# lfsr_param_gen

### Signal metal coverage by tile, lfsr_param_gen

The bar under the picture is 20 um long. The die is cut into 13 by 13 equal tiles; dark blue is low, red is high, scaled to the fullest tile. Values are wire area over tile area, all layers added.
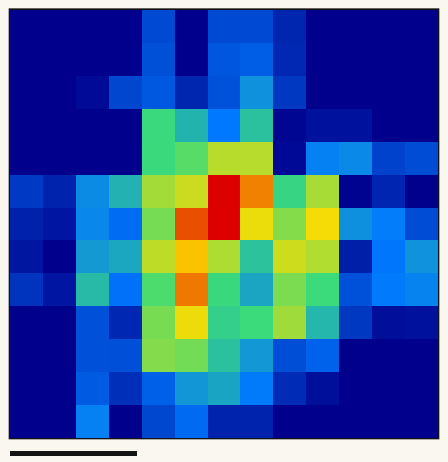

<file path="src/rtl/lfsr_param_gen.sv">
// lfsr_param_gen: parametrised Fibonacci LFSR with a valid/ready output word
// register, runtime seed load, all-zero lockup flag and full-period wrap pulse.
// Optional build macro LFSR_LOCKUP_RECOVER_EN: a zero seed write is replaced by
// DEFAULT_SEED and Lockup_SO pulses for one cycle instead of latching high.
module lfsr_param_gen #(
  parameter int unsigned       DEGREE       = 8,
  parameter logic [DEGREE-1:0] TAPS         = 8'hF3,
  parameter int unsigned       OUT_WIDTH    = 1,
  parameter logic [DEGREE-1:0] DEFAULT_SEED = {{(DEGREE-1){1'b0}}, 1'b1}
) (
  input  logic                 Clk_CI,
  input  logic                 Rst_RBI,
  input  logic                 En_SI,
  input  logic                 SeedWr_DI,
  input  logic [DEGREE-1:0]    Seed_DI,
  input  logic                 Ready_SI,
  output logic                 Valid_SO,
  output logic [OUT_WIDTH-1:0] LFSR_DO,
  output logic [DEGREE-1:0]    State_DO,
  output logic                 Lockup_SO,
  output logic                 PeriodWrap_SO
);

  // Architectural state
  logic [DEGREE-1:0]    state_reg, state_next;
  logic [DEGREE-1:0]    ref_reg, ref_next;
  logic                 valid_reg, valid_next;
  logic [OUT_WIDTH-1:0] data_reg, data_next;
  logic                 lockup_reg, lockup_next;
  logic                 wrap_reg, wrap_next;
  logic                 seed_reject;

  // Combinational step chain: chain[0] is the current state, chain[k+1] the
  // state after k+1 steps. word[k] is the bit shifted out at step k.
  logic [OUT_WIDTH:0][DEGREE-1:0] chain;
  logic [OUT_WIDTH-1:0]           word;
  logic [OUT_WIDTH-1:0]           hit;
  logic                           wrap_hit;
  logic                           advance;

  assign chain[0] = state_reg;

  generate
    for (genvar gi = 0; gi < OUT_WIDTH; gi++) begin : g_step
      assign word[gi]     = chain[gi][DEGREE-1];
      assign chain[gi+1]  = {chain[gi][DEGREE-2:0], ^(chain[gi] & TAPS)};
      assign hit[gi]      = (chain[gi+1] == ref_reg);
    end
  endgenerate

  assign wrap_hit = |hit;

  // A new word may be produced when enabled, no seed write is pending and the
  // output register is empty or being drained this cycle.
  assign advance = En_SI & ~SeedWr_DI & (~valid_reg | Ready_SI);

  // Next-state selection: seed write beats advance beats plain drain
  always_comb begin
    state_next  = state_reg;
    ref_next    = ref_reg;
    valid_next  = valid_reg;
    data_next   = data_reg;
    wrap_next   = 1'b0;
    seed_reject = 1'b0;
    if (SeedWr_DI) begin
`ifdef LFSR_LOCKUP_RECOVER_EN
      if (Seed_DI == '0) begin
        state_next  = DEFAULT_SEED;
        ref_next    = DEFAULT_SEED;
        seed_reject = 1'b1;
      end else begin
        state_next  = Seed_DI;
        ref_next    = Seed_DI;
      end
`else
      state_next = Seed_DI;
      ref_next   = Seed_DI;
`endif
      // Pending word is flushed; the data register keeps its old contents.
      valid_next = 1'b0;
    end else if (advance) begin
      state_next = chain[OUT_WIDTH];
      data_next  = word;
      valid_next = 1'b1;
      wrap_next  = wrap_hit;
    end else if (valid_reg && Ready_SI) begin
      valid_next = 1'b0;
    end
    // Lockup tracks the registered state; a rejected zero seed flags once.
    lockup_next = (state_next == '0) | seed_reject;
  end

  // Register update with synchronous active-low reset
  always_ff @(posedge Clk_CI) begin
    if (!Rst_RBI) begin
      state_reg  <= DEFAULT_SEED;
      ref_reg    <= DEFAULT_SEED;
      valid_reg  <= 1'b0;
      data_reg   <= '0;
      lockup_reg <= 1'b0;
      wrap_reg   <= 1'b0;
    end else begin
      state_reg  <= state_next;
      ref_reg    <= ref_next;
      valid_reg  <= valid_next;
      data_reg   <= data_next;
      lockup_reg <= lockup_next;
      wrap_reg   <= wrap_next;
    end
  end

  assign Valid_SO      = valid_reg;
  assign LFSR_DO       = data_reg;
  assign State_DO      = state_reg;
  assign Lockup_SO     = lockup_reg;
  assign PeriodWrap_SO = wrap_reg;

endmodule

</file>
<file path="config.mk">
export PLATFORM = sky130hd
export DESIGN_NAME = lfsr_param_gen
export DESIGN_NICKNAME = d
export VERILOG_FILES = /design/src/rtl/lfsr_param_gen.sv
export SDC_FILE = /design/constraint.sdc
export NUM_CORES = 1
export LEC_CHECK = 0
export CAP_MARGIN = 20
export CORE_MARGIN = 5
export CORE_UTILIZATION = 30
export CTS_BUF_LIST = sky130_fd_sc_hd__clkbuf_4
export CTS_CLUSTER_SIZE = 8
export DETAILED_ROUTE_END_ITERATION = 7
export GPL_TIMING_DRIVEN = 0
export HOLD_SLACK_MARGIN = 0.12
export PLACE_DENSITY_LB_ADDON = 0.25
export REMOVE_ABC_BUFFERS = 1
export SLEW_MARGIN = 20
export SYNTH_ARGS = -nofsm -noshare
export SYNTH_HDL_FRONTEND = slang
export SYNTH_SLANG_ARGS = --single-unit
</file>
<file path="constraint.sdc">
create_clock -name Clk_CI -period 3.9 [get_ports Clk_CI]
set_input_delay 0.78 -clock Clk_CI [delete_from_list [all_inputs] [get_ports Clk_CI]]
set_output_delay 0.78 -clock Clk_CI [all_outputs]
set_load 0.01 [all_outputs]
</file>
# axi_lite_rd_arbiter_flat

File: config.mk
export PLATFORM = sky130hd
export DESIGN_NAME = axi_lite_rd_arbiter_flat
export DESIGN_NICKNAME = d
export VERILOG_FILES = /design/src/rtl/axi_lite_rd_arbiter_if.sv /design/src/rtl/axi_lite_rd_arbiter.sv /design/src/flat_wrapper.sv
export SDC_FILE = /design/constraint.sdc
export NUM_CORES = 1
export LEC_CHECK = 0
export ABC_AREA = 0
export CAP_MARGIN = 20
export CORE_ASPECT_RATIO = 0.75
export CORE_MARGIN = 2
export CORE_UTILIZATION = 23
export CTS_BUF_LIST = sky130_fd_sc_hd__clkbuf_4 sky130_fd_sc_hd__clkbuf_8
export CTS_CLUSTER_SIZE = 24
export DETAILED_ROUTE_END_ITERATION = 16
export PLACE_DENSITY = 0.8
export SYNTH_ARGS = -nofsm -noshare
export SYNTH_HDL_FRONTEND = slang
export SYNTH_SLANG_ARGS = --single-unit
export TNS_END_PERCENT = 100
File: constraint.sdc
create_clock -name CLK -period 1.2 [get_ports CLK]
set_input_delay 0.36 -clock CLK [delete_from_list [all_inputs] [get_ports CLK]]
set_output_delay 0.36 -clock CLK [all_outputs]
set_load 0.02 [all_outputs]
File: src/rtl/axi_lite_rd_arbiter_if.sv
// AXI4-Lite read channel bundle (AR + R) for one requester/completer link.
// The requester uses the master modport and the completer uses the slave modport.
interface axi_lite_rd_arbiter_if #(
  parameter int unsigned AXI_AWIDTH = 4,
  parameter int unsigned AXI_DWIDTH = 32
);
  logic [AXI_AWIDTH-1:0] ARADDR;
  logic                  ARVALID;
  logic                  ARREADY;
  logic [AXI_DWIDTH-1:0] RDATA;
  logic [1:0]            RRESP;
  logic                  RVALID;
  logic                  RREADY;

  modport master (
    output ARADDR, ARVALID, RREADY,
    input  ARREADY, RDATA, RRESP, RVALID
  );

  modport slave (
    input  ARADDR, ARVALID, RREADY,
    output ARREADY, RDATA, RRESP, RVALID
  );
endinterface

File: src/rtl/axi_lite_rd_arbiter.sv
// Two-requester AXI4-Lite read arbiter: round-robin grant and a single outstanding
// transaction. M0 is instruction fetch, M1 is the load path, S is the bus read port.
module axi_lite_rd_arbiter #(
  parameter int unsigned AXI_AWIDTH = 4,
  parameter int unsigned AXI_DWIDTH = 32
) (
  input  logic                   CLK,
  input  logic                   NRST,
  axi_lite_rd_arbiter_if.slave   M0,
  axi_lite_rd_arbiter_if.slave   M1,
  axi_lite_rd_arbiter_if.master  S
);

  typedef enum logic [1:0] {
    IDLE = 2'd0,
    ADDR = 2'd1,
    DATA = 2'd2
  } state_t;

  state_t r_state;
  state_t w_nxt_state;
  logic   r_gnt;
  logic   w_nxt_gnt;
  logic   r_last;
  logic   w_nxt_last;

  logic                  w_s_arvalid;
  logic                  w_s_rready;
  logic                  w_m0_arready;
  logic                  w_m1_arready;
  logic                  w_m0_rvalid;
  logic                  w_m1_rvalid;
  logic [AXI_AWIDTH-1:0] w_araddr;
  logic [AXI_DWIDTH-1:0] w_rdata;

  // State register; last=1 after reset so M0 wins the first tie
  always_ff @(posedge CLK) begin
    if (!NRST) begin
      r_state <= IDLE;
      r_gnt   <= 1'b0;
      r_last  <= 1'b1;
    end else begin
      r_state <= w_nxt_state;
      r_gnt   <= w_nxt_gnt;
      r_last  <= w_nxt_last;
    end
  end

  // Next-state and channel routing
  always_comb begin
    w_nxt_state  = r_state;
    w_nxt_gnt    = r_gnt;
    w_nxt_last   = r_last;
    w_s_arvalid  = 1'b0;
    w_s_rready   = 1'b0;
    w_m0_arready = 1'b0;
    w_m1_arready = 1'b0;
    w_m0_rvalid  = 1'b0;
    w_m1_rvalid  = 1'b0;

    case (r_state)
      IDLE: begin
        if (M0.ARVALID || M1.ARVALID) begin
          w_nxt_state = ADDR;
          w_nxt_gnt   = (M0.ARVALID && M1.ARVALID) ? ~r_last : M1.ARVALID;
        end
      end
      ADDR: begin
        w_s_arvalid  = r_gnt ? M1.ARVALID : M0.ARVALID;
        w_m0_arready = ~r_gnt & S.ARREADY;
        w_m1_arready =  r_gnt & S.ARREADY;
        if (w_s_arvalid && S.ARREADY) begin
          w_nxt_state = DATA;
        end
      end
      DATA: begin
        w_s_rready  = r_gnt ? M1.RREADY : M0.RREADY;
        w_m0_rvalid = ~r_gnt & S.RVALID;
        w_m1_rvalid =  r_gnt & S.RVALID;
        if (S.RVALID && w_s_rready) begin
          w_nxt_state = IDLE;
          w_nxt_last  = r_gnt;
        end
      end
      default: begin
        w_nxt_state = IDLE;
      end
    endcase
  end

  // Address mux follows the grant; read data fans out unqualified, RVALID qualifies it
  assign w_araddr   = r_gnt ? M1.ARADDR : M0.ARADDR;
  assign w_rdata    = S.RDATA;

  assign S.ARADDR   = w_araddr;
  assign S.ARVALID  = w_s_arvalid;
  assign S.RREADY   = w_s_rready;

  assign M0.ARREADY = w_m0_arready;
  assign M0.RVALID  = w_m0_rvalid;
  assign M0.RDATA   = w_rdata;
  assign M0.RRESP   = S.RRESP;

  assign M1.ARREADY = w_m1_arready;
  assign M1.RVALID  = w_m1_rvalid;
  assign M1.RDATA   = w_rdata;
  assign M1.RRESP   = S.RRESP;

endmodule

File: src/flat_wrapper.sv
// flat-port wrapper written by rule: the top's interface ports become plain ports
module axi_lite_rd_arbiter_flat 
#(
  parameter int unsigned AXI_AWIDTH = 4,
  parameter int unsigned AXI_DWIDTH = 32
)
  (CLK, NRST, M0_ARADDR, M0_ARVALID, M0_RREADY, M0_ARREADY, M0_RDATA, M0_RRESP, M0_RVALID, M1_ARADDR, M1_ARVALID, M1_RREADY, M1_ARREADY, M1_RDATA, M1_RRESP, M1_RVALID, S_ARADDR, S_ARVALID, S_RREADY, S_ARREADY, S_RDATA, S_RRESP, S_RVALID);
  axi_lite_rd_arbiter_if #(.AXI_AWIDTH(AXI_AWIDTH), .AXI_DWIDTH(AXI_DWIDTH)) M0_i ();
  axi_lite_rd_arbiter_if #(.AXI_AWIDTH(AXI_AWIDTH), .AXI_DWIDTH(AXI_DWIDTH)) M1_i ();
  axi_lite_rd_arbiter_if #(.AXI_AWIDTH(AXI_AWIDTH), .AXI_DWIDTH(AXI_DWIDTH)) S_i ();
  input  logic CLK;
  input  logic NRST;
  input wire logic [$bits(M0_i.ARADDR)-1:0] M0_ARADDR;
  input wire logic [$bits(M0_i.ARVALID)-1:0] M0_ARVALID;
  input wire logic [$bits(M0_i.RREADY)-1:0] M0_RREADY;
  output wire logic [$bits(M0_i.ARREADY)-1:0] M0_ARREADY;
  output wire logic [$bits(M0_i.RDATA)-1:0] M0_RDATA;
  output wire logic [$bits(M0_i.RRESP)-1:0] M0_RRESP;
  output wire logic [$bits(M0_i.RVALID)-1:0] M0_RVALID;
  input wire logic [$bits(M1_i.ARADDR)-1:0] M1_ARADDR;
  input wire logic [$bits(M1_i.ARVALID)-1:0] M1_ARVALID;
  input wire logic [$bits(M1_i.RREADY)-1:0] M1_RREADY;
  output wire logic [$bits(M1_i.ARREADY)-1:0] M1_ARREADY;
  output wire logic [$bits(M1_i.RDATA)-1:0] M1_RDATA;
  output wire logic [$bits(M1_i.RRESP)-1:0] M1_RRESP;
  output wire logic [$bits(M1_i.RVALID)-1:0] M1_RVALID;
  output wire logic [$bits(S_i.ARADDR)-1:0] S_ARADDR;
  output wire logic [$bits(S_i.ARVALID)-1:0] S_ARVALID;
  output wire logic [$bits(S_i.RREADY)-1:0] S_RREADY;
  input wire logic [$bits(S_i.ARREADY)-1:0] S_ARREADY;
  input wire logic [$bits(S_i.RDATA)-1:0] S_RDATA;
  input wire logic [$bits(S_i.RRESP)-1:0] S_RRESP;
  input wire logic [$bits(S_i.RVALID)-1:0] S_RVALID;
  assign M0_i.ARADDR = M0_ARADDR;
  assign M0_i.ARVALID = M0_ARVALID;
  assign M0_i.RREADY = M0_RREADY;
  assign M0_ARREADY = M0_i.ARREADY;
  assign M0_RDATA = M0_i.RDATA;
  assign M0_RRESP = M0_i.RRESP;
  assign M0_RVALID = M0_i.RVALID;
  assign M1_i.ARADDR = M1_ARADDR;
  assign M1_i.ARVALID = M1_ARVALID;
  assign M1_i.RREADY = M1_RREADY;
  assign M1_ARREADY = M1_i.ARREADY;
  assign M1_RDATA = M1_i.RDATA;
  assign M1_RRESP = M1_i.RRESP;
  assign M1_RVALID = M1_i.RVALID;
  assign S_ARADDR = S_i.ARADDR;
  assign S_ARVALID = S_i.ARVALID;
  assign S_RREADY = S_i.RREADY;
  assign S_i.ARREADY = S_ARREADY;
  assign S_i.RDATA = S_RDATA;
  assign S_i.RRESP = S_RRESP;
  assign S_i.RVALID = S_RVALID;
  axi_lite_rd_arbiter #(.AXI_AWIDTH(AXI_AWIDTH), .AXI_DWIDTH(AXI_DWIDTH)) u_core (.CLK(CLK), .NRST(NRST), .M0(M0_i), .M1(M1_i), .S(S_i));
endmodule
### Routing congestion map, lfsr_param_gen

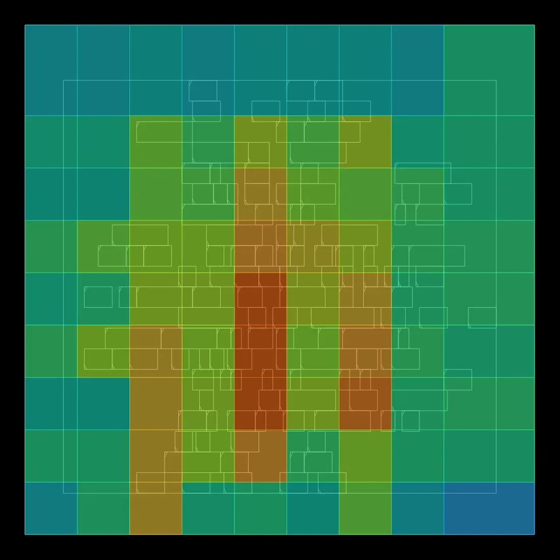
met2 usage: 16.7%
met3 Use GR: 1.83%
Final Util: 41.5%
Global Route Usage Sum: 10.7%
met1 usage: 13.7%

## Picture notes: 'Signal metal coverage by tile' of lfsr_param_gen
mean over tiles: 0.076
emptiest ninth of the die: north-east
densest ninth of the die: center

==> run_results.csv, lfsr_param_gen <==
group,metric,value,unit
timing,fmax,387,MHz
logic_synthesis,ys_async_sr_fraction,0,%
worst_setup_path,cp.required,4.16,ns
worst_setup_path,ff2ff_path_depth,5,
logic_synthesis,synth-edff-count,0,
placed_design,port_buffers,24,
worst_setup_path,reg2reg_from,"State_DO[7]",
status,status,"complete, no violations",
logic_synthesis,mux_area_share,8.17,%
worst_setup_path,critPathMaxStageDelay,0.97,ns
placed_design,dpl-instance-area,0.00126,mm^2
floorplan,num_rows,20,
floorplan,fp-utilization,31.6,%
power_and_ir_drop,switchingPower,122,uW
routing,detail_route.wl_per_cell,12.3,um
power_and_ir_drop,p_sw_share,28.3,%
==> lfsr_param_gen: layout make-up <==
class | instances | area (um^2)
Inverter | 2 | 7.51
Clock inverter | 1 | 3.75
Sequential cell | 20 | 400
Fill cell | 351 | 1810
Clock buffer | 3 | 22.5
Multi-Input combinational cell | 82 | 559
Timing Repair Buffer | 24 | 240
Tap cell | 44 | 55.1
==> lfsr_param_gen: tightest hold or removal path, cell delays in order (launching register included) <==
cell	delay, ns
dfxtp_1	0.33
nand2_1	0.05
nand3_1	0.06
### Drive-strength map, axi_lite_rd_arbiter_flat

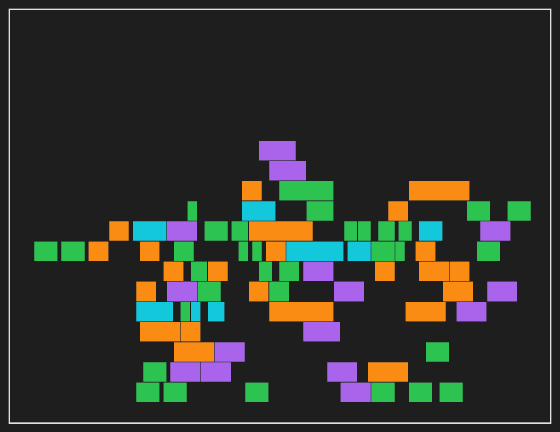
[cyan] drive 2 | cells: 8 | most used: nor3b_2
[green] drive 1 or less | cells: 33 | most used: dlygate4sd2_1
[purple] drive 6 and up | cells: 15 | most used: buf_6
[orange] drive 3 to 4 | cells: 23 | most used: buf_4

### Signal metal coverage by tile, axi_lite_rd_arbiter_flat

The bar under the picture is 20 um long. The die is cut into 15 by 11 equal tiles; dark blue is low, red is high, scaled to the fullest tile. Values are wire area over tile area, all layers added.
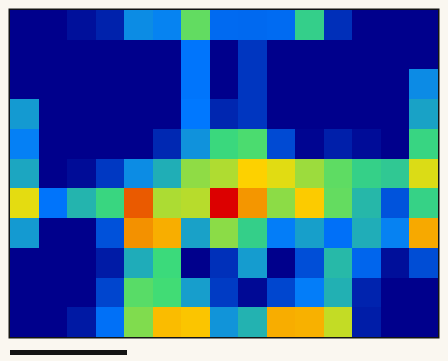
mean over tiles: 0.060
densest ninth of the die: center
tiles over half the peak: 18%

==> run_results.csv, axi_lite_rd_arbiter_flat <==
group,metric,value,unit
status,status,"complete, but fails checks",
status,violations,"setup timing",
layout,largest_reg_flops,2,
run,warning_count,29,
layout,top_register,"u_core.r_state",
logic_synthesis,top_area_cell,"buf_4",
floorplan,pin_count,128,
floorplan,fp.dieH,55.7,um
logic_synthesis,ys_types,23,
worst_hold_path,min_path_type,"flip-flop to flip-flop",
logic_synthesis,ys_cells,104,
clock_tree,cts.sinks,4,
logic_synthesis,syn_area_per_cell,7.88,um^2
worst_setup_path,rrSetupSlack,-0.07,ns
routing,wl_met1,598,um
layout,regArea,88.8,um^2
power_and_ir_drop,p_clk,281,uW
routing,wl_met3,152,um
timing,setup_viol,12,
layout,logic_area,262,um^2
run,cap_violations,0,
worst_setup_path,reg2reg_from,"u_core.r_gnt",
global_routing,grt_pass1_wl,2.20,mm
layout,signal_buffers,41,
routing,wl_met2,580,um
global_routing,grt_use_met1,9.04,%
layout,clock_area_share,5.02,%
floorplan,die-area,0.00406,mm^2
global_routing,grt_usage,7.06,%
routing,drc_errors,0,
routing,detail_route.wl_per_cell,11.6,um
routing,firstDrtPassIters,4,
layout,comb_share,31.8,%
power_and_ir_drop,cellInternalPower,517,uW
layout,seq_area_share,10.8,%
global_routing,grt_busiest_layer,"met1",
worst_hold_path,hold_end,"u_core.r_state[0]",
routing,vias_per_cell,3.98,
timing,setup_ws,-0.321,ns
clock_tree,cts_buffers,3,
-- axi_lite_rd_arbiter_flat: through the flow --
stage	setup TNS [ns]	hold WS, ns	instance area [um^2]	cells
finish	-2.71	0.551	822	119
global route	-3.27	0.584	822	119
CTS	-2.89	0.549	790	117
detailed placement	-8.98	0.587	696	112
global placement	-8.83	0.556	696	112
floorplan	-0.0600	0.436	827	104
-- axi_lite_rd_arbiter_flat: critical path, stage by stage, from the launching register on --
cell     delay, ns
dfxtp_4       0.35
buf_6         0.11
mux2i_2       0.15
nor3b_2       0.17
buf_4         0.16

# keccak_round_ctrl

### Drive-strength map, keccak_round_ctrl

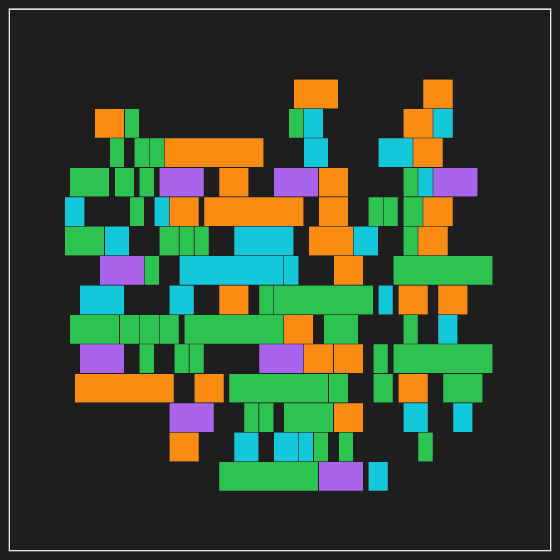

File: src/rtl/keccak_pkg.sv
// Keccak-f[1600] round controller shared types and constants.
// Optional abort input is enabled with KECCAK_CTRL_ABORT_EN.
package keccak_pkg;

  localparam int KECCAK_NR     = 24;
  localparam int KECCAK_ADDR_W = 5;

  typedef enum logic [1:0] {
    IDLE = 2'd0,
    LOAD = 2'd1,
    RUN  = 2'd2,
    HOLD = 2'd3
  } kc_state_e;

  function automatic bit ur_legal(input int ur, input int nr);
    return (ur inside {1, 2, 3, 4, 6, 8, 12}) && (nr % ur == 0);
  endfunction

endpackage

File: src/rtl/keccak_round_cnt.sv
// Round counter stepping by UR, wrapping to 0 after the last group.
// Part of keccak_round_ctrl (abort via KECCAK_CTRL_ABORT_EN drives clr).
module keccak_round_cnt
  import keccak_pkg::*;
#(
  parameter int UR = 1,
  parameter int NR = KECCAK_NR
) (
  input  logic                     clk,
  input  logic                     rst_n,
  input  logic                     clr,
  input  logic                     en,
  output logic [KECCAK_ADDR_W-1:0] cnt,
  output logic                     last
);

  localparam logic [KECCAK_ADDR_W-1:0] STEP =
    KECCAK_ADDR_W'(UR);
  localparam logic [KECCAK_ADDR_W-1:0] LAST_V =
    KECCAK_ADDR_W'(NR - UR);

  logic [KECCAK_ADDR_W-1:0] cnt_q;
  logic [KECCAK_ADDR_W-1:0] cnt_d;

  always_comb begin
    cnt_d = cnt_q;
    if (clr) begin
      cnt_d = '0;
    end else if (en) begin
      cnt_d = (cnt_q == LAST_V) ? '0 : cnt_q + STEP;
    end
  end

  always_ff @(posedge clk or negedge rst_n) begin
    if (!rst_n) cnt_q <= '0;
    else        cnt_q <= cnt_d;
  end

  assign cnt  = cnt_q;
  assign last = (cnt_q == LAST_V);

endmodule

File: src/rtl/keccak_round_ctrl.sv
// Keccak-f[1600] sequencer: IDLE/LOAD/RUN/HOLD with UR rounds per cycle.
// Define KECCAK_CTRL_ABORT_EN to add the abort input.
module keccak_round_ctrl
  import keccak_pkg::*;
#(
  parameter int UR = 1,
  parameter int NR = KECCAK_NR
) (
  input  logic                     clk,
  input  logic                     rst_n,
  input  logic                     start_valid,
  output logic                     start_ready,
  output logic [KECCAK_ADDR_W-1:0] addr,
  output logic                     load_en,
  output logic                     round_en,
  output logic                     last_round,
  output logic                     busy,
  output logic                     out_valid,
  input  logic                     out_ready
`ifdef KECCAK_CTRL_ABORT_EN
  ,
  input  logic                     abort
`endif
);

  if (!ur_legal(UR, NR)) begin : g_bad_ur
    $error("keccak_round_ctrl: illegal UR/NR");
  end

  kc_state_e                state_q;
  kc_state_e                state_d;
  logic [KECCAK_ADDR_W-1:0] cnt;
  logic                     cnt_last;
  logic                     abort_w;
  logic                     kill;

`ifdef KECCAK_CTRL_ABORT_EN
  assign abort_w = abort;
`else
  assign abort_w = 1'b0;
`endif

  assign kill = abort_w &&
    (state_q == LOAD || state_q == RUN);

  keccak_round_cnt #(
    .UR(UR),
    .NR(NR)
  ) u_cnt (
    .clk  (clk),
    .rst_n(rst_n),
    .clr  (kill || state_q != RUN),
    .en   (state_q == RUN),
    .cnt  (cnt),
    .last (cnt_last)
  );

  always_ff @(posedge clk or negedge rst_n) begin
    if (!rst_n) state_q <= IDLE;
    else        state_q <= state_d;
  end

  always_comb begin
    state_d = state_q;
    unique case (state_q)
      IDLE: if (start_valid) state_d = LOAD;
      LOAD: state_d = kill ? IDLE : RUN;
      RUN: begin
        if (kill)          state_d = IDLE;
        else if (cnt_last) state_d = HOLD;
      end
      HOLD: begin
        if (out_ready)
          state_d = start_valid ? LOAD : IDLE;
      end
      default: state_d = IDLE;
    endcase
  end

  // start_ready in HOLD follows out_ready so handoff and restart coincide
  always_comb begin
    start_ready = 1'b0;
    addr        = '0;
    load_en     = 1'b0;
    round_en    = 1'b0;
    last_round  = 1'b0;
    busy        = 1'b0;
    out_valid   = 1'b0;
    unique case (1'b1)
      (state_q == IDLE): start_ready = 1'b1;
      (state_q == LOAD): begin
        load_en = 1'b1;
        busy    = 1'b1;
      end
      (state_q == RUN): begin
        round_en   = 1'b1;
        addr       = cnt;
        last_round = cnt_last;
        busy       = 1'b1;
      end
      (state_q == HOLD): begin
        out_valid   = 1'b1;
        start_ready = out_ready;
      end
      default: ;
    endcase
  end

endmodule

File: config.mk
export PLATFORM = sky130hd
export DESIGN_NAME = keccak_round_ctrl
export DESIGN_NICKNAME = d
export VERILOG_FILES = /design/src/rtl/keccak_pkg.sv /design/src/rtl/keccak_round_cnt.sv /design/src/rtl/keccak_round_ctrl.sv
export SDC_FILE = /design/constraint.sdc
export NUM_CORES = 1
export LEC_CHECK = 0
export ABC_AREA = 1
export CORE_MARGIN = 5
export CORE_UTILIZATION = 30
export DETAILED_ROUTE_END_ITERATION = 6
export GPL_ROUTABILITY_DRIVEN = 0
export HOLD_SLACK_MARGIN = 0.05
export SKIP_LAST_GASP = 1
export SYNTH_ARGS = -nofsm -noshare
export SYNTH_HDL_FRONTEND = slang
export SYNTH_SLANG_ARGS = --single-unit
File: constraint.sdc
create_clock -name clk -period 1.2 [get_ports clk]
set_input_delay 0.18 -clock clk [delete_from_list [all_inputs] [get_ports clk]]
set_output_delay 0.18 -clock clk [all_outputs]
set_load 0.01 [all_outputs]
# cdb_arbiter

[config.mk]
export PLATFORM = sky130hd
export DESIGN_NAME = cdb_arbiter
export DESIGN_NICKNAME = d
export VERILOG_FILES = /design/src/rtl/cdb_pkg.sv /design/src/rtl/rr_arbiter.sv /design/src/rtl/cdb_arbiter.sv
export SDC_FILE = /design/constraint.sdc
export NUM_CORES = 1
export LEC_CHECK = 0
export CORE_UTILIZATION = 38
export CTS_BUF_LIST = sky130_fd_sc_hd__clkbuf_16
export DETAILED_ROUTE_END_ITERATION = 12
export HOLD_SLACK_MARGIN = 0.05
export PLACE_DENSITY = 0.83
export SLEW_MARGIN = 0
export SYNTH_ARGS = -nofsm -noshare
export SYNTH_HDL_FRONTEND = slang
export SYNTH_SLANG_ARGS = --single-unit
[constraint.sdc]
create_clock -name clk -period 4 [get_ports clk]
set_input_delay 0.8 -clock clk [delete_from_list [all_inputs] [get_ports clk]]
set_output_delay 0.8 -clock clk [all_outputs]
set_load 0.01 [all_outputs]
[src/rtl/cdb_pkg.sv]
// rtl/cdb_pkg.sv - shared CDB constants, broadcast struct and wrap helper
// Purpose: default CDB widths, the broadcast record consumed by the issue
//    queue and reservation stations, and an explicit modulo-increment helper.
// Ports: none (package).
package cdb_pkg;

   localparam int CDB_TAG_W  = 6;
   localparam int CDB_DATA_W = 32;

   typedef struct packed {
      logic                  valid;
      logic [CDB_TAG_W-1:0]  tag;
      logic [CDB_DATA_W-1:0] data;
   } cdb_bcast_t;

   // Explicit wrap so non-power-of-two source counts never rely on truncation.
   function automatic int wrap_inc(input int idx, input int n);
      return (idx + 1 >= n) ? 0 : idx + 1;
   endfunction

endpackage

[src/rtl/rr_arbiter.sv]
// rtl/rr_arbiter.sv - round-robin grant with rotating priority pointer
// Purpose: one-hot grant to the first requester at or after the pointer,
//    wrapping modulo NUM_SRC; pointer moves past the winner on each grant.
// Ports:
//    clk, reset  clock, synchronous active-high reset (pointer -> 0)
//    block       suppresses all grants and freezes the pointer
//    req         per-source request
//    grant       one-hot grant (0 when no request or blocked)
//    grant_idx   index of the granted source
//    grant_any   a grant was issued this cycle
module rr_arbiter
   import cdb_pkg::*;
#(
   parameter int NUM_SRC = 4
) (
   input  logic                       clk,
   input  logic                       reset,
   input  logic                       block,
   input  logic [NUM_SRC-1:0]         req,
   output logic [NUM_SRC-1:0]         grant,
   output logic [$clog2(NUM_SRC)-1:0] grant_idx,
   output logic                       grant_any
);

   localparam int IDX_W = $clog2(NUM_SRC);

   logic [IDX_W-1:0] ptr;
   logic [IDX_W-1:0] idx_v;
   int               idx;

   always_comb begin
      grant     = '0;
      grant_idx = '0;
      grant_any = 1'b0;
      idx       = 0;
      idx_v     = '0;
      if (!reset && !block) begin
         for (int k = 0; k < NUM_SRC; k++) begin
            idx = int'(ptr) + k;
            if (idx >= NUM_SRC)
               idx = idx - NUM_SRC;
            idx_v = IDX_W'(idx);
            if (!grant_any && req[idx_v]) begin
               grant[idx_v] = 1'b1;
               grant_idx    = idx_v;
               grant_any    = 1'b1;
            end
         end
      end
   end

   always_ff @(posedge clk) begin
      if (reset)
         ptr <= '0;
      else if (grant_any)
         ptr <= IDX_W'(wrap_inc(int'(grant_idx), NUM_SRC));
   end

endmodule

[src/rtl/cdb_arbiter.sv]
// rtl/cdb_arbiter.sv - round-robin arbitrated, registered Common Data Bus
// Purpose: picks one of NUM_SRC result producers per cycle and broadcasts its
//    tag/data one cycle later; flush squashes the current cycle's winner.
//    Optional statistics counters are enabled by macro CDB_STATS_EN.
// Ports:
//    clk, reset        clock, synchronous active-high reset
//    flush             squash: no grant this cycle, output invalid next cycle
//    src_valid/tag/data packed producer results (source i at slice i)
//    src_ready         one-hot grant back to producers
//    cdb_valid/tag/data/src  registered broadcast
//    stat_bcast, stat_conflict  saturating counters (CDB_STATS_EN only)
module cdb_arbiter
   import cdb_pkg::*;
#(
   parameter int NUM_SRC = 4,
   parameter int TAG_W   = CDB_TAG_W,
   parameter int DATA_W  = CDB_DATA_W
) (
   input  logic                       clk,
   input  logic                       reset,
   input  logic                       flush,
   input  logic [NUM_SRC-1:0]         src_valid,
   input  logic [NUM_SRC*TAG_W-1:0]   src_tag,
   input  logic [NUM_SRC*DATA_W-1:0]  src_data,
   output logic [NUM_SRC-1:0]         src_ready,
   output logic                       cdb_valid,
   output logic [TAG_W-1:0]           cdb_tag,
   output logic [DATA_W-1:0]          cdb_data,
   output logic [$clog2(NUM_SRC)-1:0] cdb_src
`ifdef CDB_STATS_EN
   ,
   output logic [31:0]                stat_bcast,
   output logic [31:0]                stat_conflict
`endif
);

   localparam int IDX_W = $clog2(NUM_SRC);

   logic [IDX_W-1:0] win_idx;
   logic             win_any;

   // Reset and flush both block the arbiter, so src_ready is 0 and the
   // pointer holds in those cycles.
   rr_arbiter #(.NUM_SRC(NUM_SRC)) u_rr (
      .clk       (clk),
      .reset     (reset),
      .block     (flush),
      .req       (src_valid),
      .grant     (src_ready),
      .grant_idx (win_idx),
      .grant_any (win_any)
   );

   always_ff @(posedge clk) begin
      if (reset) begin
         cdb_valid <= 1'b0;
         cdb_tag   <= '0;
         cdb_data  <= '0;
         cdb_src   <= '0;
      end else if (win_any) begin
         cdb_valid <= 1'b1;
         cdb_tag   <= src_tag[int'(win_idx)*TAG_W +: TAG_W];
         cdb_data  <= src_data[int'(win_idx)*DATA_W +: DATA_W];
         cdb_src   <= win_idx;
      end else begin
         // Idle or flush: payload holds, only valid drops.
         cdb_valid <= 1'b0;
      end
   end

`ifdef CDB_STATS_EN
   always_ff @(posedge clk) begin
      if (reset) begin
         stat_bcast    <= '0;
         stat_conflict <= '0;
      end else begin
         if (cdb_valid && stat_bcast != 32'hFFFF_FFFF)
            stat_bcast <= stat_bcast + 32'd1;
         if (!flush && $countones(src_valid) > 1 && stat_conflict != 32'hFFFF_FFFF)
            stat_conflict <= stat_conflict + 32'd1;
      end
   end
`endif

endmodule

### Placed cells, one color a class, cdb_arbiter

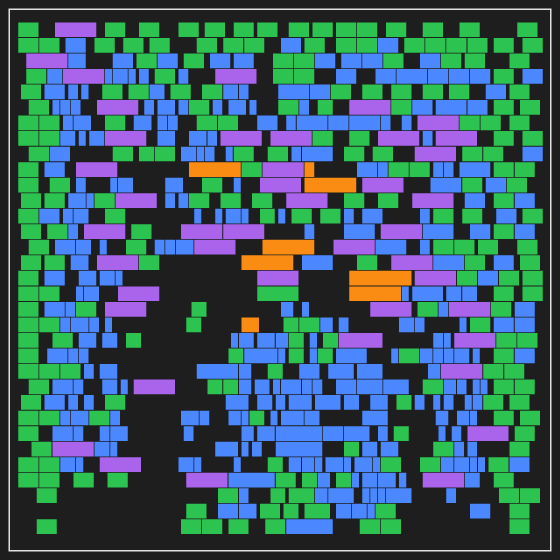
[purple] flip-flops | cells: 43 | share of their area: 16%
[blue] all other logic | cells: 290 | share of their area: 40%
[orange] clock drivers and dummy loads | cells: 8 | share of their area: 3.1%
[green] other buffers and delay cells | cells: 228 | share of their area: 41%

==> run_results.csv, cdb_arbiter <==
group,metric,value,unit
global_routing,grt_use_met3,5.72,%
worst_hold_path,hold_start,"cdb_src[1]",
logic_synthesis,ys_seq_share,26.4,%
routing,highest_layer,"met4",
placed_design,dp_hpwl,9.13,mm
timing,slew_viol_final,0,
floorplan,fp-utilization,39.4,%
layout,area_growth,72.0,%
global_routing,grt_busiest_layer,"met2",
logic_synthesis,yosysMostFrequentCell,"mux2i_1",
worst_setup_path,startpoint_type,"primary input",
layout,stdcell_count,674,
logic_synthesis,yosys.area_share.adder,3.07,%
status,status,"complete, no violations",
power_and_ir_drop,combPwrFrac,40.8,%
floorplan,pin_count,204,
power_and_ir_drop,p_clk,465,uW
power_and_ir_drop,pwr-share-clk,28.0,%
routing,vias_per_cell,5.62,
routing,drt_wl_total,11.9,mm
clock_tree,htree_levels,2,
logic_synthesis,ys_sh_aoi,30.2,%
worst_setup_path,endpoint,"src_ready[1]",
worst_setup_path,crit_cells,8,
worst_setup_path,crit_chain,"clkdlybuf4s50_1 -> mux4_2 -> buf_4 -> a22oi_1 -> nor2_1 -> a221oi_1 -> nor2_1 -> clkdlybuf4s50_1",
layout,logic_gate_count,285,
layout,seq_area_share,15.4,%
power_and_ir_drop,cellInternalPower,1.17,mW
timing,setup_viol,0,
timing,final.setup.tns,0,ns
[cdb_arbiter: worst min-delay path by stage]
| stage | slack [ns] | endpoint | cells past startpoint |
|---|---|---|---|
| 6_report | 0.45 | cdb_src[1] | 2 |
| 5_1_grt | 0.47 | cdb_src[1] | 2 |
| 4_1_cts | 0.45 | cdb_src[1] | 2 |
| 3_5_place_dp | 0.44 | cdb_src[1] | 2 |
| 3_3_place_gp | 0.43 | cdb_src[0] | 2 |
| 2_1_floorplan | 0.47 | cdb_src[0] | 2 |
### Placed cells, one color a class, keccak_round_ctrl

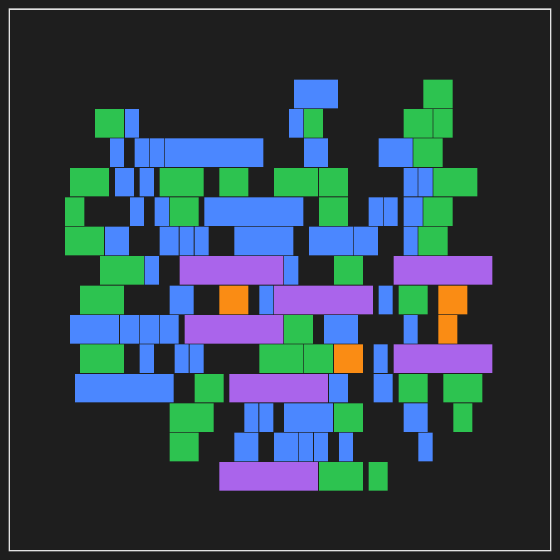
[green] other buffers and delay cells | cells: 35 | share of their area: 34%
[purple] flip-flops | cells: 7 | share of their area: 21%
[orange] clock drivers and dummy loads | cells: 4 | share of their area: 3.3%
[blue] all other logic | cells: 55 | share of their area: 42%

## Picture notes: 'Drive-strength map' of keccak_round_ctrl
[orange] drive 3 to 4 | cells: 26 | most used: buf_4
[green] drive 1 or less | cells: 45 | most used: nand2_1
[purple] drive 6 and up | cells: 8 | most used: buf_6
[cyan] drive 2 | cells: 22

==> run_results.csv, keccak_round_ctrl <==
group,metric,value,unit
worst_setup_path,cp.required,1.02,ns
clock_tree,htree_levels,1,
power_and_ir_drop,ir_drop,1.40,mV
layout,inv_count,15,
placed_design,port_buffers,14,
routing,firstDrtPassIters,2,
layout,fill_cells,155,
status,status,"complete, but fails checks",
power_and_ir_drop,p_comb,1.30,mW
routing,highest_layer,"met3",
layout,seq_area_share,20.3,%
global_routing,grt_busiest_layer,"met2",
worst_setup_path,worstPathArrival,1.32,ns
timing,skew,0.00530,ns
floorplan,die-area,0.00249,mm^2
worst_setup_path,crit_slowest_cell,"dfrtp_2",
timing,worstMarginPinSlew,0.319,ns
worst_setup_path,ff2ff_path_depth,8,
logic_synthesis,top_area_share,36.6,%
logic_synthesis,ys_sh_aoi,4.19,%
timing,setup_viol,16,
logic_synthesis,synthCells,63,
timing,setup_ws,-0.303,ns
power_and_ir_drop,seq_power_share,19.4,%
timing,hold_viol_final,0,
global_routing,grt_use_met3,5.42,%
clock_tree,cts.sinks,7,
run,warning_count,32,
layout,post-route-util,57.6,%
status,violations,"setup timing",
power_and_ir_drop,p_total,1.88,mW
logic_synthesis,xor_share,1.83,%
clock_tree,insertion_delay,0.25,ns
power_and_ir_drop,p_per_area,2160,mW/mm^2
worst_setup_path,crit_cells,6,
worst_setup_path,path_class,"flip-flop to output port",
routing,num_vias,505,
floorplan,pin_count,15,
worst_setup_path,endpoint_kind,"output port",
global_routing,grt_pass1_wl,1.97,mm
keccak_round_ctrl: state kept, by name, indices dropped and copies added, names as in the netlist:
register and cells:
state_q 2, u_cnt.cnt 5
keccak_round_ctrl: synth_stat cells:
cell     instances
nand2_2          1
ha_1             6
nor2_2           1
xor2_1           1
inv_1           14
dfrtp_1          7
a21oi_1          3
o21ai_0          1
buf_4            1
nand3_1          5
nand2_4          2
nand2_1         15
nor2_1           5
inv_2            1

==> screenshots <==
Routing congestion map.
panel A
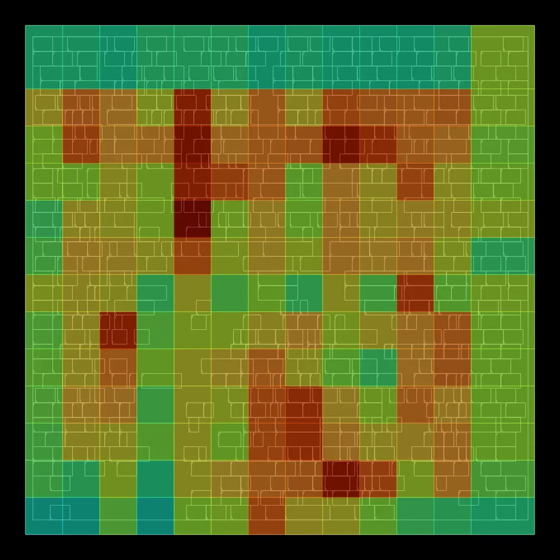
panel B
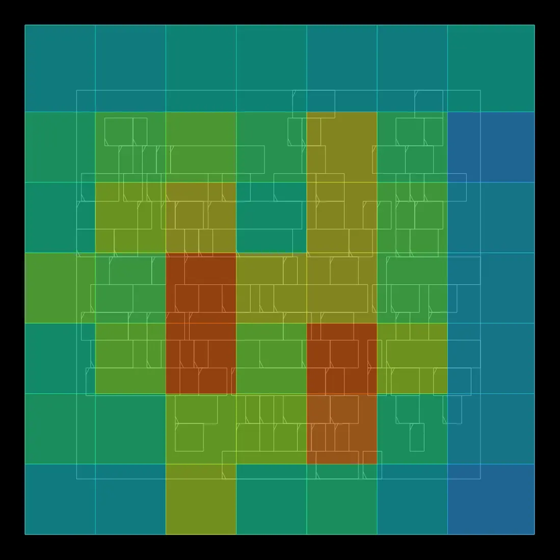
The one with the most wire per cell is panel A.
The one with the highest utilization is panel A.
cdb_arbiter -> panel A
keccak_round_ctrl -> panel B


# fetch_unit

--- config.mk ---
export PLATFORM = sky130hd
export DESIGN_NAME = fetch_unit
export DESIGN_NICKNAME = d
export VERILOG_FILES = /design/src/rtl/fetch_unit.sv
export SDC_FILE = /design/constraint.sdc
export NUM_CORES = 1
export LEC_CHECK = 0
export CAP_MARGIN = 20
export CORE_ASPECT_RATIO = 2
export CORE_MARGIN = 1.5
export CORE_UTILIZATION = 41
export DETAILED_ROUTE_END_ITERATION = 12
export PLACE_DENSITY = 0.83
export SLEW_MARGIN = 0
export SYNTH_ARGS = -nofsm -noshare
export SYNTH_HDL_FRONTEND = slang
export SYNTH_SLANG_ARGS = --single-unit
export TNS_END_PERCENT = 10
--- constraint.sdc ---
create_clock -name clk -period 2 [get_ports clk]
set_input_delay 0.3 -clock clk [delete_from_list [all_inputs] [get_ports clk]]
set_output_delay 0.3 -clock clk [all_outputs]
set_load 0.05 [all_outputs]
--- src/rtl/fetch_unit.sv ---
// fetch_unit: instruction fetch FSM (IDLE/REQ/WAIT/DONE) with PC, IR and deferred redirect.
// Optional WAIT timeout with sticky fetch_fault when FETCH_TIMEOUT_EN is defined.
module fetch_unit #(
  parameter logic [31:0] RESET_PC       = 32'h0000_0000,
  parameter int          TIMEOUT_CYCLES = 255
) (
  input  logic        clk,
  input  logic        rst_n,
  input  logic        instruction_read,
  input  logic        ir_write,
  input  logic        next_address_select,
  input  logic [31:0] branch_target,
  input  logic [31:0] imem_rdata,
  input  logic        imem_ready,
  output logic        imem_req,
  output logic [31:0] imem_addr,
  output logic [31:0] pc,
  output logic [31:0] npc,
  output logic [31:0] ir,
  output logic [5:0]  op_code,
  output logic        busy,
  output logic        fetch_fault
);
  localparam logic [1:0] IDLE = 2'd0, REQ = 2'd1, WAIT = 2'd2, DONE = 2'd3;
  logic [1:0]  state;
  logic        pend_v;
  logic [31:0] pend_t;
  logic [31:0] tgt;
  logic        red_v;
  logic [31:0] red_t;
  logic        timeout;
  logic        unused_bt;
  assign unused_bt = &branch_target[1:0];
  assign tgt       = {branch_target[31:2], 2'b00};
  // a redirect arriving in the completing cycle is newer than any pending one
  assign red_v     = next_address_select | pend_v;
  assign red_t     = next_address_select ? tgt : pend_t;
  assign imem_req  = (state == REQ) || (state == WAIT);
  assign imem_addr = pc;
  assign npc       = pc + 32'd4;
  assign op_code   = ir[31:26];
  assign busy      = state != IDLE;
`ifdef FETCH_TIMEOUT_EN
  localparam int CW = $clog2(TIMEOUT_CYCLES + 1);
  logic [CW-1:0] wait_cnt;
  assign timeout = (state == WAIT) && !imem_ready && (wait_cnt == CW'(TIMEOUT_CYCLES - 1));
  always_ff @(posedge clk or negedge rst_n)
    if (!rst_n) begin
      wait_cnt    <= '0;
      fetch_fault <= 1'b0;
    end else begin
      wait_cnt    <= (state == WAIT && !imem_ready) ? wait_cnt + 1'b1 : '0;
      fetch_fault <= fetch_fault | timeout;
    end
`else
  assign timeout     = 1'b0;
  assign fetch_fault = 1'b0;
`endif
  always_ff @(posedge clk or negedge rst_n)
    if (!rst_n) begin
      state  <= IDLE;
      pc     <= RESET_PC;
      ir     <= '0;
      pend_v <= 1'b0;
      pend_t <= '0;
    end else begin
      case (state)
        IDLE:
          if (next_address_select) pc <= tgt;
          else if (ir_write && instruction_read) state <= REQ;
        REQ, WAIT:
          if (imem_ready) begin
            ir     <= imem_rdata;
            pc     <= red_v ? red_t : pc + 32'd4;
            pend_v <= 1'b0;
            state  <= DONE;
          end else if (timeout) begin
            pend_v <= 1'b0;
            state  <= IDLE;
          end else begin
            state <= WAIT;
            if (next_address_select) begin
              pend_v <= 1'b1;
              pend_t <= tgt;
            end
          end
        default: begin
          if (red_v) pc <= red_t;
          pend_v <= 1'b0;
          state  <= IDLE;
        end
      endcase
    end
endmodule

# data_write_buffer

File: config.mk
export PLATFORM = sky130hd
export DESIGN_NAME = data_write_buffer
export DESIGN_NICKNAME = d
export VERILOG_FILES = /design/src/rtl/cpu_pkg.sv /design/src/rtl/wb_queue.sv /design/src/rtl/data_write_buffer.sv
export SDC_FILE = /design/constraint.sdc
export NUM_CORES = 1
export LEC_CHECK = 0
export CAP_MARGIN = 20
export CORE_MARGIN = 3
export CORE_UTILIZATION = 40
export CTS_BUF_LIST = sky130_fd_sc_hd__clkbuf_4 sky130_fd_sc_hd__clkbuf_8
export DETAILED_ROUTE_END_ITERATION = 10
export DONT_BUFFER_PORTS = 1
export HOLD_SLACK_MARGIN = 0.06
export PLACE_DENSITY = 0.59
export SYNTH_ARGS = -nofsm -noshare
export SYNTH_HDL_FRONTEND = slang
export SYNTH_SLANG_ARGS = --single-unit
File: constraint.sdc
create_clock -name clk -period 2.1 [get_ports clk]
set_clock_uncertainty 0.15 [all_clocks]
set_input_delay 0.42 -clock clk [delete_from_list [all_inputs] [get_ports clk]]
set_output_delay 0.42 -clock clk [all_outputs]
set_load 0.02 [all_outputs]
File: src/rtl/cpu_pkg.sv
// Shared CPU constants and the write-buffer entry layout.
package cpu_pkg;

    localparam int DATA_W = 16;
    localparam int ADDR_W = 4;

    typedef struct packed {
        logic [ADDR_W-1:0] addr;
        logic [DATA_W-1:0] data;
    } wb_entry_t;

endpackage

File: src/rtl/wb_queue.sv
// In-order entry storage for the data write buffer: entries, per-entry valid
// bits, read/write pointers and occupancy count. The caller guarantees that
// push is never asserted when full and pop is never asserted when empty.
module wb_queue
    import cpu_pkg::*;
#(
    parameter int DEPTH = 4,
    localparam int PTR_W = $clog2(DEPTH),
    localparam int CNT_W = PTR_W + 1
) (
    input  logic                         clk,
    input  logic                         reset,
    input  logic                         push,
    input  logic                         pop,
    input  wb_entry_t                    push_entry,
    output wb_entry_t                    head,
    output logic [DEPTH-1:0]             valid,
    output logic [DEPTH-1:0][ADDR_W-1:0] entry_addr,
    output logic [CNT_W-1:0]             count
);

    wb_entry_t        entries [DEPTH];
    logic [PTR_W-1:0] wr_ptr;
    logic [PTR_W-1:0] rd_ptr;

    // Entry payload storage; contents are meaningless until the valid bit is set.
    always_ff @(posedge clk) begin
        if (push) begin
            entries[wr_ptr] <= push_entry;
        end
    end

    // Pointers, valid bits and count; full/empty are judged from count only.
    always_ff @(posedge clk or posedge reset) begin
        if (reset) begin
            wr_ptr <= '0;
            rd_ptr <= '0;
            valid  <= '0;
            count  <= '0;
        end else begin
            if (push) begin
                valid[wr_ptr] <= 1'b1;
                wr_ptr        <= wr_ptr + PTR_W'(1);
            end
            if (pop) begin
                valid[rd_ptr] <= 1'b0;
                rd_ptr        <= rd_ptr + PTR_W'(1);
            end
            case ({push, pop})
                2'b10:   count <= count + CNT_W'(1);
                2'b01:   count <= count - CNT_W'(1);
                default: count <= count;
            endcase
        end
    end

    assign head = entries[rd_ptr];

    // Expose every stored address so the top level can run hazard compares.
    always_comb begin
        entry_addr = '0;
        for (int i = 0; i < DEPTH; i++) begin
            entry_addr[i] = entries[i].addr;
        end
    end

endmodule

File: src/rtl/data_write_buffer.sv
// Data write buffer: accepts ALU results over valid/ready, drains them in order
// into the data memory write port and flags read-after-write hazards against
// the two operand read addresses.
module data_write_buffer
    import cpu_pkg::*;
#(
    parameter int DEPTH = 4,
    localparam int CNT_W = $clog2(DEPTH) + 1
) (
    input  logic              clk,
    input  logic              reset,
    input  logic              in_valid,
    output logic              in_ready,
    input  logic [ADDR_W-1:0] in_addr,
    input  logic [DATA_W-1:0] in_data,
    output logic              wr_en,
    output logic [ADDR_W-1:0] wr_addr,
    output logic [DATA_W-1:0] wr_data,
    input  logic              wr_ack,
    input  logic [ADDR_W-1:0] chk_addr_a,
    input  logic [ADDR_W-1:0] chk_addr_b,
    output logic              hazard_a,
    output logic              hazard_b,
    output logic [CNT_W-1:0]  count,
    output logic              empty
);

    localparam logic [CNT_W-1:0] FULL_COUNT = CNT_W'(DEPTH);

    logic                         push;
    logic                         pop;
    wb_entry_t                    push_entry;
    wb_entry_t                    head;
    logic [DEPTH-1:0]             valid;
    logic [DEPTH-1:0][ADDR_W-1:0] entry_addr;

    // Ready depends on registered count only, so a pop never frees a slot for
    // a push in the same cycle and there is no path from wr_ack to in_ready.
    assign in_ready   = (count != FULL_COUNT);
    assign empty      = (count == '0);
    assign wr_en      = !empty;
    assign push       = in_valid && in_ready;
    assign pop        = wr_en && wr_ack;
    assign push_entry = '{addr: in_addr, data: in_data};
    assign wr_addr    = head.addr;
    assign wr_data    = head.data;

    wb_queue #(
        .DEPTH(DEPTH)
    ) u_queue (
        .clk        (clk),
        .reset      (reset),
        .push       (push),
        .pop        (pop),
        .push_entry (push_entry),
        .head       (head),
        .valid      (valid),
        .entry_addr (entry_addr),
        .count      (count)
    );

    // Hazard compare over all valid entries; the head being popped still counts.
    always_comb begin
        hazard_a = 1'b0;
        hazard_b = 1'b0;
        for (int i = 0; i < DEPTH; i++) begin
            if (valid[i] && (entry_addr[i] == chk_addr_a)) begin
                hazard_a = 1'b1;
            end
            if (valid[i] && (entry_addr[i] == chk_addr_b)) begin
                hazard_b = 1'b1;
            end
        end
    end

endmodule
### Drive-strength map, data_write_buffer

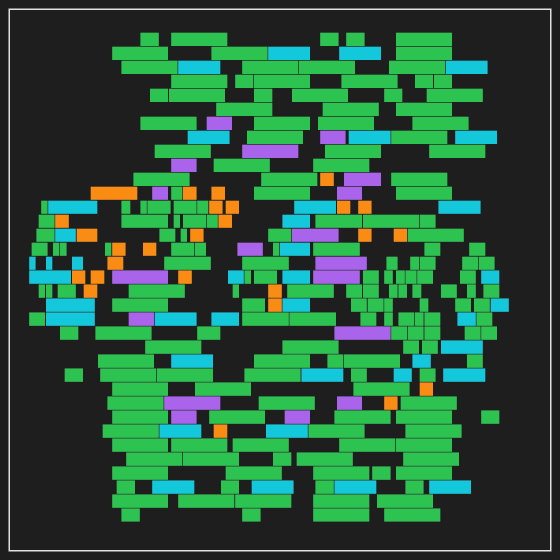
[purple] drive 6 and up | cells: 18 | most used: clkbuf_8
[orange] drive 3 to 4 | cells: 26 | most used: buf_4
[cyan] drive 2 | cells: 39 | most used: mux4_2
[green] drive 1 or less | cells: 184 | most used: edfxtp_1

==> run_results.csv, data_write_buffer <==
group,metric,value,unit
placed_design,gp_congestion,0.712,
layout,reg_top3,"u_queue.entries (80), u_queue.valid (4), u_queue.count (3)",
status,violations,"setup timing",
timing,fmax,463,MHz
logic_synthesis,synth-edff-count,80,
logic_synthesis,synth_chip_area,0.00392,mm^2
logic_synthesis,synthCells,212,
layout,clockBufferCount,10,
logic_synthesis,fp_nets,254,
timing,setup_ws,-0.0621,ns
logic_synthesis,yosys.area_share.adder,3.38,%
timing,period_used_share,103,%
logic_synthesis,syn-cell-area,0.00392,mm^2
timing,slew_viol_final,0,
layout,stdcell_count,396,
clock_tree,clkTransAtPathRegs,0.08,ns
layout,logic_gate_count,104,
worst_setup_path,endpoint,"wr_data[13]",
logic_synthesis,yosysMostFrequentCell,"edfxtp_1",
clock_tree,cts.sinks,91,
status,status,"complete, but fails checks",
timing,setup_viol,21,
timing,worstMarginPinSlew,0.443,ns
==> data_write_buffer: power breakdown <==
part           switching (mW)  internal (mW)  leakage [nW]  total [mW]
Sequential              0.198           2.43         0.860        2.62
Combinational            1.36           1.12         0.716        2.49
Clock                   0.586          0.928         0.131        1.51
Total                    2.15           4.48          1.71        6.63
==> data_write_buffer: per-layer routing <==
layer	global-route usage, %	up-vias	share of wire, %
met5	0	-	0
met4	3.66	0	1.1
met3	5.37	9	5.8
met2	23.8	49	52
met1	16.7	984	41
li1	-	907	-
### Cell density map, fetch_unit

The bar under the picture is 20 um long. The die is cut into 9 by 17 equal tiles; dark blue is low, red is high, 0 to 100% covered.
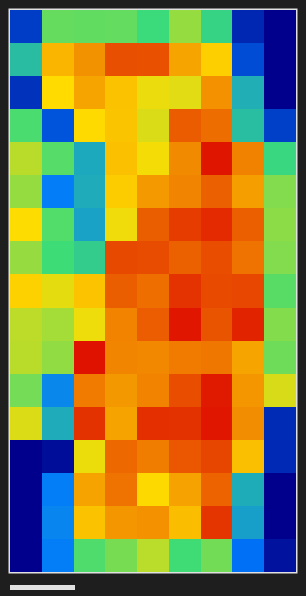
tiles over 75% full: 50%
nearly empty tiles: 5.9%
fullest tile: 98%
densest ninth of the die: center

==> run_results.csv, fetch_unit <==
group,metric,value,unit
status,status,"complete, but fails checks",
status,violations,"setup timing",
routing,num_vias,5959,
logic_synthesis,syn_area_per_cell,10.2,um^2
logic_synthesis,synthCells,570,
layout,seq_cells,99,
routing,ant_nets,0,
placed_design,dp_worst_setup_slack,-0.217,ns
layout,post-route-util,70.9,%
clock_tree,htree_levels,3,
layout,antennaDiodeCount,0,
timing,setup_viol,35,
layout,comb_share,36.3,%
layout,fill_cells,949,
floorplan,pin_count,207,
layout,lay_top_count,"clkdlybuf4s50_1",
power_and_ir_drop,p_per_area,2030,mW/mm^2
global_routing,grt_max_degree,36,
worst_setup_path,path_class,"flip-flop to output port",
layout,final_area,0.00985,mm^2
layout,logic_area,0.00358,mm^2
placed_design,dp.cells,966,
worst_setup_path,crit_cells,7,
placed_design,dp_hpwl,15.0,mm
timing,slew_viol_final,0,
worst_setup_path,ff2ff_path_depth,7,
clock_tree,insertion_delay,0.35,ns
routing,drc_errors,0,
power_and_ir_drop,p_total,20.0,mW
clock_tree,cts_tree,"yes",
logic_synthesis,top_area_cell,"dfrtp_1",
worst_setup_path,rrSetupSlack,-0.12,ns
timing,setup_ws,-0.385,ns
routing,drtIter0Drc,503,
routing,drt_wl_total,21.4,mm
power_and_ir_drop,p_leak,4.35,nW
worst_setup_path,crit_path_start,"imem_addr[10]",
run,warning_count,32,
worst_setup_path,regToRegEndpoint,"imem_addr[9]",
clock_tree,cts_resized,58,
routing,vias_per_cell,5.94,
layout,layout.nets,883,
logic_synthesis,ys_async_sr_fraction,100,%
placed_design,port_buffers,203,
==> fetch_unit: routing by layer <==
| metal | vias up | wire [um] | track usage (%) |
|---|---|---|---|
| li1 | 2515 | - | - |
| met1 | 2926 | 6810 | 27.8 |
| met2 | 395 | 11800 | 48.4 |
| met3 | 123 | 1400 | 4.80 |
| met4 | 0 | 1400 | 17.1 |
| met5 | - | 0 | 0 |
==> fetch_unit: report_power, final <==
group	switching, mW	internal, mW
logic	8.78	5.66
registers	0.795	3.03
clock network	0.812	0.889

==> gallery <==
Placed cells, one color a class.
Plate I
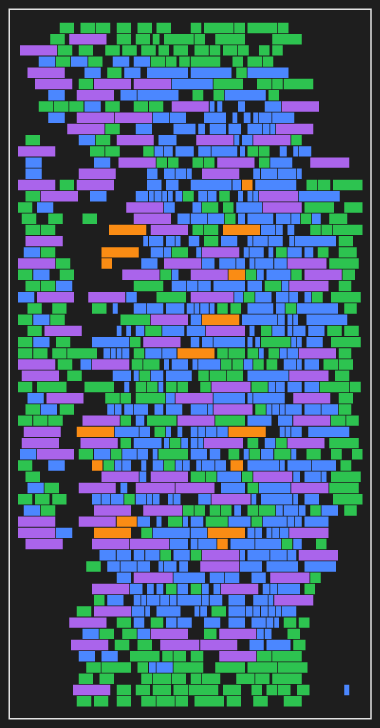
Plate II
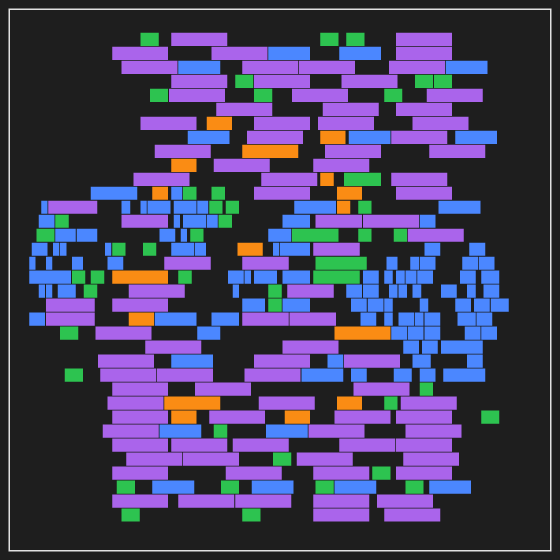
- highest utilization: Plate I
- most cells: Plate I
- fetch_unit = Plate I
- data_write_buffer = Plate II

Key to Plate II:
[orange] clock drivers and dummy loads | cells: 16 | share of their area: 5.7%
[purple] flip-flops | cells: 91 | share of their area: 58%
[blue] all other logic | cells: 114 | share of their area: 27%
[green] other buffers and delay cells | cells: 46 | share of their area: 10%


# sram_port_arbiter_flat

### Drive-strength map, sram_port_arbiter_flat

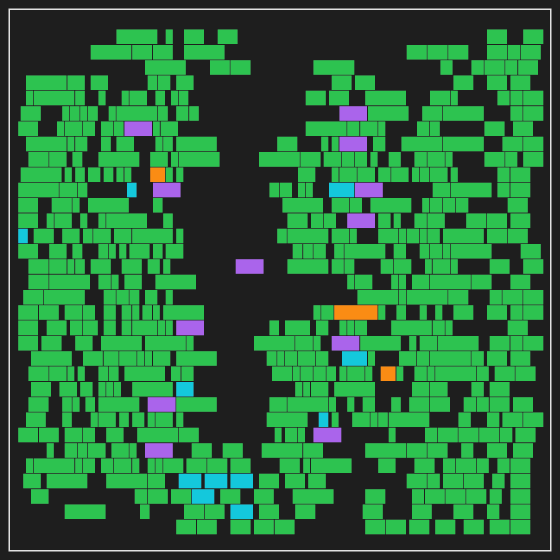

==> src/rtl/sram_port_arbiter_if.sv <==
// Bus bundle for sram_port_arbiter.
// Requester and SRAM pins share one interface.
interface sram_port_arbiter_if #(
  parameter int WIDTH = 32,
  parameter int DEPTH = 32
);
  localparam int AW = $clog2(DEPTH);

  logic             hold;
  logic             wr_req;
  logic [AW-1:0]    wr_addr;
  logic [WIDTH-1:0] wr_data;
  logic             wr_gnt;
  logic             rd_req;
  logic [AW-1:0]    rd_addr;
  logic             rd_gnt;
  logic             rd_rsp_valid;
  logic [WIDTH-1:0] rd_rsp_data;
  logic [AW-1:0]    sram_addr;
  logic             sram_ren;
  logic             sram_wen;
  logic [WIDTH-1:0] sram_d;
  logic [WIDTH-1:0] sram_q;
  logic [31:0]      n_writes;
  logic [31:0]      n_reads;

  modport slave (
    input  hold, wr_req, wr_addr, wr_data,
    input  rd_req, rd_addr, sram_q,
    output wr_gnt, rd_gnt,
    output rd_rsp_valid, rd_rsp_data,
    output sram_addr, sram_ren,
    output sram_wen, sram_d,
    output n_writes, n_reads
  );

  modport master (
    output hold, wr_req, wr_addr, wr_data,
    output rd_req, rd_addr, sram_q,
    input  wr_gnt, rd_gnt,
    input  rd_rsp_valid, rd_rsp_data,
    input  sram_addr, sram_ren,
    input  sram_wen, sram_d,
    input  n_writes, n_reads
  );
endinterface

==> src/rtl/sram_port_arbiter.sv <==
// Shares one single-port SRAM between a writer and a reader.
// Ports: clk, rst (sync, active-high), bus (slave modport).
module sram_port_arbiter #(
  parameter int WIDTH    = 32,
  parameter int DEPTH    = 32,
  parameter int MODE     = 0,
  parameter int MAX_WAIT = 4
) (
  input  logic clk,
  input  logic rst,
  sram_port_arbiter_if.slave bus
);
  localparam logic [7:0] LP_MAX_WAIT = 8'(MAX_WAIT);

  typedef enum logic {
    WIN_WR,
    WIN_RD
  } win_e;

  win_e        r_last;
  logic [7:0]  r_wr_wait;
  logic [7:0]  r_rd_wait;
  logic        r_rsp_valid;
  logic [31:0] r_n_writes;
  logic [31:0] r_n_reads;

  logic w_wr_gnt;
  logic w_rd_gnt;
  logic w_wr_first;

  // Tie-break: alternate in mode 0; in mode 1 the
  // writer wins unless the reader has starved.
  always_comb begin
    w_wr_gnt   = 1'b0;
    w_rd_gnt   = 1'b0;
    if (MODE == 0)
      w_wr_first = (r_last == WIN_RD);
    else
      w_wr_first = (r_rd_wait < LP_MAX_WAIT);
    if (!rst && !bus.hold) begin
      unique case (1'b1)
        (bus.wr_req && bus.rd_req): begin
          w_wr_gnt = w_wr_first;
          w_rd_gnt = !w_wr_first;
        end
        (bus.wr_req && !bus.rd_req):
          w_wr_gnt = 1'b1;
        (!bus.wr_req && bus.rd_req):
          w_rd_gnt = 1'b1;
        default: ;
      endcase
    end
  end

  always_ff @(posedge clk) begin
    if (rst) begin
      r_rsp_valid <= 1'b0;
      r_n_writes  <= '0;
      r_n_reads   <= '0;
      r_last      <= WIN_RD;
      r_wr_wait   <= '0;
      r_rd_wait   <= '0;
    end else begin
      r_rsp_valid <= w_rd_gnt;
      if (w_wr_gnt)
        r_n_writes <= r_n_writes + 32'd1;
      if (w_rd_gnt)
        r_n_reads <= r_n_reads + 32'd1;
      // Arbitration state is frozen while held.
      if (!bus.hold) begin
        if (w_wr_gnt)
          r_last <= WIN_WR;
        else if (w_rd_gnt)
          r_last <= WIN_RD;
        if (!bus.wr_req || w_wr_gnt)
          r_wr_wait <= '0;
        else if (r_wr_wait != 8'hFF)
          r_wr_wait <= r_wr_wait + 8'd1;
        if (!bus.rd_req || w_rd_gnt)
          r_rd_wait <= '0;
        else if (r_rd_wait != 8'hFF)
          r_rd_wait <= r_rd_wait + 8'd1;
      end
    end
  end

  assign bus.wr_gnt       = w_wr_gnt;
  assign bus.rd_gnt       = w_rd_gnt;
  assign bus.sram_wen     = w_wr_gnt;
  assign bus.sram_ren     = w_rd_gnt;
  assign bus.sram_addr    = w_wr_gnt ? bus.wr_addr
                                     : bus.rd_addr;
  assign bus.sram_d       = bus.wr_data;
  assign bus.rd_rsp_valid = r_rsp_valid;
  assign bus.rd_rsp_data  = r_rsp_valid ? bus.sram_q
                                        : {WIDTH{1'b0}};
  assign bus.n_writes     = r_n_writes;
  assign bus.n_reads      = r_n_reads;
endmodule

==> src/flat_wrapper.sv <==
// flat-port wrapper written by rule: the top's interface ports become plain ports
module sram_port_arbiter_flat 
#(
  parameter int WIDTH    = 32,
  parameter int DEPTH    = 32,
  parameter int MODE     = 0,
  parameter int MAX_WAIT = 4
)
  (clk, rst, bus_hold, bus_wr_req, bus_wr_addr, bus_wr_data, bus_rd_req, bus_rd_addr, bus_sram_q, bus_wr_gnt, bus_rd_gnt, bus_rd_rsp_valid, bus_rd_rsp_data, bus_sram_addr, bus_sram_ren, bus_sram_wen, bus_sram_d, bus_n_writes, bus_n_reads);
  sram_port_arbiter_if #(.WIDTH(WIDTH), .DEPTH(DEPTH)) bus_i ();
  input  logic clk;
  input  logic rst;
  input wire logic [$bits(bus_i.hold)-1:0] bus_hold;
  input wire logic [$bits(bus_i.wr_req)-1:0] bus_wr_req;
  input wire logic [$bits(bus_i.wr_addr)-1:0] bus_wr_addr;
  input wire logic [$bits(bus_i.wr_data)-1:0] bus_wr_data;
  input wire logic [$bits(bus_i.rd_req)-1:0] bus_rd_req;
  input wire logic [$bits(bus_i.rd_addr)-1:0] bus_rd_addr;
  input wire logic [$bits(bus_i.sram_q)-1:0] bus_sram_q;
  output wire logic [$bits(bus_i.wr_gnt)-1:0] bus_wr_gnt;
  output wire logic [$bits(bus_i.rd_gnt)-1:0] bus_rd_gnt;
  output wire logic [$bits(bus_i.rd_rsp_valid)-1:0] bus_rd_rsp_valid;
  output wire logic [$bits(bus_i.rd_rsp_data)-1:0] bus_rd_rsp_data;
  output wire logic [$bits(bus_i.sram_addr)-1:0] bus_sram_addr;
  output wire logic [$bits(bus_i.sram_ren)-1:0] bus_sram_ren;
  output wire logic [$bits(bus_i.sram_wen)-1:0] bus_sram_wen;
  output wire logic [$bits(bus_i.sram_d)-1:0] bus_sram_d;
  output wire logic [$bits(bus_i.n_writes)-1:0] bus_n_writes;
  output wire logic [$bits(bus_i.n_reads)-1:0] bus_n_reads;
  assign bus_i.hold = bus_hold;
  assign bus_i.wr_req = bus_wr_req;
  assign bus_i.wr_addr = bus_wr_addr;
  assign bus_i.wr_data = bus_wr_data;
  assign bus_i.rd_req = bus_rd_req;
  assign bus_i.rd_addr = bus_rd_addr;
  assign bus_i.sram_q = bus_sram_q;
  assign bus_wr_gnt = bus_i.wr_gnt;
  assign bus_rd_gnt = bus_i.rd_gnt;
  assign bus_rd_rsp_valid = bus_i.rd_rsp_valid;
  assign bus_rd_rsp_data = bus_i.rd_rsp_data;
  assign bus_sram_addr = bus_i.sram_addr;
  assign bus_sram_ren = bus_i.sram_ren;
  assign bus_sram_wen = bus_i.sram_wen;
  assign bus_sram_d = bus_i.sram_d;
  assign bus_n_writes = bus_i.n_writes;
  assign bus_n_reads = bus_i.n_reads;
  sram_port_arbiter #(.WIDTH(WIDTH), .DEPTH(DEPTH), .MODE(MODE), .MAX_WAIT(MAX_WAIT)) u_core (.clk(clk), .rst(rst), .bus(bus_i));
endmodule
==> config.mk <==
export PLATFORM = sky130hd
export DESIGN_NAME = sram_port_arbiter_flat
export DESIGN_NICKNAME = d
export VERILOG_FILES = /design/src/rtl/sram_port_arbiter_if.sv /design/src/rtl/sram_port_arbiter.sv /design/src/flat_wrapper.sv
export SDC_FILE = /design/constraint.sdc
export NUM_CORES = 1
export LEC_CHECK = 0
export CORE_MARGIN = 1
export CORE_UTILIZATION = 40
export DETAILED_ROUTE_END_ITERATION = 7
export PLACE_DENSITY = 0.86
export SLEW_MARGIN = 5
export SYNTH_ARGS = -nofsm -noshare
export SYNTH_HDL_FRONTEND = slang
export SYNTH_SLANG_ARGS = --single-unit
==> constraint.sdc <==
create_clock -name clk -period 4.3 [get_ports clk]
set_input_delay 0.43 -clock clk [delete_from_list [all_inputs] [get_ports clk]]
set_output_delay 0.43 -clock clk [all_outputs]
set_load 0.05 [all_outputs]
# demux_1a2_32bits_buf

$ cat src/rtl/demux_1a2_32bits_buf.sv
// -----------------------------------------------------------------------------
// demux_1a2_32bits_buf
//
// Buffered 1-to-2 demultiplexer. A single valid/ready input stream is steered
// word by word into one of two output channels by the Control bit. Each
// channel owns a small FIFO, so back-pressure on one consumer never stalls
// traffic addressed to the other.
//
// Parameters
//   WIDTH  data width of Entrada / Salida_0 / Salida_1
//   DEPTH  entries per channel FIFO (power of 2, >= 2)
//
// Ports
//   clk        in   1      rising-edge clock
//   reset      in   1      synchronous, active-high; empties both FIFOs
//   Control    in   1      destination of the current word (0 -> ch0, 1 -> ch1)
//   Entrada    in   WIDTH  input data
//   Valido_in  in   1      Entrada/Control are valid
//   Listo_in   out  1      the channel addressed by Control has room
//   Salida_0   out  WIDTH  ch0 head word (0 when ch0 is empty)
//   Valido_0   out  1      ch0 holds at least one word
//   Listo_0    in   1      ch0 consumer accepts the head word
//   Salida_1   out  WIDTH  ch1 head word (0 when ch1 is empty)
//   Valido_1   out  1      ch1 holds at least one word
//   Listo_1    in   1      ch1 consumer accepts the head word
//   Conteo_0   out  16     ch0 delivered-word count, saturating
//   Conteo_1   out  16     ch1 delivered-word count, saturating
//
// Build option
//   DEMUX_CONTEO_EN  when defined, the Conteo_0/Conteo_1 ports and their
//                    saturating counters are present; otherwise they are absent.
// -----------------------------------------------------------------------------
module demux_1a2_32bits_buf #(
    parameter int WIDTH = 32,
    parameter int DEPTH = 2
) (
    input  logic             clk,
    input  logic             reset,
    input  logic             Control,
    input  logic [WIDTH-1:0] Entrada,
    input  logic             Valido_in,
    output logic             Listo_in,
    output logic [WIDTH-1:0] Salida_0,
    output logic             Valido_0,
    input  logic             Listo_0,
    output logic [WIDTH-1:0] Salida_1,
    output logic             Valido_1,
    input  logic             Listo_1
`ifdef DEMUX_CONTEO_EN
    ,
    output logic [15:0]      Conteo_0,
    output logic [15:0]      Conteo_1
`endif
);

    localparam int AW = (DEPTH > 1) ? $clog2(DEPTH) : 1;

    localparam logic [AW:0]   CNT_FULL = (AW + 1)'(DEPTH);
    localparam logic [AW:0]   CNT_ONE  = (AW + 1)'(1);
    localparam logic [AW-1:0] PTR_ONE  = AW'(1);

`ifdef DEMUX_CONTEO_EN
    // Delivered-word counters stick at all-ones instead of wrapping.
    function automatic logic [15:0] sat_inc(input logic [15:0] c);
        return (c == 16'hFFFF) ? c : c + 16'd1;
    endfunction
`endif

    // Per-channel status and handshakes, bit k belongs to channel k.
    logic [1:0]       full_v;
    logic [1:0]       empty_v;
    logic [1:0]       sel_v;
    logic [1:0]       push_v;
    logic [1:0]       pop_v;
    logic [WIDTH-1:0] head_v [2];
`ifdef DEMUX_CONTEO_EN
    logic [15:0]      conteo_v [2];
`endif

    // Listo_in depends only on Control and registered occupancy; the
    // consumer-side Listo_k never reaches it, so a pop cannot free a slot
    // for a push in the same cycle.
    assign sel_v    = {Control, ~Control};
    assign Listo_in = Control ? ~full_v[1] : ~full_v[0];
    assign push_v   = {2{Valido_in}} & sel_v & ~full_v;
    // No output handshake completes while reset is asserted.
    assign pop_v    = {Listo_1, Listo_0} & ~empty_v & {2{~reset}};

    genvar ch;
    for (ch = 0; ch < 2; ch++) begin : g_ch
        logic [WIDTH-1:0] mem [DEPTH];
        logic [AW-1:0]    wr_ptr_q;
        logic [AW-1:0]    rd_ptr_q;
        logic [AW:0]      count_q;

        assign full_v[ch]  = (count_q == CNT_FULL);
        assign empty_v[ch] = (count_q == '0);
        assign head_v[ch]  = mem[rd_ptr_q];

        // Storage carries no reset: an empty channel masks its head to 0.
        always_ff @(posedge clk) begin
            if (push_v[ch]) begin
                mem[wr_ptr_q] <= Entrada;
            end
        end

        // Occupancy and pointers; pointers wrap modulo DEPTH.
        always_ff @(posedge clk) begin
            if (reset) begin
                wr_ptr_q <= '0;
                rd_ptr_q <= '0;
                count_q  <= '0;
            end else begin
                if (push_v[ch]) begin
                    wr_ptr_q <= wr_ptr_q + PTR_ONE;
                end
                if (pop_v[ch]) begin
                    rd_ptr_q <= rd_ptr_q + PTR_ONE;
                end
                unique case ({push_v[ch], pop_v[ch]})
                    2'b10:   count_q <= count_q + CNT_ONE;
                    2'b01:   count_q <= count_q - CNT_ONE;
                    default: count_q <= count_q;
                endcase
            end
        end

`ifdef DEMUX_CONTEO_EN
        logic [15:0] conteo_q;

        always_ff @(posedge clk) begin
            if (reset) begin
                conteo_q <= '0;
            end else if (pop_v[ch]) begin
                conteo_q <= sat_inc(conteo_q);
            end
        end

        assign conteo_v[ch] = conteo_q;
`endif
    end

    assign Valido_0 = ~empty_v[0];
    assign Valido_1 = ~empty_v[1];
    assign Salida_0 = empty_v[0] ? '0 : head_v[0];
    assign Salida_1 = empty_v[1] ? '0 : head_v[1];

`ifdef DEMUX_CONTEO_EN
    assign Conteo_0 = conteo_v[0];
    assign Conteo_1 = conteo_v[1];
`endif

endmodule

$ cat config.mk
export PLATFORM = sky130hd
export DESIGN_NAME = demux_1a2_32bits_buf
export DESIGN_NICKNAME = d
export VERILOG_FILES = /design/src/rtl/demux_1a2_32bits_buf.sv
export SDC_FILE = /design/constraint.sdc
export NUM_CORES = 1
export LEC_CHECK = 0
export CORE_UTILIZATION = 30
export DETAILED_ROUTE_END_ITERATION = 7
export HOLD_SLACK_MARGIN = 0.03
export SYNTH_ARGS = -nofsm -noshare
export SYNTH_HDL_FRONTEND = slang
export SYNTH_SLANG_ARGS = --single-unit
export TNS_END_PERCENT = 5
$ cat constraint.sdc
create_clock -name clk -period 3.4 [get_ports clk]
set_input_delay 0.51 -clock clk [delete_from_list [all_inputs] [get_ports clk]]
set_output_delay 0.51 -clock clk [all_outputs]
set_load 0.01 [all_outputs]
# lcd_ctrl

File: src/rtl/lcd_pkg.sv
// Shared types and constants for the HD44780 character-LCD controller.
// Holds the FSM state encoding, the power-up init table and the timing helpers.
package lcd_pkg;

    typedef enum logic [2:0] {
        PWRUP = 3'd0,
        SETUP = 3'd1,
        PULSE = 3'd2,
        HOLD  = 3'd3,
        WAIT  = 3'd4,
        IDLE  = 3'd5
    } state_t;

    localparam int INIT_LEN = 4;
    localparam int IDX_W    = $clog2(INIT_LEN);

    // Function set 8-bit/2-line, display on, clear, entry mode increment.
    // Entry 0 sits in the low byte.
    localparam logic [INIT_LEN-1:0][7:0] INIT_ROM = {8'h06, 8'h01, 8'h0C, 8'h38};

    // Clear (0x01) and return-home (0x02/0x03) need the long execution time.
    function automatic logic is_long_cmd(input logic rs, input logic [7:0] data);
        return !rs && (data[7:2] == 6'd0) && (data[1:0] != 2'd0);
    endfunction

    // Counter reload value for a dwell of t cycles; zero is treated as one cycle.
    function automatic int dwell_m1(input int t);
        return (t <= 1) ? 0 : t - 1;
    endfunction

    function automatic int max2(input int a, input int b);
        return (a > b) ? a : b;
    endfunction

endpackage

File: src/rtl/lcd_timer.sv
// Loadable down-counter shared by every FSM state.
// o_done is high while the count is zero; a load always wins over counting.
module lcd_timer
    import lcd_pkg::*;
#(
    parameter int W = 8
) (
    input  logic         clk,
    input  logic         i_load,
    input  logic [W-1:0] i_value,
    output logic         o_done
);

    logic [W-1:0] r_count;

    always_ff @(posedge clk) begin
        if (i_load) begin
            r_count <= i_value;
        end else if (r_count != '0) begin
            r_count <= r_count - 1'b1;
        end
    end

    assign o_done = (r_count == '0);

endmodule

File: src/rtl/lcd_ctrl.sv
// HD44780 bus controller: power-up wait, fixed init sequence, then one byte
// per valid/ready handshake, each driven as a timed RS/EN/DATA write cycle.
module lcd_ctrl
    import lcd_pkg::*;
#(
    parameter int T_PWRUP = 750000,
    parameter int T_SETUP = 3,
    parameter int T_EN    = 12,
    parameter int T_HOLD  = 3,
    parameter int T_SHORT = 2000,
    parameter int T_LONG  = 82000
) (
    input  logic       clk,
    input  logic       rst,
    input  logic       cmd_valid,
    input  logic       cmd_rs,
    input  logic [7:0] cmd_data,
    output logic       cmd_ready,
    output logic       init_done,
    input  logic       ctl_on,
    input  logic       ctl_blon,
    output logic       lcd_on,
    output logic       lcd_blon,
    output logic       lcd_rs,
    output logic       lcd_rw,
    output logic       lcd_en,
    output logic [7:0] lcd_data
);

    localparam int T_MAX = max2(max2(max2(T_PWRUP, T_SETUP), max2(T_EN, T_HOLD)),
                                max2(T_SHORT, T_LONG));
    localparam int CW    = $clog2(T_MAX) + 1;

    localparam logic [CW-1:0] D_PWRUP = CW'(dwell_m1(T_PWRUP));
    localparam logic [CW-1:0] D_SETUP = CW'(dwell_m1(T_SETUP));
    localparam logic [CW-1:0] D_EN    = CW'(dwell_m1(T_EN));
    localparam logic [CW-1:0] D_HOLD  = CW'(dwell_m1(T_HOLD));
    localparam logic [CW-1:0] D_SHORT = CW'(dwell_m1(T_SHORT));
    localparam logic [CW-1:0] D_LONG  = CW'(dwell_m1(T_LONG));

    state_t            r_state;
    state_t            w_state_next;
    logic              w_load;
    logic [CW-1:0]     w_load_val;
    logic              w_tmr_load;
    logic [CW-1:0]     w_tmr_val;
    logic              w_done;

    logic [IDX_W-1:0]  r_init_idx;
    logic [IDX_W-1:0]  w_init_idx_next;
    logic              r_init_done;
    logic              w_init_done_next;
    logic              r_rs;
    logic              w_rs_next;
    logic [7:0]        r_data;
    logic [7:0]        w_data_next;
    logic              r_en;
    logic              w_en_next;
    logic              r_ready;
    logic              w_ready_next;
    logic              r_on;
    logic              r_blon;
    logic              w_last_entry;

    // Reset reloads the power-up wait so PWRUP dwell starts from the reset edge.
    assign w_tmr_load = rst | w_load;
    assign w_tmr_val  = rst ? D_PWRUP : w_load_val;

    lcd_timer #(
        .W (CW)
    ) u_timer (
        .clk     (clk),
        .i_load  (w_tmr_load),
        .i_value (w_tmr_val),
        .o_done  (w_done)
    );

    assign w_last_entry = (r_init_idx == IDX_W'(INIT_LEN - 1));

    always_ff @(posedge clk) begin
        if (rst) begin
            r_state <= PWRUP;
        end else begin
            r_state <= w_state_next;
        end
    end

    always_comb begin
        w_state_next = r_state;
        w_load       = 1'b0;
        w_load_val   = D_SETUP;
        case (r_state)
            PWRUP: if (w_done) begin
                w_state_next = SETUP;
                w_load       = 1'b1;
                w_load_val   = D_SETUP;
            end
            SETUP: if (w_done) begin
                w_state_next = PULSE;
                w_load       = 1'b1;
                w_load_val   = D_EN;
            end
            PULSE: if (w_done) begin
                w_state_next = HOLD;
                w_load       = 1'b1;
                w_load_val   = D_HOLD;
            end
            HOLD: if (w_done) begin
                w_state_next = WAIT;
                w_load       = 1'b1;
                w_load_val   = is_long_cmd(r_rs, r_data) ? D_LONG : D_SHORT;
            end
            WAIT: if (w_done) begin
                if (r_init_done || w_last_entry) begin
                    w_state_next = IDLE;
                end else begin
                    w_state_next = SETUP;
                    w_load       = 1'b1;
                    w_load_val   = D_SETUP;
                end
            end
            IDLE: if (cmd_valid) begin
                w_state_next = SETUP;
                w_load       = 1'b1;
                w_load_val   = D_SETUP;
            end
            default: w_state_next = PWRUP;
        endcase
    end

    // Every output is registered from the next state, so pins change together.
    always_comb begin
        w_rs_next        = r_rs;
        w_data_next      = r_data;
        w_init_idx_next  = r_init_idx;
        w_init_done_next = r_init_done;
        w_en_next        = (w_state_next == PULSE);
        w_ready_next     = (w_state_next == IDLE);
        case (r_state)
            PWRUP: if (w_done) begin
                w_rs_next   = 1'b0;
                w_data_next = INIT_ROM[0];
            end
            WAIT: if (w_done && !r_init_done) begin
                if (w_last_entry) begin
                    w_init_done_next = 1'b1;
                end else begin
                    w_init_idx_next = r_init_idx + 1'b1;
                    w_data_next     = INIT_ROM[r_init_idx + 1'b1];
                end
            end
            IDLE: if (cmd_valid) begin
                w_rs_next   = cmd_rs;
                w_data_next = cmd_data;
            end
            default: ;
        endcase
    end

    always_ff @(posedge clk) begin
        if (rst) begin
            r_init_idx  <= '0;
            r_init_done <= 1'b0;
            r_rs        <= 1'b0;
            r_data      <= 8'h00;
            r_en        <= 1'b0;
            r_ready     <= 1'b0;
            r_on        <= 1'b0;
            r_blon      <= 1'b0;
        end else begin
            r_init_idx  <= w_init_idx_next;
            r_init_done <= w_init_done_next;
            r_rs        <= w_rs_next;
            r_data      <= w_data_next;
            r_en        <= w_en_next;
            r_ready     <= w_ready_next;
            r_on        <= ctl_on;
            r_blon      <= ctl_blon;
        end
    end

    assign cmd_ready = r_ready;
    assign init_done = r_init_done;
    assign lcd_on    = r_on;
    assign lcd_blon  = r_blon;
    assign lcd_rs    = r_rs;
    assign lcd_rw    = 1'b0;
    assign lcd_en    = r_en;
    assign lcd_data  = r_data;

endmodule

File: config.mk
export PLATFORM = sky130hd
export DESIGN_NAME = lcd_ctrl
export DESIGN_NICKNAME = d
export VERILOG_FILES = /design/src/rtl/lcd_pkg.sv /design/src/rtl/lcd_timer.sv /design/src/rtl/lcd_ctrl.sv
export SDC_FILE = /design/constraint.sdc
export NUM_CORES = 1
export LEC_CHECK = 0
export CORE_MARGIN = 5
export CORE_UTILIZATION = 56
export DETAILED_ROUTE_END_ITERATION = 7
export MAX_ROUTING_LAYER = met4
export PLACE_DENSITY = 0.79
export SLEW_MARGIN = 15
export SYNTH_ARGS = -nofsm -noshare
export SYNTH_HDL_FRONTEND = slang
export SYNTH_SLANG_ARGS = --single-unit
File: constraint.sdc
create_clock -name clk -period 7.37 [get_ports clk]
set_input_delay 0.737 -clock clk [delete_from_list [all_inputs] [get_ports clk]]
set_output_delay 0.737 -clock clk [all_outputs]
set_load 0.02 [all_outputs]
# ptw_mem_responder

## src/rtl/ptw_mem_responder.sv

```systemverilog
// PTE read responder between the page-table walker and the data-memory arbiter.
// Define PTW_RESP_CACHE_EN to add a single-entry PTE cache in front of the bus.
`ifndef XLEN
`define XLEN 32
`endif

module ptw_mem_responder #(
  parameter int              XLEN           = `XLEN,
  parameter logic [XLEN-1:0] PMEM_BASE      = XLEN'('h8000_0000),
  parameter logic [XLEN-1:0] PMEM_SIZE      = XLEN'('h0100_0000),
  parameter int              TIMEOUT_CYCLES = 64
) (
  input  logic            clk,
  input  logic            reset,
  input  logic            ptw_req_valid,
  input  logic [XLEN-1:0] ptw_req_addr,
  output logic            ptw_req_ready,
  output logic            ptw_resp_valid,
  output logic [XLEN-1:0] ptw_resp_data,
  output logic            mem_req_valid,
  output logic [XLEN-1:0] mem_req_addr,
  input  logic            mem_req_ready,
  input  logic            mem_resp_valid,
  input  logic [XLEN-1:0] mem_resp_data,
  output logic            access_fault,
  output logic [XLEN-1:0] access_fault_addr,
  input  logic            flush,
  input  logic            snoop_store_valid,
  input  logic [XLEN-1:0] snoop_store_addr
);
  localparam int OFF = (XLEN == 64) ? 3 : 2;
  localparam int CW  = $clog2(TIMEOUT_CYCLES + 1);

  typedef enum logic [2:0] {IDLE, BUS_REQ, BUS_WAIT, RESPOND, COOLDOWN} state_t;
  state_t state, state_next;

  logic [XLEN-1:0] addr_q, data_q, fault_addr_q, hit_data;
  logic            fault_q, abandoned_q, stale_q;
  logic [CW-1:0]   tmo_cnt;
  logic            legal, hit, timeout, bus_done, drop, stale_set;

  assign legal    = (ptw_req_addr >= PMEM_BASE) && ((ptw_req_addr - PMEM_BASE) < PMEM_SIZE)
                    && (ptw_req_addr[OFF-1:0] == '0);
  assign timeout  = (tmo_cnt == CW'(TIMEOUT_CYCLES - 1));
  assign bus_done = (state == BUS_WAIT) && mem_resp_valid && !stale_q;
  assign drop     = abandoned_q || !ptw_req_valid;
  // A granted read we no longer wait for leaves one response in flight; the next one seen is discarded.
  assign stale_set = ((state == BUS_REQ) && mem_req_ready && (state_next != BUS_WAIT))
                  || ((state == BUS_WAIT) && !bus_done && (state_next != BUS_WAIT));

`ifdef PTW_RESP_CACHE_EN
  logic                c_valid, suppress_q, snoop_hits_entry, snoop_hits_req, fill;
  logic [XLEN-OFF-1:0] c_tag;
  logic [XLEN-1:0]     c_data;
  logic                unused_low;

  assign snoop_hits_entry = snoop_store_valid && (snoop_store_addr[XLEN-1:OFF] == c_tag);
  assign snoop_hits_req   = snoop_store_valid && (snoop_store_addr[XLEN-1:OFF] == addr_q[XLEN-1:OFF]);
  assign hit      = c_valid && !flush && (ptw_req_addr[XLEN-1:OFF] == c_tag);
  assign hit_data = c_data;
  assign fill     = bus_done && !drop && !suppress_q && !snoop_hits_req;
  assign unused_low = ^snoop_store_addr[OFF-1:0];

  always_ff @(posedge clk) begin
    if (reset) begin
      c_valid    <= 1'b0;
      c_tag      <= '0;
      c_data     <= '0;
      suppress_q <= 1'b0;
    end else begin
      if (state == IDLE)
        suppress_q <= 1'b0;
      else if ((state == BUS_WAIT) && snoop_hits_req)
        suppress_q <= 1'b1;
      if (fill && !flush) begin
        c_valid <= 1'b1;
        c_tag   <= addr_q[XLEN-1:OFF];
        c_data  <= mem_resp_data;
      end else if (flush || snoop_hits_entry) begin
        c_valid <= 1'b0;
      end
    end
  end
`else
  logic unused_cfg;
  assign hit        = 1'b0;
  assign hit_data   = '0;
  assign unused_cfg = flush ^ snoop_store_valid ^ (^snoop_store_addr);
`endif

  always_ff @(posedge clk) begin
    if (reset) state <= IDLE;
    else       state <= state_next;
  end

  always_comb begin
    state_next = state;
    case (state)
      IDLE:
        if (ptw_req_valid) state_next = (!legal || hit) ? RESPOND : BUS_REQ;
      BUS_REQ:
        if (!ptw_req_valid)     state_next = IDLE;
        else if (timeout)       state_next = RESPOND;
        else if (mem_req_ready) state_next = BUS_WAIT;
      BUS_WAIT:
        if (bus_done || timeout) state_next = drop ? COOLDOWN : RESPOND;
      RESPOND:  state_next = COOLDOWN;
      COOLDOWN: state_next = IDLE;
      default:  state_next = IDLE;
    endcase
  end

  always_comb begin
    ptw_req_ready     = (state == RESPOND);
    ptw_resp_valid    = (state == RESPOND);
    ptw_resp_data     = (state == RESPOND) ? data_q : '0;
    access_fault      = (state == RESPOND) && fault_q;
    mem_req_valid     = (state == BUS_REQ);
    mem_req_addr      = (state == BUS_REQ) ? addr_q : '0;
    access_fault_addr = fault_addr_q;
  end

  always_ff @(posedge clk) begin
    if (reset) begin
      addr_q       <= '0;
      data_q       <= '0;
      fault_q      <= 1'b0;
      fault_addr_q <= '0;
      abandoned_q  <= 1'b0;
      stale_q      <= 1'b0;
      tmo_cnt      <= '0;
    end else begin
      tmo_cnt <= ((state == BUS_REQ) || (state == BUS_WAIT)) ? tmo_cnt + CW'(1) : '0;
      if (stale_set)           stale_q <= 1'b1;
      else if (mem_resp_valid) stale_q <= 1'b0;
      case (state)
        IDLE:
          if (ptw_req_valid) begin
            addr_q      <= ptw_req_addr;
            abandoned_q <= 1'b0;
            if (!legal) begin
              data_q       <= '0;
              fault_q      <= 1'b1;
              fault_addr_q <= ptw_req_addr;
            end else if (hit) begin
              data_q  <= hit_data;
              fault_q <= 1'b0;
            end
          end
        BUS_REQ:
          if (ptw_req_valid && timeout) begin
            data_q       <= '0;
            fault_q      <= 1'b1;
            fault_addr_q <= addr_q;
          end
        BUS_WAIT: begin
          if (!ptw_req_valid) abandoned_q <= 1'b1;
          if (bus_done) begin
            data_q  <= mem_resp_data;
            fault_q <= 1'b0;
          end else if (timeout && !drop) begin
            data_q       <= '0;
            fault_q      <= 1'b1;
            fault_addr_q <= addr_q;
          end
        end
        default: ;
      endcase
    end
  end
endmodule

```

## config.mk

```make
export PLATFORM = sky130hd
export DESIGN_NAME = ptw_mem_responder
export DESIGN_NICKNAME = d
export VERILOG_FILES = /design/src/rtl/ptw_mem_responder.sv
export SDC_FILE = /design/constraint.sdc
export NUM_CORES = 1
export LEC_CHECK = 0
export CORE_MARGIN = 2
export CORE_UTILIZATION = 25
export CTS_CLUSTER_SIZE = 24
export DETAILED_ROUTE_END_ITERATION = 12
export DONT_BUFFER_PORTS = 1
export REMOVE_ABC_BUFFERS = 1
export SYNTH_ARGS = -nofsm -noshare
export SYNTH_HDL_FRONTEND = slang
export SYNTH_SLANG_ARGS = --single-unit
```

## constraint.sdc

```tcl
create_clock -name clk -period 6.8 [get_ports clk]
set_clock_uncertainty 0.15 [all_clocks]
set_input_delay 2.04 -clock clk [delete_from_list [all_inputs] [get_ports clk]]
set_output_delay 2.04 -clock clk [all_outputs]
set_load 0.05 [all_outputs]
```


==> layout pictures side by side <==
Routing congestion map.
image #1
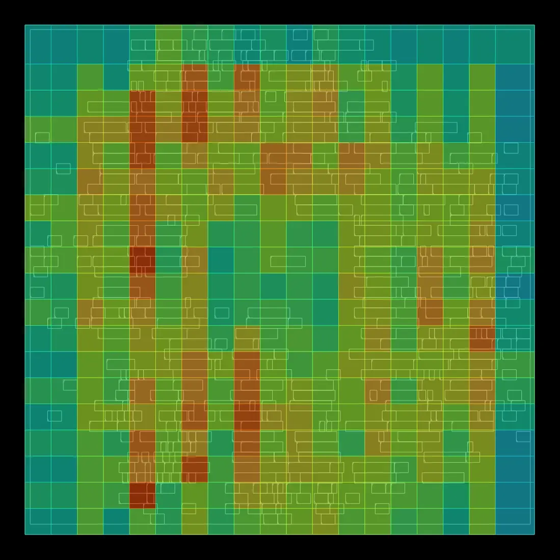
image #2
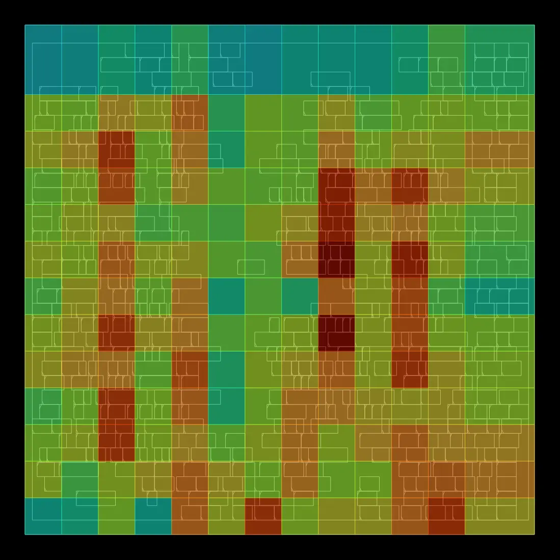
image #3
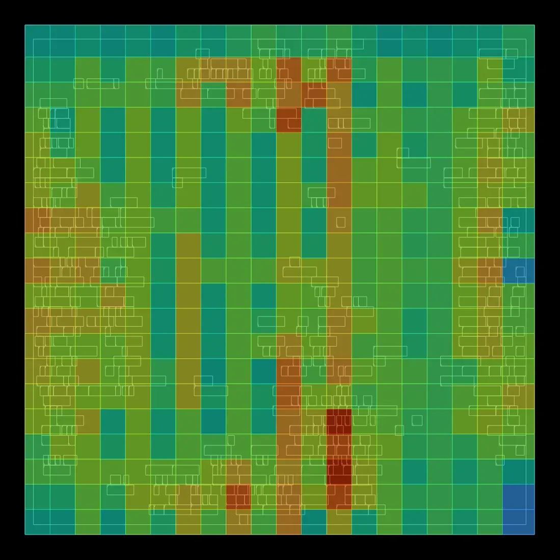
Of these, lowest utilization: image #3
Of these, highest utilization: image #2
image #2: sram_port_arbiter_flat
image #3: ptw_mem_responder
image #1: demux_1a2_32bits_buf

### Placed cells, one color a class, demux_1a2_32bits_buf

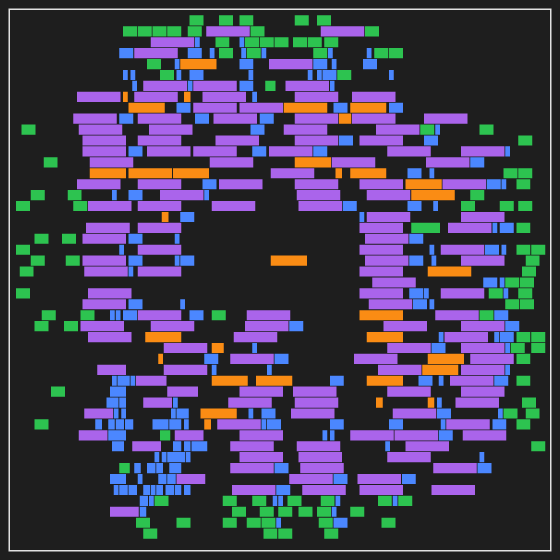
[blue] all other logic | cells: 177 | share of their area: 17%
[orange] clock drivers and dummy loads | cells: 32 | share of their area: 9.1%
[green] other buffers and delay cells | cells: 108 | share of their area: 16%
[purple] flip-flops | cells: 138 | share of their area: 58%

==> run_results.csv, demux_1a2_32bits_buf <==
group,metric,value,unit
run,warning_count,26,
clock_tree,cts_tree,"yes",
layout,top_register,"g_ch.mem",
routing,wl_met2,5.20,mm
worst_setup_path,crit_chain,"buf_4 -> mux2i_1 -> nor2_1 -> clkdlybuf4s50_1",
placed_design,dp_hpwl,6.76,mm
power_and_ir_drop,p_clk,1.93,mW
timing,fmax,346,MHz
global_routing,grt_pass1_vias,2995,
logic_synthesis,ys_sh_aoi,1.05,%
status,status,"complete, no violations",
logic_synthesis,yosys.area_share.simple,6.75,%
logic_synthesis,ys_types,17,
worst_setup_path,path_class,"flip-flop to output port",
logic_synthesis,ys_top_cells_by_count,"edfxtp_1 (128), nor2_1 (77), mux2i_1 (64)",
logic_synthesis,yosys_warnings,0,
power_and_ir_drop,p_sw_share,22.4,%
timing,setup_ws,0.512,ns
power_and_ir_drop,p_comb,685,uW
routing,highest_layer,"met4",
power_and_ir_drop,switchingPower,1.04,mW
layout,reg_top3,"g_ch.mem (128), g_ch.count_q (4)",
worst_setup_path,critPathTopFamily,"buffers and inverters",
timing,worstMarginPinSlew,0.888,ns
worst_setup_path,worst-path-buf-inv,2,
placed_design,port_buffers,104,
timing,period_used_share,85.0,%
logic_synthesis,ys_ff,138,
layout,final_cell_mix,"edfxtp_1 (128), clkdlybuf4s50_1 (104), nor2_1 (73), mux2i_1 (64), clkbuf_16 (17)",
==> demux_1a2_32bits_buf: metal layers <==
metal / global-route usage [%] / vias up
met4: 3.93 / 0
met2: 20.5 / 77
met5: 0 / -
met1: 14.1 / 1425
li1: - / 1422
met3: 4.80 / 10
==> demux_1a2_32bits_buf: final cells by class <==
class | instances | area (um^2) | area share (%)
well taps | 225 | 282 | 3.90
repair buffers | 108 | 1080 | 15.0
clock inverters | 14 | 201 | 2.79
clock buffers | 18 | 429 | 5.94
multi-input cells | 171 | 1160 | 16.0
inverters | 6 | 22.5 | 0.312
flip-flops and latches | 138 | 4050 | 56.0
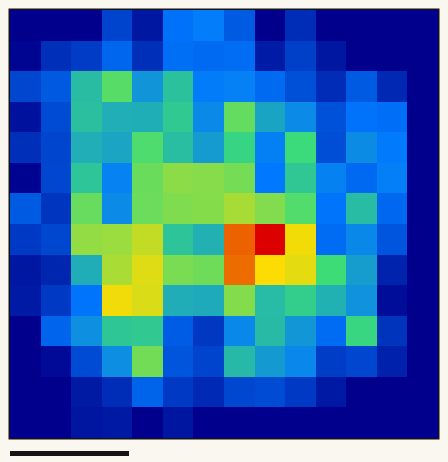
*Signal metal coverage by tile, lcd_ctrl*
The bar under the picture is 20 um long. The die is cut into 14 by 14 equal tiles; dark blue is low, red is high, scaled to the fullest tile. Values are wire area over tile area, all layers added.
nearly empty tiles: 21%
tiles over half the peak: 16%
fullest tile: 0.56
mean over tiles: 0.14
densest ninth of the die: center

==> run_results.csv, lcd_ctrl <==
group,metric,value,unit
worst_hold_path,min_path_type,"flip-flop to flip-flop",
logic_synthesis,area_leaders,"edfxtp_1 (29%), dfxtp_1 (18%), nor2_1 (5.1%), xnor2_1 (4.5%), ha_1 (3.5%)",
clock_tree,insertion_delay,0.29,ns
worst_setup_path,endpoint_kind,"flip-flop",
routing,drtIter0Drc,109,
placed_design,gp_congestion,0.837,
power_and_ir_drop,p_clk,138,uW
placed_design,port_buffers,27,
layout,nonClkBufAreaFrac,10.7,%
global_routing,grt_pass1_vias,1696,
logic_synthesis,synthCells,220,
layout,clockBufferCount,6,
worst_setup_path,cp.required,7.08,ns
global_routing,grt_usage,20.2,%
logic_synthesis,yosysMostFrequentCell,"nor2_1",
layout,signal_buffers,27,
clock_tree,clock_path_buffers,2,
status,status,"complete, no violations",
layout,area_growth,17.4,%
## lcd_ctrl: cells by family after synthesis
| logic type | synth area share, % |
|---|---|
| AOI/OAI and AO/OA | 13.5 |
| xor gates and xnor gates | 6.93 |
| adders and majority gates | 3.49 |
| buffers and inverters | 3.09 |
| DFF | 47.1 |
| muxes | 3.26 |
| other | 0.175 |
| and+or+nand+nor | 22.5 |
## lcd_ctrl: per-layer routing
layer | GRT usage (%) | up-vias
li1 | - | 861
met1 | 25.3 | 809
met4 | 7.93 | 0
met3 | 2.91 | 5
met2 | 33.1 | 49
met5 | - | -
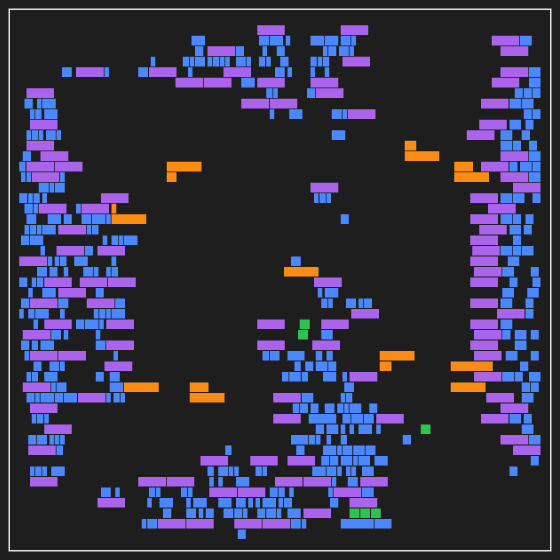
*Placed cells, one color a class, ptw_mem_responder*
[orange] clock drivers and dummy loads | cells: 16 | share of their area: 6.5%
[green] other buffers and delay cells | cells: 6 | share of their area: 0.94%
[purple] flip-flops | cells: 109 | share of their area: 45%
[blue] all other logic | cells: 359 | share of their area: 47%

==> run_results.csv, ptw_mem_responder <==
group,metric,value,unit
logic_synthesis,yosys.area_share.simple,23.0,%
timing,worstMarginPinSlew,1.17,ns
power_and_ir_drop,combPwrFrac,15.1,%
clock_tree,clkTransAtPathRegs,0.08,ns
routing,drc_errors,0,
timing,fmax,220,MHz
logic_synthesis,yosysMostFrequentCell,"dfxtp_1",
clock_tree,cts_resized,0,
timing,rsz0062_at_grt,"false",
timing,whs,0.311,ns
timing,period_minus_slack,4.55,ns
worst_setup_path,critPathMaxStageDelay,0.86,ns
global_routing,grt_pass1_vias,3405,
logic_synthesis,ys_seq_share,47.3,%
run,warning_count,59,
logic_synthesis,yosys.area_share.adder,0.271,%
clock_tree,insertion_delay,0.34,ns
floorplan,pin_count,203,
floorplan,core_area,0.0180,mm^2
worst_setup_path,rrSetupSlack,3.63,ns
power_and_ir_drop,p_total,1.67,mW
worst_hold_path,hold_start,"addr_q[19]",
placed_design,dp.cells,703,
logic_synthesis,xor_share,0.949,%
clock_tree,clock_path_buffers,2,
logic_synthesis,yosys_warnings,0,
status,status,"complete, no violations",
timing,final.setup.tns,0,ns
worst_setup_path,ff2ff_path_depth,6,
logic_synthesis,ys_top_logic_family,"simple AND/OR/NAND/NOR gates",
layout,post-route-util,28.2,%
worst_setup_path,reg2reg_from,"state[0]",
power_and_ir_drop,switchingPower,572,uW
[ptw_mem_responder: registers in the layout, indices dropped and copies added, names as in the netlist]
name and cells:
abandoned_q 1, access_fault_addr 32, addr_q 32, data_q 32
fault_q 1, stale_q 1, state 3, tmo_cnt 7
[ptw_mem_responder: layer usage]
layer | global-route usage [%] | routed length (um) | up-vias
li1 | - | - | 1719
met1 | 12.8 | 4820 | 1607
met2 | 20.5 | 5560 | 162
met3 | 5.02 | 1100 | 13
met4 | 3.84 | 154 | 0
met5 | 0 | 0 | -
### Cell density map, sram_port_arbiter_flat

The bar under the picture is 20 um long. The die is cut into 10 by 10 equal tiles; dark blue is low, red is high, 0 to 100% covered.
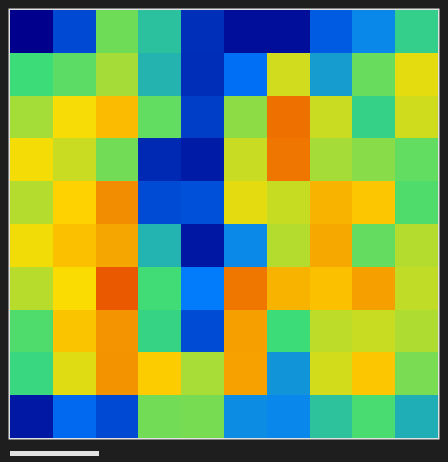
nearly empty tiles: 1.0%
emptiest ninth of the die: north
fullest tile: 90%
tiles over 75% full: 22%
mean over tiles: 54%

About 'Drive-strength map' of sram_port_arbiter_flat:
[green] drive 1 or less | cells: 525 | most used: clkdlybuf4s50_1
[orange] drive 3 to 4 | cells: 3 | most used: buf_4
[purple] drive 6 and up | cells: 12 | most used: clkbuf_8
[cyan] drive 2 | cells: 11 | most used: mux2_2

==> run_results.csv, sram_port_arbiter_flat <==
group,metric,value,unit
placed_design,dp.cells,640,
logic_synthesis,syn_area_per_cell,8.22,um^2
power_and_ir_drop,power-top-group,"sequential cells",
power_and_ir_drop,p_sw_share,25.0,%
layout,area_growth,43.4,%
floorplan,die_w,95.9,um
clock_tree,cts_buffers,9,
worst_setup_path,startpoint_type,"primary input",
clock_tree,clkTransAtPathRegs,0.07,ns
global_routing,grt_pass1_vias,3192,
logic_synthesis,syn-cell-area,0.00353,mm^2
layout,regArea,0.00132,mm^2
worst_setup_path,endpoint_kind,"output port",
worst_setup_path,rrSetupSlack,2.01,ns
logic_synthesis,yosys.area_share.simple,34.1,%
clock_tree,ctsHoldBuffers,0,
timing,worstMarginPinSlew,0.854,ns
timing,skew,0.00690,ns
worst_setup_path,cp.required,3.87,ns
logic_synthesis,top_area_cell,"dfxtp_1",
layout,drive_above_1_share,4.72,%
routing,wl_met1,3.84,mm
worst_hold_path,min_path_type,"primary input to flip-flop",
worst_setup_path,worstPathArrival,3.00,ns
global_routing,grt_max_degree,50,
status,status,"complete, no violations",
timing,whs,0.470,ns
logic_synthesis,area_leaders,"dfxtp_1 (37%), buf_4 (7.2%), xnor2_1 (7.0%), nor2_1 (6.9%), xor2_1 (6.5%)",
power_and_ir_drop,p_total,1.25,mW
sram_port_arbiter_flat: final timing paths:
kind              cells past startpoint                    from                      end
setup reg to reg                      5  u_core.bus.n_writes[8]  u_core.bus.n_writes[27]
hold / removal                        2                     rst  u_core.bus.n_writes[15]
hold reg to reg                       2  u_core.bus.n_reads[30]   u_core.bus.n_reads[30]
setup / recovery                      6              bus_wr_req         bus_sram_addr[1]
sram_port_arbiter_flat: registers in the layout, indices dropped and copies added, names as in the netlist:
signal                   cells
u_core.bus.rd_rsp_valid      1
u_core.bus.n_reads          32
u_core.r_last                1
u_core.bus.n_writes         32

# acq_sequencer_flat

### Cell density map, acq_sequencer_flat

The bar under the picture is 50 um long. The die is cut into 14 by 14 equal tiles; dark blue is low, red is high, 0 to 100% covered.
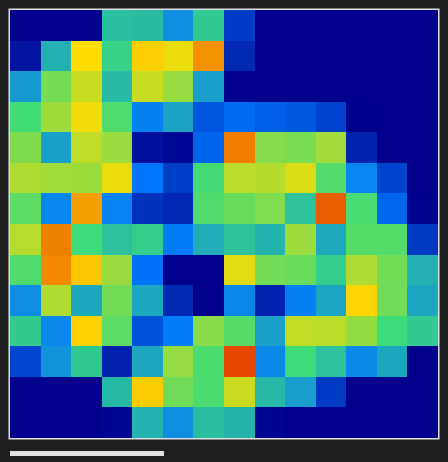

===== config.mk =====
export PLATFORM = sky130hd
export DESIGN_NAME = acq_sequencer_flat
export DESIGN_NICKNAME = d
export VERILOG_FILES = /design/src/rtl/acq_pkg.sv /design/src/rtl/acq_sequencer_if.sv /design/src/rtl/sync_edge.sv /design/src/rtl/acq_sequencer.sv /design/src/flat_wrapper.sv
export SDC_FILE = /design/constraint.sdc
export NUM_CORES = 1
export LEC_CHECK = 0
export CORE_UTILIZATION = 30
export CTS_BUF_LIST = sky130_fd_sc_hd__clkbuf_4
export DETAILED_ROUTE_END_ITERATION = 12
export SYNTH_ARGS = -nofsm -noshare
export SYNTH_HDL_FRONTEND = slang
export SYNTH_SLANG_ARGS = --single-unit

===== constraint.sdc =====
create_clock -name sys_clk_pll -period 5.7 [get_ports sys_clk_pll]
set_input_delay 1.71 -clock sys_clk_pll [delete_from_list [all_inputs] [get_ports sys_clk_pll]]
set_output_delay 1.71 -clock sys_clk_pll [all_outputs]
set_load 0.02 [all_outputs]

===== src/rtl/acq_pkg.sv =====
// Shared definitions for the scintillator acquisition sequencer: state encoding,
// default widths and a saturating increment.
package acq_pkg;

    localparam int unsigned TS_W_DEF  = 32;
    localparam int unsigned CNT_W_DEF = 16;

    typedef enum logic [2:0] {
        StIdle    = 3'd0,
        StArmed   = 3'd1,
        StWaitRd  = 3'd2,
        StReading = 3'd3,
        StClear   = 3'd4,
        StHoldoff = 3'd5
    } acq_state_e;

    // Increment holding at the all-ones value of a w-bit field (w <= 32).
    function automatic logic [31:0] sat_inc(input logic [31:0] v, input int unsigned w);
        logic [31:0] top_val;
        top_val = (w >= 32) ? '1 : ((32'd1 << w) - 32'd1);
        return (v >= top_val) ? v : v + 32'd1;
    endfunction

endpackage


===== src/rtl/acq_sequencer_if.sv =====
// Signal bundle between the sequencer and the latch bank / SPI / MCU side.
interface acq_sequencer_if #(
    parameter int unsigned TS_W  = 32,
    parameter int unsigned CNT_W = 16
);
    logic             enable;
    logic             trigger;
    logic             spi_cs;
    logic             latch_clr_n;
    logic             irq;
    logic             armed;
    logic [TS_W-1:0]  ts_evt;
    logic [CNT_W-1:0] evt_cnt;
    logic [CNT_W-1:0] tmo_cnt;
    logic [2:0]       state_dbg;

    modport master (
        input  enable, trigger, spi_cs,
        output latch_clr_n, irq, armed, ts_evt, evt_cnt, tmo_cnt, state_dbg
    );

    modport slave (
        output enable, trigger, spi_cs,
        input  latch_clr_n, irq, armed, ts_evt, evt_cnt, tmo_cnt, state_dbg
    );
endinterface


===== src/rtl/sync_edge.sv =====
// Two-flop synchronizer with rise/fall pulses taken from the synchronized value.
module sync_edge #(
    parameter logic ResetVal = 1'b0
) (
    input  logic clk_i,
    input  logic rst_ni,
    input  logic d_i,
    output logic q_o,
    output logic rise_o,
    output logic fall_o
);
    // [0],[1] form the synchronizer; [2] is the previous synchronized value.
    logic [2:0] sync_q, sync_d;

    always_comb begin
        sync_d = {sync_q[1:0], d_i};
    end

    always_ff @(posedge clk_i or negedge rst_ni) begin
        if (!rst_ni) begin
            sync_q <= {3{ResetVal}};
        end else begin
            sync_q <= sync_d;
        end
    end

    assign q_o    = sync_q[1];
    assign rise_o = sync_q[1] & ~sync_q[2];
    assign fall_o = ~sync_q[1] & sync_q[2];
endmodule


===== src/rtl/acq_sequencer.sv =====
// Run-control FSM for the latch bank: arm, capture, SPI readout, clear, holdoff.
// Timestamps triggers and counts normal and timed-out readouts.
module acq_sequencer
    import acq_pkg::*;
#(
    parameter int unsigned CLR_LEN    = 4,
    parameter int unsigned HOLDOFF    = 1024,
    parameter int unsigned RD_TIMEOUT = 2**20,
    parameter int unsigned TS_W       = TS_W_DEF,
    parameter int unsigned CNT_W      = CNT_W_DEF
) (
    input  logic          sys_clk_pll,
    input  logic          rst_n,
    acq_sequencer_if.master bus
);
    localparam int unsigned LimA = (CLR_LEN > HOLDOFF) ? CLR_LEN : HOLDOFF;
    localparam int unsigned Lim  = (LimA > RD_TIMEOUT) ? LimA : RD_TIMEOUT;
    localparam int unsigned TmrW = (Lim < 2) ? 1 : $clog2(Lim);
    localparam logic [TmrW-1:0] TmrMax   = TmrW'(Lim - 1);
    localparam logic [TmrW-1:0] ClrLast  = TmrW'(CLR_LEN - 1);
    localparam logic [TmrW-1:0] HoldLast = TmrW'(HOLDOFF - 1);
    localparam logic [TmrW-1:0] TmoLast  = TmrW'(RD_TIMEOUT - 1);

    acq_state_e       state_q, state_d;
    logic [TmrW-1:0]  timer_q, timer_d;
    logic [TS_W-1:0]  ts_q, ts_d;
    logic [TS_W-1:0]  ts_evt_q, ts_evt_d;
    logic [CNT_W-1:0] evt_cnt_q, evt_cnt_d;
    logic [CNT_W-1:0] tmo_cnt_q, tmo_cnt_d;
    logic             latch_clr_n_q, latch_clr_n_d;

    logic enable_s, cs_rise, cs_fall;
    logic unused_en_rise, unused_en_fall, unused_cs_level;

    sync_edge #(.ResetVal(1'b0)) u_sync_enable (
        .clk_i  (sys_clk_pll),
        .rst_ni (rst_n),
        .d_i    (bus.enable),
        .q_o    (enable_s),
        .rise_o (unused_en_rise),
        .fall_o (unused_en_fall)
    );

    // Chip select idles high, so reset the synchronizer high to avoid a false edge.
    sync_edge #(.ResetVal(1'b1)) u_sync_cs (
        .clk_i  (sys_clk_pll),
        .rst_ni (rst_n),
        .d_i    (bus.spi_cs),
        .q_o    (unused_cs_level),
        .rise_o (cs_rise),
        .fall_o (cs_fall)
    );

    always_comb begin
        state_d   = state_q;
        timer_d   = (timer_q == TmrMax) ? timer_q : timer_q + TmrW'(1);
        ts_d      = ts_q + TS_W'(1);
        ts_evt_d  = ts_evt_q;
        evt_cnt_d = evt_cnt_q;
        tmo_cnt_d = tmo_cnt_q;

        unique case (state_q)
            StIdle: begin
                if (enable_s) begin
                    state_d = StClear;
                    timer_d = '0;
                end
            end
            StArmed: begin
                if (bus.trigger) begin
                    state_d  = StWaitRd;
                    timer_d  = '0;
                    ts_evt_d = ts_q;
                end else if (!enable_s) begin
                    state_d = StIdle;
                end
            end
            StWaitRd: begin
                if (cs_fall) begin
                    state_d = StReading;
                end else if (timer_q >= TmoLast) begin
                    state_d   = StClear;
                    timer_d   = '0;
                    tmo_cnt_d = CNT_W'(sat_inc(32'(tmo_cnt_q), CNT_W));
                end
            end
            // Timer keeps running from the trigger; a chip-select release wins over expiry.
            StReading: begin
                if (cs_rise) begin
                    state_d   = StClear;
                    timer_d   = '0;
                    evt_cnt_d = CNT_W'(sat_inc(32'(evt_cnt_q), CNT_W));
                end else if (timer_q >= TmoLast) begin
                    state_d   = StClear;
                    timer_d   = '0;
                    tmo_cnt_d = CNT_W'(sat_inc(32'(tmo_cnt_q), CNT_W));
                end
            end
            StClear: begin
                if (timer_q == ClrLast) begin
                    state_d = StHoldoff;
                    timer_d = '0;
                end
            end
            StHoldoff: begin
                if (timer_q == HoldLast) begin
                    state_d = enable_s ? StArmed : StIdle;
                    timer_d = '0;
                end
            end
            default: begin
                state_d = StClear;
                timer_d = '0;
            end
        endcase

        latch_clr_n_d = (state_d != StClear);
    end

    always_ff @(posedge sys_clk_pll or negedge rst_n) begin
        if (!rst_n) begin
            state_q       <= StClear;
            timer_q       <= '0;
            ts_q          <= '0;
            ts_evt_q      <= '0;
            evt_cnt_q     <= '0;
            tmo_cnt_q     <= '0;
            latch_clr_n_q <= 1'b0;
        end else begin
            state_q       <= state_d;
            timer_q       <= timer_d;
            ts_q          <= ts_d;
            ts_evt_q      <= ts_evt_d;
            evt_cnt_q     <= evt_cnt_d;
            tmo_cnt_q     <= tmo_cnt_d;
            latch_clr_n_q <= latch_clr_n_d;
        end
    end

    assign bus.latch_clr_n = latch_clr_n_q;
    assign bus.irq         = (state_q == StWaitRd) || (state_q == StReading);
    assign bus.armed       = (state_q == StArmed);
    assign bus.ts_evt      = ts_evt_q;
    assign bus.evt_cnt     = evt_cnt_q;
    assign bus.tmo_cnt     = tmo_cnt_q;
    assign bus.state_dbg   = state_q;
endmodule

===== src/flat_wrapper.sv =====
// flat-port wrapper written by rule: the top's interface ports become plain ports
module acq_sequencer_flat import acq_pkg::*;
#(
    parameter int unsigned CLR_LEN    = 4,
    parameter int unsigned HOLDOFF    = 1024,
    parameter int unsigned RD_TIMEOUT = 2**20,
    parameter int unsigned TS_W       = TS_W_DEF,
    parameter int unsigned CNT_W      = CNT_W_DEF
)
  (sys_clk_pll, rst_n, bus_enable, bus_trigger, bus_spi_cs, bus_latch_clr_n, bus_irq, bus_armed, bus_ts_evt, bus_evt_cnt, bus_tmo_cnt, bus_state_dbg);
  acq_sequencer_if #(.TS_W(TS_W), .CNT_W(CNT_W)) bus_i ();
  input  logic sys_clk_pll;
  input  logic rst_n;
  input wire logic [$bits(bus_i.enable)-1:0] bus_enable;
  input wire logic [$bits(bus_i.trigger)-1:0] bus_trigger;
  input wire logic [$bits(bus_i.spi_cs)-1:0] bus_spi_cs;
  output wire logic [$bits(bus_i.latch_clr_n)-1:0] bus_latch_clr_n;
  output wire logic [$bits(bus_i.irq)-1:0] bus_irq;
  output wire logic [$bits(bus_i.armed)-1:0] bus_armed;
  output wire logic [$bits(bus_i.ts_evt)-1:0] bus_ts_evt;
  output wire logic [$bits(bus_i.evt_cnt)-1:0] bus_evt_cnt;
  output wire logic [$bits(bus_i.tmo_cnt)-1:0] bus_tmo_cnt;
  output wire logic [$bits(bus_i.state_dbg)-1:0] bus_state_dbg;
  assign bus_i.enable = bus_enable;
  assign bus_i.trigger = bus_trigger;
  assign bus_i.spi_cs = bus_spi_cs;
  assign bus_latch_clr_n = bus_i.latch_clr_n;
  assign bus_irq = bus_i.irq;
  assign bus_armed = bus_i.armed;
  assign bus_ts_evt = bus_i.ts_evt;
  assign bus_evt_cnt = bus_i.evt_cnt;
  assign bus_tmo_cnt = bus_i.tmo_cnt;
  assign bus_state_dbg = bus_i.state_dbg;
  acq_sequencer #(.CLR_LEN(CLR_LEN), .HOLDOFF(HOLDOFF), .RD_TIMEOUT(RD_TIMEOUT), .TS_W(TS_W), .CNT_W(CNT_W)) u_core (.sys_clk_pll(sys_clk_pll), .rst_n(rst_n), .bus(bus_i));
endmodule

# hazard_ctrl

**config.mk**
```make
export PLATFORM = sky130hd
export DESIGN_NAME = hazard_ctrl
export DESIGN_NICKNAME = d
export VERILOG_FILES = /design/src/rtl/hazard_ctrl.sv
export SDC_FILE = /design/constraint.sdc
export NUM_CORES = 1
export LEC_CHECK = 0
export CAP_MARGIN = 20
export CORE_MARGIN = 3
export CORE_UTILIZATION = 45
export DETAILED_ROUTE_END_ITERATION = 8
export GPL_TIMING_DRIVEN = 0
export HOLD_SLACK_MARGIN = 0.02
export PLACE_DENSITY = 0.9
export SYNTH_ARGS = -nofsm -noshare
export SYNTH_HDL_FRONTEND = slang
export SYNTH_SLANG_ARGS = --single-unit
```
**constraint.sdc**
```tcl
create_clock -name clk -period 2.4 [get_ports clk]
set_clock_uncertainty 0.05 [all_clocks]
set_input_delay 0.24 -clock clk [delete_from_list [all_inputs] [get_ports clk]]
set_output_delay 0.24 -clock clk [all_outputs]
set_load 0.05 [all_outputs]
```
**src/rtl/hazard_ctrl.sv**
```systemverilog
// Decode-side hazard unit: a shadow scoreboard of in-flight destination registers raises
// the stall/hold controls, and a two-state FSM squashes fetch after a jump-register.
module hazard_ctrl #(
  parameter int FORWARDING     = 1,
  parameter int WB_WRITE_FIRST = 1,
  parameter int JR_PENALTY     = 2
) (
  input  logic        clk,
  input  logic        reset,
  input  logic        id_valid,
  input  logic [4:0]  id_rs,
  input  logic [4:0]  id_rt,
  input  logic        id_uses_rs,
  input  logic        id_uses_rt,
  input  logic        id_reg_write,
  input  logic        id_mem_load,
  input  logic        id_jump_reg,
  input  logic [4:0]  id_dest,
  output logic        stall,
  output logic        pc_hold,
  output logic        ifid_hold,
  output logic        ifid_flush,
  output logic [15:0] stall_count
);

  typedef enum logic {RUN, FLUSH} state_t;

  state_t      state, state_nxt;
  logic [2:0]  flush_cnt, flush_cnt_nxt;

  // Scoreboard entries: _p0 = EX, _p1 = MEM, _p2 = WB.
  logic        vld_p0, vld_p1, vld_p2;
  logic [4:0]  dest_p0, dest_p1, dest_p2;
  logic        ld_p0, ld_p1, ld_p2;

  logic        hit_p0, hit_p1, hit_p2;
  logic        hazard;
  logic        issue;
  logic        jr_issue;

  // A valid entry whose nonzero destination is read by the decode instruction.
  // rs==rt collapses into one hit because the two reads are OR-ed.
  function automatic logic src_hit(input logic v, input logic [4:0] dest);
    logic rd_rs, rd_rt;
    rd_rs = id_uses_rs && (dest == id_rs);
    rd_rt = id_uses_rt && (dest == id_rt);
    return v && (dest != 5'd0) && (rd_rs || rd_rt);
  endfunction

  function automatic logic [15:0] sat_inc(input logic [15:0] cnt);
    return (cnt == 16'hFFFF) ? cnt : cnt + 16'd1;
  endfunction

  always_comb begin
    hit_p0 = src_hit(vld_p0, dest_p0);
    hit_p1 = src_hit(vld_p1, dest_p1);
    hit_p2 = src_hit(vld_p2, dest_p2);
    if (FORWARDING != 0) begin
      hazard = id_valid && hit_p0 && ld_p0;
    end else begin
      hazard = id_valid && (hit_p0 || hit_p1 || ((WB_WRITE_FIRST == 0) && hit_p2));
    end
    issue    = id_valid && !hazard;
    jr_issue = issue && id_jump_reg;
  end

  // ---- decode -> EX -> MEM -> WB scoreboard advance ----
  always_ff @(posedge clk) begin
    if (reset) begin
      vld_p0 <= 1'b0;
      vld_p1 <= 1'b0;
      vld_p2 <= 1'b0;
    end else begin
      vld_p0 <= issue && id_reg_write && (id_dest != 5'd0);
      vld_p1 <= vld_p0;
      vld_p2 <= vld_p1;
    end
  end

  always_ff @(posedge clk) begin
    dest_p0 <= id_dest;
    ld_p0   <= id_mem_load;
    dest_p1 <= dest_p0;
    ld_p1   <= ld_p0;
    dest_p2 <= dest_p1;
    ld_p2   <= ld_p1;
  end

  always_ff @(posedge clk) begin
    if (reset) begin
      stall_count <= 16'd0;
    end else if (hazard) begin
      stall_count <= sat_inc(stall_count);
    end
  end

  // ---- jump-register fetch squash FSM ----
  always_ff @(posedge clk) begin
    if (reset) begin
      state     <= RUN;
      flush_cnt <= 3'd0;
    end else begin
      state     <= state_nxt;
      flush_cnt <= flush_cnt_nxt;
    end
  end

  always_comb begin
    state_nxt     = state;
    flush_cnt_nxt = flush_cnt;
    case (state)
      RUN: begin
        if (jr_issue) begin
          state_nxt     = FLUSH;
          flush_cnt_nxt = 3'(JR_PENALTY);
        end
      end
      FLUSH: begin
        flush_cnt_nxt = flush_cnt - 3'd1;
        if (flush_cnt == 3'd1) begin
          state_nxt = RUN;
        end
      end
      default: begin
        state_nxt     = RUN;
        flush_cnt_nxt = 3'd0;
      end
    endcase
  end

  always_comb begin
    stall      = hazard && !reset;
    pc_hold    = hazard && !reset;
    ifid_hold  = hazard && !reset;
    ifid_flush = (state == FLUSH) && !reset;
  end

endmodule

```

==> layout pictures side by side <==
Signal metal coverage by tile.
shot_01.png
The bar under the picture is 50 um long. The die is cut into 28 by 28 equal tiles; dark blue is low, red is high, scaled to the fullest tile. Values are wire area over tile area, all layers added.
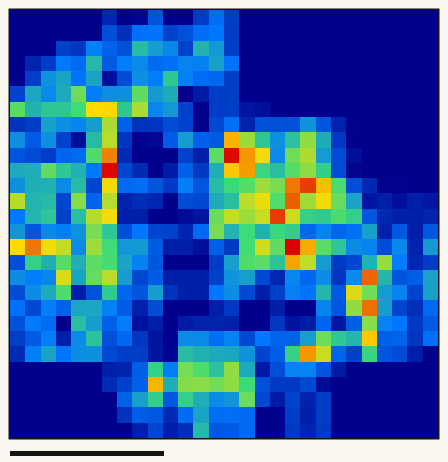
shot_02.png
The bar under the picture is 20 um long. The die is cut into 12 by 12 equal tiles; dark blue is low, red is high, scaled to the fullest tile. Values are wire area over tile area, all layers added.
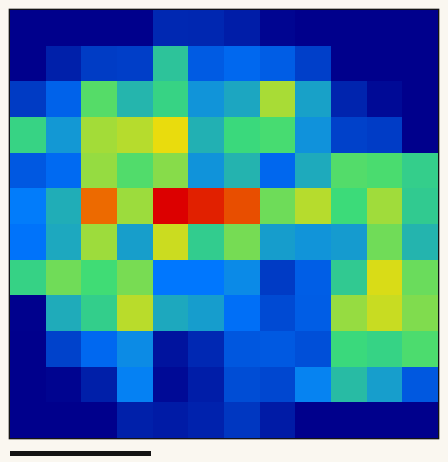
- largest die: shot_01.png
shot_01.png: acq_sequencer_flat
shot_02.png: hazard_ctrl

### Drive-strength map, acq_sequencer_flat

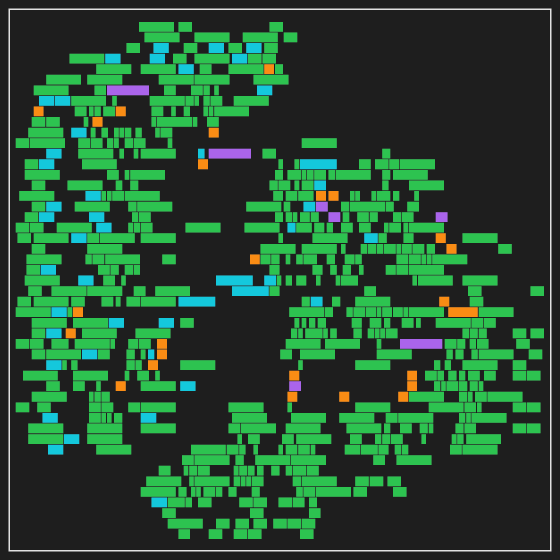
[purple] drive 6 and up | cells: 7 | most used: inv_6
[green] drive 1 or less | cells: 509 | most used: dfrtp_1
[orange] drive 3 to 4 | cells: 25 | most used: clkbuf_4
[cyan] drive 2 | cells: 45 | most used: mux2_2

## Picture notes: 'Cell density map' of acq_sequencer_flat
nearly empty tiles: 26%
fullest tile: 92%
tiles over 75% full: 6.1%
emptiest ninth of the die: north-east

==> run_results.csv, acq_sequencer_flat <==
group,metric,value,unit
status,status,"complete, but fails checks",
status,violations,"DRC",
logic_synthesis,syn-cell-area,0.00563,mm^2
worst_setup_path,crit_cells,3,
timing,fmax,268,MHz
routing,wl_met3,485,um
routing,wl_met2,5.43,mm
power_and_ir_drop,pwr-share-clk,41.4,%
routing,drc_errors,4,
global_routing,grt_pass1_wl,19.7,mm
global_routing,overflow,0,
clock_tree,cts_resized,0,
worst_setup_path,critPathTopFamily,"buffers and inverters",
global_routing,grt_use_met3,3.87,%
layout,drive_above_1_share,13.1,%
floorplan,pin_count,75,
worst_setup_path,crit_path_start,"u_core.bus.state_dbg[0]",
logic_synthesis,yosys.area_share.adder,0.889,%
clock_tree,ctsHoldBuffers,0,
power_and_ir_drop,p_per_area,226,mW/mm^2
power_and_ir_drop,p_sw_share,23.1,%
power_and_ir_drop,cellInternalPower,1.20,mW
timing,period_minus_slack,3.73,ns
global_routing,grt_usage,12.8,%
global_routing,use_met2,20.3,%
worst_setup_path,worst-path-buf-inv,1,
logic_synthesis,mux_area_share,6.98,%
logic_synthesis,ys_types,56,
logic_synthesis,synth_chip_area,0.00563,mm^2
worst_setup_path,crit_slowest_cell,"clkdlybuf4s50_1",
worst_hold_path,hold_depth,0,
power_and_ir_drop,p_leak,3.00,nW
timing,worstMarginPinSlew,1.18,ns
routing,detail_route.wl_per_cell,14.2,um
timing,period_used_share,65.4,%
worst_setup_path,rrSetupSlack,2.72,ns
global_routing,antenna_found_initial,0,
clock_tree,clkTransAtPathRegs,0.12,ns
worst_setup_path,worstPathArrival,2.02,ns
timing,relSlewSlack,20.8,%
acq_sequencer_flat: area by class of cell:
type | instances | share of cell area, %
clock buffers | 17 | 1.85
well taps | 229 | 4.16
flip-flops and latches | 125 | 45.5
multi-input cells | 342 | 34.5
repair buffers | 77 | 11.0
inverters | 11 | 0.599
clock inverters | 14 | 2.40
acq_sequencer_flat: power by group through the flow:
stage	logic (mW)	registers (mW)	clock network, mW
2_1_floorplan	0.00143	0.907	0
3_3_place_gp	0.0230	0.907	0
3_5_place_dp	0.0238	0.907	0
4_1_cts	0.0237	0.890	0.678
5_1_grt	0.0263	0.891	0.713
6_report	0.0216	0.890	0.644
### Drive-strength map, hazard_ctrl

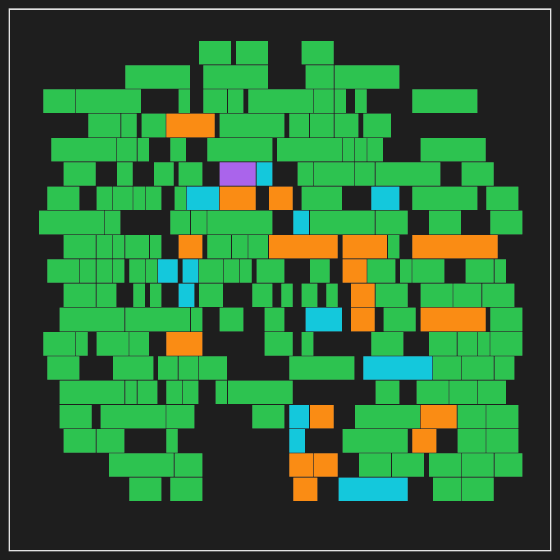
[orange] drive 3 to 4 | cells: 18 | most used: buf_4
[cyan] drive 2 | cells: 12
[green] drive 1 or less | cells: 162 | most used: clkdlybuf4s50_1
[purple] drive 6 and up | cells: 1 | most used: buf_6

==> run_results.csv, hazard_ctrl <==
group,metric,value,unit
global_routing,antenna_found_initial,0,
logic_synthesis,ys_top_logic_family,"simple AND/OR/NAND/NOR gates",
routing,wl_met3,288,um
timing,hold_viol_final,0,
layout,final_cell_mix,"clkdlybuf4s50_1 (39), dfxtp_1 (25), nor2_1 (13), xnor2_1 (10), nand2_1 (10)",
floorplan,pin_count,43,
clock_tree,ctsHoldBuffers,0,
clock_tree,htree_levels,1,
timing,final.setup.tns,0,ns
timing,period_minus_slack,2.30,ns
logic_synthesis,synth_chip_area,0.00134,mm^2
layout,dominant_cells,"multi-input combinational cells",
status,status,"complete, no violations",
routing,drt_wl_total,3.07,mm
layout,stdcell_count,224,
layout,regArea,543,um^2
clock_tree,cts.sinks,27,
hazard_ctrl: cells in the mapped netlist (3+ instances only):
cell type  instances
inv_1              4
xnor2_1           10
nand2_1           10
o31ai_1            3
nand4_1            8
or3_1              3
dfxtp_1           27
o21ai_0            4
ha_1               3
nand3_1            5
a21oi_1            9
or4_1              5
xor2_1             5
nor2_1            14
hazard_ctrl: flip-flops by register name, summed over array words and instances, names as in the netlist:
| register | flops |
|---|---|
| dest_p0 | 5 |
| ld_p0 | 1 |
| state | 1 |
| vld_p0 | 1 |
| stall_count | 16 |
| flush_cnt | 3 |

# rd_req_arbiter

### Placed cells, one color a class, rd_req_arbiter

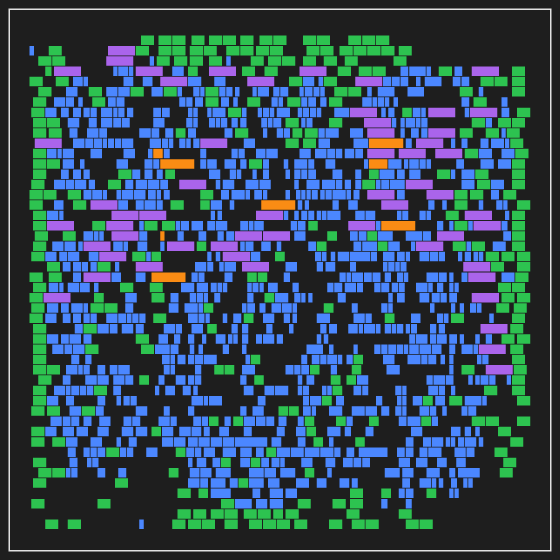

<file path="src/rtl/rd_req_arbiter.sv">
// rtl/rd_req_arbiter.sv - round-robin arbiter sharing one rd_channel command/data port (optional watchdog: RD_ARB_TIMEOUT_EN)
module rd_req_arbiter #(
  parameter int NUM_REQ         = 4,
  parameter int AXI_ADDR_WIDTH  = 32,
  parameter int USER_DATA_WIDTH = 16,
  parameter int TIMEOUT_CYC     = 4096
) (
  input  logic                              clk,
  input  logic                              reset,
  input  logic [NUM_REQ-1:0]                req_valid,
  input  logic [NUM_REQ*AXI_ADDR_WIDTH-1:0] req_addr,
  input  logic [NUM_REQ*13-1:0]             req_length,
  output logic [NUM_REQ-1:0]                req_ready,
  output logic [USER_DATA_WIDTH-1:0]        rsp_data,
  output logic [NUM_REQ-1:0]                rsp_valid,
  output logic [NUM_REQ-1:0]                rsp_last,
  output logic                              user_rd_req,
  output logic [AXI_ADDR_WIDTH-1:0]         user_rd_addr,
  output logic [12:0]                       user_rd_length,
  input  logic                              user_rd_req_busy,
  input  logic [USER_DATA_WIDTH-1:0]        user_rd_data,
  input  logic                              user_rd_valid,
  input  logic                              user_rd_last,
  output logic [2:0]                        arb_owner,
  output logic                              arb_timeout_err
);

  typedef enum logic [1:0] {IDLE, ISSUE, WAIT_ACK, DATA} state_t;

  // Owner index and pointer are 3 bits wide, and the watchdog counter is 16 bits.
  if (NUM_REQ < 2 || NUM_REQ > 8 || TIMEOUT_CYC < 1 || TIMEOUT_CYC > 65536) begin : g_bad_cfg
    $error("rd_req_arbiter: unsupported NUM_REQ or TIMEOUT_CYC");
  end

  state_t                    state_q;
  logic [2:0]                rr_q;
  logic [2:0]                owner_q;
  logic [NUM_REQ-1:0]        req_ready_q;
  logic                      user_rd_req_q;
  logic [AXI_ADDR_WIDTH-1:0] addr_q;
  logic [12:0]               len_q;

  logic [NUM_REQ-1:0]        eligible;
  logic [NUM_REQ-1:0]        grant_onehot;
  logic [NUM_REQ-1:0]        owner_onehot;
  logic                      grant_found;
  logic [2:0]                grant_idx;
  logic [AXI_ADDR_WIDTH-1:0] grant_addr;
  logic [12:0]               grant_len;
  logic                      fwd_en;
  logic                      burst_end;
  logic                      forced_last;

`ifdef RD_ARB_TIMEOUT_EN
  logic [15:0] to_cnt_q;
  logic        to_err_q;
  logic        to_last_q;
  logic        to_hit;

  // The counter is held at zero in IDLE, so it starts from zero on every entry to ISSUE.
  assign to_hit          = (state_q != IDLE) && (to_cnt_q == 16'(TIMEOUT_CYC - 1));
  assign arb_timeout_err = to_err_q;
  assign forced_last     = to_last_q;
`else
  assign arb_timeout_err = 1'b0;
  assign forced_last     = 1'b0;
`endif

  // Slot visited at scan offset 'off' from the round-robin base, wrapping at NUM_REQ.
  function automatic logic [2:0] rr_slot(input logic [2:0] base, input int off);
    int s;
    s = int'(base) + off;
    if (s >= NUM_REQ) s = s - NUM_REQ;
    return 3'(s);
  endfunction

  function automatic logic [2:0] ptr_after(input logic [2:0] idx);
    return (idx == 3'(NUM_REQ - 1)) ? 3'd0 : idx + 3'd1;
  endfunction

  // Round-robin scan; the requester accepted last cycle is masked because its valid may still be up.
  always_comb begin
    eligible     = req_valid & ~req_ready_q;
    grant_found  = 1'b0;
    grant_idx    = '0;
    grant_addr   = '0;
    grant_len    = '0;
    grant_onehot = '0;
    for (int k = 0; k < NUM_REQ; k++) begin
      for (int i = 0; i < NUM_REQ; i++) begin
        if (!grant_found && eligible[i] && (rr_slot(rr_q, k) == 3'(i))) begin
          grant_found     = 1'b1;
          grant_idx       = 3'(i);
          grant_addr      = req_addr[i*AXI_ADDR_WIDTH +: AXI_ADDR_WIDTH];
          grant_len       = req_length[i*13 +: 13];
          grant_onehot[i] = 1'b1;
        end
      end
    end
  end

  // Response steering: data is forwarded only to the owner and only once the command is out.
  always_comb begin
    owner_onehot = '0;
    for (int i = 0; i < NUM_REQ; i++) begin
      owner_onehot[i] = (owner_q == 3'(i));
    end
    fwd_en    = (state_q == WAIT_ACK) || (state_q == DATA);
    burst_end = fwd_en && user_rd_valid && user_rd_last;
    rsp_valid = (fwd_en && user_rd_valid) ? owner_onehot : '0;
    rsp_last  = ((fwd_en && user_rd_last) || forced_last) ? owner_onehot : '0;
  end

  assign rsp_data       = user_rd_data;
  assign req_ready      = req_ready_q;
  assign user_rd_req    = user_rd_req_q;
  assign user_rd_addr   = addr_q;
  assign user_rd_length = len_q;
  assign arb_owner      = owner_q;

  // Arbitration FSM with registered grant pulse and command pulse.
  always_ff @(posedge clk) begin
    if (reset) begin
      state_q       <= IDLE;
      rr_q          <= '0;
      owner_q       <= '0;
      req_ready_q   <= '0;
      user_rd_req_q <= 1'b0;
      addr_q        <= '0;
      len_q         <= '0;
`ifdef RD_ARB_TIMEOUT_EN
      to_cnt_q      <= '0;
      to_err_q      <= 1'b0;
      to_last_q     <= 1'b0;
`endif
    end else begin
      req_ready_q   <= '0;
      user_rd_req_q <= 1'b0;
      case (state_q)
        IDLE: begin
          if (grant_found) begin
            owner_q     <= grant_idx;
            addr_q      <= grant_addr;
            len_q       <= grant_len;
            req_ready_q <= grant_onehot;
            // A zero-length read is acknowledged but never reaches rd_channel.
            if (grant_len == 13'd0) rr_q <= ptr_after(grant_idx);
            else                    state_q <= ISSUE;
          end
        end
        ISSUE: begin
          if (!user_rd_req_busy) begin
            user_rd_req_q <= 1'b1;
            state_q       <= WAIT_ACK;
          end
        end
        WAIT_ACK: begin
          if (burst_end) begin
            rr_q    <= ptr_after(owner_q);
            state_q <= IDLE;
          end else if (user_rd_req_busy) begin
            state_q <= DATA;
          end
        end
        DATA: begin
          if (burst_end) begin
            rr_q    <= ptr_after(owner_q);
            state_q <= IDLE;
          end
        end
        default: state_q <= IDLE;
      endcase
`ifdef RD_ARB_TIMEOUT_EN
      to_last_q <= 1'b0;
      if (state_q == IDLE) begin
        to_cnt_q <= '0;
      end else if (to_hit) begin
        to_err_q  <= 1'b1;
        to_last_q <= 1'b1;
        rr_q      <= ptr_after(owner_q);
        state_q   <= IDLE;
      end else begin
        to_cnt_q <= to_cnt_q + 16'd1;
      end
`endif
    end
  end

endmodule

</file>
<file path="config.mk">
export PLATFORM = sky130hd
export DESIGN_NAME = rd_req_arbiter
export DESIGN_NICKNAME = d
export VERILOG_FILES = /design/src/rtl/rd_req_arbiter.sv
export SDC_FILE = /design/constraint.sdc
export NUM_CORES = 1
export LEC_CHECK = 0
export CORE_MARGIN = 5
export CORE_UTILIZATION = 40
export DETAILED_ROUTE_END_ITERATION = 8
export HOLD_SLACK_MARGIN = 0.1
export PLACE_DENSITY = 0.75
export SLEW_MARGIN = 15
export SYNTH_ARGS = -nofsm -noshare
export SYNTH_HDL_FRONTEND = slang
export SYNTH_SLANG_ARGS = --single-unit
</file>
<file path="constraint.sdc">
create_clock -name clk -period 5.1 [get_ports clk]
set_clock_uncertainty 0.15 [all_clocks]
set_input_delay 0.51 -clock clk [delete_from_list [all_inputs] [get_ports clk]]
set_output_delay 0.51 -clock clk [all_outputs]
set_load 0.01 [all_outputs]
</file>
# nibble_serial_add16_flat

$ cat src/rtl/nibble_serial_add16_if.sv
// Operand/result bundle for the nibble-serial 16-bit adder/subtractor.
// The requester drives the operands and start; the adder returns status and the registered result.
interface nibble_serial_add16_if;
  logic        start;
  logic        op_sub;
  logic [15:0] a;
  logic [15:0] b;
  logic        busy;
  logic        done;
  logic [15:0] sum;
  logic        c_out;
  logic        ovf;
  logic        zero;

  modport master (
    output start, op_sub, a, b,
    input  busy, done, sum, c_out, ovf, zero
  );

  modport slave (
    input  start, op_sub, a, b,
    output busy, done, sum, c_out, ovf, zero
  );
endinterface

$ cat src/rtl/nibble_serial_add16.sv
// 16-bit add/subtract computed one nibble per cycle through a single 4-bit adder.
// Subtraction is a + ~b + 1, so the carry out means "no borrow".
module nibble_serial_add16 (
  input  logic                         clk,
  input  logic                         rst,
  nibble_serial_add16_if.slave         bus
);

  typedef enum logic [1:0] {
    IDLE = 2'd0,
    RUN  = 2'd1,
    DONE = 2'd2
  } state_t;

  state_t      state_r;
  logic [15:0] op_a_r;
  logic [15:0] op_b_r;
  logic [15:0] partial_r;
  logic        carry_r;
  logic [1:0]  idx_r;
  logic        busy_r;
  logic        done_r;
  logic [15:0] sum_r;
  logic        c_out_r;
  logic        ovf_r;
  logic        zero_r;

  logic [4:0]  nib_s;
  logic [15:0] partial_next_s;

  function automatic logic [4:0] add_nibble(input logic [3:0] x, input logic [3:0] y,
                                            input logic cin);
    return {1'b0, x} + {1'b0, y} + {4'b0000, cin};
  endfunction

  // One nibble of the sum for the current index, merged into the partial result
  always_comb begin
    nib_s          = add_nibble(op_a_r[{idx_r, 2'b00} +: 4], op_b_r[{idx_r, 2'b00} +: 4], carry_r);
    partial_next_s = partial_r;
    partial_next_s[{idx_r, 2'b00} +: 4] = nib_s[3:0];
  end

  // Control FSM and datapath registers; results update only on the last nibble
  always_ff @(posedge clk) begin
    if (rst) begin
      state_r   <= IDLE;
      op_a_r    <= 16'h0000;
      op_b_r    <= 16'h0000;
      partial_r <= 16'h0000;
      carry_r   <= 1'b0;
      idx_r     <= 2'd0;
      busy_r    <= 1'b0;
      done_r    <= 1'b0;
      sum_r     <= 16'h0000;
      c_out_r   <= 1'b0;
      ovf_r     <= 1'b0;
      zero_r    <= 1'b0;
    end else begin
      case (state_r)
        IDLE: begin
          if (bus.start) begin
            op_a_r    <= bus.a;
            op_b_r    <= bus.op_sub ? ~bus.b : bus.b;
            carry_r   <= bus.op_sub;
            idx_r     <= 2'd0;
            partial_r <= 16'h0000;
            busy_r    <= 1'b1;
            state_r   <= RUN;
          end else begin
            state_r   <= IDLE;
          end
        end
        RUN: begin
          partial_r <= partial_next_s;
          carry_r   <= nib_s[4];
          if (idx_r == 2'd3) begin
            // Operand sign bits already reflect the inversion applied for subtraction
            sum_r   <= partial_next_s;
            c_out_r <= nib_s[4];
            ovf_r   <= (op_a_r[15] == op_b_r[15]) && (partial_next_s[15] != op_a_r[15]);
            zero_r  <= (partial_next_s == 16'h0000);
            busy_r  <= 1'b0;
            done_r  <= 1'b1;
            state_r <= DONE;
          end else begin
            idx_r   <= idx_r + 2'd1;
          end
        end
        DONE: begin
          done_r  <= 1'b0;
          state_r <= IDLE;
        end
        default: begin
          busy_r  <= 1'b0;
          done_r  <= 1'b0;
          state_r <= IDLE;
        end
      endcase
    end
  end

  assign bus.busy  = busy_r;
  assign bus.done  = done_r;
  assign bus.sum   = sum_r;
  assign bus.c_out = c_out_r;
  assign bus.ovf   = ovf_r;
  assign bus.zero  = zero_r;

endmodule

$ cat src/flat_wrapper.sv
// flat-port wrapper written by rule: the top's interface ports become plain ports
module nibble_serial_add16_flat 
  (clk, rst, bus_start, bus_op_sub, bus_a, bus_b, bus_busy, bus_done, bus_sum, bus_c_out, bus_ovf, bus_zero);
  nibble_serial_add16_if bus_i ();
  input  logic clk;
  input  logic rst;
  input wire logic [$bits(bus_i.start)-1:0] bus_start;
  input wire logic [$bits(bus_i.op_sub)-1:0] bus_op_sub;
  input wire logic [$bits(bus_i.a)-1:0] bus_a;
  input wire logic [$bits(bus_i.b)-1:0] bus_b;
  output wire logic [$bits(bus_i.busy)-1:0] bus_busy;
  output wire logic [$bits(bus_i.done)-1:0] bus_done;
  output wire logic [$bits(bus_i.sum)-1:0] bus_sum;
  output wire logic [$bits(bus_i.c_out)-1:0] bus_c_out;
  output wire logic [$bits(bus_i.ovf)-1:0] bus_ovf;
  output wire logic [$bits(bus_i.zero)-1:0] bus_zero;
  assign bus_i.start = bus_start;
  assign bus_i.op_sub = bus_op_sub;
  assign bus_i.a = bus_a;
  assign bus_i.b = bus_b;
  assign bus_busy = bus_i.busy;
  assign bus_done = bus_i.done;
  assign bus_sum = bus_i.sum;
  assign bus_c_out = bus_i.c_out;
  assign bus_ovf = bus_i.ovf;
  assign bus_zero = bus_i.zero;
  nibble_serial_add16 u_core (.clk(clk), .rst(rst), .bus(bus_i));
endmodule
$ cat config.mk
export PLATFORM = sky130hd
export DESIGN_NAME = nibble_serial_add16_flat
export DESIGN_NICKNAME = d
export VERILOG_FILES = /design/src/rtl/nibble_serial_add16_if.sv /design/src/rtl/nibble_serial_add16.sv /design/src/flat_wrapper.sv
export SDC_FILE = /design/constraint.sdc
export NUM_CORES = 1
export LEC_CHECK = 0
export CAP_MARGIN = 20
export CORE_MARGIN = 2
export CORE_UTILIZATION = 41
export DETAILED_ROUTE_END_ITERATION = 7
export HOLD_SLACK_MARGIN = 0.12
export PLACE_DENSITY = 0.62
export SLEW_MARGIN = 30
export SYNTH_ARGS = -nofsm -noshare
export SYNTH_HDL_FRONTEND = slang
export SYNTH_SLANG_ARGS = --single-unit
$ cat constraint.sdc
create_clock -name clk -period 4.7 [get_ports clk]
set_clock_uncertainty 0.05 [all_clocks]
set_input_delay 0.94 -clock clk [delete_from_list [all_inputs] [get_ports clk]]
set_output_delay 0.94 -clock clk [all_outputs]
set_load 0.02 [all_outputs]
# mem_port_arbiter

--- config.mk ---
export PLATFORM = sky130hd
export DESIGN_NAME = mem_port_arbiter
export DESIGN_NICKNAME = d
export VERILOG_FILES = /design/src/rtl/mem_port_arbiter.sv
export SDC_FILE = /design/constraint.sdc
export NUM_CORES = 1
export LEC_CHECK = 0
export CORE_MARGIN = 8
export CORE_UTILIZATION = 30
export CTS_CLUSTER_DIAMETER = 80
export DETAILED_ROUTE_END_ITERATION = 12
export SLEW_MARGIN = 15
export SYNTH_ARGS = -nofsm -noshare
export SYNTH_HDL_FRONTEND = slang
export SYNTH_SLANG_ARGS = --single-unit
export TNS_END_PERCENT = 1
--- constraint.sdc ---
create_clock -name clk -period 8.9 [get_ports clk]
set_input_delay 1.78 -clock clk [delete_from_list [all_inputs] [get_ports clk]]
set_output_delay 1.78 -clock clk [all_outputs]
set_load 0.02 [all_outputs]
--- src/rtl/mem_port_arbiter.sv ---
// Shares a single memory port between the instruction-fetch and data-access requesters.
// Build option ARB_FAIR_EN: a last-grant bit alternates grants when both sides keep requesting.
module mem_port_arbiter #(
  parameter int DATA_WIDTH = 32
) (
  input  logic                  clk,
  input  logic                  reset,
  input  logic                  i_If_Req,
  input  logic [DATA_WIDTH-1:0] i_If_Addr,
  output logic [DATA_WIDTH-1:0] o_If_Rdata,
  output logic                  o_If_Valid,
  input  logic                  i_Dm_Req,
  input  logic                  i_Dm_We,
  input  logic [DATA_WIDTH-1:0] i_Dm_Addr,
  input  logic [DATA_WIDTH-1:0] i_Dm_Wdata,
  output logic [DATA_WIDTH-1:0] o_Dm_Rdata,
  output logic                  o_Dm_Valid,
  input  logic                  i_Branch_Taken,
  output logic                  o_Freeze,
  output logic                  o_Pipe_Stall,
  output logic                  o_Mem_Req,
  output logic                  o_Mem_We,
  output logic [DATA_WIDTH-1:0] o_Mem_Addr,
  output logic [DATA_WIDTH-1:0] o_Mem_Wdata,
  input  logic [DATA_WIDTH-1:0] i_Mem_Rdata,
  input  logic                  i_Mem_Ready
);

  typedef enum logic [1:0] {
    IDLE    = 2'd0,
    IF_BUSY = 2'd1,
    DM_BUSY = 2'd2
  } state_e;

  state_e                  state_q, state_d;
  logic                    mem_req_q, mem_req_d;
  logic                    mem_we_q, mem_we_d;
  logic [DATA_WIDTH-1:0]   mem_addr_q, mem_addr_d;
  logic [DATA_WIDTH-1:0]   mem_wdata_q, mem_wdata_d;
  logic                    if_valid_q, if_valid_d;
  logic [DATA_WIDTH-1:0]   if_rdata_q, if_rdata_d;
  logic                    dm_valid_q, dm_valid_d;
  logic [DATA_WIDTH-1:0]   dm_rdata_q, dm_rdata_d;
  logic                    drop_q, drop_d;

  logic                    if_elig;
  logic                    dm_elig;
  logic                    data_first;
  logic                    grant_dm;
  logic                    grant_if;

`ifdef ARB_FAIR_EN
  logic                    last_dm_q, last_dm_d;

  always_comb begin
    data_first = ~last_dm_q;
    last_dm_d  = last_dm_q;
    if (grant_dm) begin
      last_dm_d = 1'b1;
    end else if (grant_if) begin
      last_dm_d = 1'b0;
    end
  end

  always_ff @(posedge clk or posedge reset) begin
    if (reset) begin
      last_dm_q <= 1'b0;
    end else begin
      last_dm_q <= last_dm_d;
    end
  end
`else
  always_comb begin
    data_first = 1'b1;
  end
`endif

  // A held data request blocks fetch even during its own valid cycle, so a
  // continuously requesting data side keeps the port when it has priority.
  always_comb begin
    if_elig  = i_If_Req & ~if_valid_q;
    dm_elig  = i_Dm_Req & ~dm_valid_q;
    grant_dm = (state_q == IDLE) & dm_elig & (data_first | ~if_elig);
    grant_if = (state_q == IDLE) & if_elig & ~(i_Dm_Req & data_first);
  end

  always_comb begin
    state_d     = state_q;
    mem_req_d   = mem_req_q;
    mem_we_d    = mem_we_q;
    mem_addr_d  = mem_addr_q;
    mem_wdata_d = mem_wdata_q;
    if_valid_d  = 1'b0;
    if_rdata_d  = if_rdata_q;
    dm_valid_d  = 1'b0;
    dm_rdata_d  = dm_rdata_q;
    drop_d      = drop_q;

    case (state_q)
      IDLE: begin
        drop_d = 1'b0;
        if (grant_dm) begin
          state_d     = DM_BUSY;
          mem_req_d   = 1'b1;
          mem_we_d    = i_Dm_We;
          mem_addr_d  = i_Dm_Addr;
          mem_wdata_d = i_Dm_Wdata;
        end else if (grant_if) begin
          state_d    = IF_BUSY;
          mem_req_d  = 1'b1;
          mem_we_d   = 1'b0;
          mem_addr_d = i_If_Addr;
        end
      end

      IF_BUSY: begin
        if (i_Mem_Ready) begin
          // A flush on the completion cycle itself must also suppress the result.
          if (!(drop_q || i_Branch_Taken)) begin
            if_valid_d = 1'b1;
            if_rdata_d = i_Mem_Rdata;
          end
          state_d   = IDLE;
          mem_req_d = 1'b0;
          mem_we_d  = 1'b0;
          drop_d    = 1'b0;
        end else if (i_Branch_Taken) begin
          drop_d = 1'b1;
        end
      end

      DM_BUSY: begin
        if (i_Mem_Ready) begin
          dm_valid_d = 1'b1;
          if (!mem_we_q) begin
            dm_rdata_d = i_Mem_Rdata;
          end
          state_d   = IDLE;
          mem_req_d = 1'b0;
          mem_we_d  = 1'b0;
        end
      end

      default: begin
        state_d   = IDLE;
        mem_req_d = 1'b0;
        mem_we_d  = 1'b0;
        drop_d    = 1'b0;
      end
    endcase
  end

  always_ff @(posedge clk or posedge reset) begin
    if (reset) begin
      state_q     <= IDLE;
      mem_req_q   <= 1'b0;
      mem_we_q    <= 1'b0;
      mem_addr_q  <= '0;
      mem_wdata_q <= '0;
      if_valid_q  <= 1'b0;
      if_rdata_q  <= '0;
      dm_valid_q  <= 1'b0;
      dm_rdata_q  <= '0;
      drop_q      <= 1'b0;
    end else begin
      state_q     <= state_d;
      mem_req_q   <= mem_req_d;
      mem_we_q    <= mem_we_d;
      mem_addr_q  <= mem_addr_d;
      mem_wdata_q <= mem_wdata_d;
      if_valid_q  <= if_valid_d;
      if_rdata_q  <= if_rdata_d;
      dm_valid_q  <= dm_valid_d;
      dm_rdata_q  <= dm_rdata_d;
      drop_q      <= drop_d;
    end
  end

  always_comb begin
    o_If_Valid   = if_valid_q;
    o_If_Rdata   = if_rdata_q;
    o_Dm_Valid   = dm_valid_q;
    o_Dm_Rdata   = dm_rdata_q;
    o_Mem_Req    = mem_req_q;
    o_Mem_We     = mem_we_q;
    o_Mem_Addr   = mem_addr_q;
    o_Mem_Wdata  = mem_wdata_q;
    o_Freeze     = i_If_Req & ~if_valid_q;
    o_Pipe_Stall = i_Dm_Req & ~dm_valid_q;
  end

endmodule

### Drive-strength map, rd_req_arbiter

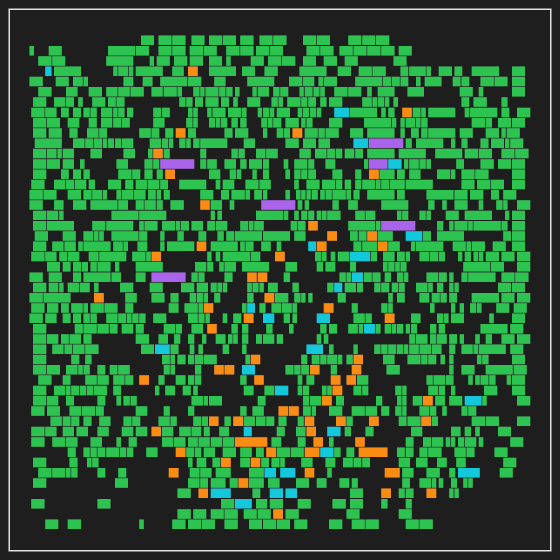
[orange] drive 3 to 4 | cells: 65 | most used: buf_4
[cyan] drive 2 | cells: 28 | most used: nor3_2
[purple] drive 6 and up | cells: 6 | most used: clkbuf_16
[green] drive 1 or less | cells: 1142 | most used: clkdlybuf4s50_1

### Cell density map, rd_req_arbiter

The bar under the picture is 50 um long. The die is cut into 14 by 14 equal tiles; dark blue is low, red is high, 0 to 100% covered.
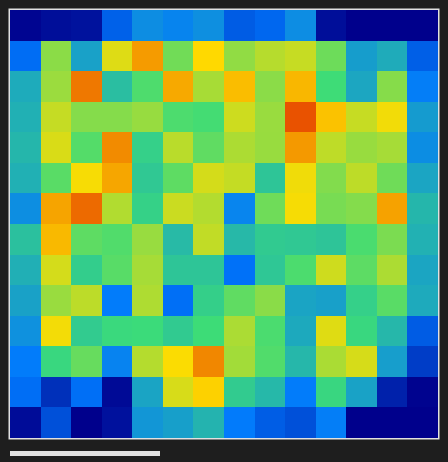
fullest tile: 91%
nearly empty tiles: 4.6%
mean over tiles: 47%
tiles over 75% full: 8.7%

Notes on 'Placed cells, one color a class' of rd_req_arbiter above:
[green] other buffers and delay cells | cells: 308 | share of their area: 30%
[orange] clock drivers and dummy loads | cells: 8 | share of their area: 1.6%
[blue] all other logic | cells: 869 | share of their area: 56%
[purple] flip-flops | cells: 56 | share of their area: 12%

==> run_results.csv, rd_req_arbiter <==
group,metric,value,unit
status,status,"complete, no violations",
logic_synthesis,yosys_warnings,0,
clock_tree,ctsHoldBuffers,0,
worst_setup_path,regToRegEndpoint,"user_rd_addr[4]",
timing,period_minus_slack,4.54,ns
power_and_ir_drop,p_seq,532,uW
layout,seq_cells,56,
floorplan,die_w,143,um
worst_setup_path,cp_max_fo,26,
power_and_ir_drop,ir_drop,0.148,mV
clock_tree,htree_levels,2,
worst_setup_path,crit_chain,"buf_4 -> nand2_1 -> o21ai_1 -> and2_1 -> buf_4 -> a21oi_1 -> a21oi_1 -> o22ai_1 -> a211o_1 -> a31oi_1 -> a221oi_1 -> a211oi_1",
logic_synthesis,mux_area_share,0.907,%
power_and_ir_drop,combPwrFrac,50.5,%
clock_tree,insertion_delay,0.30,ns
worst_setup_path,crit_path_start,"rr_q[1]",
routing,vias_per_cell,7.16,
worst_setup_path,worstPathArrival,4.60,ns
logic_synthesis,area_leaders,"dfxtp_1 (16%), a21oi_1 (8.4%), nor2_1 (6.8%), o22ai_1 (6.1%), a221oi_1 (5.6%)",
logic_synthesis,ys_ff,56,
timing,worstMarginPinSlew,1.13,ns
placed_design,dp_hpwl,28.0,mm
logic_synthesis,top_area_cell,"dfxtp_1",
floorplan,num_rows,48,
timing,setup_viol,0,
worst_setup_path,startpoint_type,"flip-flop",
logic_synthesis,synth-edff-count,0,
timing,whs,0.307,ns
clock_tree,ctsRootBufferMaster,"clkbuf_16",
global_routing,grt_max_degree,37,
routing,firstDrtPassIters,6,
## rd_req_arbiter: cell usage in the layout (no fill, tap or decap), types with 18 or more instances in the layout
master           synthesis  final
a22o_1                  19     19
o21ai_0                 38     38
nand2_1                 83     83
nor3_1                  35     30
a211o_1                 18     18
buf_4                   22     60
o22ai_1                 69     69
a221oi_1                45     45
a21oi_1                118    117
nand3_1                 19     19
dfxtp_1                 56     56
clkdlybuf4s50_1          0    247
a31oi_1                 35     35
a211oi_1                25     25
nor2_1                 127    126
and3_1                  27     27
a222oi_1                21     21
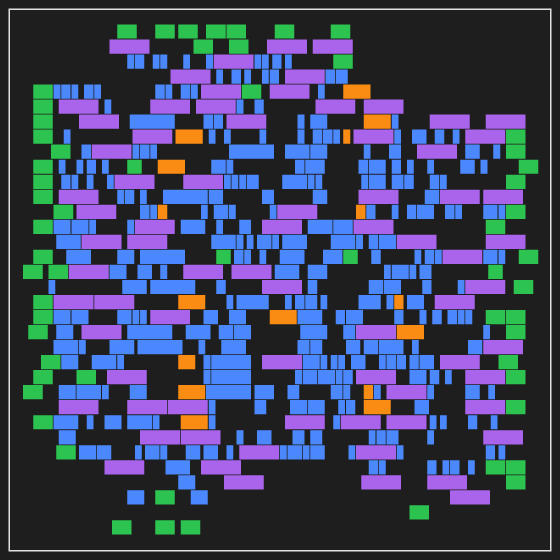
*Placed cells, one color a class, nibble_serial_add16_flat*
[green] other buffers and delay cells | cells: 59 | share of their area: 14%
[orange] clock drivers and dummy loads | cells: 16 | share of their area: 4.0%
[purple] flip-flops | cells: 74 | share of their area: 35%
[blue] all other logic | cells: 302 | share of their area: 47%

==> run_results.csv, nibble_serial_add16_flat <==
group,metric,value,unit
power_and_ir_drop,p_sw_share,28.4,%
logic_synthesis,mux_area_share,5.28,%
clock_tree,ctsHoldBuffers,0,
layout,regArea,0.00148,mm^2
worst_hold_path,hold_depth,2,
clock_tree,cts.sinks,74,
logic_synthesis,synthFlopType,"dfxtp_1",
clock_tree,cts_tree,"yes",
power_and_ir_drop,combPwrFrac,17.1,%
worst_hold_path,hold_start,"u_core.op_a_r[11]",
power_and_ir_drop,p_per_area,310,mW/mm^2
layout,signal_buffers,59,
timing,setup_ws,1.46,ns
floorplan,core_area,0.00864,mm^2
worst_setup_path,cp_max_fo,18,
timing,period_used_share,68.9,%
power_and_ir_drop,p_comb,231,uW
status,status,"complete, no violations",
timing,setup_viol,0,
power_and_ir_drop,p_leak,1.59,nW
logic_synthesis,ys_top_cells_by_count,"nor2_1 (79), dfxtp_1 (74), nand2_1 (38)",
floorplan,fp.dieH,97.7,um
worst_setup_path,reg2reg_from,"u_core.idx_r[0]",
clock_tree,insertion_delay,0.35,ns
logic_synthesis,xor_share,4.38,%
clock_tree,ctsRootBufferMaster,"clkbuf_8",
power_and_ir_drop,p_total,1.35,mW
worst_hold_path,min_path_type,"flip-flop to flip-flop",
run,warning_count,31,
layout,logic_area,0.00193,mm^2
layout,final_cell_mix,"nor2_1 (79), dfxtp_1 (74), clkdlybuf4s50_1 (55), nand2_1 (38), a21oi_1 (32)",
layout,post-route-util,50.2,%
logic_synthesis,yosys.area_share.simple,19.8,%
floorplan,die_w,97.7,um
worst_setup_path,worstPathArrival,3.46,ns
layout,lay_top_count,"nor2_1",
layout,comb_share,44.5,%
worst_setup_path,ff2ff_path_depth,7,
floorplan,taps,108,
layout,clockBufferCount,11,
placed_design,dp.cells,543,
logic_synthesis,ys_sh_aoi,19.7,%
==> nibble_serial_add16_flat: routing by layer <==
| layer | part of all wire, % | vias to the layer above | wire length (um) | global-route usage (%) |
|---|---|---|---|---|
| met2 | 47 | 74 | 3870 | 29.1 |
| met3 | 4.8 | 11 | 394 | 3.36 |
| li1 | - | 1494 | - | - |
| met4 | 2.0 | 0 | 166 | 8.12 |
| met1 | 46 | 1362 | 3830 | 23.8 |
| met5 | 0 | - | 0 | 0 |
### Routing congestion map, mem_port_arbiter

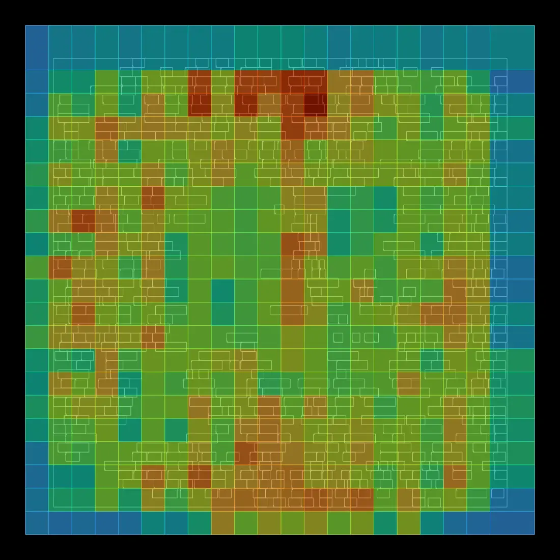
met3 Use GR: 7.23%
Global Route Usage Sum: 14.2%

==> run_results.csv, mem_port_arbiter <==
group,metric,value,unit
worst_setup_path,worst-path-buf-inv,3,
routing,wl_met2,8.22,mm
layout,layout.nets,756,
layout,regArea,0.00338,mm^2
layout,clock_area_share,6.60,%
floorplan,die_w,151,um
layout,post-route-util,49.9,%
worst_setup_path,critPathMaxStageDelay,0.65,ns
logic_synthesis,xor_share,0,%
global_routing,grt_busiest_layer,"met2",
logic_synthesis,synth-edff-count,0,
placed_design,dp_worst_setup_slack,4.00,ns
layout,final_cell_mix,"clkdlybuf4s50_1 (268), dfrtp_1 (135), mux2_2 (95), o22ai_1 (33), a2bb2oi_2 (30)",
logic_synthesis,top_area_cell,"dfrtp_1",
layout,drive_above_1_share,26.5,%
floorplan,pin_count,269,
routing,firstDrtPassIters,4,
layout,fill_cells,1596,
layout,nonClkBufAreaFrac,30.4,%
timing,period_minus_slack,4.90,ns
power_and_ir_drop,p_per_area,397,mW/mm^2
clock_tree,clock_path_buffers,2,
layout,final_area,0.00897,mm^2
status,status,"complete, no violations",
logic_synthesis,synthCells,352,
worst_hold_path,hold_depth,1,
routing,detail_route.wl_per_cell,19.1,um
clock_tree,cts.sinks,135,
==> mem_port_arbiter: cells by family after synthesis <==
group / count (synthesis)
adder cells (fa/ha/maj): 3
AND-OR/OR-AND: 74
multiplexers: 96
buffers and inverters: 32
AND/OR/NAND/NOR: 12
flip-flops: 135
==> mem_port_arbiter: power by group <==
| part | switching [mW] | internal, mW | leakage [nW] |
|---|---|---|---|
| logic | 0.836 | 0.942 | 1.75 |
| registers | 0.168 | 0.923 | 1.60 |
| clock network | 0.259 | 0.434 | 0.278 |

# serial_subtractor

===== src/rtl/serial_subtractor.sv =====
// serial_subtractor: bit-serial a - b, LSB first, one bit per clock.
// Three-state FSM (IDLE, SHIFT, DONE); result and flags update together on
// the final SHIFT edge and are held until the next operation completes.
// Optional feature: define SERIAL_SUB_ADD_MODE_EN to add the 'op' port
// (0 = subtract, 1 = add; borrow then reports carry-out).
module serial_subtractor #(
    parameter int WIDTH = 32
) (
    input  logic             clk,
    input  logic             rst,
    input  logic             start,
`ifdef SERIAL_SUB_ADD_MODE_EN
    input  logic             op,
`endif
    input  logic [WIDTH-1:0] a,
    input  logic [WIDTH-1:0] b,
    output logic             busy,
    output logic             done,
    output logic [WIDTH-1:0] result,
    output logic             borrow,
    output logic             zero,
    output logic             overflow
);

    localparam int CW = $clog2(WIDTH);

    typedef enum logic [1:0] {
        IDLE  = 2'd0,
        SHIFT = 2'd1,
        DONE  = 2'd2
    } state_t;

    state_t           r_state;
    state_t           w_state_next;

    logic [WIDTH-1:0] r_a_sh;
    logic [WIDTH-1:0] r_b_sh;
    logic             r_a_msb;
    logic             r_b_msb;
    logic             r_c;
    logic [CW-1:0]    r_cnt;
    logic [WIDTH-1:0] r_acc;
    logic [WIDTH-1:0] r_result;
    logic             r_borrow;
    logic             r_zero;
    logic             r_ovf;
`ifdef SERIAL_SUB_ADD_MODE_EN
    logic             r_op;
`endif

    logic             w_op;
    logic             w_ai;
    logic             w_bi;
    logic             w_bit;
    logic             w_c_next;
    logic             w_last;
    logic [WIDTH-1:0] w_res;
    logic             w_ovf;

`ifdef SERIAL_SUB_ADD_MODE_EN
    assign w_op = r_op;
`else
    assign w_op = 1'b0;
`endif

    assign w_ai   = r_a_sh[0];
    assign w_bi   = r_b_sh[0];
    assign w_last = (r_cnt == CW'(WIDTH - 1));
    assign w_res  = {w_bit, r_acc[WIDTH-1:1]};

    // One-bit serial ALU slice plus final-result overflow evaluation
    always_comb begin
        w_bit    = w_ai ^ w_bi ^ r_c;
        w_c_next = 1'b0;
        w_ovf    = 1'b0;
        if (w_op) begin
            w_c_next = (w_ai & w_bi) | (r_c & (w_ai ^ w_bi));
            w_ovf    = (r_a_msb == r_b_msb) && (w_bit != r_a_msb);
        end else begin
            w_c_next = (~w_ai & w_bi) | (~(w_ai ^ w_bi) & r_c);
            w_ovf    = (r_a_msb != r_b_msb) && (w_bit != r_a_msb);
        end
    end

    // FSM state register
    always_ff @(posedge clk or negedge rst) begin
        if (!rst) begin
            r_state <= IDLE;
        end else begin
            r_state <= w_state_next;
        end
    end

    // FSM next-state logic
    always_comb begin
        w_state_next = r_state;
        case (r_state)
            IDLE:    if (start) w_state_next = SHIFT;
            SHIFT:   if (w_last) w_state_next = DONE;
            DONE:    w_state_next = start ? SHIFT : IDLE;
            default: w_state_next = IDLE;
        endcase
    end

    // Operand capture, serial shifting and end-of-operation result update
    always_ff @(posedge clk or negedge rst) begin
        if (!rst) begin
            r_a_sh   <= '0;
            r_b_sh   <= '0;
            r_a_msb  <= 1'b0;
            r_b_msb  <= 1'b0;
            r_c      <= 1'b0;
            r_cnt    <= '0;
            r_acc    <= '0;
            r_result <= '0;
            r_borrow <= 1'b0;
            r_zero   <= 1'b0;
            r_ovf    <= 1'b0;
`ifdef SERIAL_SUB_ADD_MODE_EN
            r_op     <= 1'b0;
`endif
        end else begin
            case (r_state)
                IDLE, DONE: begin
                    if (start) begin
                        r_a_sh  <= a;
                        r_b_sh  <= b;
                        r_a_msb <= a[WIDTH-1];
                        r_b_msb <= b[WIDTH-1];
                        r_c     <= 1'b0;
                        r_cnt   <= '0;
                        r_acc   <= '0;
`ifdef SERIAL_SUB_ADD_MODE_EN
                        r_op    <= op;
`endif
                    end
                end
                SHIFT: begin
                    r_a_sh <= r_a_sh >> 1;
                    r_b_sh <= r_b_sh >> 1;
                    r_c    <= w_c_next;
                    r_acc  <= w_res;
                    if (w_last) begin
                        // counter returns to 0 instead of wrapping past WIDTH-1
                        r_cnt    <= '0;
                        r_result <= w_res;
                        r_borrow <= w_c_next;
                        r_zero   <= (w_res == '0);
                        r_ovf    <= w_ovf;
                    end else begin
                        r_cnt <= r_cnt + 1'b1;
                    end
                end
                default: ;
            endcase
        end
    end

    assign busy     = (r_state == SHIFT);
    assign done     = (r_state == DONE);
    assign result   = r_result;
    assign borrow   = r_borrow;
    assign zero     = r_zero;
    assign overflow = r_ovf;

endmodule

===== config.mk =====
export PLATFORM = sky130hd
export DESIGN_NAME = serial_subtractor
export DESIGN_NICKNAME = d
export VERILOG_FILES = /design/src/rtl/serial_subtractor.sv
export SDC_FILE = /design/constraint.sdc
export NUM_CORES = 1
export LEC_CHECK = 0
export ABC_AREA = 1
export CAP_MARGIN = 20
export CORE_UTILIZATION = 40
export CTS_BUF_LIST = sky130_fd_sc_hd__clkbuf_16
export DETAILED_ROUTE_END_ITERATION = 12
export RECOVER_POWER = 25
export SYNTH_ARGS = -nofsm -noshare
export SYNTH_HDL_FRONTEND = slang
export SYNTH_SLANG_ARGS = --single-unit

===== constraint.sdc =====
create_clock -name clk -period 3.45 [get_ports clk]
set_input_delay 0.8625 -clock clk [delete_from_list [all_inputs] [get_ports clk]]
set_output_delay 0.8625 -clock clk [all_outputs]
set_load 0.03 [all_outputs]

# pulse_scheduler_flat

[config.mk]
export PLATFORM = sky130hd
export DESIGN_NAME = pulse_scheduler_flat
export DESIGN_NICKNAME = d
export VERILOG_FILES = /design/src/rtl/pulse_scheduler_pkg.sv /design/src/rtl/pulse_scheduler_if.sv /design/src/rtl/pulse_scheduler_rr_arbiter.sv /design/src/rtl/pulse_scheduler.sv /design/src/flat_wrapper.sv
export SDC_FILE = /design/constraint.sdc
export NUM_CORES = 1
export LEC_CHECK = 0
export ABC_CLOCK_PERIOD_IN_PS = 5300
export CAP_MARGIN = 20
export CORE_AREA = 2 2 80 82
export DETAILED_ROUTE_END_ITERATION = 8
export DIE_AREA = 0 0 82 84
export MAX_ROUTING_LAYER = met4
export PLACE_DENSITY = 0.71
export SETUP_SLACK_MARGIN = 0.4
export SLEW_MARGIN = 10
export SYNTH_ARGS = -nofsm -noshare
export SYNTH_HDL_FRONTEND = slang
export SYNTH_SLANG_ARGS = --single-unit
[constraint.sdc]
create_clock -name in_clock -period 5.3 [get_ports in_clock]
set_input_delay 1.06 -clock in_clock [delete_from_list [all_inputs] [get_ports in_clock]]
set_output_delay 1.06 -clock in_clock [all_outputs]
set_load 0.05 [all_outputs]
[src/rtl/pulse_scheduler_pkg.sv]
// Shared state encoding and default configuration for the pulse scheduler.
package pulse_sched_pkg;

    localparam int unsigned DEFAULT_NUM_REQ = 4;
    localparam int unsigned DEFAULT_WIDTH_W = 8;
    localparam int unsigned DEFAULT_TIMEOUT = 255;

    typedef enum logic [2:0] {
        ST_IDLE      = 3'd0,
        ST_PROGRAM   = 3'd1,
        ST_FIRE      = 3'd2,
        ST_WAIT_HIGH = 3'd3,
        ST_WAIT_LOW  = 3'd4,
        ST_DONE      = 3'd5
    } state_t;

endpackage

[src/rtl/pulse_scheduler_if.sv]
// Requester and pulse-extender signals of the pulse scheduler, grouped as one bundle.
interface pulse_scheduler_if #(
    parameter int unsigned NUM_REQ = pulse_sched_pkg::DEFAULT_NUM_REQ,
    parameter int unsigned WIDTH_W = pulse_sched_pkg::DEFAULT_WIDTH_W
);

    logic [NUM_REQ-1:0]         in_req;
    logic [NUM_REQ*WIDTH_W-1:0] in_width;
    logic [NUM_REQ-1:0]         out_grant;
    logic [NUM_REQ-1:0]         out_done;
    logic                       out_error;
    logic                       out_set;
    logic [WIDTH_W-1:0]         out_value;
    logic                       in_ack;
    logic                       out_trigger;
    logic                       in_pulse;

    // Requesters plus extender side.
    modport master (
        output in_req, in_width, in_ack, in_pulse,
        input  out_grant, out_done, out_error, out_set, out_value, out_trigger
    );

    // Scheduler side.
    modport slave (
        input  in_req, in_width, in_ack, in_pulse,
        output out_grant, out_done, out_error, out_set, out_value, out_trigger
    );

endinterface

[src/rtl/pulse_scheduler_rr_arbiter.sv]
// Combinational round-robin pick: first set req bit at or after ptr, with wrap-around.
module rr_arbiter
    import pulse_sched_pkg::*;
#(
    parameter int unsigned NUM_REQ = DEFAULT_NUM_REQ,
    localparam int unsigned PTR_W  = $clog2(NUM_REQ)
) (
    input  logic [NUM_REQ-1:0] req,
    input  logic [PTR_W-1:0]   ptr,
    output logic [NUM_REQ-1:0] winner
);

    int unsigned      sum;
    logic [PTR_W-1:0] idx;
    logic             found;

    always_comb begin
        winner = '0;
        found  = 1'b0;
        sum    = 0;
        idx    = '0;
        for (int unsigned i = 0; i < NUM_REQ; i++) begin
            sum = 32'(ptr) + i;
            if (sum >= NUM_REQ) begin
                sum = sum - NUM_REQ;
            end
            idx = PTR_W'(sum);
            if (!found && req[idx]) begin
                winner[idx] = 1'b1;
                found       = 1'b1;
            end
        end
    end

endmodule

[src/rtl/pulse_scheduler.sv]
// Round-robin scheduler that programs and fires an external pulse extender per request.
// Optional watchdog on the wait states: define PULSE_SCHED_TIMEOUT_EN.
module pulse_scheduler
    import pulse_sched_pkg::*;
#(
    parameter int unsigned NUM_REQ = DEFAULT_NUM_REQ,
    parameter int unsigned WIDTH_W = DEFAULT_WIDTH_W,
    parameter int unsigned TIMEOUT = DEFAULT_TIMEOUT
) (
    input logic              in_clock,
    input logic              in_reset,
    pulse_scheduler_if.slave bus
);

    localparam int unsigned PTR_W = $clog2(NUM_REQ);

    state_t             state;
    logic [PTR_W-1:0]   rr_ptr;
    logic [PTR_W-1:0]   owner;
    logic [PTR_W-1:0]   next_ptr;
    logic [WIDTH_W-1:0] last_width;
    logic [NUM_REQ-1:0] winner;
    logic [PTR_W-1:0]   winner_idx;
    logic [WIDTH_W-1:0] winner_width;
    logic               wd_abort;

    logic [NUM_REQ-1:0] grant_q;
    logic [NUM_REQ-1:0] done_q;
    logic               error_q;
    logic               set_q;
    logic [WIDTH_W-1:0] value_q;
    logic               trigger_q;

    rr_arbiter #(.NUM_REQ(NUM_REQ)) u_arb (
        .req    (bus.in_req),
        .ptr    (rr_ptr),
        .winner (winner)
    );

    always_comb begin
        winner_idx = '0;
        for (int unsigned i = 0; i < NUM_REQ; i++) begin
            if (winner[i]) begin
                winner_idx = PTR_W'(i);
            end
        end
        winner_width = bus.in_width[winner_idx*WIDTH_W +: WIDTH_W];
        if (winner_width == '0) begin
            winner_width = WIDTH_W'(1);
        end
        next_ptr = (owner == PTR_W'(NUM_REQ - 1)) ? '0 : owner + 1'b1;
    end

`ifdef PULSE_SCHED_TIMEOUT_EN
    localparam int unsigned WD_W = $clog2(TIMEOUT + 1);

    logic [WD_W-1:0] wd_cnt;
    logic            waiting;
    logic            leaving;

    always_comb begin
        waiting = 1'b0;
        leaving = 1'b0;
        case (state)
            ST_PROGRAM:   begin waiting = 1'b1; leaving = bus.in_ack;   end
            ST_WAIT_HIGH: begin waiting = 1'b1; leaving = bus.in_pulse;  end
            ST_WAIT_LOW:  begin waiting = 1'b1; leaving = !bus.in_pulse; end
            default:      begin waiting = 1'b0; leaving = 1'b0;          end
        endcase
    end

    // Counter restarts on every state change, so each wait state gets a full TIMEOUT budget.
    assign wd_abort = waiting && !leaving && (wd_cnt == WD_W'(TIMEOUT - 1));

    always_ff @(posedge in_clock) begin
        if (in_reset || !waiting || leaving || wd_abort) begin
            wd_cnt <= '0;
        end else begin
            wd_cnt <= wd_cnt + 1'b1;
        end
    end
`else
    assign wd_abort = 1'b0;
`endif

    always_ff @(posedge in_clock) begin
        if (in_reset) begin
            state      <= ST_IDLE;
            grant_q    <= '0;
            done_q     <= '0;
            error_q    <= 1'b0;
            set_q      <= 1'b0;
            value_q    <= '0;
            trigger_q  <= 1'b0;
            rr_ptr     <= '0;
            owner      <= '0;
            last_width <= WIDTH_W'(1);
        end else begin
            done_q    <= '0;
            error_q   <= 1'b0;
            trigger_q <= 1'b0;
            case (state)
                ST_IDLE: begin
                    if (|bus.in_req) begin
                        grant_q <= winner;
                        owner   <= winner_idx;
                        value_q <= winner_width;
                        if (winner_width == last_width) begin
                            state <= ST_FIRE;
                        end else begin
                            set_q <= 1'b1;
                            state <= ST_PROGRAM;
                        end
                    end
                end
                ST_PROGRAM: begin
                    if (bus.in_ack) begin
                        set_q      <= 1'b0;
                        last_width <= value_q;
                        state      <= ST_FIRE;
                    end
                end
                ST_FIRE: begin
                    trigger_q <= 1'b1;
                    state     <= ST_WAIT_HIGH;
                end
                ST_WAIT_HIGH: begin
                    if (bus.in_pulse) begin
                        state <= ST_WAIT_LOW;
                    end
                end
                ST_WAIT_LOW: begin
                    if (!bus.in_pulse) begin
                        state <= ST_DONE;
                    end
                end
                ST_DONE: begin
                    done_q  <= grant_q;
                    grant_q <= '0;
                    rr_ptr  <= next_ptr;
                    state   <= ST_IDLE;
                end
                default: begin
                    state <= ST_IDLE;
                end
            endcase
            // Watchdog abort overrides whatever the wait state scheduled above.
            if (wd_abort) begin
                error_q    <= 1'b1;
                set_q      <= 1'b0;
                grant_q    <= '0;
                last_width <= '0;
                rr_ptr     <= next_ptr;
                state      <= ST_IDLE;
            end
        end
    end

    assign bus.out_grant   = grant_q;
    assign bus.out_done    = done_q;
    assign bus.out_error   = error_q;
    assign bus.out_set     = set_q;
    assign bus.out_value   = value_q;
    assign bus.out_trigger = trigger_q;

endmodule

[src/flat_wrapper.sv]
// flat-port wrapper written by rule: the top's interface ports become plain ports
module pulse_scheduler_flat import pulse_sched_pkg::*;
#(
    parameter int unsigned NUM_REQ = DEFAULT_NUM_REQ,
    parameter int unsigned WIDTH_W = DEFAULT_WIDTH_W,
    parameter int unsigned TIMEOUT = DEFAULT_TIMEOUT
)
  (in_clock, in_reset, bus_in_req, bus_in_width, bus_in_ack, bus_in_pulse, bus_out_grant, bus_out_done, bus_out_error, bus_out_set, bus_out_value, bus_out_trigger);
  pulse_scheduler_if #(.NUM_REQ(NUM_REQ), .WIDTH_W(WIDTH_W)) bus_i ();
  input logic in_clock;
  input logic in_reset;
  input wire logic [$bits(bus_i.in_req)-1:0] bus_in_req;
  input wire logic [$bits(bus_i.in_width)-1:0] bus_in_width;
  input wire logic [$bits(bus_i.in_ack)-1:0] bus_in_ack;
  input wire logic [$bits(bus_i.in_pulse)-1:0] bus_in_pulse;
  output wire logic [$bits(bus_i.out_grant)-1:0] bus_out_grant;
  output wire logic [$bits(bus_i.out_done)-1:0] bus_out_done;
  output wire logic [$bits(bus_i.out_error)-1:0] bus_out_error;
  output wire logic [$bits(bus_i.out_set)-1:0] bus_out_set;
  output wire logic [$bits(bus_i.out_value)-1:0] bus_out_value;
  output wire logic [$bits(bus_i.out_trigger)-1:0] bus_out_trigger;
  assign bus_i.in_req = bus_in_req;
  assign bus_i.in_width = bus_in_width;
  assign bus_i.in_ack = bus_in_ack;
  assign bus_i.in_pulse = bus_in_pulse;
  assign bus_out_grant = bus_i.out_grant;
  assign bus_out_done = bus_i.out_done;
  assign bus_out_error = bus_i.out_error;
  assign bus_out_set = bus_i.out_set;
  assign bus_out_value = bus_i.out_value;
  assign bus_out_trigger = bus_i.out_trigger;
  pulse_scheduler #(.NUM_REQ(NUM_REQ), .WIDTH_W(WIDTH_W), .TIMEOUT(TIMEOUT)) u_core (.in_clock(in_clock), .in_reset(in_reset), .bus(bus_i));
endmodule
# dmem_arbiter

File: config.mk
export PLATFORM = sky130hd
export DESIGN_NAME = dmem_arbiter
export DESIGN_NICKNAME = d
export VERILOG_FILES = /design/src/rtl/dmem_arb_pkg.sv /design/src/rtl/dmem_arb_starve_ctr.sv /design/src/rtl/dmem_arbiter.sv
export SDC_FILE = /design/constraint.sdc
export NUM_CORES = 1
export LEC_CHECK = 0
export ABC_CLOCK_PERIOD_IN_PS = 2340
export CORE_UTILIZATION = 23
export CTS_CLUSTER_SIZE = 10
export DETAILED_ROUTE_END_ITERATION = 16
export PLACE_DENSITY = 0.92
export SETUP_SLACK_MARGIN = 0.05
export SLEW_MARGIN = 40
export SYNTH_ARGS = -nofsm -noshare
export SYNTH_HDL_FRONTEND = slang
export SYNTH_SLANG_ARGS = --single-unit
File: constraint.sdc
create_clock -name clk -period 2.34 [get_ports clk]
set_input_delay 0.234 -clock clk [delete_from_list [all_inputs] [get_ports clk]]
set_output_delay 0.234 -clock clk [all_outputs]
set_load 0.03 [all_outputs]
File: src/rtl/dmem_arb_pkg.sv
// Shared types and constants for the data-memory arbiter.
// Optional statistics outputs are enabled by defining DMEM_ARB_STATS_EN.
package dmem_arb_pkg;

    // Width of the optional statistics counters.
    localparam int STAT_WIDTH = 16;

    // Arbiter FSM: idle/issue, or waiting one cycle for read data.
    typedef enum logic [1:0] {
        IDLE    = 2'd0,
        RD_CORE = 2'd1,
        RD_HOST = 2'd2
    } arb_state_t;

    // Which requester drives the memory port this cycle.
    typedef enum logic [1:0] {
        OWN_NONE = 2'd0,
        OWN_CORE = 2'd1,
        OWN_HOST = 2'd2
    } arb_owner_t;

    // Saturating increment for statistics counters.
    function automatic logic [STAT_WIDTH-1:0] sat_inc(input logic [STAT_WIDTH-1:0] v);
        return (&v) ? v : v + 1'b1;
    endfunction

endpackage

File: src/rtl/dmem_arb_starve_ctr.sv
// Saturating count of consecutive denied host cycles; at_limit forces a host grant.
module dmem_arb_starve_ctr
    import dmem_arb_pkg::*;
#(
    parameter int LIMIT = 4
) (
    input  logic clk,
    input  logic rst,
    input  logic inc,
    input  logic clr,
    output logic at_limit
);

    localparam int              CNT_W   = $clog2(LIMIT + 1);
    localparam logic [CNT_W-1:0] LIMIT_V = CNT_W'(LIMIT);

    logic [CNT_W-1:0] cnt_q, cnt_d;

    // Next count: clear wins, otherwise count up and stick at the limit.
    always_comb begin
        cnt_d = cnt_q;
        if (clr) begin
            cnt_d = '0;
        end else if (inc && (cnt_q != LIMIT_V)) begin
            cnt_d = cnt_q + 1'b1;
        end
    end

    // Counter register with synchronous reset.
    always_ff @(posedge clk) begin
        if (rst) begin
            cnt_q <= '0;
        end else begin
            cnt_q <= cnt_d;
        end
    end

    assign at_limit = (cnt_q == LIMIT_V);

endmodule

File: src/rtl/dmem_arbiter.sv
// Shares one synchronous-read data memory between the core (fixed priority)
// and a host loader/debug port, with a starvation override for the host.
// Define DMEM_ARB_STATS_EN to add the stall/grant statistics outputs.
module dmem_arbiter
    import dmem_arb_pkg::*;
#(
    parameter int DATA_WIDTH    = 20,
    parameter int ADDRESS_WIDTH = 8,
    parameter int STARVE_LIMIT  = 4
) (
    input  logic                     clk,
    input  logic                     rst,
    input  logic                     core_req,
    input  logic                     core_we,
    input  logic [ADDRESS_WIDTH-1:0] core_addr,
    input  logic [DATA_WIDTH-1:0]    core_wdata,
    input  logic                     core_byte_en,
    output logic [DATA_WIDTH-1:0]    core_rdata,
    output logic                     core_rvalid,
    output logic                     core_stall,
    input  logic                     host_req,
    input  logic                     host_we,
    input  logic [ADDRESS_WIDTH-1:0] host_addr,
    input  logic [DATA_WIDTH-1:0]    host_wdata,
    output logic                     host_gnt,
    output logic [DATA_WIDTH-1:0]    host_rdata,
    output logic                     host_rvalid,
    output logic                     mem_en,
    output logic                     mem_we,
    output logic                     mem_byte_en,
    output logic [ADDRESS_WIDTH-1:0] mem_addr,
    output logic [DATA_WIDTH-1:0]    mem_wdata,
    input  logic [DATA_WIDTH-1:0]    mem_rdata
`ifdef DMEM_ARB_STATS_EN
    ,
    output logic [STAT_WIDTH-1:0]    stat_core_stall_cycles,
    output logic [STAT_WIDTH-1:0]    stat_host_grants
`endif
);

    arb_state_t state_q, state_d;
    arb_owner_t owner;
    logic       at_limit;

    // Pick the memory owner; new issues happen only from IDLE and never in reset.
    always_comb begin
        owner = OWN_NONE;
        if (!rst && (state_q == IDLE)) begin
            if (host_req && (!core_req || at_limit)) begin
                owner = OWN_HOST;
            end else if (core_req) begin
                owner = OWN_CORE;
            end
        end
    end

    // Memory port mux, host grant and FSM next state.
    always_comb begin
        mem_en      = 1'b0;
        mem_we      = 1'b0;
        mem_byte_en = 1'b0;
        mem_addr    = '0;
        mem_wdata   = '0;
        host_gnt    = 1'b0;
        state_d     = state_q;

        case (owner)
            OWN_CORE: begin
                mem_en      = 1'b1;
                mem_we      = core_we;
                mem_byte_en = core_byte_en;
                mem_addr    = core_addr;
                mem_wdata   = core_wdata;
            end
            OWN_HOST: begin
                mem_en    = 1'b1;
                mem_we    = host_we;
                mem_addr  = host_addr;
                mem_wdata = host_wdata;
                host_gnt  = 1'b1;
            end
            default: ;
        endcase

        case (state_q)
            IDLE: begin
                // Writes finish in the issue cycle; reads wait one cycle for data.
                if ((owner == OWN_CORE) && !core_we) begin
                    state_d = RD_CORE;
                end else if ((owner == OWN_HOST) && !host_we) begin
                    state_d = RD_HOST;
                end else begin
                    state_d = IDLE;
                end
            end
            RD_CORE, RD_HOST: state_d = IDLE;
            default:          state_d = IDLE;
        endcase
    end

    // FSM state register; reset drops any in-flight read.
    always_ff @(posedge clk) begin
        if (rst) begin
            state_q <= IDLE;
        end else begin
            state_q <= state_d;
        end
    end

    // Read return: rvalid is masked during reset so a dropped read never shows.
    assign core_rvalid = !rst && (state_q == RD_CORE);
    assign host_rvalid = !rst && (state_q == RD_HOST);
    assign core_rdata  = core_rvalid ? mem_rdata : '0;
    assign host_rdata  = host_rvalid ? mem_rdata : '0;

    // Core proceeds only on its own granted write or when its read data returns.
    assign core_stall = !rst && core_req
                        && !((owner == OWN_CORE) && core_we)
                        && (state_q != RD_CORE);

    dmem_arb_starve_ctr #(
        .LIMIT (STARVE_LIMIT)
    ) u_starve_ctr (
        .clk      (clk),
        .rst      (rst),
        .inc      (host_req && !host_gnt),
        .clr      (host_gnt || !host_req),
        .at_limit (at_limit)
    );

`ifdef DMEM_ARB_STATS_EN
    logic [STAT_WIDTH-1:0] stall_cnt_q;
    logic [STAT_WIDTH-1:0] gnt_cnt_q;

    // Saturating activity counters.
    always_ff @(posedge clk) begin
        if (rst) begin
            stall_cnt_q <= '0;
            gnt_cnt_q   <= '0;
        end else begin
            if (core_stall) begin
                stall_cnt_q <= sat_inc(stall_cnt_q);
            end
            if (host_gnt) begin
                gnt_cnt_q <= sat_inc(gnt_cnt_q);
            end
        end
    end

    assign stat_core_stall_cycles = stall_cnt_q;
    assign stat_host_grants       = gnt_cnt_q;
`endif

endmodule

### Drive-strength map, serial_subtractor

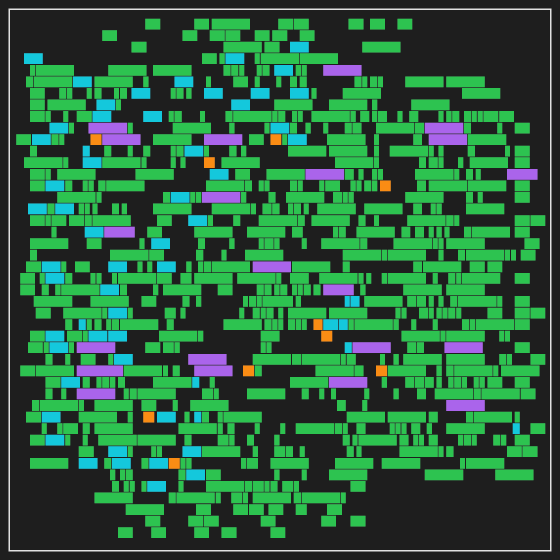
[green] drive 1 or less | cells: 653 | most used: dfrtp_1
[purple] drive 6 and up | cells: 21 | most used: clkbuf_16
[cyan] drive 2 | cells: 60 | most used: o211ai_2
[orange] drive 3 to 4 | cells: 10 | most used: buf_4

==> run_results.csv, serial_subtractor <==
group,metric,value,unit
timing,slew_viol_final,76,
worst_setup_path,crit_path_start,"r_state[1]",
clock_tree,postCtsSetupBuffers,0,
layout,final_cell_mix,"dfrtp_1 (140), nand2_1 (119), inv_1 (110), clkdlybuf4s50_1 (102), o21ai_1 (63)",
status,violations,"capacitance limit, slew limit",
clock_tree,ctsRootBufferMaster,"clkbuf_16",
status,status,"complete, but fails checks",
logic_synthesis,yosys.area_share.simple,9.64,%
run,cap_violations,1,
clock_tree,cts_tree,"yes",
timing,final.setup.tns,0,ns
clock_tree,ctsHoldBuffers,0,
timing,period_used_share,85.9,%
layout,logic_area,0.00210,mm^2
routing,ant_nets,0,
placed_design,dp_hpwl,8.22,mm
worst_hold_path,hold_depth,2,
global_routing,antenna_found_initial,0,
layout,signal_buffers,112,
layout,clockBufferCount,17,
global_routing,grt_max_degree,85,
power_and_ir_drop,switchingPower,3.02,mW
serial_subtractor: stage by stage:
stage	power (mW)	utilization, %	worst slack, ns	std cells	cell area [um^2]
5_1_grt	8.36	51.8	0.377	955	7910
6_report	7.72	51.8	0.486	955	7910
3_5_place_dp	6.15	48.5	0.750	924	7390
3_3_place_gp	6.00	48.5	0.809	924	7390
4_1_cts	7.81	51.9	0.472	955	7910
2_1_floorplan	5.35	-	1.67	642	6260
### Signal metal coverage by tile, dmem_arbiter

The bar under the picture is 20 um long. The die is cut into 14 by 14 equal tiles; dark blue is low, red is high, scaled to the fullest tile. Values are wire area over tile area, all layers added.
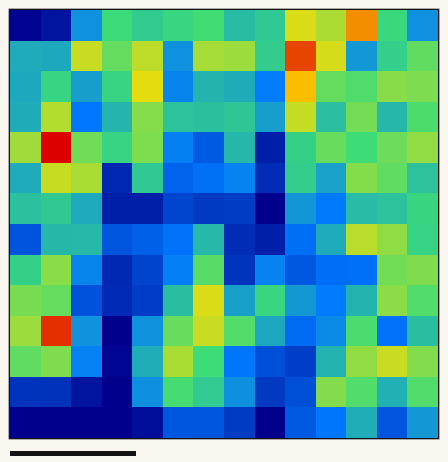
nearly empty tiles: 5.1%
densest ninth of the die: north-east
fullest tile: 0.45

==> run_results.csv, dmem_arbiter <==
group,metric,value,unit
status,status,"complete, no violations",
floorplan,die_w,68.0,um
layout,area_growth,178,%
worst_hold_path,hold_end,"u_starve_ctr.cnt_q[1]",
layout,clock_area_share,1.62,%
worst_setup_path,ff2ff_path_depth,7,
worst_setup_path,rrSetupSlack,0.47,ns
global_routing,grt_use_met1,17.6,%
timing,final.setup.tns,0,ns
layout,largest_reg_flops,3,
logic_synthesis,syn-cell-area,0.00100,mm^2
logic_synthesis,yosysMostFrequentCell,"and2_1",
timing,setup_viol,0,
timing,period_minus_slack,2.23,ns
routing,ant_nets,0,
logic_synthesis,synth_chip_area,0.00100,mm^2
global_routing,grt_pass1_vias,1494,
power_and_ir_drop,p_total,662,uW
logic_synthesis,ys_types,24,
layout,comb_share,36.8,%
worst_setup_path,startpoint_type,"flip-flop",
global_routing,grt_pass1_wl,6.56,mm
routing,wl_met3,531,um
placed_design,dp_worst_setup_slack,0.121,ns
layout,nonClkBufAreaFrac,55.1,%
layout,top_register,"u_starve_ctr.cnt_q",
floorplan,core_area,0.00409,mm^2
layout,seq_area_share,3.68,%
clock_tree,htree_levels,1,
layout,seq_cells,5,
worst_hold_path,min_path_type,"flip-flop to flip-flop",
worst_setup_path,crit_slowest_cell,"dfxtp_2",
clock_tree,insertion_delay,0.22,ns
placed_design,gp_congestion,0.766,
routing,wl_met2,2.71,mm
power_and_ir_drop,p_per_area,238,mW/mm^2
logic_synthesis,ys_top_cells_by_count,"and2_1 (41), nor2_1 (30), a22oi_1 (29)",
global_routing,grt_use_met3,4.17,%
run,cap_violations,0,
dmem_arbiter: report_power, final:
group	total, mW	leakage (nW)	switching [mW]	internal, mW
combinational	0.408	1.13	0.178	0.230
sequential	0.0912	0.0414	0.00263	0.0886
clock	0.162	0.0228	0.0451	0.117
total	0.662	1.20	0.226	0.436
dmem_arbiter: repair_timing:
item	in CTS	in global routing
gates resized	5	25
cloned	0	0
endpoints found under the setup margin	30	29
dmem_arbiter: kinds of logic after synthesis:
kind of cell / count (synthesis)
AOI/OAI and AO/OA: 35
adders and majority gates: 5
DFF: 5
and+or+nand+nor: 88
buffers and inverters: 18
### Signal metal coverage by tile, pulse_scheduler_flat

The bar under the picture is 20 um long. The die is cut into 16 by 17 equal tiles; dark blue is low, red is high, scaled to the fullest tile. Values are wire area over tile area, all layers added.
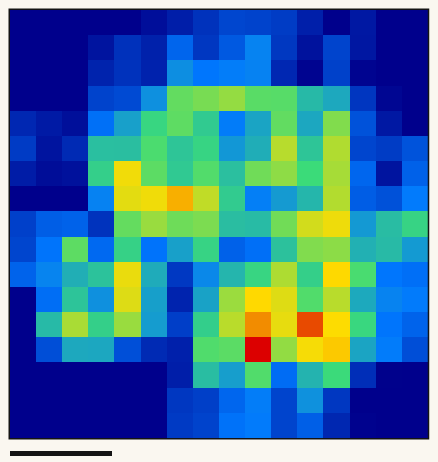
fullest tile: 0.53
emptiest ninth of the die: north-west
tiles over half the peak: 21%
nearly empty tiles: 21%
mean over tiles: 0.15

### Placed cells, one color a class, pulse_scheduler_flat

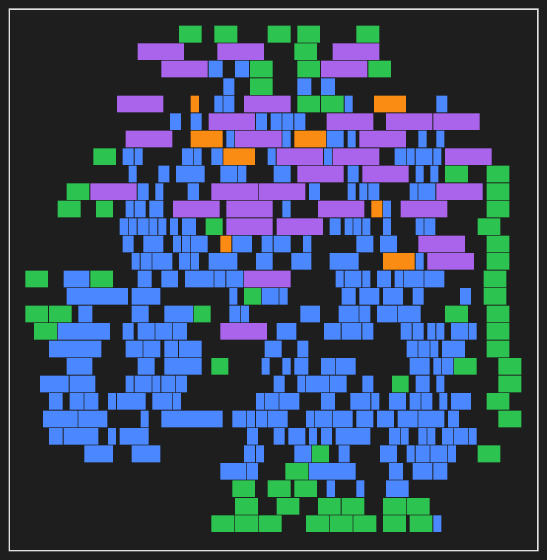
[orange] clock drivers and dummy loads | cells: 8 | share of their area: 2.8%
[blue] all other logic | cells: 246 | share of their area: 54%
[purple] flip-flops | cells: 33 | share of their area: 22%
[green] other buffers and delay cells | cells: 64 | share of their area: 21%

==> run_results.csv, pulse_scheduler_flat <==
group,metric,value,unit
status,status,"complete, no violations",
logic_synthesis,xor_share,3.35,%
worst_setup_path,cp.required,5.49,ns
power_and_ir_drop,p_seq,306,uW
clock_tree,cts_buffers,5,
power_and_ir_drop,p_total,811,uW
clock_tree,ctsRootBufferMaster,"clkbuf_8",
placed_design,port_buffers,57,
layout,signal_buffers,64,
routing,firstDrtPassIters,4,
placed_design,dp_worst_setup_slack,0.597,ns
layout,post-route-util,50.5,%
global_routing,antenna_found_initial,0,
layout,drive_above_1_share,9.97,%
timing,period_used_share,83.5,%
clock_tree,ctsHoldBuffers,0,
worst_setup_path,ff2ff_path_depth,12,
global_routing,grt_pass1_wl,10.6,mm
logic_synthesis,area_leaders,"dfxtp_1 (28%), a21oi_1 (6.0%), nand2_1 (5.6%), a211oi_1 (5.1%), nor2_1 (4.5%)",
logic_synthesis,yosys.area_share.simple,26.5,%
floorplan,core_area,0.00610,mm^2
timing,skew,0.00193,ns
clock_tree,postCtsSetupBuffers,0,
routing,detail_route.wl_per_cell,15.0,um
routing,drt_wl_total,6.43,mm
logic_synthesis,yosysMostFrequentCell,"nand2_1",
routing,vias_per_cell,5.63,
timing,slew_viol_final,0,
worst_setup_path,worstPathArrival,4.62,ns
routing,wl_met1,2.84,mm
worst_setup_path,startpoint_type,"flip-flop",
[pulse_scheduler_flat: worst max-delay path, cell delays in order (launching register included)]
cell      delay (ns)
dfxtp_1         0.63
inv_1           0.19
ha_1            0.39
mux4_1          0.66
or2_4           0.32
o311ai_4        0.50
buf_4           0.24
mux2_2          0.34
o21ai_0         0.24
nand4_1         0.16
o31ai_2         0.26
xnor2_1         0.16
a211oi_1        0.23

# execute_muldiv_flat

### Signal metal coverage by tile, execute_muldiv_flat

The bar under the picture is 50 um long. The die is cut into 23 by 18 equal tiles; dark blue is low, red is high, scaled to the fullest tile. Values are wire area over tile area, all layers added.
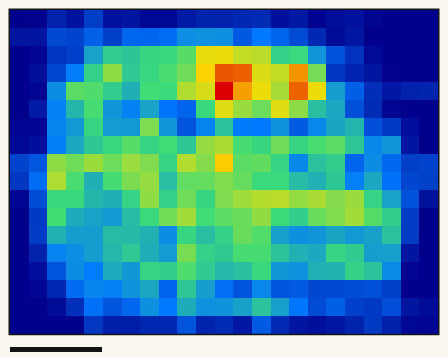

### config.mk
export PLATFORM = sky130hd
export DESIGN_NAME = execute_muldiv_flat
export DESIGN_NICKNAME = d
export VERILOG_FILES = /design/src/rtl/execute_muldiv_pkg.sv /design/src/rtl/execute_muldiv_if.sv /design/src/rtl/execute_muldiv_sign_fix.sv /design/src/rtl/execute_muldiv.sv /design/src/flat_wrapper.sv
export SDC_FILE = /design/constraint.sdc
export NUM_CORES = 1
export LEC_CHECK = 0
export CAP_MARGIN = 10
export CORE_ASPECT_RATIO = 0.75
export CORE_MARGIN = 3
export CORE_UTILIZATION = 40
export DETAILED_ROUTE_END_ITERATION = 6
export GPL_ROUTABILITY_DRIVEN = 0
export SETUP_SLACK_MARGIN = 0.3
export SLEW_MARGIN = 30
export SYNTH_ARGS = -nofsm -noshare
export SYNTH_HDL_FRONTEND = slang
export SYNTH_SLANG_ARGS = --single-unit
### constraint.sdc
create_clock -name clk_i -period 13.2 [get_ports clk_i]
set_clock_uncertainty 0.2 [all_clocks]
set_input_delay 1.98 -clock clk_i [delete_from_list [all_inputs] [get_ports clk_i]]
set_output_delay 1.98 -clock clk_i [all_outputs]
set_load 0.03 [all_outputs]
### src/rtl/execute_muldiv_pkg.sv
// Shared types and helpers for the iterative RV32M multiply/divide unit.
package execute_muldiv_pkg;

  localparam int MDU_DATA_WIDTH     = 32;
  localparam int MDU_REG_ADDR_WIDTH = 5;

  typedef enum logic [2:0] {
    OP_MUL    = 3'd0,
    OP_MULH   = 3'd1,
    OP_MULHSU = 3'd2,
    OP_MULHU  = 3'd3,
    OP_DIV    = 3'd4,
    OP_DIVU   = 3'd5,
    OP_REM    = 3'd6,
    OP_REMU   = 3'd7
  } mdu_op_e;

  typedef enum logic [1:0] {
    IDLE = 2'd0,
    CALC = 2'd1,
    DONE = 2'd2
  } mdu_state_e;

  function automatic logic is_div(input mdu_op_e op);
    return op inside {OP_DIV, OP_DIVU, OP_REM, OP_REMU};
  endfunction

  // Signedness of rs1 (rs2 = 0) or rs2 (rs2 = 1) for the given funct3.
  function automatic logic is_signed(input mdu_op_e op, input logic rs2);
    case (op)
      OP_MUL, OP_MULH, OP_DIV, OP_REM: return 1'b1;
      OP_MULHSU:                       return !rs2;
      default:                         return 1'b0;
    endcase
  endfunction

endpackage

### src/rtl/execute_muldiv_if.sv
// Issue/result bundle between the execute stage and the multiply/divide unit.
interface execute_muldiv_if
  import execute_muldiv_pkg::*;
#(
  parameter int DATA_WIDTH     = MDU_DATA_WIDTH,
  parameter int REG_ADDR_WIDTH = MDU_REG_ADDR_WIDTH
);
  logic                      flush_i;
  logic                      start_i;
  logic [2:0]                op_i;
  logic [DATA_WIDTH-1:0]     a_i;
  logic [DATA_WIDTH-1:0]     b_i;
  logic [REG_ADDR_WIDTH-1:0] rd_i;
  logic                      busy_o;
  logic                      done_o;
  logic [DATA_WIDTH-1:0]     result_o;
  logic [REG_ADDR_WIDTH-1:0] rd_o;

  modport master (
    output flush_i, start_i, op_i, a_i, b_i, rd_i,
    input  busy_o, done_o, result_o, rd_o
  );

  modport slave (
    input  flush_i, start_i, op_i, a_i, b_i, rd_i,
    output busy_o, done_o, result_o, rd_o
  );
endinterface

### src/rtl/execute_muldiv_sign_fix.sv
// Conditional two's-complement: operand magnitude at capture, result sign at completion.
module execute_muldiv_sign_fix #(
  parameter int WIDTH = 32
) (
  input  logic [WIDTH-1:0] value,
  input  logic             negate,
  output logic [WIDTH-1:0] result
);
  assign result = negate ? (~value + WIDTH'(1)) : value;
endmodule

### src/rtl/execute_muldiv.sv
// Iterative RV32M multiply/divide: one radix-2 shift-add or restoring-divide step per clock.
module execute_muldiv
  import execute_muldiv_pkg::*;
#(
  parameter int DATA_WIDTH     = MDU_DATA_WIDTH,
  parameter int REG_ADDR_WIDTH = MDU_REG_ADDR_WIDTH
) (
  input  logic           clk_i,
  input  logic           rst_ni,
  execute_muldiv_if.slave bus
);
  localparam int CW = $clog2(DATA_WIDTH);
  localparam logic [DATA_WIDTH-1:0] MIN_INT = {1'b1, {(DATA_WIDTH-1){1'b0}}};

  mdu_state_e                state_reg, state_next;
  mdu_op_e                   op_reg, op_next, op_in;
  logic [CW-1:0]             cnt_reg, cnt_next;
  logic [REG_ADDR_WIDTH-1:0] rd_reg;
  logic                      neg_q_reg, neg_q_next, neg_r_reg, neg_r_next;
  logic [DATA_WIDTH-1:0]     hi_reg, hi_next, lo_reg, lo_next, b_reg, b_next, result_reg;
  logic                      accept, a_neg, b_neg, div_by_zero, div_ovf;
  logic [DATA_WIDTH-1:0]     a_mag, b_mag, quot_fix, rem_fix, result_sel;
  logic [2*DATA_WIDTH-1:0]   prod_fix;
  logic [DATA_WIDTH:0]       mul_sum, mul_part, div_shift, div_diff;

  assign op_in       = mdu_op_e'(bus.op_i);
  assign accept      = (state_reg == IDLE) && bus.start_i && !bus.flush_i;
  assign a_neg       = is_signed(op_in, 1'b0) && bus.a_i[DATA_WIDTH-1];
  assign b_neg       = is_signed(op_in, 1'b1) && bus.b_i[DATA_WIDTH-1];
  assign div_by_zero = is_div(op_in) && (bus.b_i == '0);
  assign div_ovf     = (op_in == OP_DIV || op_in == OP_REM) && (bus.a_i == MIN_INT) && (bus.b_i == '1);

  execute_muldiv_sign_fix #(.WIDTH(DATA_WIDTH)) u_abs_a (.value(bus.a_i), .negate(a_neg), .result(a_mag));
  execute_muldiv_sign_fix #(.WIDTH(DATA_WIDTH)) u_abs_b (.value(bus.b_i), .negate(b_neg), .result(b_mag));

  // hi:lo holds product (mul) or remainder:quotient (div); the guard bit catches carry/borrow.
  assign mul_sum   = {1'b0, hi_reg} + {1'b0, b_reg};
  assign mul_part  = lo_reg[0] ? mul_sum : {1'b0, hi_reg};
  assign div_shift = {hi_reg, lo_reg[DATA_WIDTH-1]};
  assign div_diff  = div_shift - {1'b0, b_reg};

  always_comb begin
    state_next = state_reg;
    op_next    = op_reg;
    cnt_next   = cnt_reg;
    neg_q_next = neg_q_reg;
    neg_r_next = neg_r_reg;
    hi_next    = hi_reg;
    lo_next    = lo_reg;
    b_next     = b_reg;
    unique case (state_reg)
      IDLE: begin
        if (accept) begin
          op_next    = op_in;
          cnt_next   = '0;
          hi_next    = '0;
          lo_next    = a_mag;
          b_next     = b_mag;
          neg_q_next = a_neg ^ b_neg;
          neg_r_next = a_neg;
          state_next = CALC;
          if (div_by_zero) begin
            hi_next    = bus.a_i;
            lo_next    = '1;
            neg_q_next = 1'b0;
            neg_r_next = 1'b0;
            state_next = DONE;
          end else if (div_ovf) begin
            hi_next    = '0;
            lo_next    = bus.a_i;
            neg_q_next = 1'b0;
            neg_r_next = 1'b0;
            state_next = DONE;
          end
        end
      end
      CALC: begin
        cnt_next = cnt_reg + CW'(1);
        if (is_div(op_reg)) begin
          if (!div_diff[DATA_WIDTH]) begin
            hi_next = div_diff[DATA_WIDTH-1:0];
            lo_next = {lo_reg[DATA_WIDTH-2:0], 1'b1};
          end else begin
            hi_next = div_shift[DATA_WIDTH-1:0];
            lo_next = {lo_reg[DATA_WIDTH-2:0], 1'b0};
          end
        end else begin
          hi_next = mul_part[DATA_WIDTH:1];
          lo_next = {mul_part[0], lo_reg[DATA_WIDTH-1:1]};
        end
        if (bus.flush_i)                          state_next = IDLE;
        else if (cnt_reg == CW'(DATA_WIDTH - 1))  state_next = DONE;
      end
      default: state_next = IDLE;
    endcase
  end

  // Result is formed from the values entering DONE so it is valid alongside done_o.
  execute_muldiv_sign_fix #(.WIDTH(2*DATA_WIDTH)) u_fix_prod (.value({hi_next, lo_next}), .negate(neg_q_next), .result(prod_fix));
  execute_muldiv_sign_fix #(.WIDTH(DATA_WIDTH))   u_fix_quot (.value(lo_next), .negate(neg_q_next), .result(quot_fix));
  execute_muldiv_sign_fix #(.WIDTH(DATA_WIDTH))   u_fix_rem  (.value(hi_next), .negate(neg_r_next), .result(rem_fix));

  always_comb begin
    result_sel = rem_fix;
    case (op_next)
      OP_MUL:                       result_sel = prod_fix[DATA_WIDTH-1:0];
      OP_MULH, OP_MULHSU, OP_MULHU: result_sel = prod_fix[2*DATA_WIDTH-1:DATA_WIDTH];
      OP_DIV, OP_DIVU:              result_sel = quot_fix;
      default:                      result_sel = rem_fix;
    endcase
  end

  always_ff @(posedge clk_i or negedge rst_ni) begin
    if (!rst_ni) begin
      state_reg  <= IDLE;
      op_reg     <= OP_MUL;
      cnt_reg    <= '0;
      neg_q_reg  <= 1'b0;
      neg_r_reg  <= 1'b0;
      hi_reg     <= '0;
      lo_reg     <= '0;
      b_reg      <= '0;
      rd_reg     <= '0;
      result_reg <= '0;
    end else begin
      state_reg <= state_next;
      op_reg    <= op_next;
      cnt_reg   <= cnt_next;
      neg_q_reg <= neg_q_next;
      neg_r_reg <= neg_r_next;
      hi_reg    <= hi_next;
      lo_reg    <= lo_next;
      b_reg     <= b_next;
      if (accept)             rd_reg     <= bus.rd_i;
      if (state_next == DONE) result_reg <= result_sel;
    end
  end

  assign bus.busy_o   = accept || (state_reg == CALC);
  assign bus.done_o   = (state_reg == DONE) && !bus.flush_i;
  assign bus.result_o = result_reg;
  assign bus.rd_o     = rd_reg;

endmodule

### src/flat_wrapper.sv
// flat-port wrapper written by rule: the top's interface ports become plain ports
module execute_muldiv_flat import execute_muldiv_pkg::*;
#(
  parameter int DATA_WIDTH     = MDU_DATA_WIDTH,
  parameter int REG_ADDR_WIDTH = MDU_REG_ADDR_WIDTH
)
  (clk_i, rst_ni, bus_flush_i, bus_start_i, bus_op_i, bus_a_i, bus_b_i, bus_rd_i, bus_busy_o, bus_done_o, bus_result_o, bus_rd_o);
  execute_muldiv_if #(.DATA_WIDTH(DATA_WIDTH), .REG_ADDR_WIDTH(REG_ADDR_WIDTH)) bus_i ();
  input  logic clk_i;
  input  logic rst_ni;
  input wire logic [$bits(bus_i.flush_i)-1:0] bus_flush_i;
  input wire logic [$bits(bus_i.start_i)-1:0] bus_start_i;
  input wire logic [$bits(bus_i.op_i)-1:0] bus_op_i;
  input wire logic [$bits(bus_i.a_i)-1:0] bus_a_i;
  input wire logic [$bits(bus_i.b_i)-1:0] bus_b_i;
  input wire logic [$bits(bus_i.rd_i)-1:0] bus_rd_i;
  output wire logic [$bits(bus_i.busy_o)-1:0] bus_busy_o;
  output wire logic [$bits(bus_i.done_o)-1:0] bus_done_o;
  output wire logic [$bits(bus_i.result_o)-1:0] bus_result_o;
  output wire logic [$bits(bus_i.rd_o)-1:0] bus_rd_o;
  assign bus_i.flush_i = bus_flush_i;
  assign bus_i.start_i = bus_start_i;
  assign bus_i.op_i = bus_op_i;
  assign bus_i.a_i = bus_a_i;
  assign bus_i.b_i = bus_b_i;
  assign bus_i.rd_i = bus_rd_i;
  assign bus_busy_o = bus_i.busy_o;
  assign bus_done_o = bus_i.done_o;
  assign bus_result_o = bus_i.result_o;
  assign bus_rd_o = bus_i.rd_o;
  execute_muldiv #(.DATA_WIDTH(DATA_WIDTH), .REG_ADDR_WIDTH(REG_ADDR_WIDTH)) u_core (.clk_i(clk_i), .rst_ni(rst_ni), .bus(bus_i));
endmodule
# arduino_cell_receiver

File: config.mk
export PLATFORM = sky130hd
export DESIGN_NAME = arduino_cell_receiver
export DESIGN_NICKNAME = d
export VERILOG_FILES = /design/src/rtl/maze_pkg.sv /design/src/rtl/bus_synchronizer.sv /design/src/rtl/arduino_cell_receiver.sv
export SDC_FILE = /design/constraint.sdc
export NUM_CORES = 1
export LEC_CHECK = 0
export CAP_MARGIN = 20
export CORE_MARGIN = 5
export CORE_UTILIZATION = 54
export CTS_CLUSTER_SIZE = 40
export DETAILED_ROUTE_END_ITERATION = 8
export GPL_TIMING_DRIVEN = 0
export PLACE_DENSITY = 0.78
export SLEW_MARGIN = 5
export SYNTH_ARGS = -nofsm -noshare
export SYNTH_HDL_FRONTEND = slang
export SYNTH_SLANG_ARGS = --single-unit
File: constraint.sdc
create_clock -name CLOCK -period 1.91 [get_ports CLOCK]
set_input_delay 0.382 -clock CLOCK [delete_from_list [all_inputs] [get_ports CLOCK]]
set_output_delay 0.382 -clock CLOCK [all_outputs]
set_load 0.02 [all_outputs]
File: src/rtl/maze_pkg.sv
// maze_pkg
//   Shared definitions for the maze cell path: bus geometry, cell word field
//   positions, receiver FSM state encoding, and the status / treasure codes
//   that the VGA renderer decodes from a cell word.
//   No ports; imported by arduino_cell_receiver and the renderer side.
package maze_pkg;

    // Arduino bus geometry
    localparam int DATA_W = 3;
    localparam int ADDR_W = 5;
    localparam int CELL_W = 9;

    // Address space of the maze
    localparam int NUM_CELLS = 20;
    localparam int SYNC_ADDR = 31;

    // Cell word field positions
    localparam int STATUS_MSB   = 8;
    localparam int STATUS_LSB   = 6;
    localparam int WALL_S       = 5;
    localparam int WALL_E       = 4;
    localparam int WALL_N       = 3;
    localparam int WALL_W       = 2;
    localparam int TREASURE_MSB = 1;
    localparam int TREASURE_LSB = 0;

    // Receiver FSM states
    typedef enum logic [1:0] {
        HUNT = 2'd0,
        B0   = 2'd1,
        B1   = 2'd2,
        B2   = 2'd3
    } rx_state_t;

    // Status codes carried in [8:6]
    localparam logic [2:0] STATUS_UNKNOWN   = 3'd0;
    localparam logic [2:0] STATUS_VISITED   = 3'd1;
    localparam logic [2:0] STATUS_CURRENT   = 3'd2;
    localparam logic [2:0] STATUS_FRONTIER  = 3'd3;
    localparam logic [2:0] STATUS_DONE      = 3'd4;

    // Treasure codes carried in [1:0]
    localparam logic [1:0] TREASURE_NONE   = 2'd0;
    localparam logic [1:0] TREASURE_RED    = 2'd1;
    localparam logic [1:0] TREASURE_GREEN  = 2'd2;
    localparam logic [1:0] TREASURE_BLUE   = 2'd3;

endpackage

File: src/rtl/bus_synchronizer.sv
// bus_synchronizer
//   Multi-flop synchroniser for a bus of independent asynchronous bits.
//   Every bit passes through DEPTH flops; the last stage drives dout.
// Ports:
//   clk    in          sampling clock
//   reset  in          synchronous active-high reset, clears all stages
//   din    in  WIDTH   asynchronous input bits
//   dout   out WIDTH   synchronised bits (last stage)
module bus_synchronizer #(
    parameter int WIDTH = 9,
    parameter int DEPTH = 2
) (
    input  logic             clk,
    input  logic             reset,
    input  logic [WIDTH-1:0] din,
    output logic [WIDTH-1:0] dout
);

    logic [DEPTH-1:0][WIDTH-1:0] stages;

    always_ff @(posedge clk) begin
        if (reset) begin
            stages <= '0;
        end else begin
            stages[0] <= din;
            for (int i = 1; i < DEPTH; i++) begin
                stages[i] <= stages[i-1];
            end
        end
    end

    assign dout = stages[DEPTH-1];

endmodule

File: src/rtl/arduino_cell_receiver.sv
// arduino_cell_receiver
//   Receives the Arduino's asynchronous maze-update bus, resynchronises it
//   into the video clock, frames transfers on a sync beat and assembles three
//   3-bit beats at a consistent address into one 9-bit cell word, issued as a
//   single one-cycle write to the cell RAM. Inconsistent or timed-out frames
//   are discarded and counted.
// Ports:
//   CLOCK      in   1  video clock
//   RESET      in   1  synchronous active-high reset
//   ard_data   in   3  async data bits
//   ard_strobe in   1  async beat strobe (beat = rising edge)
//   ard_addr   in   5  async cell address
//   wr_en      out  1  one-cycle cell-RAM write strobe
//   wr_addr    out  5  cell address, held until the next write
//   wr_data    out  9  cell word, held until the next write
//   frame_err  out  1  one-cycle pulse per aborted frame
//   err_count  out  8  aborted-frame count, saturating at 255
//   busy       out  1  frame in progress
//
// Handshake: there is no back-pressure. wr_en is a valid-only strobe; the
// cell RAM must accept wr_addr/wr_data in the single cycle wr_en is high.
module arduino_cell_receiver
    import maze_pkg::*;
#(
    parameter int SYNC_STAGES = 2,
    parameter int NUM_CELLS   = maze_pkg::NUM_CELLS,
    parameter int SYNC_ADDR   = maze_pkg::SYNC_ADDR,
    parameter int TIMEOUT     = 25000
) (
    input  logic              CLOCK,
    input  logic              RESET,
    input  logic [DATA_W-1:0] ard_data,
    input  logic              ard_strobe,
    input  logic [ADDR_W-1:0] ard_addr,
    output logic              wr_en,
    output logic [ADDR_W-1:0] wr_addr,
    output logic [CELL_W-1:0] wr_data,
    output logic              frame_err,
    output logic [7:0]        err_count,
    output logic              busy
);

    localparam int BUS_W = 1 + ADDR_W + DATA_W;
    localparam int TW    = $clog2(TIMEOUT + 1);

    // Synchronised bus: {strobe, addr, data}
    logic [BUS_W-1:0]  bus_raw;
    logic [BUS_W-1:0]  bus_sync;
    logic              strobe_s;
    logic              strobe_d;
    logic [ADDR_W-1:0] addr_s;
    logic [DATA_W-1:0] data_s;
    logic              beat;

    assign bus_raw = {ard_strobe, ard_addr, ard_data};

    bus_synchronizer #(
        .WIDTH (BUS_W),
        .DEPTH (SYNC_STAGES)
    ) u_sync (
        .clk   (CLOCK),
        .reset (RESET),
        .din   (bus_raw),
        .dout  (bus_sync)
    );

    assign strobe_s = bus_sync[BUS_W-1];
    assign addr_s   = bus_sync[DATA_W +: ADDR_W];
    assign data_s   = bus_sync[DATA_W-1:0];
    assign beat     = strobe_s & ~strobe_d;

    // FSM and frame registers
    rx_state_t         state, state_next;
    logic [ADDR_W-1:0] addr_q;
    logic [CELL_W-1:0] word_q;
    logic [TW-1:0]     tmo_cnt;
    logic              wr_go;

    logic is_sync;
    logic addr_valid;
    logic addr_match;
    logic tmo_hit;
    logic err;
    logic ld0, ld1, ld2;

    assign is_sync    = (addr_s == ADDR_W'(SYNC_ADDR));
    assign addr_valid = (int'(addr_s) < NUM_CELLS);
    assign addr_match = (addr_s == addr_q);
    // Expires TIMEOUT cycles after the last accepted beat
    assign tmo_hit    = (state != HUNT) && (tmo_cnt == TW'(TIMEOUT - 1));

    always_comb begin
        state_next = state;
        err        = 1'b0;
        ld0        = 1'b0;
        ld1        = 1'b0;
        ld2        = 1'b0;
        if (beat) begin
            // A beat always takes priority over a coincident timeout
            unique case (state)
                HUNT: begin
                    if (is_sync) state_next = B0;
                end
                B0: begin
                    if (is_sync) begin
                        state_next = B0;
                    end else if (addr_valid) begin
                        state_next = B1;
                        ld0        = 1'b1;
                    end else begin
                        state_next = HUNT;
                        err        = 1'b1;
                    end
                end
                B1, B2: begin
                    if (is_sync) begin
                        // Restart: abort the partial frame, begin a new one
                        state_next = B0;
                        err        = 1'b1;
                    end else if (addr_match) begin
                        state_next = (state == B1) ? B2 : HUNT;
                        ld1        = (state == B1);
                        ld2        = (state == B2);
                    end else begin
                        state_next = HUNT;
                        err        = 1'b1;
                    end
                end
                default: state_next = HUNT;
            endcase
        end else if (tmo_hit) begin
            state_next = HUNT;
            // Waiting for the first data beat after sync is not an error
            err        = (state == B1) || (state == B2);
        end
    end

    always_ff @(posedge CLOCK) begin
        if (RESET) begin
            state     <= HUNT;
            strobe_d  <= 1'b0;
            addr_q    <= '0;
            word_q    <= '0;
            tmo_cnt   <= '0;
            wr_go     <= 1'b0;
            wr_en     <= 1'b0;
            wr_addr   <= '0;
            wr_data   <= '0;
            frame_err <= 1'b0;
            err_count <= '0;
        end else begin
            state    <= state_next;
            strobe_d <= strobe_s;

            if (beat || state == HUNT) begin
                tmo_cnt <= '0;
            end else begin
                tmo_cnt <= tmo_cnt + TW'(1);
            end

            if (ld0) begin
                addr_q      <= addr_s;
                word_q      <= '0;
                word_q[2:0] <= data_s;
            end
            if (ld1) word_q[5:3] <= data_s;
            if (ld2) word_q[8:6] <= data_s;

            // Write goes out one cycle after the third beat is stored
            wr_go <= ld2;
            wr_en <= wr_go;
            if (wr_go) begin
                wr_addr <= addr_q;
                wr_data <= word_q;
            end

            frame_err <= err;
            if (err && err_count != 8'hFF) begin
                err_count <= err_count + 8'd1;
            end
        end
    end

    assign busy = (state != HUNT);

endmodule

### Placed cells, one color a class, arduino_cell_receiver

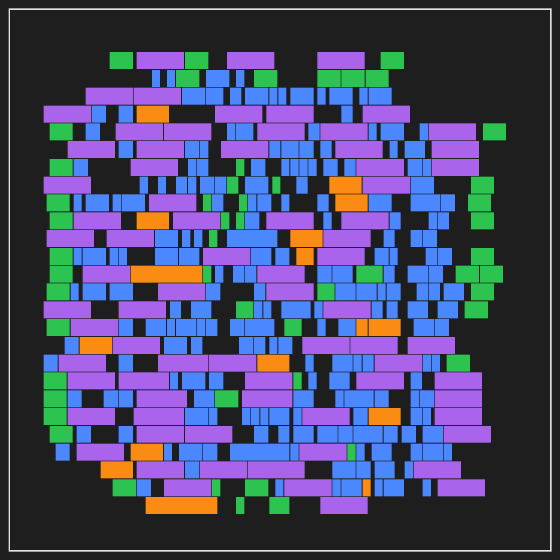
[green] other buffers and delay cells | cells: 51 | share of their area: 12%
[blue] all other logic | cells: 208 | share of their area: 38%
[orange] clock drivers and dummy loads | cells: 16 | share of their area: 6.6%
[purple] flip-flops | cells: 75 | share of their area: 43%

==> run_results.csv, arduino_cell_receiver <==
group,metric,value,unit
layout,post-route-util,69.8,%
timing,slew_viol_final,0,
logic_synthesis,top_area_cell,"dfxtp_1",
run,cap_violations,0,
worst_setup_path,endpoint_kind,"output port",
routing,wl_met3,217,um
placed_design,dpl-instance-area,0.00327,mm^2
floorplan,core_area,0.00511,mm^2
placed_design,dp_worst_setup_slack,-0.139,ns
status,status,"complete, no violations",
logic_synthesis,fp_nets,310,
clock_tree,postCtsSetupBuffers,3,
clock_tree,ctsRootBufferMaster,"clkbuf_8",
worst_setup_path,worstPathArrival,1.43,ns
global_routing,grt_use_met3,4.01,%
logic_synthesis,top_area_share,52.8,%
timing,setup_viol,0,
layout,top_register,"tmo_cnt",
logic_synthesis,syn-cell-area,0.00284,mm^2
logic_synthesis,ys_ff,75,
global_routing,grt_pass1_vias,2046,
power_and_ir_drop,cellInternalPower,2.42,mW
layout,dominant_cells,"registers",
arduino_cell_receiver: power by group through the flow:
stage	sequential (mW)	combinational (mW)	clock, mW
6_report	1.59	0.0713	1.35
5_1_grt	1.59	0.0780	1.44
4_1_cts	1.59	0.0709	1.38
3_5_place_dp	1.63	0.0702	0
3_3_place_gp	1.63	0.0689	0
2_1_floorplan	1.62	0.0409	0
### Drive-strength map, execute_muldiv_flat

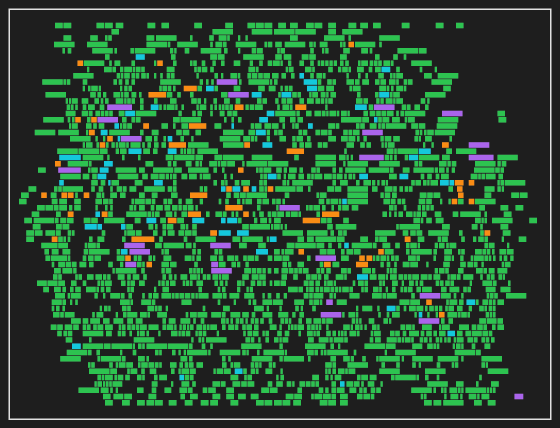
[green] drive 1 or less | cells: 1977 | most used: nand2_1
[orange] drive 3 to 4 | cells: 57 | most used: buf_4
[purple] drive 6 and up | cells: 25 | most used: clkbuf_16
[cyan] drive 2 | cells: 66 | most used: mux2_2

About 'Signal metal coverage by tile' of execute_muldiv_flat:
tiles over half the peak: 21%
fullest tile: 0.85
nearly empty tiles: 13%
emptiest ninth of the die: north-east
mean over tiles: 0.26

==> run_results.csv, execute_muldiv_flat <==
group,metric,value,unit
status,status,"complete, but fails checks",
status,violations,"DRC",
layout,clock_area_share,3.41,%
layout,regArea,0.00363,mm^2
clock_tree,ctsRootBufferMaster,"clkbuf_16",
logic_synthesis,ys_ff,145,
routing,drc_errors,21,
timing,period_minus_slack,8.03,ns
timing,hold_viol_final,0,
clock_tree,cts.sinks,145,
clock_tree,ctsHoldBuffers,0,
layout,clockBufferCount,20,
timing,rsz0062_at_grt,"false",
power_and_ir_drop,power-top-group,"combinational cells",
floorplan,pin_count,115,
routing,wl_met2,25.9,mm
timing,period_used_share,60.8,%
power_and_ir_drop,combPwrFrac,67.2,%
worst_setup_path,startpoint_type,"primary input",
layout,seq_cells,145,
logic_synthesis,ys_top_logic_family,"AND-OR/OR-AND gates",
worst_setup_path,crit_path_start,"bus_b_i[1]",
timing,relSlewSlack,31.5,%
placed_design,dp_hpwl,49.1,mm
layout,logic_area,0.0111,mm^2
layout,antennaDiodeCount,2,
power_and_ir_drop,ir_drop,0.148,mV
logic_synthesis,syn_area_per_cell,7.53,um^2
logic_synthesis,yosys_warnings,0,
worst_setup_path,cp_max_fo,18,
run,warning_count,27,
logic_synthesis,mux_area_share,3.32,%
power_and_ir_drop,p_seq,713,uW
layout,inv_count,94,
clock_tree,cts_tree,"yes",
worst_setup_path,crit_chain,"clkdlybuf4s50_1 -> inv_1 -> ha_1 -> nor3b_1 -> and4b_1 -> and4_1 -> nor2_2 -> o211ai_1 -> a222oi_1 -> ha_1 -> nand4b_1 -> or3_1 -> nor4_4 -> nand4_2 -> nor2_2 -> nand2_1 -> or4_1 -> mux2_2 -> a31oi_1",
logic_synthesis,xor_share,7.83,%
placed_design,port_buffers,114,
floorplan,num_rows,61,
-- execute_muldiv_flat: critical path, delay by kind of cell --
kind,cells,cell delay [ns]
and+or+nand+nor,11,3.96
AOI/OAI and AO/OA,3,0.88
muxes,1,0.28
adders and majority gates,2,0.51
buffers and inverters,2,0.58
-- execute_muldiv_flat: through the flow --
stage               cell area, um^2  cells  total power, mW  worst slack, ns
floorplan                     15500   2064             2.41             6.70
global placement              17100   2596             3.12             5.18
detailed placement            17200   2597             3.15             4.94
CTS                           17800   2629             3.68             5.39
global route                  17800   2631             4.03             4.81
finish                        17800   2631             3.78             5.17

# i2c_slave_regfile

### Placed cells, one color a class, i2c_slave_regfile

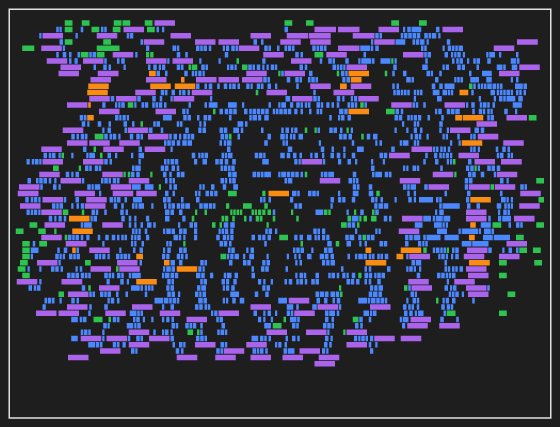

==> src/rtl/i2c_slave_regfile.sv <==
// I2C target with an auto-incrementing byte register file and local write port.
// Optional input glitch filter: define I2C_SLAVE_GLITCH_FILTER_EN.
module i2c_slave_regfile #(
  parameter logic [6:0] I2C_ADDR  = 7'h4B,
  parameter int         REG_COUNT = 16
) (
  input  logic       i_clk,
  input  logic       reset_n,
  input  logic       scl_i,
  input  logic       sda_i,
  output logic       sda_oe,
  input  logic       loc_we,
  input  logic [7:0] loc_addr,
  input  logic [7:0] loc_wdata,
  output logic       rx_valid,
  output logic [7:0] rx_addr,
  output logic [7:0] rx_data,
  output logic       busy
);

  localparam int AW = (REG_COUNT > 1) ? $clog2(REG_COUNT) : 1;
  localparam logic [8:0] RC = 9'(REG_COUNT);

  typedef enum logic [3:0] {
    IDLE, ADDR, ADDR_ACK, PTR, PTR_ACK,
    WDATA, WDATA_ACK, RDATA, RDATA_ACK, WAIT
  } state_t;

  state_t     state, state_n;
  logic [3:0] cnt, cnt_n;
  logic [7:0] sh, sh_n;
  logic [7:0] ptr, ptr_n;
  logic       oe_n, busy_n;
  logic       wr_en;
  logic [7:0] byte_in, ptr_inc, rd_cur, rd_nxt;
  logic [7:0] regs [REG_COUNT];

  logic [1:0] scl_sy, sda_sy;
  logic       scl_c, sda_c, scl_p, sda_p;
  logic       scl_rise, scl_fall, start_det, stop_det;

  // Two-flop synchronizers; idle bus is high
  always_ff @(posedge i_clk or negedge reset_n) begin
    if (!reset_n) begin
      scl_sy <= 2'b11;
      sda_sy <= 2'b11;
    end else begin
      scl_sy <= {scl_sy[0], scl_i};
      sda_sy <= {sda_sy[0], sda_i};
    end
  end

`ifdef I2C_SLAVE_GLITCH_FILTER_EN
  logic [1:0] scl_h, sda_h;
  logic       scl_f, sda_f;

  // Filtered level follows input only after 3 agreeing samples
  always_ff @(posedge i_clk or negedge reset_n) begin
    if (!reset_n) begin
      scl_h <= 2'b11;
      sda_h <= 2'b11;
      scl_f <= 1'b1;
      sda_f <= 1'b1;
    end else begin
      scl_h <= {scl_h[0], scl_sy[1]};
      sda_h <= {sda_h[0], sda_sy[1]};
      if (&{scl_h, scl_sy[1]})
        scl_f <= 1'b1;
      else if (~|{scl_h, scl_sy[1]})
        scl_f <= 1'b0;
      if (&{sda_h, sda_sy[1]})
        sda_f <= 1'b1;
      else if (~|{sda_h, sda_sy[1]})
        sda_f <= 1'b0;
    end
  end

  assign scl_c = scl_f;
  assign sda_c = sda_f;
`else
  assign scl_c = scl_sy[1];
  assign sda_c = sda_sy[1];
`endif

  // Previous line levels for edge detection
  always_ff @(posedge i_clk or negedge reset_n) begin
    if (!reset_n) begin
      scl_p <= 1'b1;
      sda_p <= 1'b1;
    end else begin
      scl_p <= scl_c;
      sda_p <= sda_c;
    end
  end

  assign scl_rise  = scl_c & ~scl_p;
  assign scl_fall  = ~scl_c & scl_p;
  assign start_det = scl_c & scl_p & sda_p & ~sda_c;
  assign stop_det  = scl_c & scl_p & ~sda_p & sda_c;
  assign byte_in   = {sh[6:0], sda_c};

  // Pointer increment: last or out-of-range pointer wraps to 0
  always_comb begin
    ptr_inc = ptr + 8'd1;
    if ({1'b0, ptr} + 9'd1 >= RC)
      ptr_inc = 8'd0;
  end

  // Read-side register lookup; unimplemented addresses read FF
  always_comb begin
    rd_cur = 8'hFF;
    rd_nxt = 8'hFF;
    if ({1'b0, ptr} < RC)
      rd_cur = regs[ptr[AW-1:0]];
    if ({1'b0, ptr_inc} < RC)
      rd_nxt = regs[ptr_inc[AW-1:0]];
  end

  // Protocol state and datapath registers
  always_ff @(posedge i_clk or negedge reset_n) begin
    if (!reset_n) begin
      state  <= IDLE;
      cnt    <= 4'd0;
      sh     <= 8'd0;
      ptr    <= 8'd0;
      sda_oe <= 1'b0;
      busy   <= 1'b0;
    end else begin
      state  <= state_n;
      cnt    <= cnt_n;
      sh     <= sh_n;
      ptr    <= ptr_n;
      sda_oe <= oe_n;
      busy   <= busy_n;
    end
  end

  // Next-state logic; START/STOP override every state
  always_comb begin
    state_n = state;
    cnt_n   = cnt;
    sh_n    = sh;
    ptr_n   = ptr;
    oe_n    = sda_oe;
    busy_n  = busy;
    wr_en   = 1'b0;
    if (start_det) begin
      state_n = ADDR;
      cnt_n   = 4'd0;
      oe_n    = 1'b0;
      busy_n  = 1'b0;
    end else if (stop_det) begin
      state_n = IDLE;
      oe_n    = 1'b0;
      busy_n  = 1'b0;
    end else begin
      unique case (state)
        IDLE: ;
        ADDR: if (scl_rise) begin
          sh_n  = byte_in;
          cnt_n = cnt + 4'd1;
          if (cnt == 4'd7) begin
            if (byte_in[7:1] == I2C_ADDR) begin
              state_n = ADDR_ACK;
              busy_n  = 1'b1;
            end else begin
              state_n = WAIT;
            end
          end
        end
        ADDR_ACK: if (scl_fall) begin
          cnt_n = 4'd0;
          if (!sda_oe) begin
            oe_n = 1'b1;
          end else if (sh[0]) begin
            sh_n    = rd_cur;
            oe_n    = ~rd_cur[7];
            state_n = RDATA;
          end else begin
            oe_n    = 1'b0;
            state_n = PTR;
          end
        end
        PTR: if (scl_rise) begin
          sh_n  = byte_in;
          cnt_n = cnt + 4'd1;
          if (cnt == 4'd7) begin
            ptr_n   = byte_in;
            state_n = PTR_ACK;
          end
        end
        PTR_ACK: if (scl_fall) begin
          cnt_n = 4'd0;
          if (!sda_oe) begin
            oe_n = 1'b1;
          end else begin
            oe_n    = 1'b0;
            state_n = WDATA;
          end
        end
        WDATA: if (scl_rise) begin
          sh_n  = byte_in;
          cnt_n = cnt + 4'd1;
          if (cnt == 4'd7) begin
            wr_en   = ({1'b0, ptr} < RC);
            state_n = WDATA_ACK;
          end
        end
        WDATA_ACK: if (scl_fall) begin
          cnt_n = 4'd0;
          if (!sda_oe) begin
            oe_n = 1'b1;
          end else begin
            oe_n    = 1'b0;
            ptr_n   = ptr_inc;
            state_n = WDATA;
          end
        end
        RDATA: begin
          if (scl_rise)
            cnt_n = cnt + 4'd1;
          if (scl_fall) begin
            if (cnt == 4'd8) begin
              oe_n    = 1'b0;
              state_n = RDATA_ACK;
            end else begin
              sh_n = {sh[6:0], 1'b0};
              oe_n = ~sh[6];
            end
          end
        end
        RDATA_ACK: begin
          if (scl_rise) begin
            if (!sda_c) begin
              ptr_n = ptr_inc;
              sh_n  = rd_nxt;
            end else begin
              state_n = WAIT;
            end
          end
          if (scl_fall) begin
            oe_n    = ~sh[7];
            cnt_n   = 4'd0;
            state_n = RDATA;
          end
        end
        WAIT: ;
        default: state_n = IDLE;
      endcase
    end
  end

  // Register file; I2C commit overrides a same-cycle local write
  always_ff @(posedge i_clk or negedge reset_n) begin
    if (!reset_n) begin
      for (int i = 0; i < REG_COUNT; i++)
        regs[i] <= 8'd0;
    end else begin
      if (loc_we && ({1'b0, loc_addr} < RC))
        regs[loc_addr[AW-1:0]] <= loc_wdata;
      if (wr_en)
        regs[ptr[AW-1:0]] <= byte_in;
    end
  end

  // Commit report towards the application
  always_ff @(posedge i_clk or negedge reset_n) begin
    if (!reset_n) begin
      rx_valid <= 1'b0;
      rx_addr  <= 8'd0;
      rx_data  <= 8'd0;
    end else begin
      rx_valid <= wr_en;
      if (wr_en) begin
        rx_addr <= ptr;
        rx_data <= byte_in;
      end
    end
  end

endmodule

==> config.mk <==
export PLATFORM = sky130hd
export DESIGN_NAME = i2c_slave_regfile
export DESIGN_NICKNAME = d
export VERILOG_FILES = /design/src/rtl/i2c_slave_regfile.sv
export SDC_FILE = /design/constraint.sdc
export NUM_CORES = 1
export LEC_CHECK = 0
export ABC_AREA = 1
export CAP_MARGIN = 20
export CORE_ASPECT_RATIO = 0.75
export CORE_MARGIN = 2
export CORE_UTILIZATION = 30
export DETAILED_ROUTE_END_ITERATION = 10
export GPL_TIMING_DRIVEN = 0
export PLACE_DENSITY = 0.56
export SYNTH_ARGS = -nofsm -noshare
export SYNTH_HDL_FRONTEND = slang
export SYNTH_SLANG_ARGS = --single-unit
==> constraint.sdc <==
create_clock -name i_clk -period 5.75 [get_ports i_clk]
set_input_delay 1.15 -clock i_clk [delete_from_list [all_inputs] [get_ports i_clk]]
set_output_delay 1.15 -clock i_clk [all_outputs]
set_load 0.005 [all_outputs]
# mseq_enc

`src/rtl/mseq_enc.sv`:
```
// M-sequence spreading transmitter: each bit of a latched word is sent as N_CHIP
// chips of TEMPLATE (bit=1) or ~TEMPLATE (bit=0), then GAP idle zero chips.
module mseq_enc #(
    parameter int unsigned       N_CHIP    = 31,
    parameter logic [N_CHIP-1:0] TEMPLATE  = 31'b0110100110100110100101001101001,
    parameter int unsigned       GAP       = 1,
    parameter int unsigned       N_BITS    = 8,
    parameter bit                MSB_FIRST = 1'b1
) (
    input  logic              clk,
    input  logic              rst_n,
    input  logic [N_BITS-1:0] data,
    input  logic              data_valid,
    output logic              data_ready,
    output logic              signal,
    output logic              sym_start,
    output logic              busy,
    output logic              done,
    output logic [7:0]        chip_cnt
);

    localparam logic [1:0] IDLE = 2'd0;
    localparam logic [1:0] SYM  = 2'd1;
    localparam logic [1:0] GAPS = 2'd2;

    localparam int BW = (N_BITS > 1) ? $clog2(N_BITS) : 1;

    // Template widened to the full 8-bit chip index range so chip_cnt indexes it directly.
    localparam logic [255:0]   TMPL_EXT  = 256'(TEMPLATE);
    localparam logic [7:0]     LAST_CHIP = 8'(N_CHIP - 1);
    localparam logic [7:0]     LAST_SLOT = 8'(N_CHIP + GAP - 1);
    localparam logic [7:0]     GAP_FIRST = 8'(N_CHIP);
    localparam logic [BW-1:0]  LAST_BIT  = BW'(N_BITS - 1);

    logic [1:0]        state_q, state_d;
    logic [7:0]        chip_q, chip_d;
    logic [N_BITS-1:0] shreg_q, shreg_d;
    logic [BW-1:0]     bit_q, bit_d;
    logic              signal_q, signal_d;
    logic              sym_q, sym_d;
    logic              done_q, done_d;

    logic [7:0]        chip_inc;
    logic [N_BITS-1:0] shreg_adv;
    logic              cur_bit;
    logic              sym_end;

    // The bit on air is always at the head of the shift register.
    function automatic logic head(input logic [N_BITS-1:0] v);
        return MSB_FIRST ? v[N_BITS-1] : v[0];
    endfunction

    assign chip_inc  = chip_q + 8'd1;
    assign shreg_adv = MSB_FIRST ? (shreg_q << 1) : (shreg_q >> 1);
    assign cur_bit   = head(shreg_q);

    always_comb begin
        state_d  = state_q;
        chip_d   = chip_q;
        shreg_d  = shreg_q;
        bit_d    = bit_q;
        signal_d = 1'b0;
        sym_d    = 1'b0;
        done_d   = 1'b0;
        sym_end  = 1'b0;

        case (state_q)
            IDLE: begin
                chip_d = 8'd0;
                if (data_valid) begin
                    state_d  = SYM;
                    shreg_d  = data;
                    bit_d    = '0;
                    signal_d = TMPL_EXT[0] ~^ head(data);
                    sym_d    = 1'b1;
                end
            end
            SYM: begin
                if (chip_q != LAST_CHIP) begin
                    chip_d   = chip_inc;
                    signal_d = TMPL_EXT[chip_inc] ~^ cur_bit;
                end else if (GAP > 0) begin
                    state_d = GAPS;
                    chip_d  = GAP_FIRST;
                end else begin
                    sym_end = 1'b1;
                end
            end
            GAPS: begin
                if (chip_q != LAST_SLOT) chip_d = chip_inc;
                else                     sym_end = 1'b1;
            end
            default: begin
                state_d = IDLE;
                chip_d  = 8'd0;
            end
        endcase

        // Symbol boundary: start the next bit with no idle cycle, or finish the word.
        if (sym_end) begin
            if (bit_q != LAST_BIT) begin
                state_d  = SYM;
                chip_d   = 8'd0;
                bit_d    = bit_q + 1'b1;
                shreg_d  = shreg_adv;
                signal_d = TMPL_EXT[0] ~^ head(shreg_adv);
                sym_d    = 1'b1;
            end else begin
                state_d = IDLE;
                chip_d  = 8'd0;
                done_d  = 1'b1;
            end
        end
    end

    always_ff @(posedge clk or negedge rst_n) begin
        if (!rst_n) begin
            state_q  <= IDLE;
            chip_q   <= 8'd0;
            shreg_q  <= '0;
            bit_q    <= '0;
            signal_q <= 1'b0;
            sym_q    <= 1'b0;
            done_q   <= 1'b0;
        end else begin
            state_q  <= state_d;
            chip_q   <= chip_d;
            shreg_q  <= shreg_d;
            bit_q    <= bit_d;
            signal_q <= signal_d;
            sym_q    <= sym_d;
            done_q   <= done_d;
        end
    end

    assign data_ready = (state_q == IDLE);
    assign busy       = (state_q != IDLE);
    assign signal     = signal_q;
    assign sym_start  = sym_q;
    assign done       = done_q;
    assign chip_cnt   = chip_q;

endmodule

```
`config.mk`:
```
export PLATFORM = sky130hd
export DESIGN_NAME = mseq_enc
export DESIGN_NICKNAME = d
export VERILOG_FILES = /design/src/rtl/mseq_enc.sv
export SDC_FILE = /design/constraint.sdc
export NUM_CORES = 1
export LEC_CHECK = 0
export CAP_MARGIN = 25
export CORE_UTILIZATION = 48
export CTS_BUF_LIST = sky130_fd_sc_hd__clkbuf_4 sky130_fd_sc_hd__clkbuf_8 sky130_fd_sc_hd__clkbuf_16
export CTS_CLUSTER_DIAMETER = 60
export CTS_CLUSTER_SIZE = 25
export DETAILED_ROUTE_END_ITERATION = 10
export PLACE_DENSITY = 0.8
export SKIP_LAST_GASP = 1
export SYNTH_ARGS = -nofsm -noshare
export SYNTH_HDL_FRONTEND = slang
export SYNTH_SLANG_ARGS = --single-unit
```
`constraint.sdc`:
```
create_clock -name clk -period 2.3 [get_ports clk]
set_input_delay 0.69 -clock clk [delete_from_list [all_inputs] [get_ports clk]]
set_output_delay 0.69 -clock clk [all_outputs]
set_load 0.01 [all_outputs]
```
# memory_access_controller

File: src/rtl/memory_access_controller.sv
// Memory bus sequencer: arbitrates instruction fetch against LDR/STR data accesses
// and drives one registered read or write transaction at a time onto the memory bus.
module memory_access_controller #(
   parameter int unsigned ADDR_W      = 16,
   parameter int unsigned PC_W        = 8,
   parameter int unsigned DATA_W      = 32,
   parameter int unsigned MEM_LATENCY = 2
) (
   input  logic              clk,
   input  logic              rst,
   input  logic              fetch_req,
   input  logic [PC_W-1:0]   pc_addr,
   output logic              fetch_ack,
   output logic [DATA_W-1:0] instr_out,
   input  logic              data_req,
   input  logic              data_we,
   input  logic [ADDR_W-1:0] data_addr,
   input  logic [DATA_W-1:0] data_wdata,
   output logic              data_ack,
   output logic [DATA_W-1:0] data_rdata,
   output logic              busy,
   output logic              sel_add_bus,
   output logic [ADDR_W-1:0] mem_addr,
   output logic              mem_re,
   output logic              mem_we,
   output logic [DATA_W-1:0] mem_wdata,
   input  logic [DATA_W-1:0] mem_rdata
);

   localparam int unsigned CNT_W = $clog2(MEM_LATENCY + 1);

   typedef enum logic [1:0] {
      S_IDLE  = 2'd0,
      S_ISSUE = 2'd1,
      S_WAIT  = 2'd2,
      S_DONE  = 2'd3
   } state_e;

   state_e            state_q, state_d;
   logic              last_data_q, last_data_d;
   logic              gnt_data_q, gnt_data_d;
   logic              we_q, we_d;
   logic [ADDR_W-1:0] addr_q, addr_d;
   logic [DATA_W-1:0] wdata_q, wdata_d;
   logic [CNT_W-1:0]  cnt_q, cnt_d;

   logic              fetch_ack_q, fetch_ack_d;
   logic [DATA_W-1:0] instr_q, instr_d;
   logic              data_ack_q, data_ack_d;
   logic [DATA_W-1:0] rdata_q, rdata_d;
   logic              busy_q, busy_d;
   logic              sel_q, sel_d;
   logic [ADDR_W-1:0] mem_addr_q, mem_addr_d;
   logic              mem_re_q, mem_re_d;
   logic              mem_we_q, mem_we_d;
   logic [DATA_W-1:0] mem_wdata_q, mem_wdata_d;
   logic              grant_data;
   logic              capture;

   // Next state, transaction latches, and outputs derived from the upcoming state
   always_comb begin
      state_d     = state_q;
      last_data_d = last_data_q;
      gnt_data_d  = gnt_data_q;
      we_d        = we_q;
      addr_d      = addr_q;
      wdata_d     = wdata_q;
      cnt_d       = cnt_q;
      instr_d     = instr_q;
      rdata_d     = rdata_q;
      grant_data  = 1'b0;
      capture     = 1'b0;

      case (state_q)
         S_IDLE: begin
            if (fetch_req || data_req) begin
               // Data wins a tie unless it won the previous tie-capable grant
               grant_data  = data_req && (!fetch_req || !last_data_q);
               gnt_data_d  = grant_data;
               last_data_d = grant_data;
               addr_d      = grant_data ? data_addr : ADDR_W'(pc_addr);
               we_d        = grant_data && data_we;
               wdata_d     = data_wdata;
               state_d     = S_ISSUE;
            end
         end
         S_ISSUE: begin
            if (we_q) begin
               state_d = S_DONE;
            end else begin
               cnt_d = CNT_W'(MEM_LATENCY - 1);
               if (MEM_LATENCY == 1) begin
                  capture = 1'b1;
                  state_d = S_DONE;
               end else begin
                  state_d = S_WAIT;
               end
            end
         end
         S_WAIT: begin
            cnt_d = cnt_q - CNT_W'(1);
            if (cnt_q == CNT_W'(1)) begin
               capture = 1'b1;
               state_d = S_DONE;
            end
         end
         S_DONE: begin
            state_d = S_IDLE;
         end
         default: begin
            state_d = S_IDLE;
         end
      endcase

      if (capture) begin
         if (gnt_data_q) rdata_d = mem_rdata;
         else            instr_d = mem_rdata;
      end

      busy_d      = (state_d != S_IDLE);
      sel_d       = (state_d != S_IDLE) && gnt_data_d;
      mem_addr_d  = (state_d != S_IDLE) ? addr_d : '0;
      mem_re_d    = (state_d == S_ISSUE) && !we_d;
      mem_we_d    = (state_d == S_ISSUE) && we_d;
      mem_wdata_d = ((state_d == S_ISSUE) && we_d) ? wdata_d : '0;
      fetch_ack_d = (state_d == S_DONE) && !gnt_data_d;
      data_ack_d  = (state_d == S_DONE) && gnt_data_d;
   end

   // State and output registers
   always_ff @(posedge clk) begin
      if (rst) begin
         state_q     <= S_IDLE;
         last_data_q <= 1'b0;
         gnt_data_q  <= 1'b0;
         we_q        <= 1'b0;
         addr_q      <= '0;
         wdata_q     <= '0;
         cnt_q       <= '0;
         fetch_ack_q <= 1'b0;
         instr_q     <= '0;
         data_ack_q  <= 1'b0;
         rdata_q     <= '0;
         busy_q      <= 1'b0;
         sel_q       <= 1'b0;
         mem_addr_q  <= '0;
         mem_re_q    <= 1'b0;
         mem_we_q    <= 1'b0;
         mem_wdata_q <= '0;
      end else begin
         state_q     <= state_d;
         last_data_q <= last_data_d;
         gnt_data_q  <= gnt_data_d;
         we_q        <= we_d;
         addr_q      <= addr_d;
         wdata_q     <= wdata_d;
         cnt_q       <= cnt_d;
         fetch_ack_q <= fetch_ack_d;
         instr_q     <= instr_d;
         data_ack_q  <= data_ack_d;
         rdata_q     <= rdata_d;
         busy_q      <= busy_d;
         sel_q       <= sel_d;
         mem_addr_q  <= mem_addr_d;
         mem_re_q    <= mem_re_d;
         mem_we_q    <= mem_we_d;
         mem_wdata_q <= mem_wdata_d;
      end
   end

   assign fetch_ack   = fetch_ack_q;
   assign instr_out   = instr_q;
   assign data_ack    = data_ack_q;
   assign data_rdata  = rdata_q;
   assign busy        = busy_q;
   assign sel_add_bus = sel_q;
   assign mem_addr    = mem_addr_q;
   assign mem_re      = mem_re_q;
   assign mem_we      = mem_we_q;
   assign mem_wdata   = mem_wdata_q;

endmodule

File: config.mk
export PLATFORM = sky130hd
export DESIGN_NAME = memory_access_controller
export DESIGN_NICKNAME = d
export VERILOG_FILES = /design/src/rtl/memory_access_controller.sv
export SDC_FILE = /design/constraint.sdc
export NUM_CORES = 1
export LEC_CHECK = 0
export CAP_MARGIN = 20
export CORE_MARGIN = 2
export CORE_UTILIZATION = 45
export DETAILED_ROUTE_END_ITERATION = 16
export GPL_TIMING_DRIVEN = 0
export PLACE_DENSITY = 0.8
export REMOVE_ABC_BUFFERS = 1
export SETUP_SLACK_MARGIN = 0.02
export SYNTH_ARGS = -nofsm -noshare
export SYNTH_HDL_FRONTEND = slang
export SYNTH_SLANG_ARGS = --single-unit
File: constraint.sdc
create_clock -name clk -period 1.9 [get_ports clk]
set_clock_uncertainty 0.05 [all_clocks]
set_input_delay 0.38 -clock clk [delete_from_list [all_inputs] [get_ports clk]]
set_output_delay 0.38 -clock clk [all_outputs]
set_load 0.02 [all_outputs]
### Placed cells, one color a class, mseq_enc

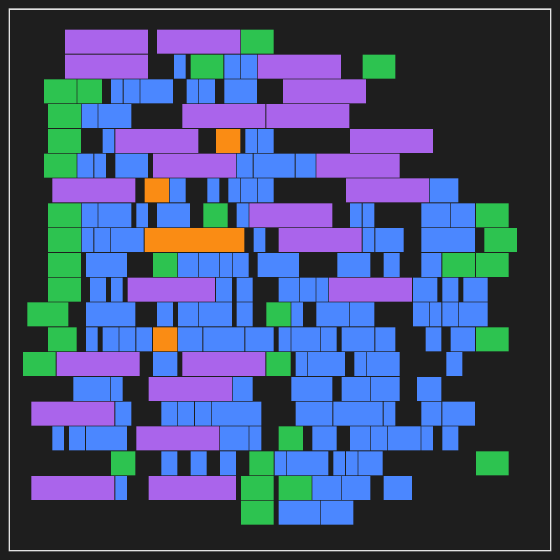
[orange] clock drivers and dummy loads | cells: 4 | share of their area: 2.8%
[purple] flip-flops | cells: 24 | share of their area: 32%
[green] other buffers and delay cells | cells: 31 | share of their area: 16%
[blue] all other logic | cells: 135 | share of their area: 49%

==> run_results.csv, mseq_enc <==
group,metric,value,unit
routing,wl_met1,1.47,mm
layout,final_cell_mix,"dfrtp_1 (22), clkdlybuf4s50_1 (21), a21oi_1 (19), nor2_1 (16), nand3_1 (12)",
global_routing,grt_pass1_vias,1269,
timing,final.setup.tns,0,ns
clock_tree,cts_resized,3,
worst_setup_path,startpoint_type,"flip-flop",
layout,inv_count,7,
placed_design,dp.cells,233,
power_and_ir_drop,cellInternalPower,1.08,mW
layout,clockBufferCount,3,
layout,drive_above_1_share,15.5,%
timing,setup_ws,0.128,ns
logic_synthesis,syn_area_per_cell,9.36,um^2
timing,whs,0.524,ns
layout,post-route-util,62.2,%
layout,area_growth,21.7,%
layout,signal_buffers,31,
logic_synthesis,ys_top_cells_by_count,"dfrtp_1 (24), a21oi_1 (19), nor2_1 (16)",
timing,relSlewSlack,64.7,%
logic_synthesis,ys_cells,168,
status,status,"complete, no violations",
==> mseq_enc: how the worst min path moves through the flow <==
stage | from | to | slack, ns | depth (start not counted)
2_1_floorplan | rst_n | bit_q[0] | 0.39 | 0
3_3_place_gp | bit_q[2] | bit_q[2] | 0.48 | 2
3_5_place_dp | bit_q[1] | bit_q[1] | 0.49 | 2
4_1_cts | bit_q[0] | bit_q[0] | 0.52 | 1
5_1_grt | bit_q[0] | bit_q[0] | 0.56 | 1
6_report | bit_q[1] | bit_q[1] | 0.52 | 2
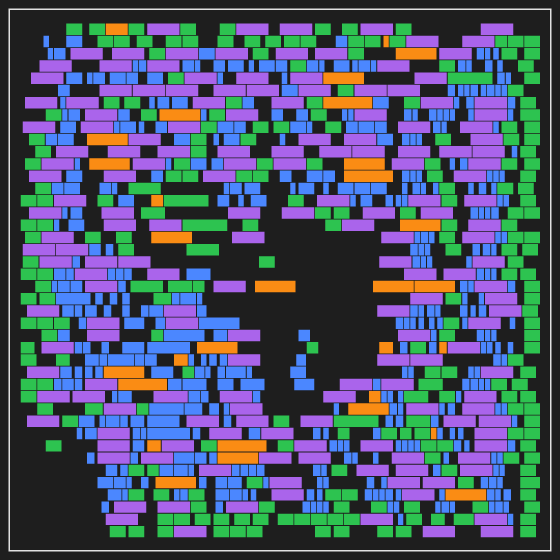
*Placed cells, one color a class, memory_access_controller*
[orange] clock drivers and dummy loads | cells: 30 | share of their area: 6.9%
[purple] flip-flops | cells: 173 | share of their area: 39%
[green] other buffers and delay cells | cells: 232 | share of their area: 27%
[blue] all other logic | cells: 414 | share of their area: 27%

==> run_results.csv, memory_access_controller <==
group,metric,value,unit
logic_synthesis,ys_top_cells_by_count,"dfxtp_1 (173), nand2_1 (131), a21oi_1 (85)",
worst_setup_path,crit_cells,1,
worst_setup_path,path_class,"flip-flop to output port",
timing,relSlewSlack,53.7,%
layout,drive_above_1_share,9.07,%
routing,drc_errors,0,
layout,lay_top_count,"clkdlybuf4s50_1",
timing,hold_viol_final,0,
status,status,"complete, no violations",
logic_synthesis,yosys.area_share.adder,1.04,%
power_and_ir_drop,ir_drop,0.800,mV
logic_synthesis,syn-cell-area,0.00604,mm^2
power_and_ir_drop,switchingPower,3.88,mW
global_routing,overflow,0,
worst_hold_path,min_path_type,"primary input to flip-flop",
worst_setup_path,reg2reg_from,"state_q[1]",
timing,whs,0.334,ns
worst_setup_path,cp_max_fo,2,
clock_tree,postCtsSetupBuffers,5,
floorplan,pin_count,211,
routing,num_vias,5393,
layout,antennaDiodeCount,0,
logic_synthesis,top_area_share,57.3,%
logic_synthesis,mux_area_share,5.30,%
global_routing,grt_usage,23.3,%
logic_synthesis,ys_types,39,
power_and_ir_drop,combPwrFrac,34.1,%
worst_setup_path,worstPathArrival,1.42,ns
layout,layout.nets,936,
worst_hold_path,hold_depth,2,
layout,final_cell_mix,"clkdlybuf4s50_1 (203), dfxtp_1 (172), nand2_1 (131), a21oi_1 (84), a211oi_1 (40)",
placed_design,dp_hpwl,11.3,mm
timing,period_used_share,97.6,%
global_routing,antenna_found_initial,0,
clock_tree,cts.sinks,173,
clock_tree,insertion_delay,0.42,ns
clock_tree,ctsRootBufferMaster,"clkbuf_16",
## memory_access_controller: layer usage
layer / up-vias / part of all wire [%] / global-route usage [%]
met3: 21 / 5.9 / 5.42
met2: 220 / 50 / 38.5
met4: 0 / 1.9 / 9.04
met1: 2556 / 42 / 29.5
li1: 2596 / - / -
met5: - / 0 / 0
## memory_access_controller: area by class of cell
type                            instances  area, um^2  share of cell area [%]
Sequential cell                       173        3460                    37.8
Timing Repair Buffer                  232        2430                    26.5
Multi-Input combinational cell        400        2380                    26.0
Clock buffer                           20         447                    4.87
Tap cell                              176         220                    2.40
Clock inverter                         10         166                    1.81
Inverter                               14        58.8                   0.641
### Drive-strength map, i2c_slave_regfile

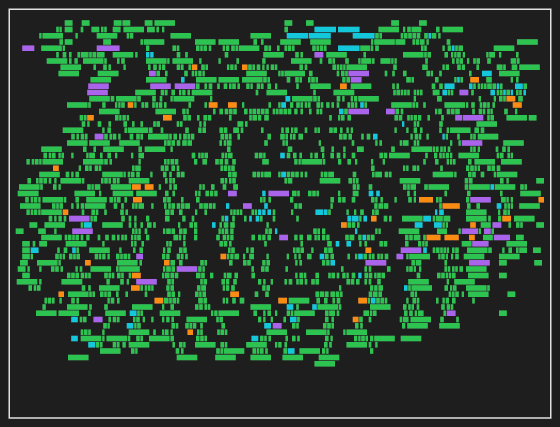
[green] drive 1 or less | cells: 1622 | most used: nand2_1
[cyan] drive 2 | cells: 81 | most used: buf_2
[orange] drive 3 to 4 | cells: 39
[purple] drive 6 and up | cells: 39 | most used: clkbuf_16

Notes on 'Placed cells, one color a class' of i2c_slave_regfile above:
[purple] flip-flops | cells: 177 | share of their area: 35%
[green] other buffers and delay cells | cells: 150 | share of their area: 7.7%
[orange] clock drivers and dummy loads | cells: 32 | share of their area: 4.3%
[blue] all other logic | cells: 1422 | share of their area: 53%

==> run_results.csv, i2c_slave_regfile <==
group,metric,value,unit
routing,drtIter0Drc,1867,
worst_hold_path,hold_start,"sda_sy[0]",
clock_tree,htree_levels,4,
worst_hold_path,hold_depth,0,
placed_design,dpl-instance-area,0.0128,mm^2
clock_tree,ctsRootBufferMaster,"clkbuf_16",
layout,clock_area_share,4.08,%
worst_hold_path,min_path_type,"flip-flop to flip-flop",
logic_synthesis,ys_sh_aoi,21.3,%
clock_tree,cts.sinks,177,
layout,inv_count,173,
routing,detail_route.wl_per_cell,23.8,um
timing,skew,0.00861,ns
logic_synthesis,top_area_share,36.3,%
routing,drt_wl_total,54.6,mm
worst_setup_path,worstPathArrival,4.35,ns
worst_setup_path,crit_slowest_cell,"clkbuf_1",
logic_synthesis,synthCells,1709,
layout,drive_above_1_share,8.93,%
status,status,"complete, no violations",
timing,period_minus_slack,4.00,ns
clock_tree,clkTransAtPathRegs,0.07,ns
global_routing,antenna_found_initial,1,
logic_synthesis,fp_nets,1739,
logic_synthesis,synth-edff-count,0,
logic_synthesis,ys_seq_share,37.6,%
layout,largest_reg_flops,128,
run,cap_violations,0,
routing,vias_per_cell,5.54,
logic_synthesis,ys_types,46,
logic_synthesis,yosysMostFrequentCell,"nand2_1",
timing,rsz0062_at_grt,"false",
logic_synthesis,syn_area_per_cell,6.90,um^2
layout,signal_buffers,150,
layout,final_cell_mix,"nand2_1 (418), o21ai_0 (254), dfrtp_1 (171), inv_1 (157), nand3_1 (125)",
layout,seq_cells,177,
power_and_ir_drop,p_sw_share,33.4,%
logic_synthesis,yosys_warnings,0,
routing,num_vias,12700,
timing,fmax,250,MHz
floorplan,num_rows,62,
worst_setup_path,endpoint_kind,"flip-flop",
[i2c_slave_regfile: stage by stage]
stage | setup WS, ns | instances | TNS, ns | hold slack [ns] | utilization [%]
floorplan | 3.13 | 1709 | 0 | 0.345 | -
global placement | -4.38 | 2260 | -755.47 | 0.346 | 33.3
detailed placement | 1.90 | 2261 | 0 | 0.347 | 33.4
CTS | 1.94 | 2293 | 0 | 0.358 | 34.8
global route | 1.75 | 2293 | 0 | 0.362 | 34.8
finish | 1.75 | 2294 | 0 | 0.358 | 34.8

==> gallery <==
Signal metal coverage by tile.
picture 1
The bar under the picture is 50 um long. The die is cut into 23 by 18 equal tiles; dark blue is low, red is high, scaled to the fullest tile. Values are wire area over tile area, all layers added.
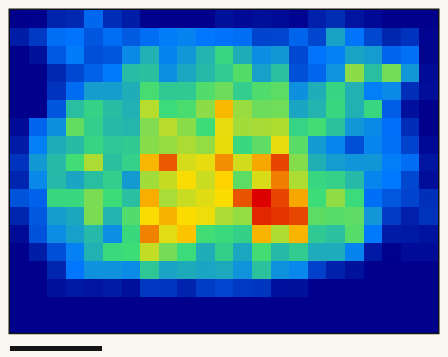
picture 2
The bar under the picture is 20 um long. The die is cut into 24 by 24 equal tiles; dark blue is low, red is high, scaled to the fullest tile. Values are wire area over tile area, all layers added.
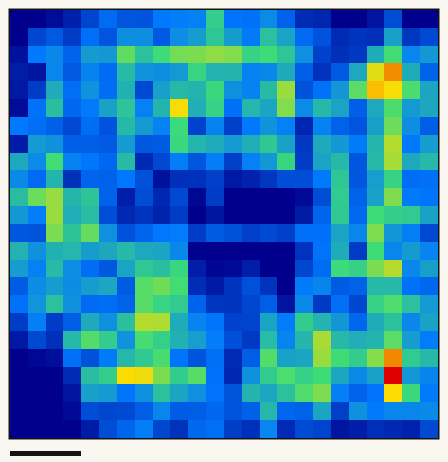
picture 3
The bar under the picture is 20 um long. The die is cut into 12 by 12 equal tiles; dark blue is low, red is high, scaled to the fullest tile. Values are wire area over tile area, all layers added.
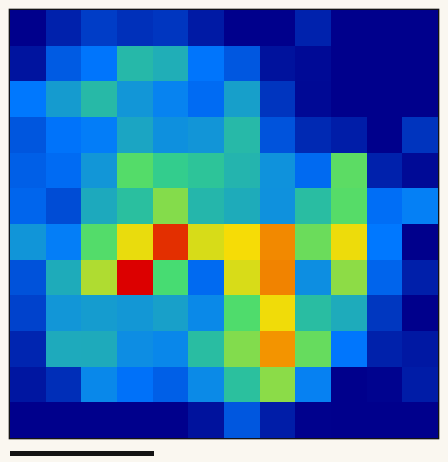
Picture 1 is i2c_slave_regfile.
Picture 2 is memory_access_controller.
Picture 3 is mseq_enc.
The one with the smallest die is picture 3.
The one with the largest die is picture 1.

Key to picture 3:
densest ninth of the die: center
mean over tiles: 0.15
tiles over half the peak: 17%



==> gallery <==
Signal metal coverage by tile.
(a)
The bar under the picture is 50 um long. The die is cut into 25 by 25 equal tiles; dark blue is low, red is high, scaled to the fullest tile. Values are wire area over tile area, all layers added.
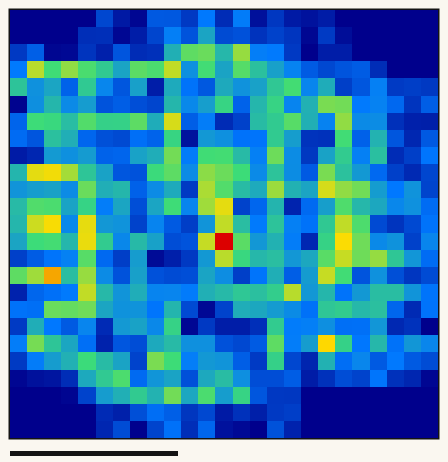
(b)
The bar under the picture is 50 um long. The die is cut into 28 by 28 equal tiles; dark blue is low, red is high, scaled to the fullest tile. Values are wire area over tile area, all layers added.
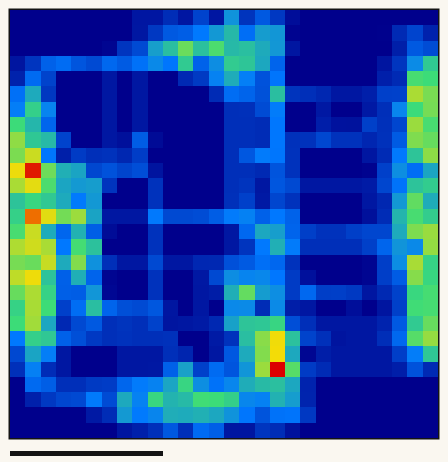
(c)
The bar under the picture is 10 um long. The die is cut into 10 by 10 equal tiles; dark blue is low, red is high, scaled to the fullest tile. Values are wire area over tile area, all layers added.
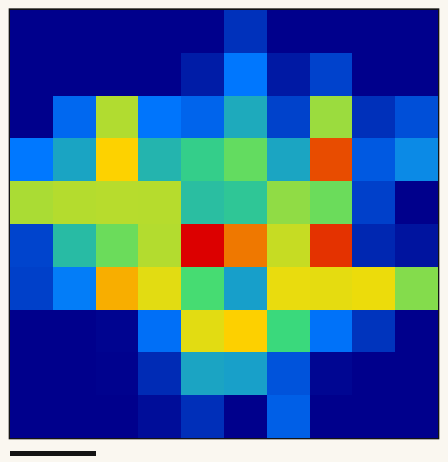
(d)
The bar under the picture is 50 um long. The die is cut into 30 by 30 equal tiles; dark blue is low, red is high, scaled to the fullest tile. Values are wire area over tile area, all layers added.
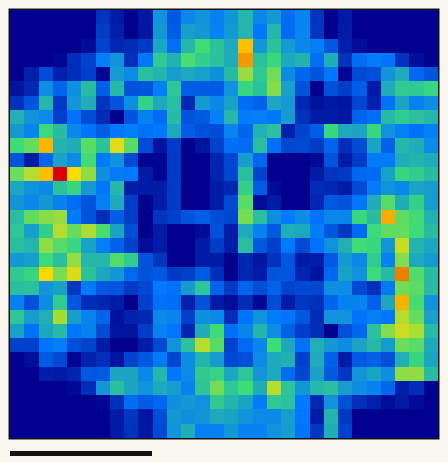
(e)
The bar under the picture is 20 um long. The die is cut into 21 by 21 equal tiles; dark blue is low, red is high, scaled to the fullest tile. Values are wire area over tile area, all layers added.
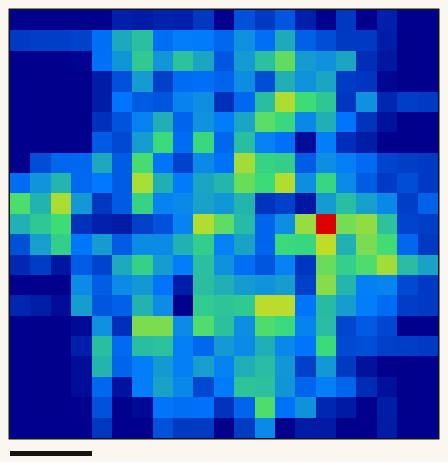
(f)
The bar under the picture is 50 um long. The die is cut into 27 by 27 equal tiles; dark blue is low, red is high, scaled to the fullest tile. Values are wire area over tile area, all layers added.
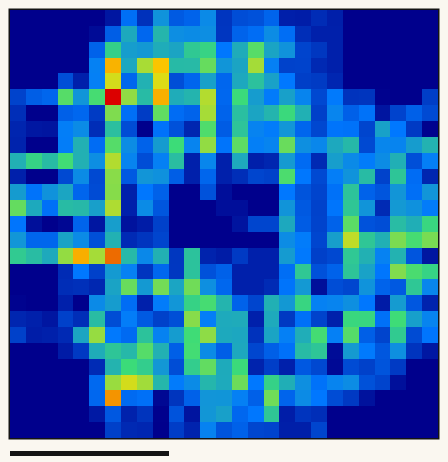
demux_1a2_32bits_buf is (f).
serial_subtractor is (a).
ptw_mem_responder is (b).
mem_port_arbiter is (d).
keccak_round_ctrl is (c).
data_write_buffer is (e).
The one with the smallest die is (c).
The one with the largest die is (d).


==> notes/layouts.md <==
Pictures saved along the way, in no particular order.

Placed cells, one color a class.
panel A
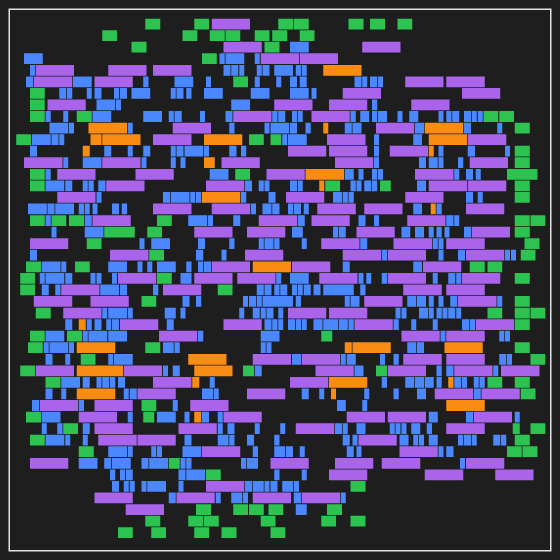
panel B
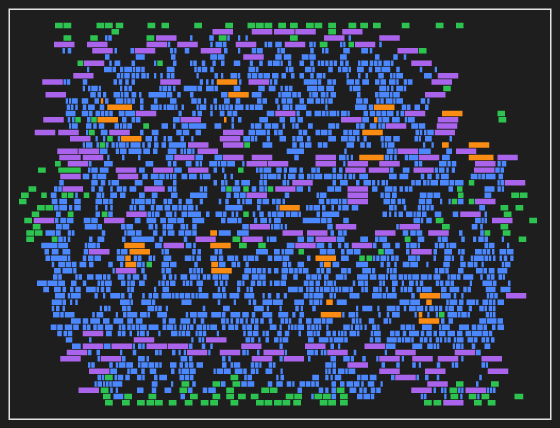
panel C
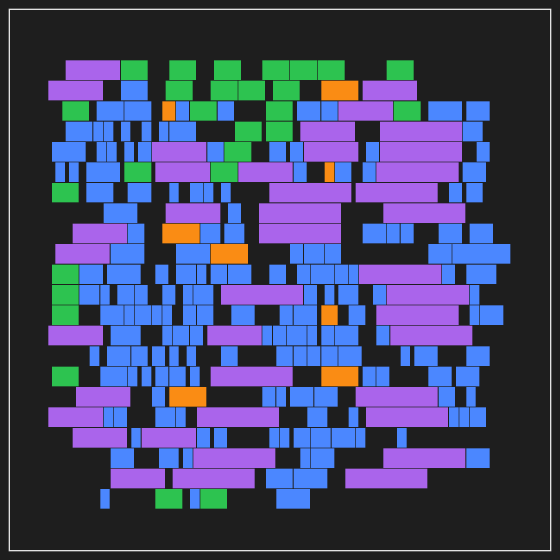
panel D
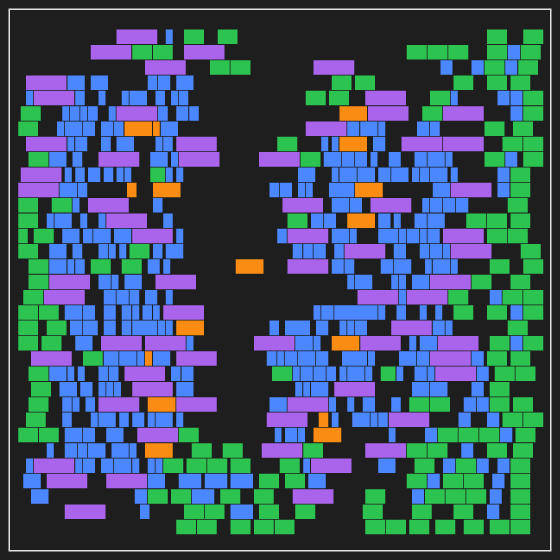
panel E
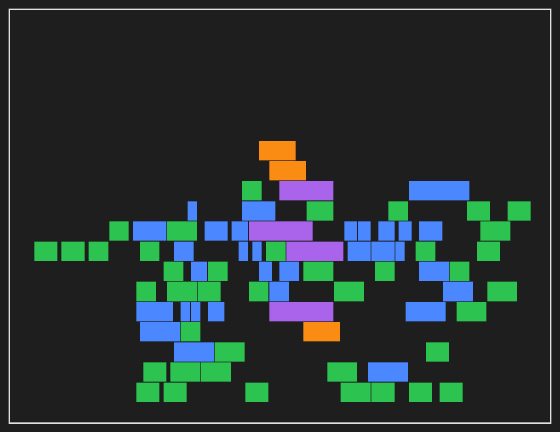
panel F
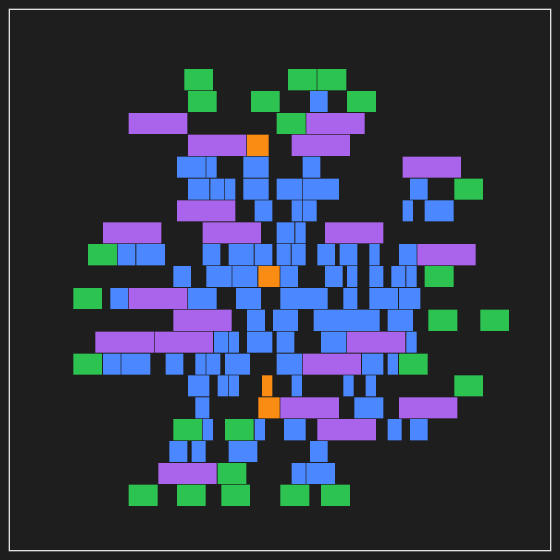
lcd_ctrl: panel C
execute_muldiv_flat: panel B
axi_lite_rd_arbiter_flat: panel E
lfsr_param_gen: panel F
sram_port_arbiter_flat: panel D
serial_subtractor: panel A
- fewest sequential cells: panel E

Power figures rest on the tool's default switching activity, not on a simulated workload.
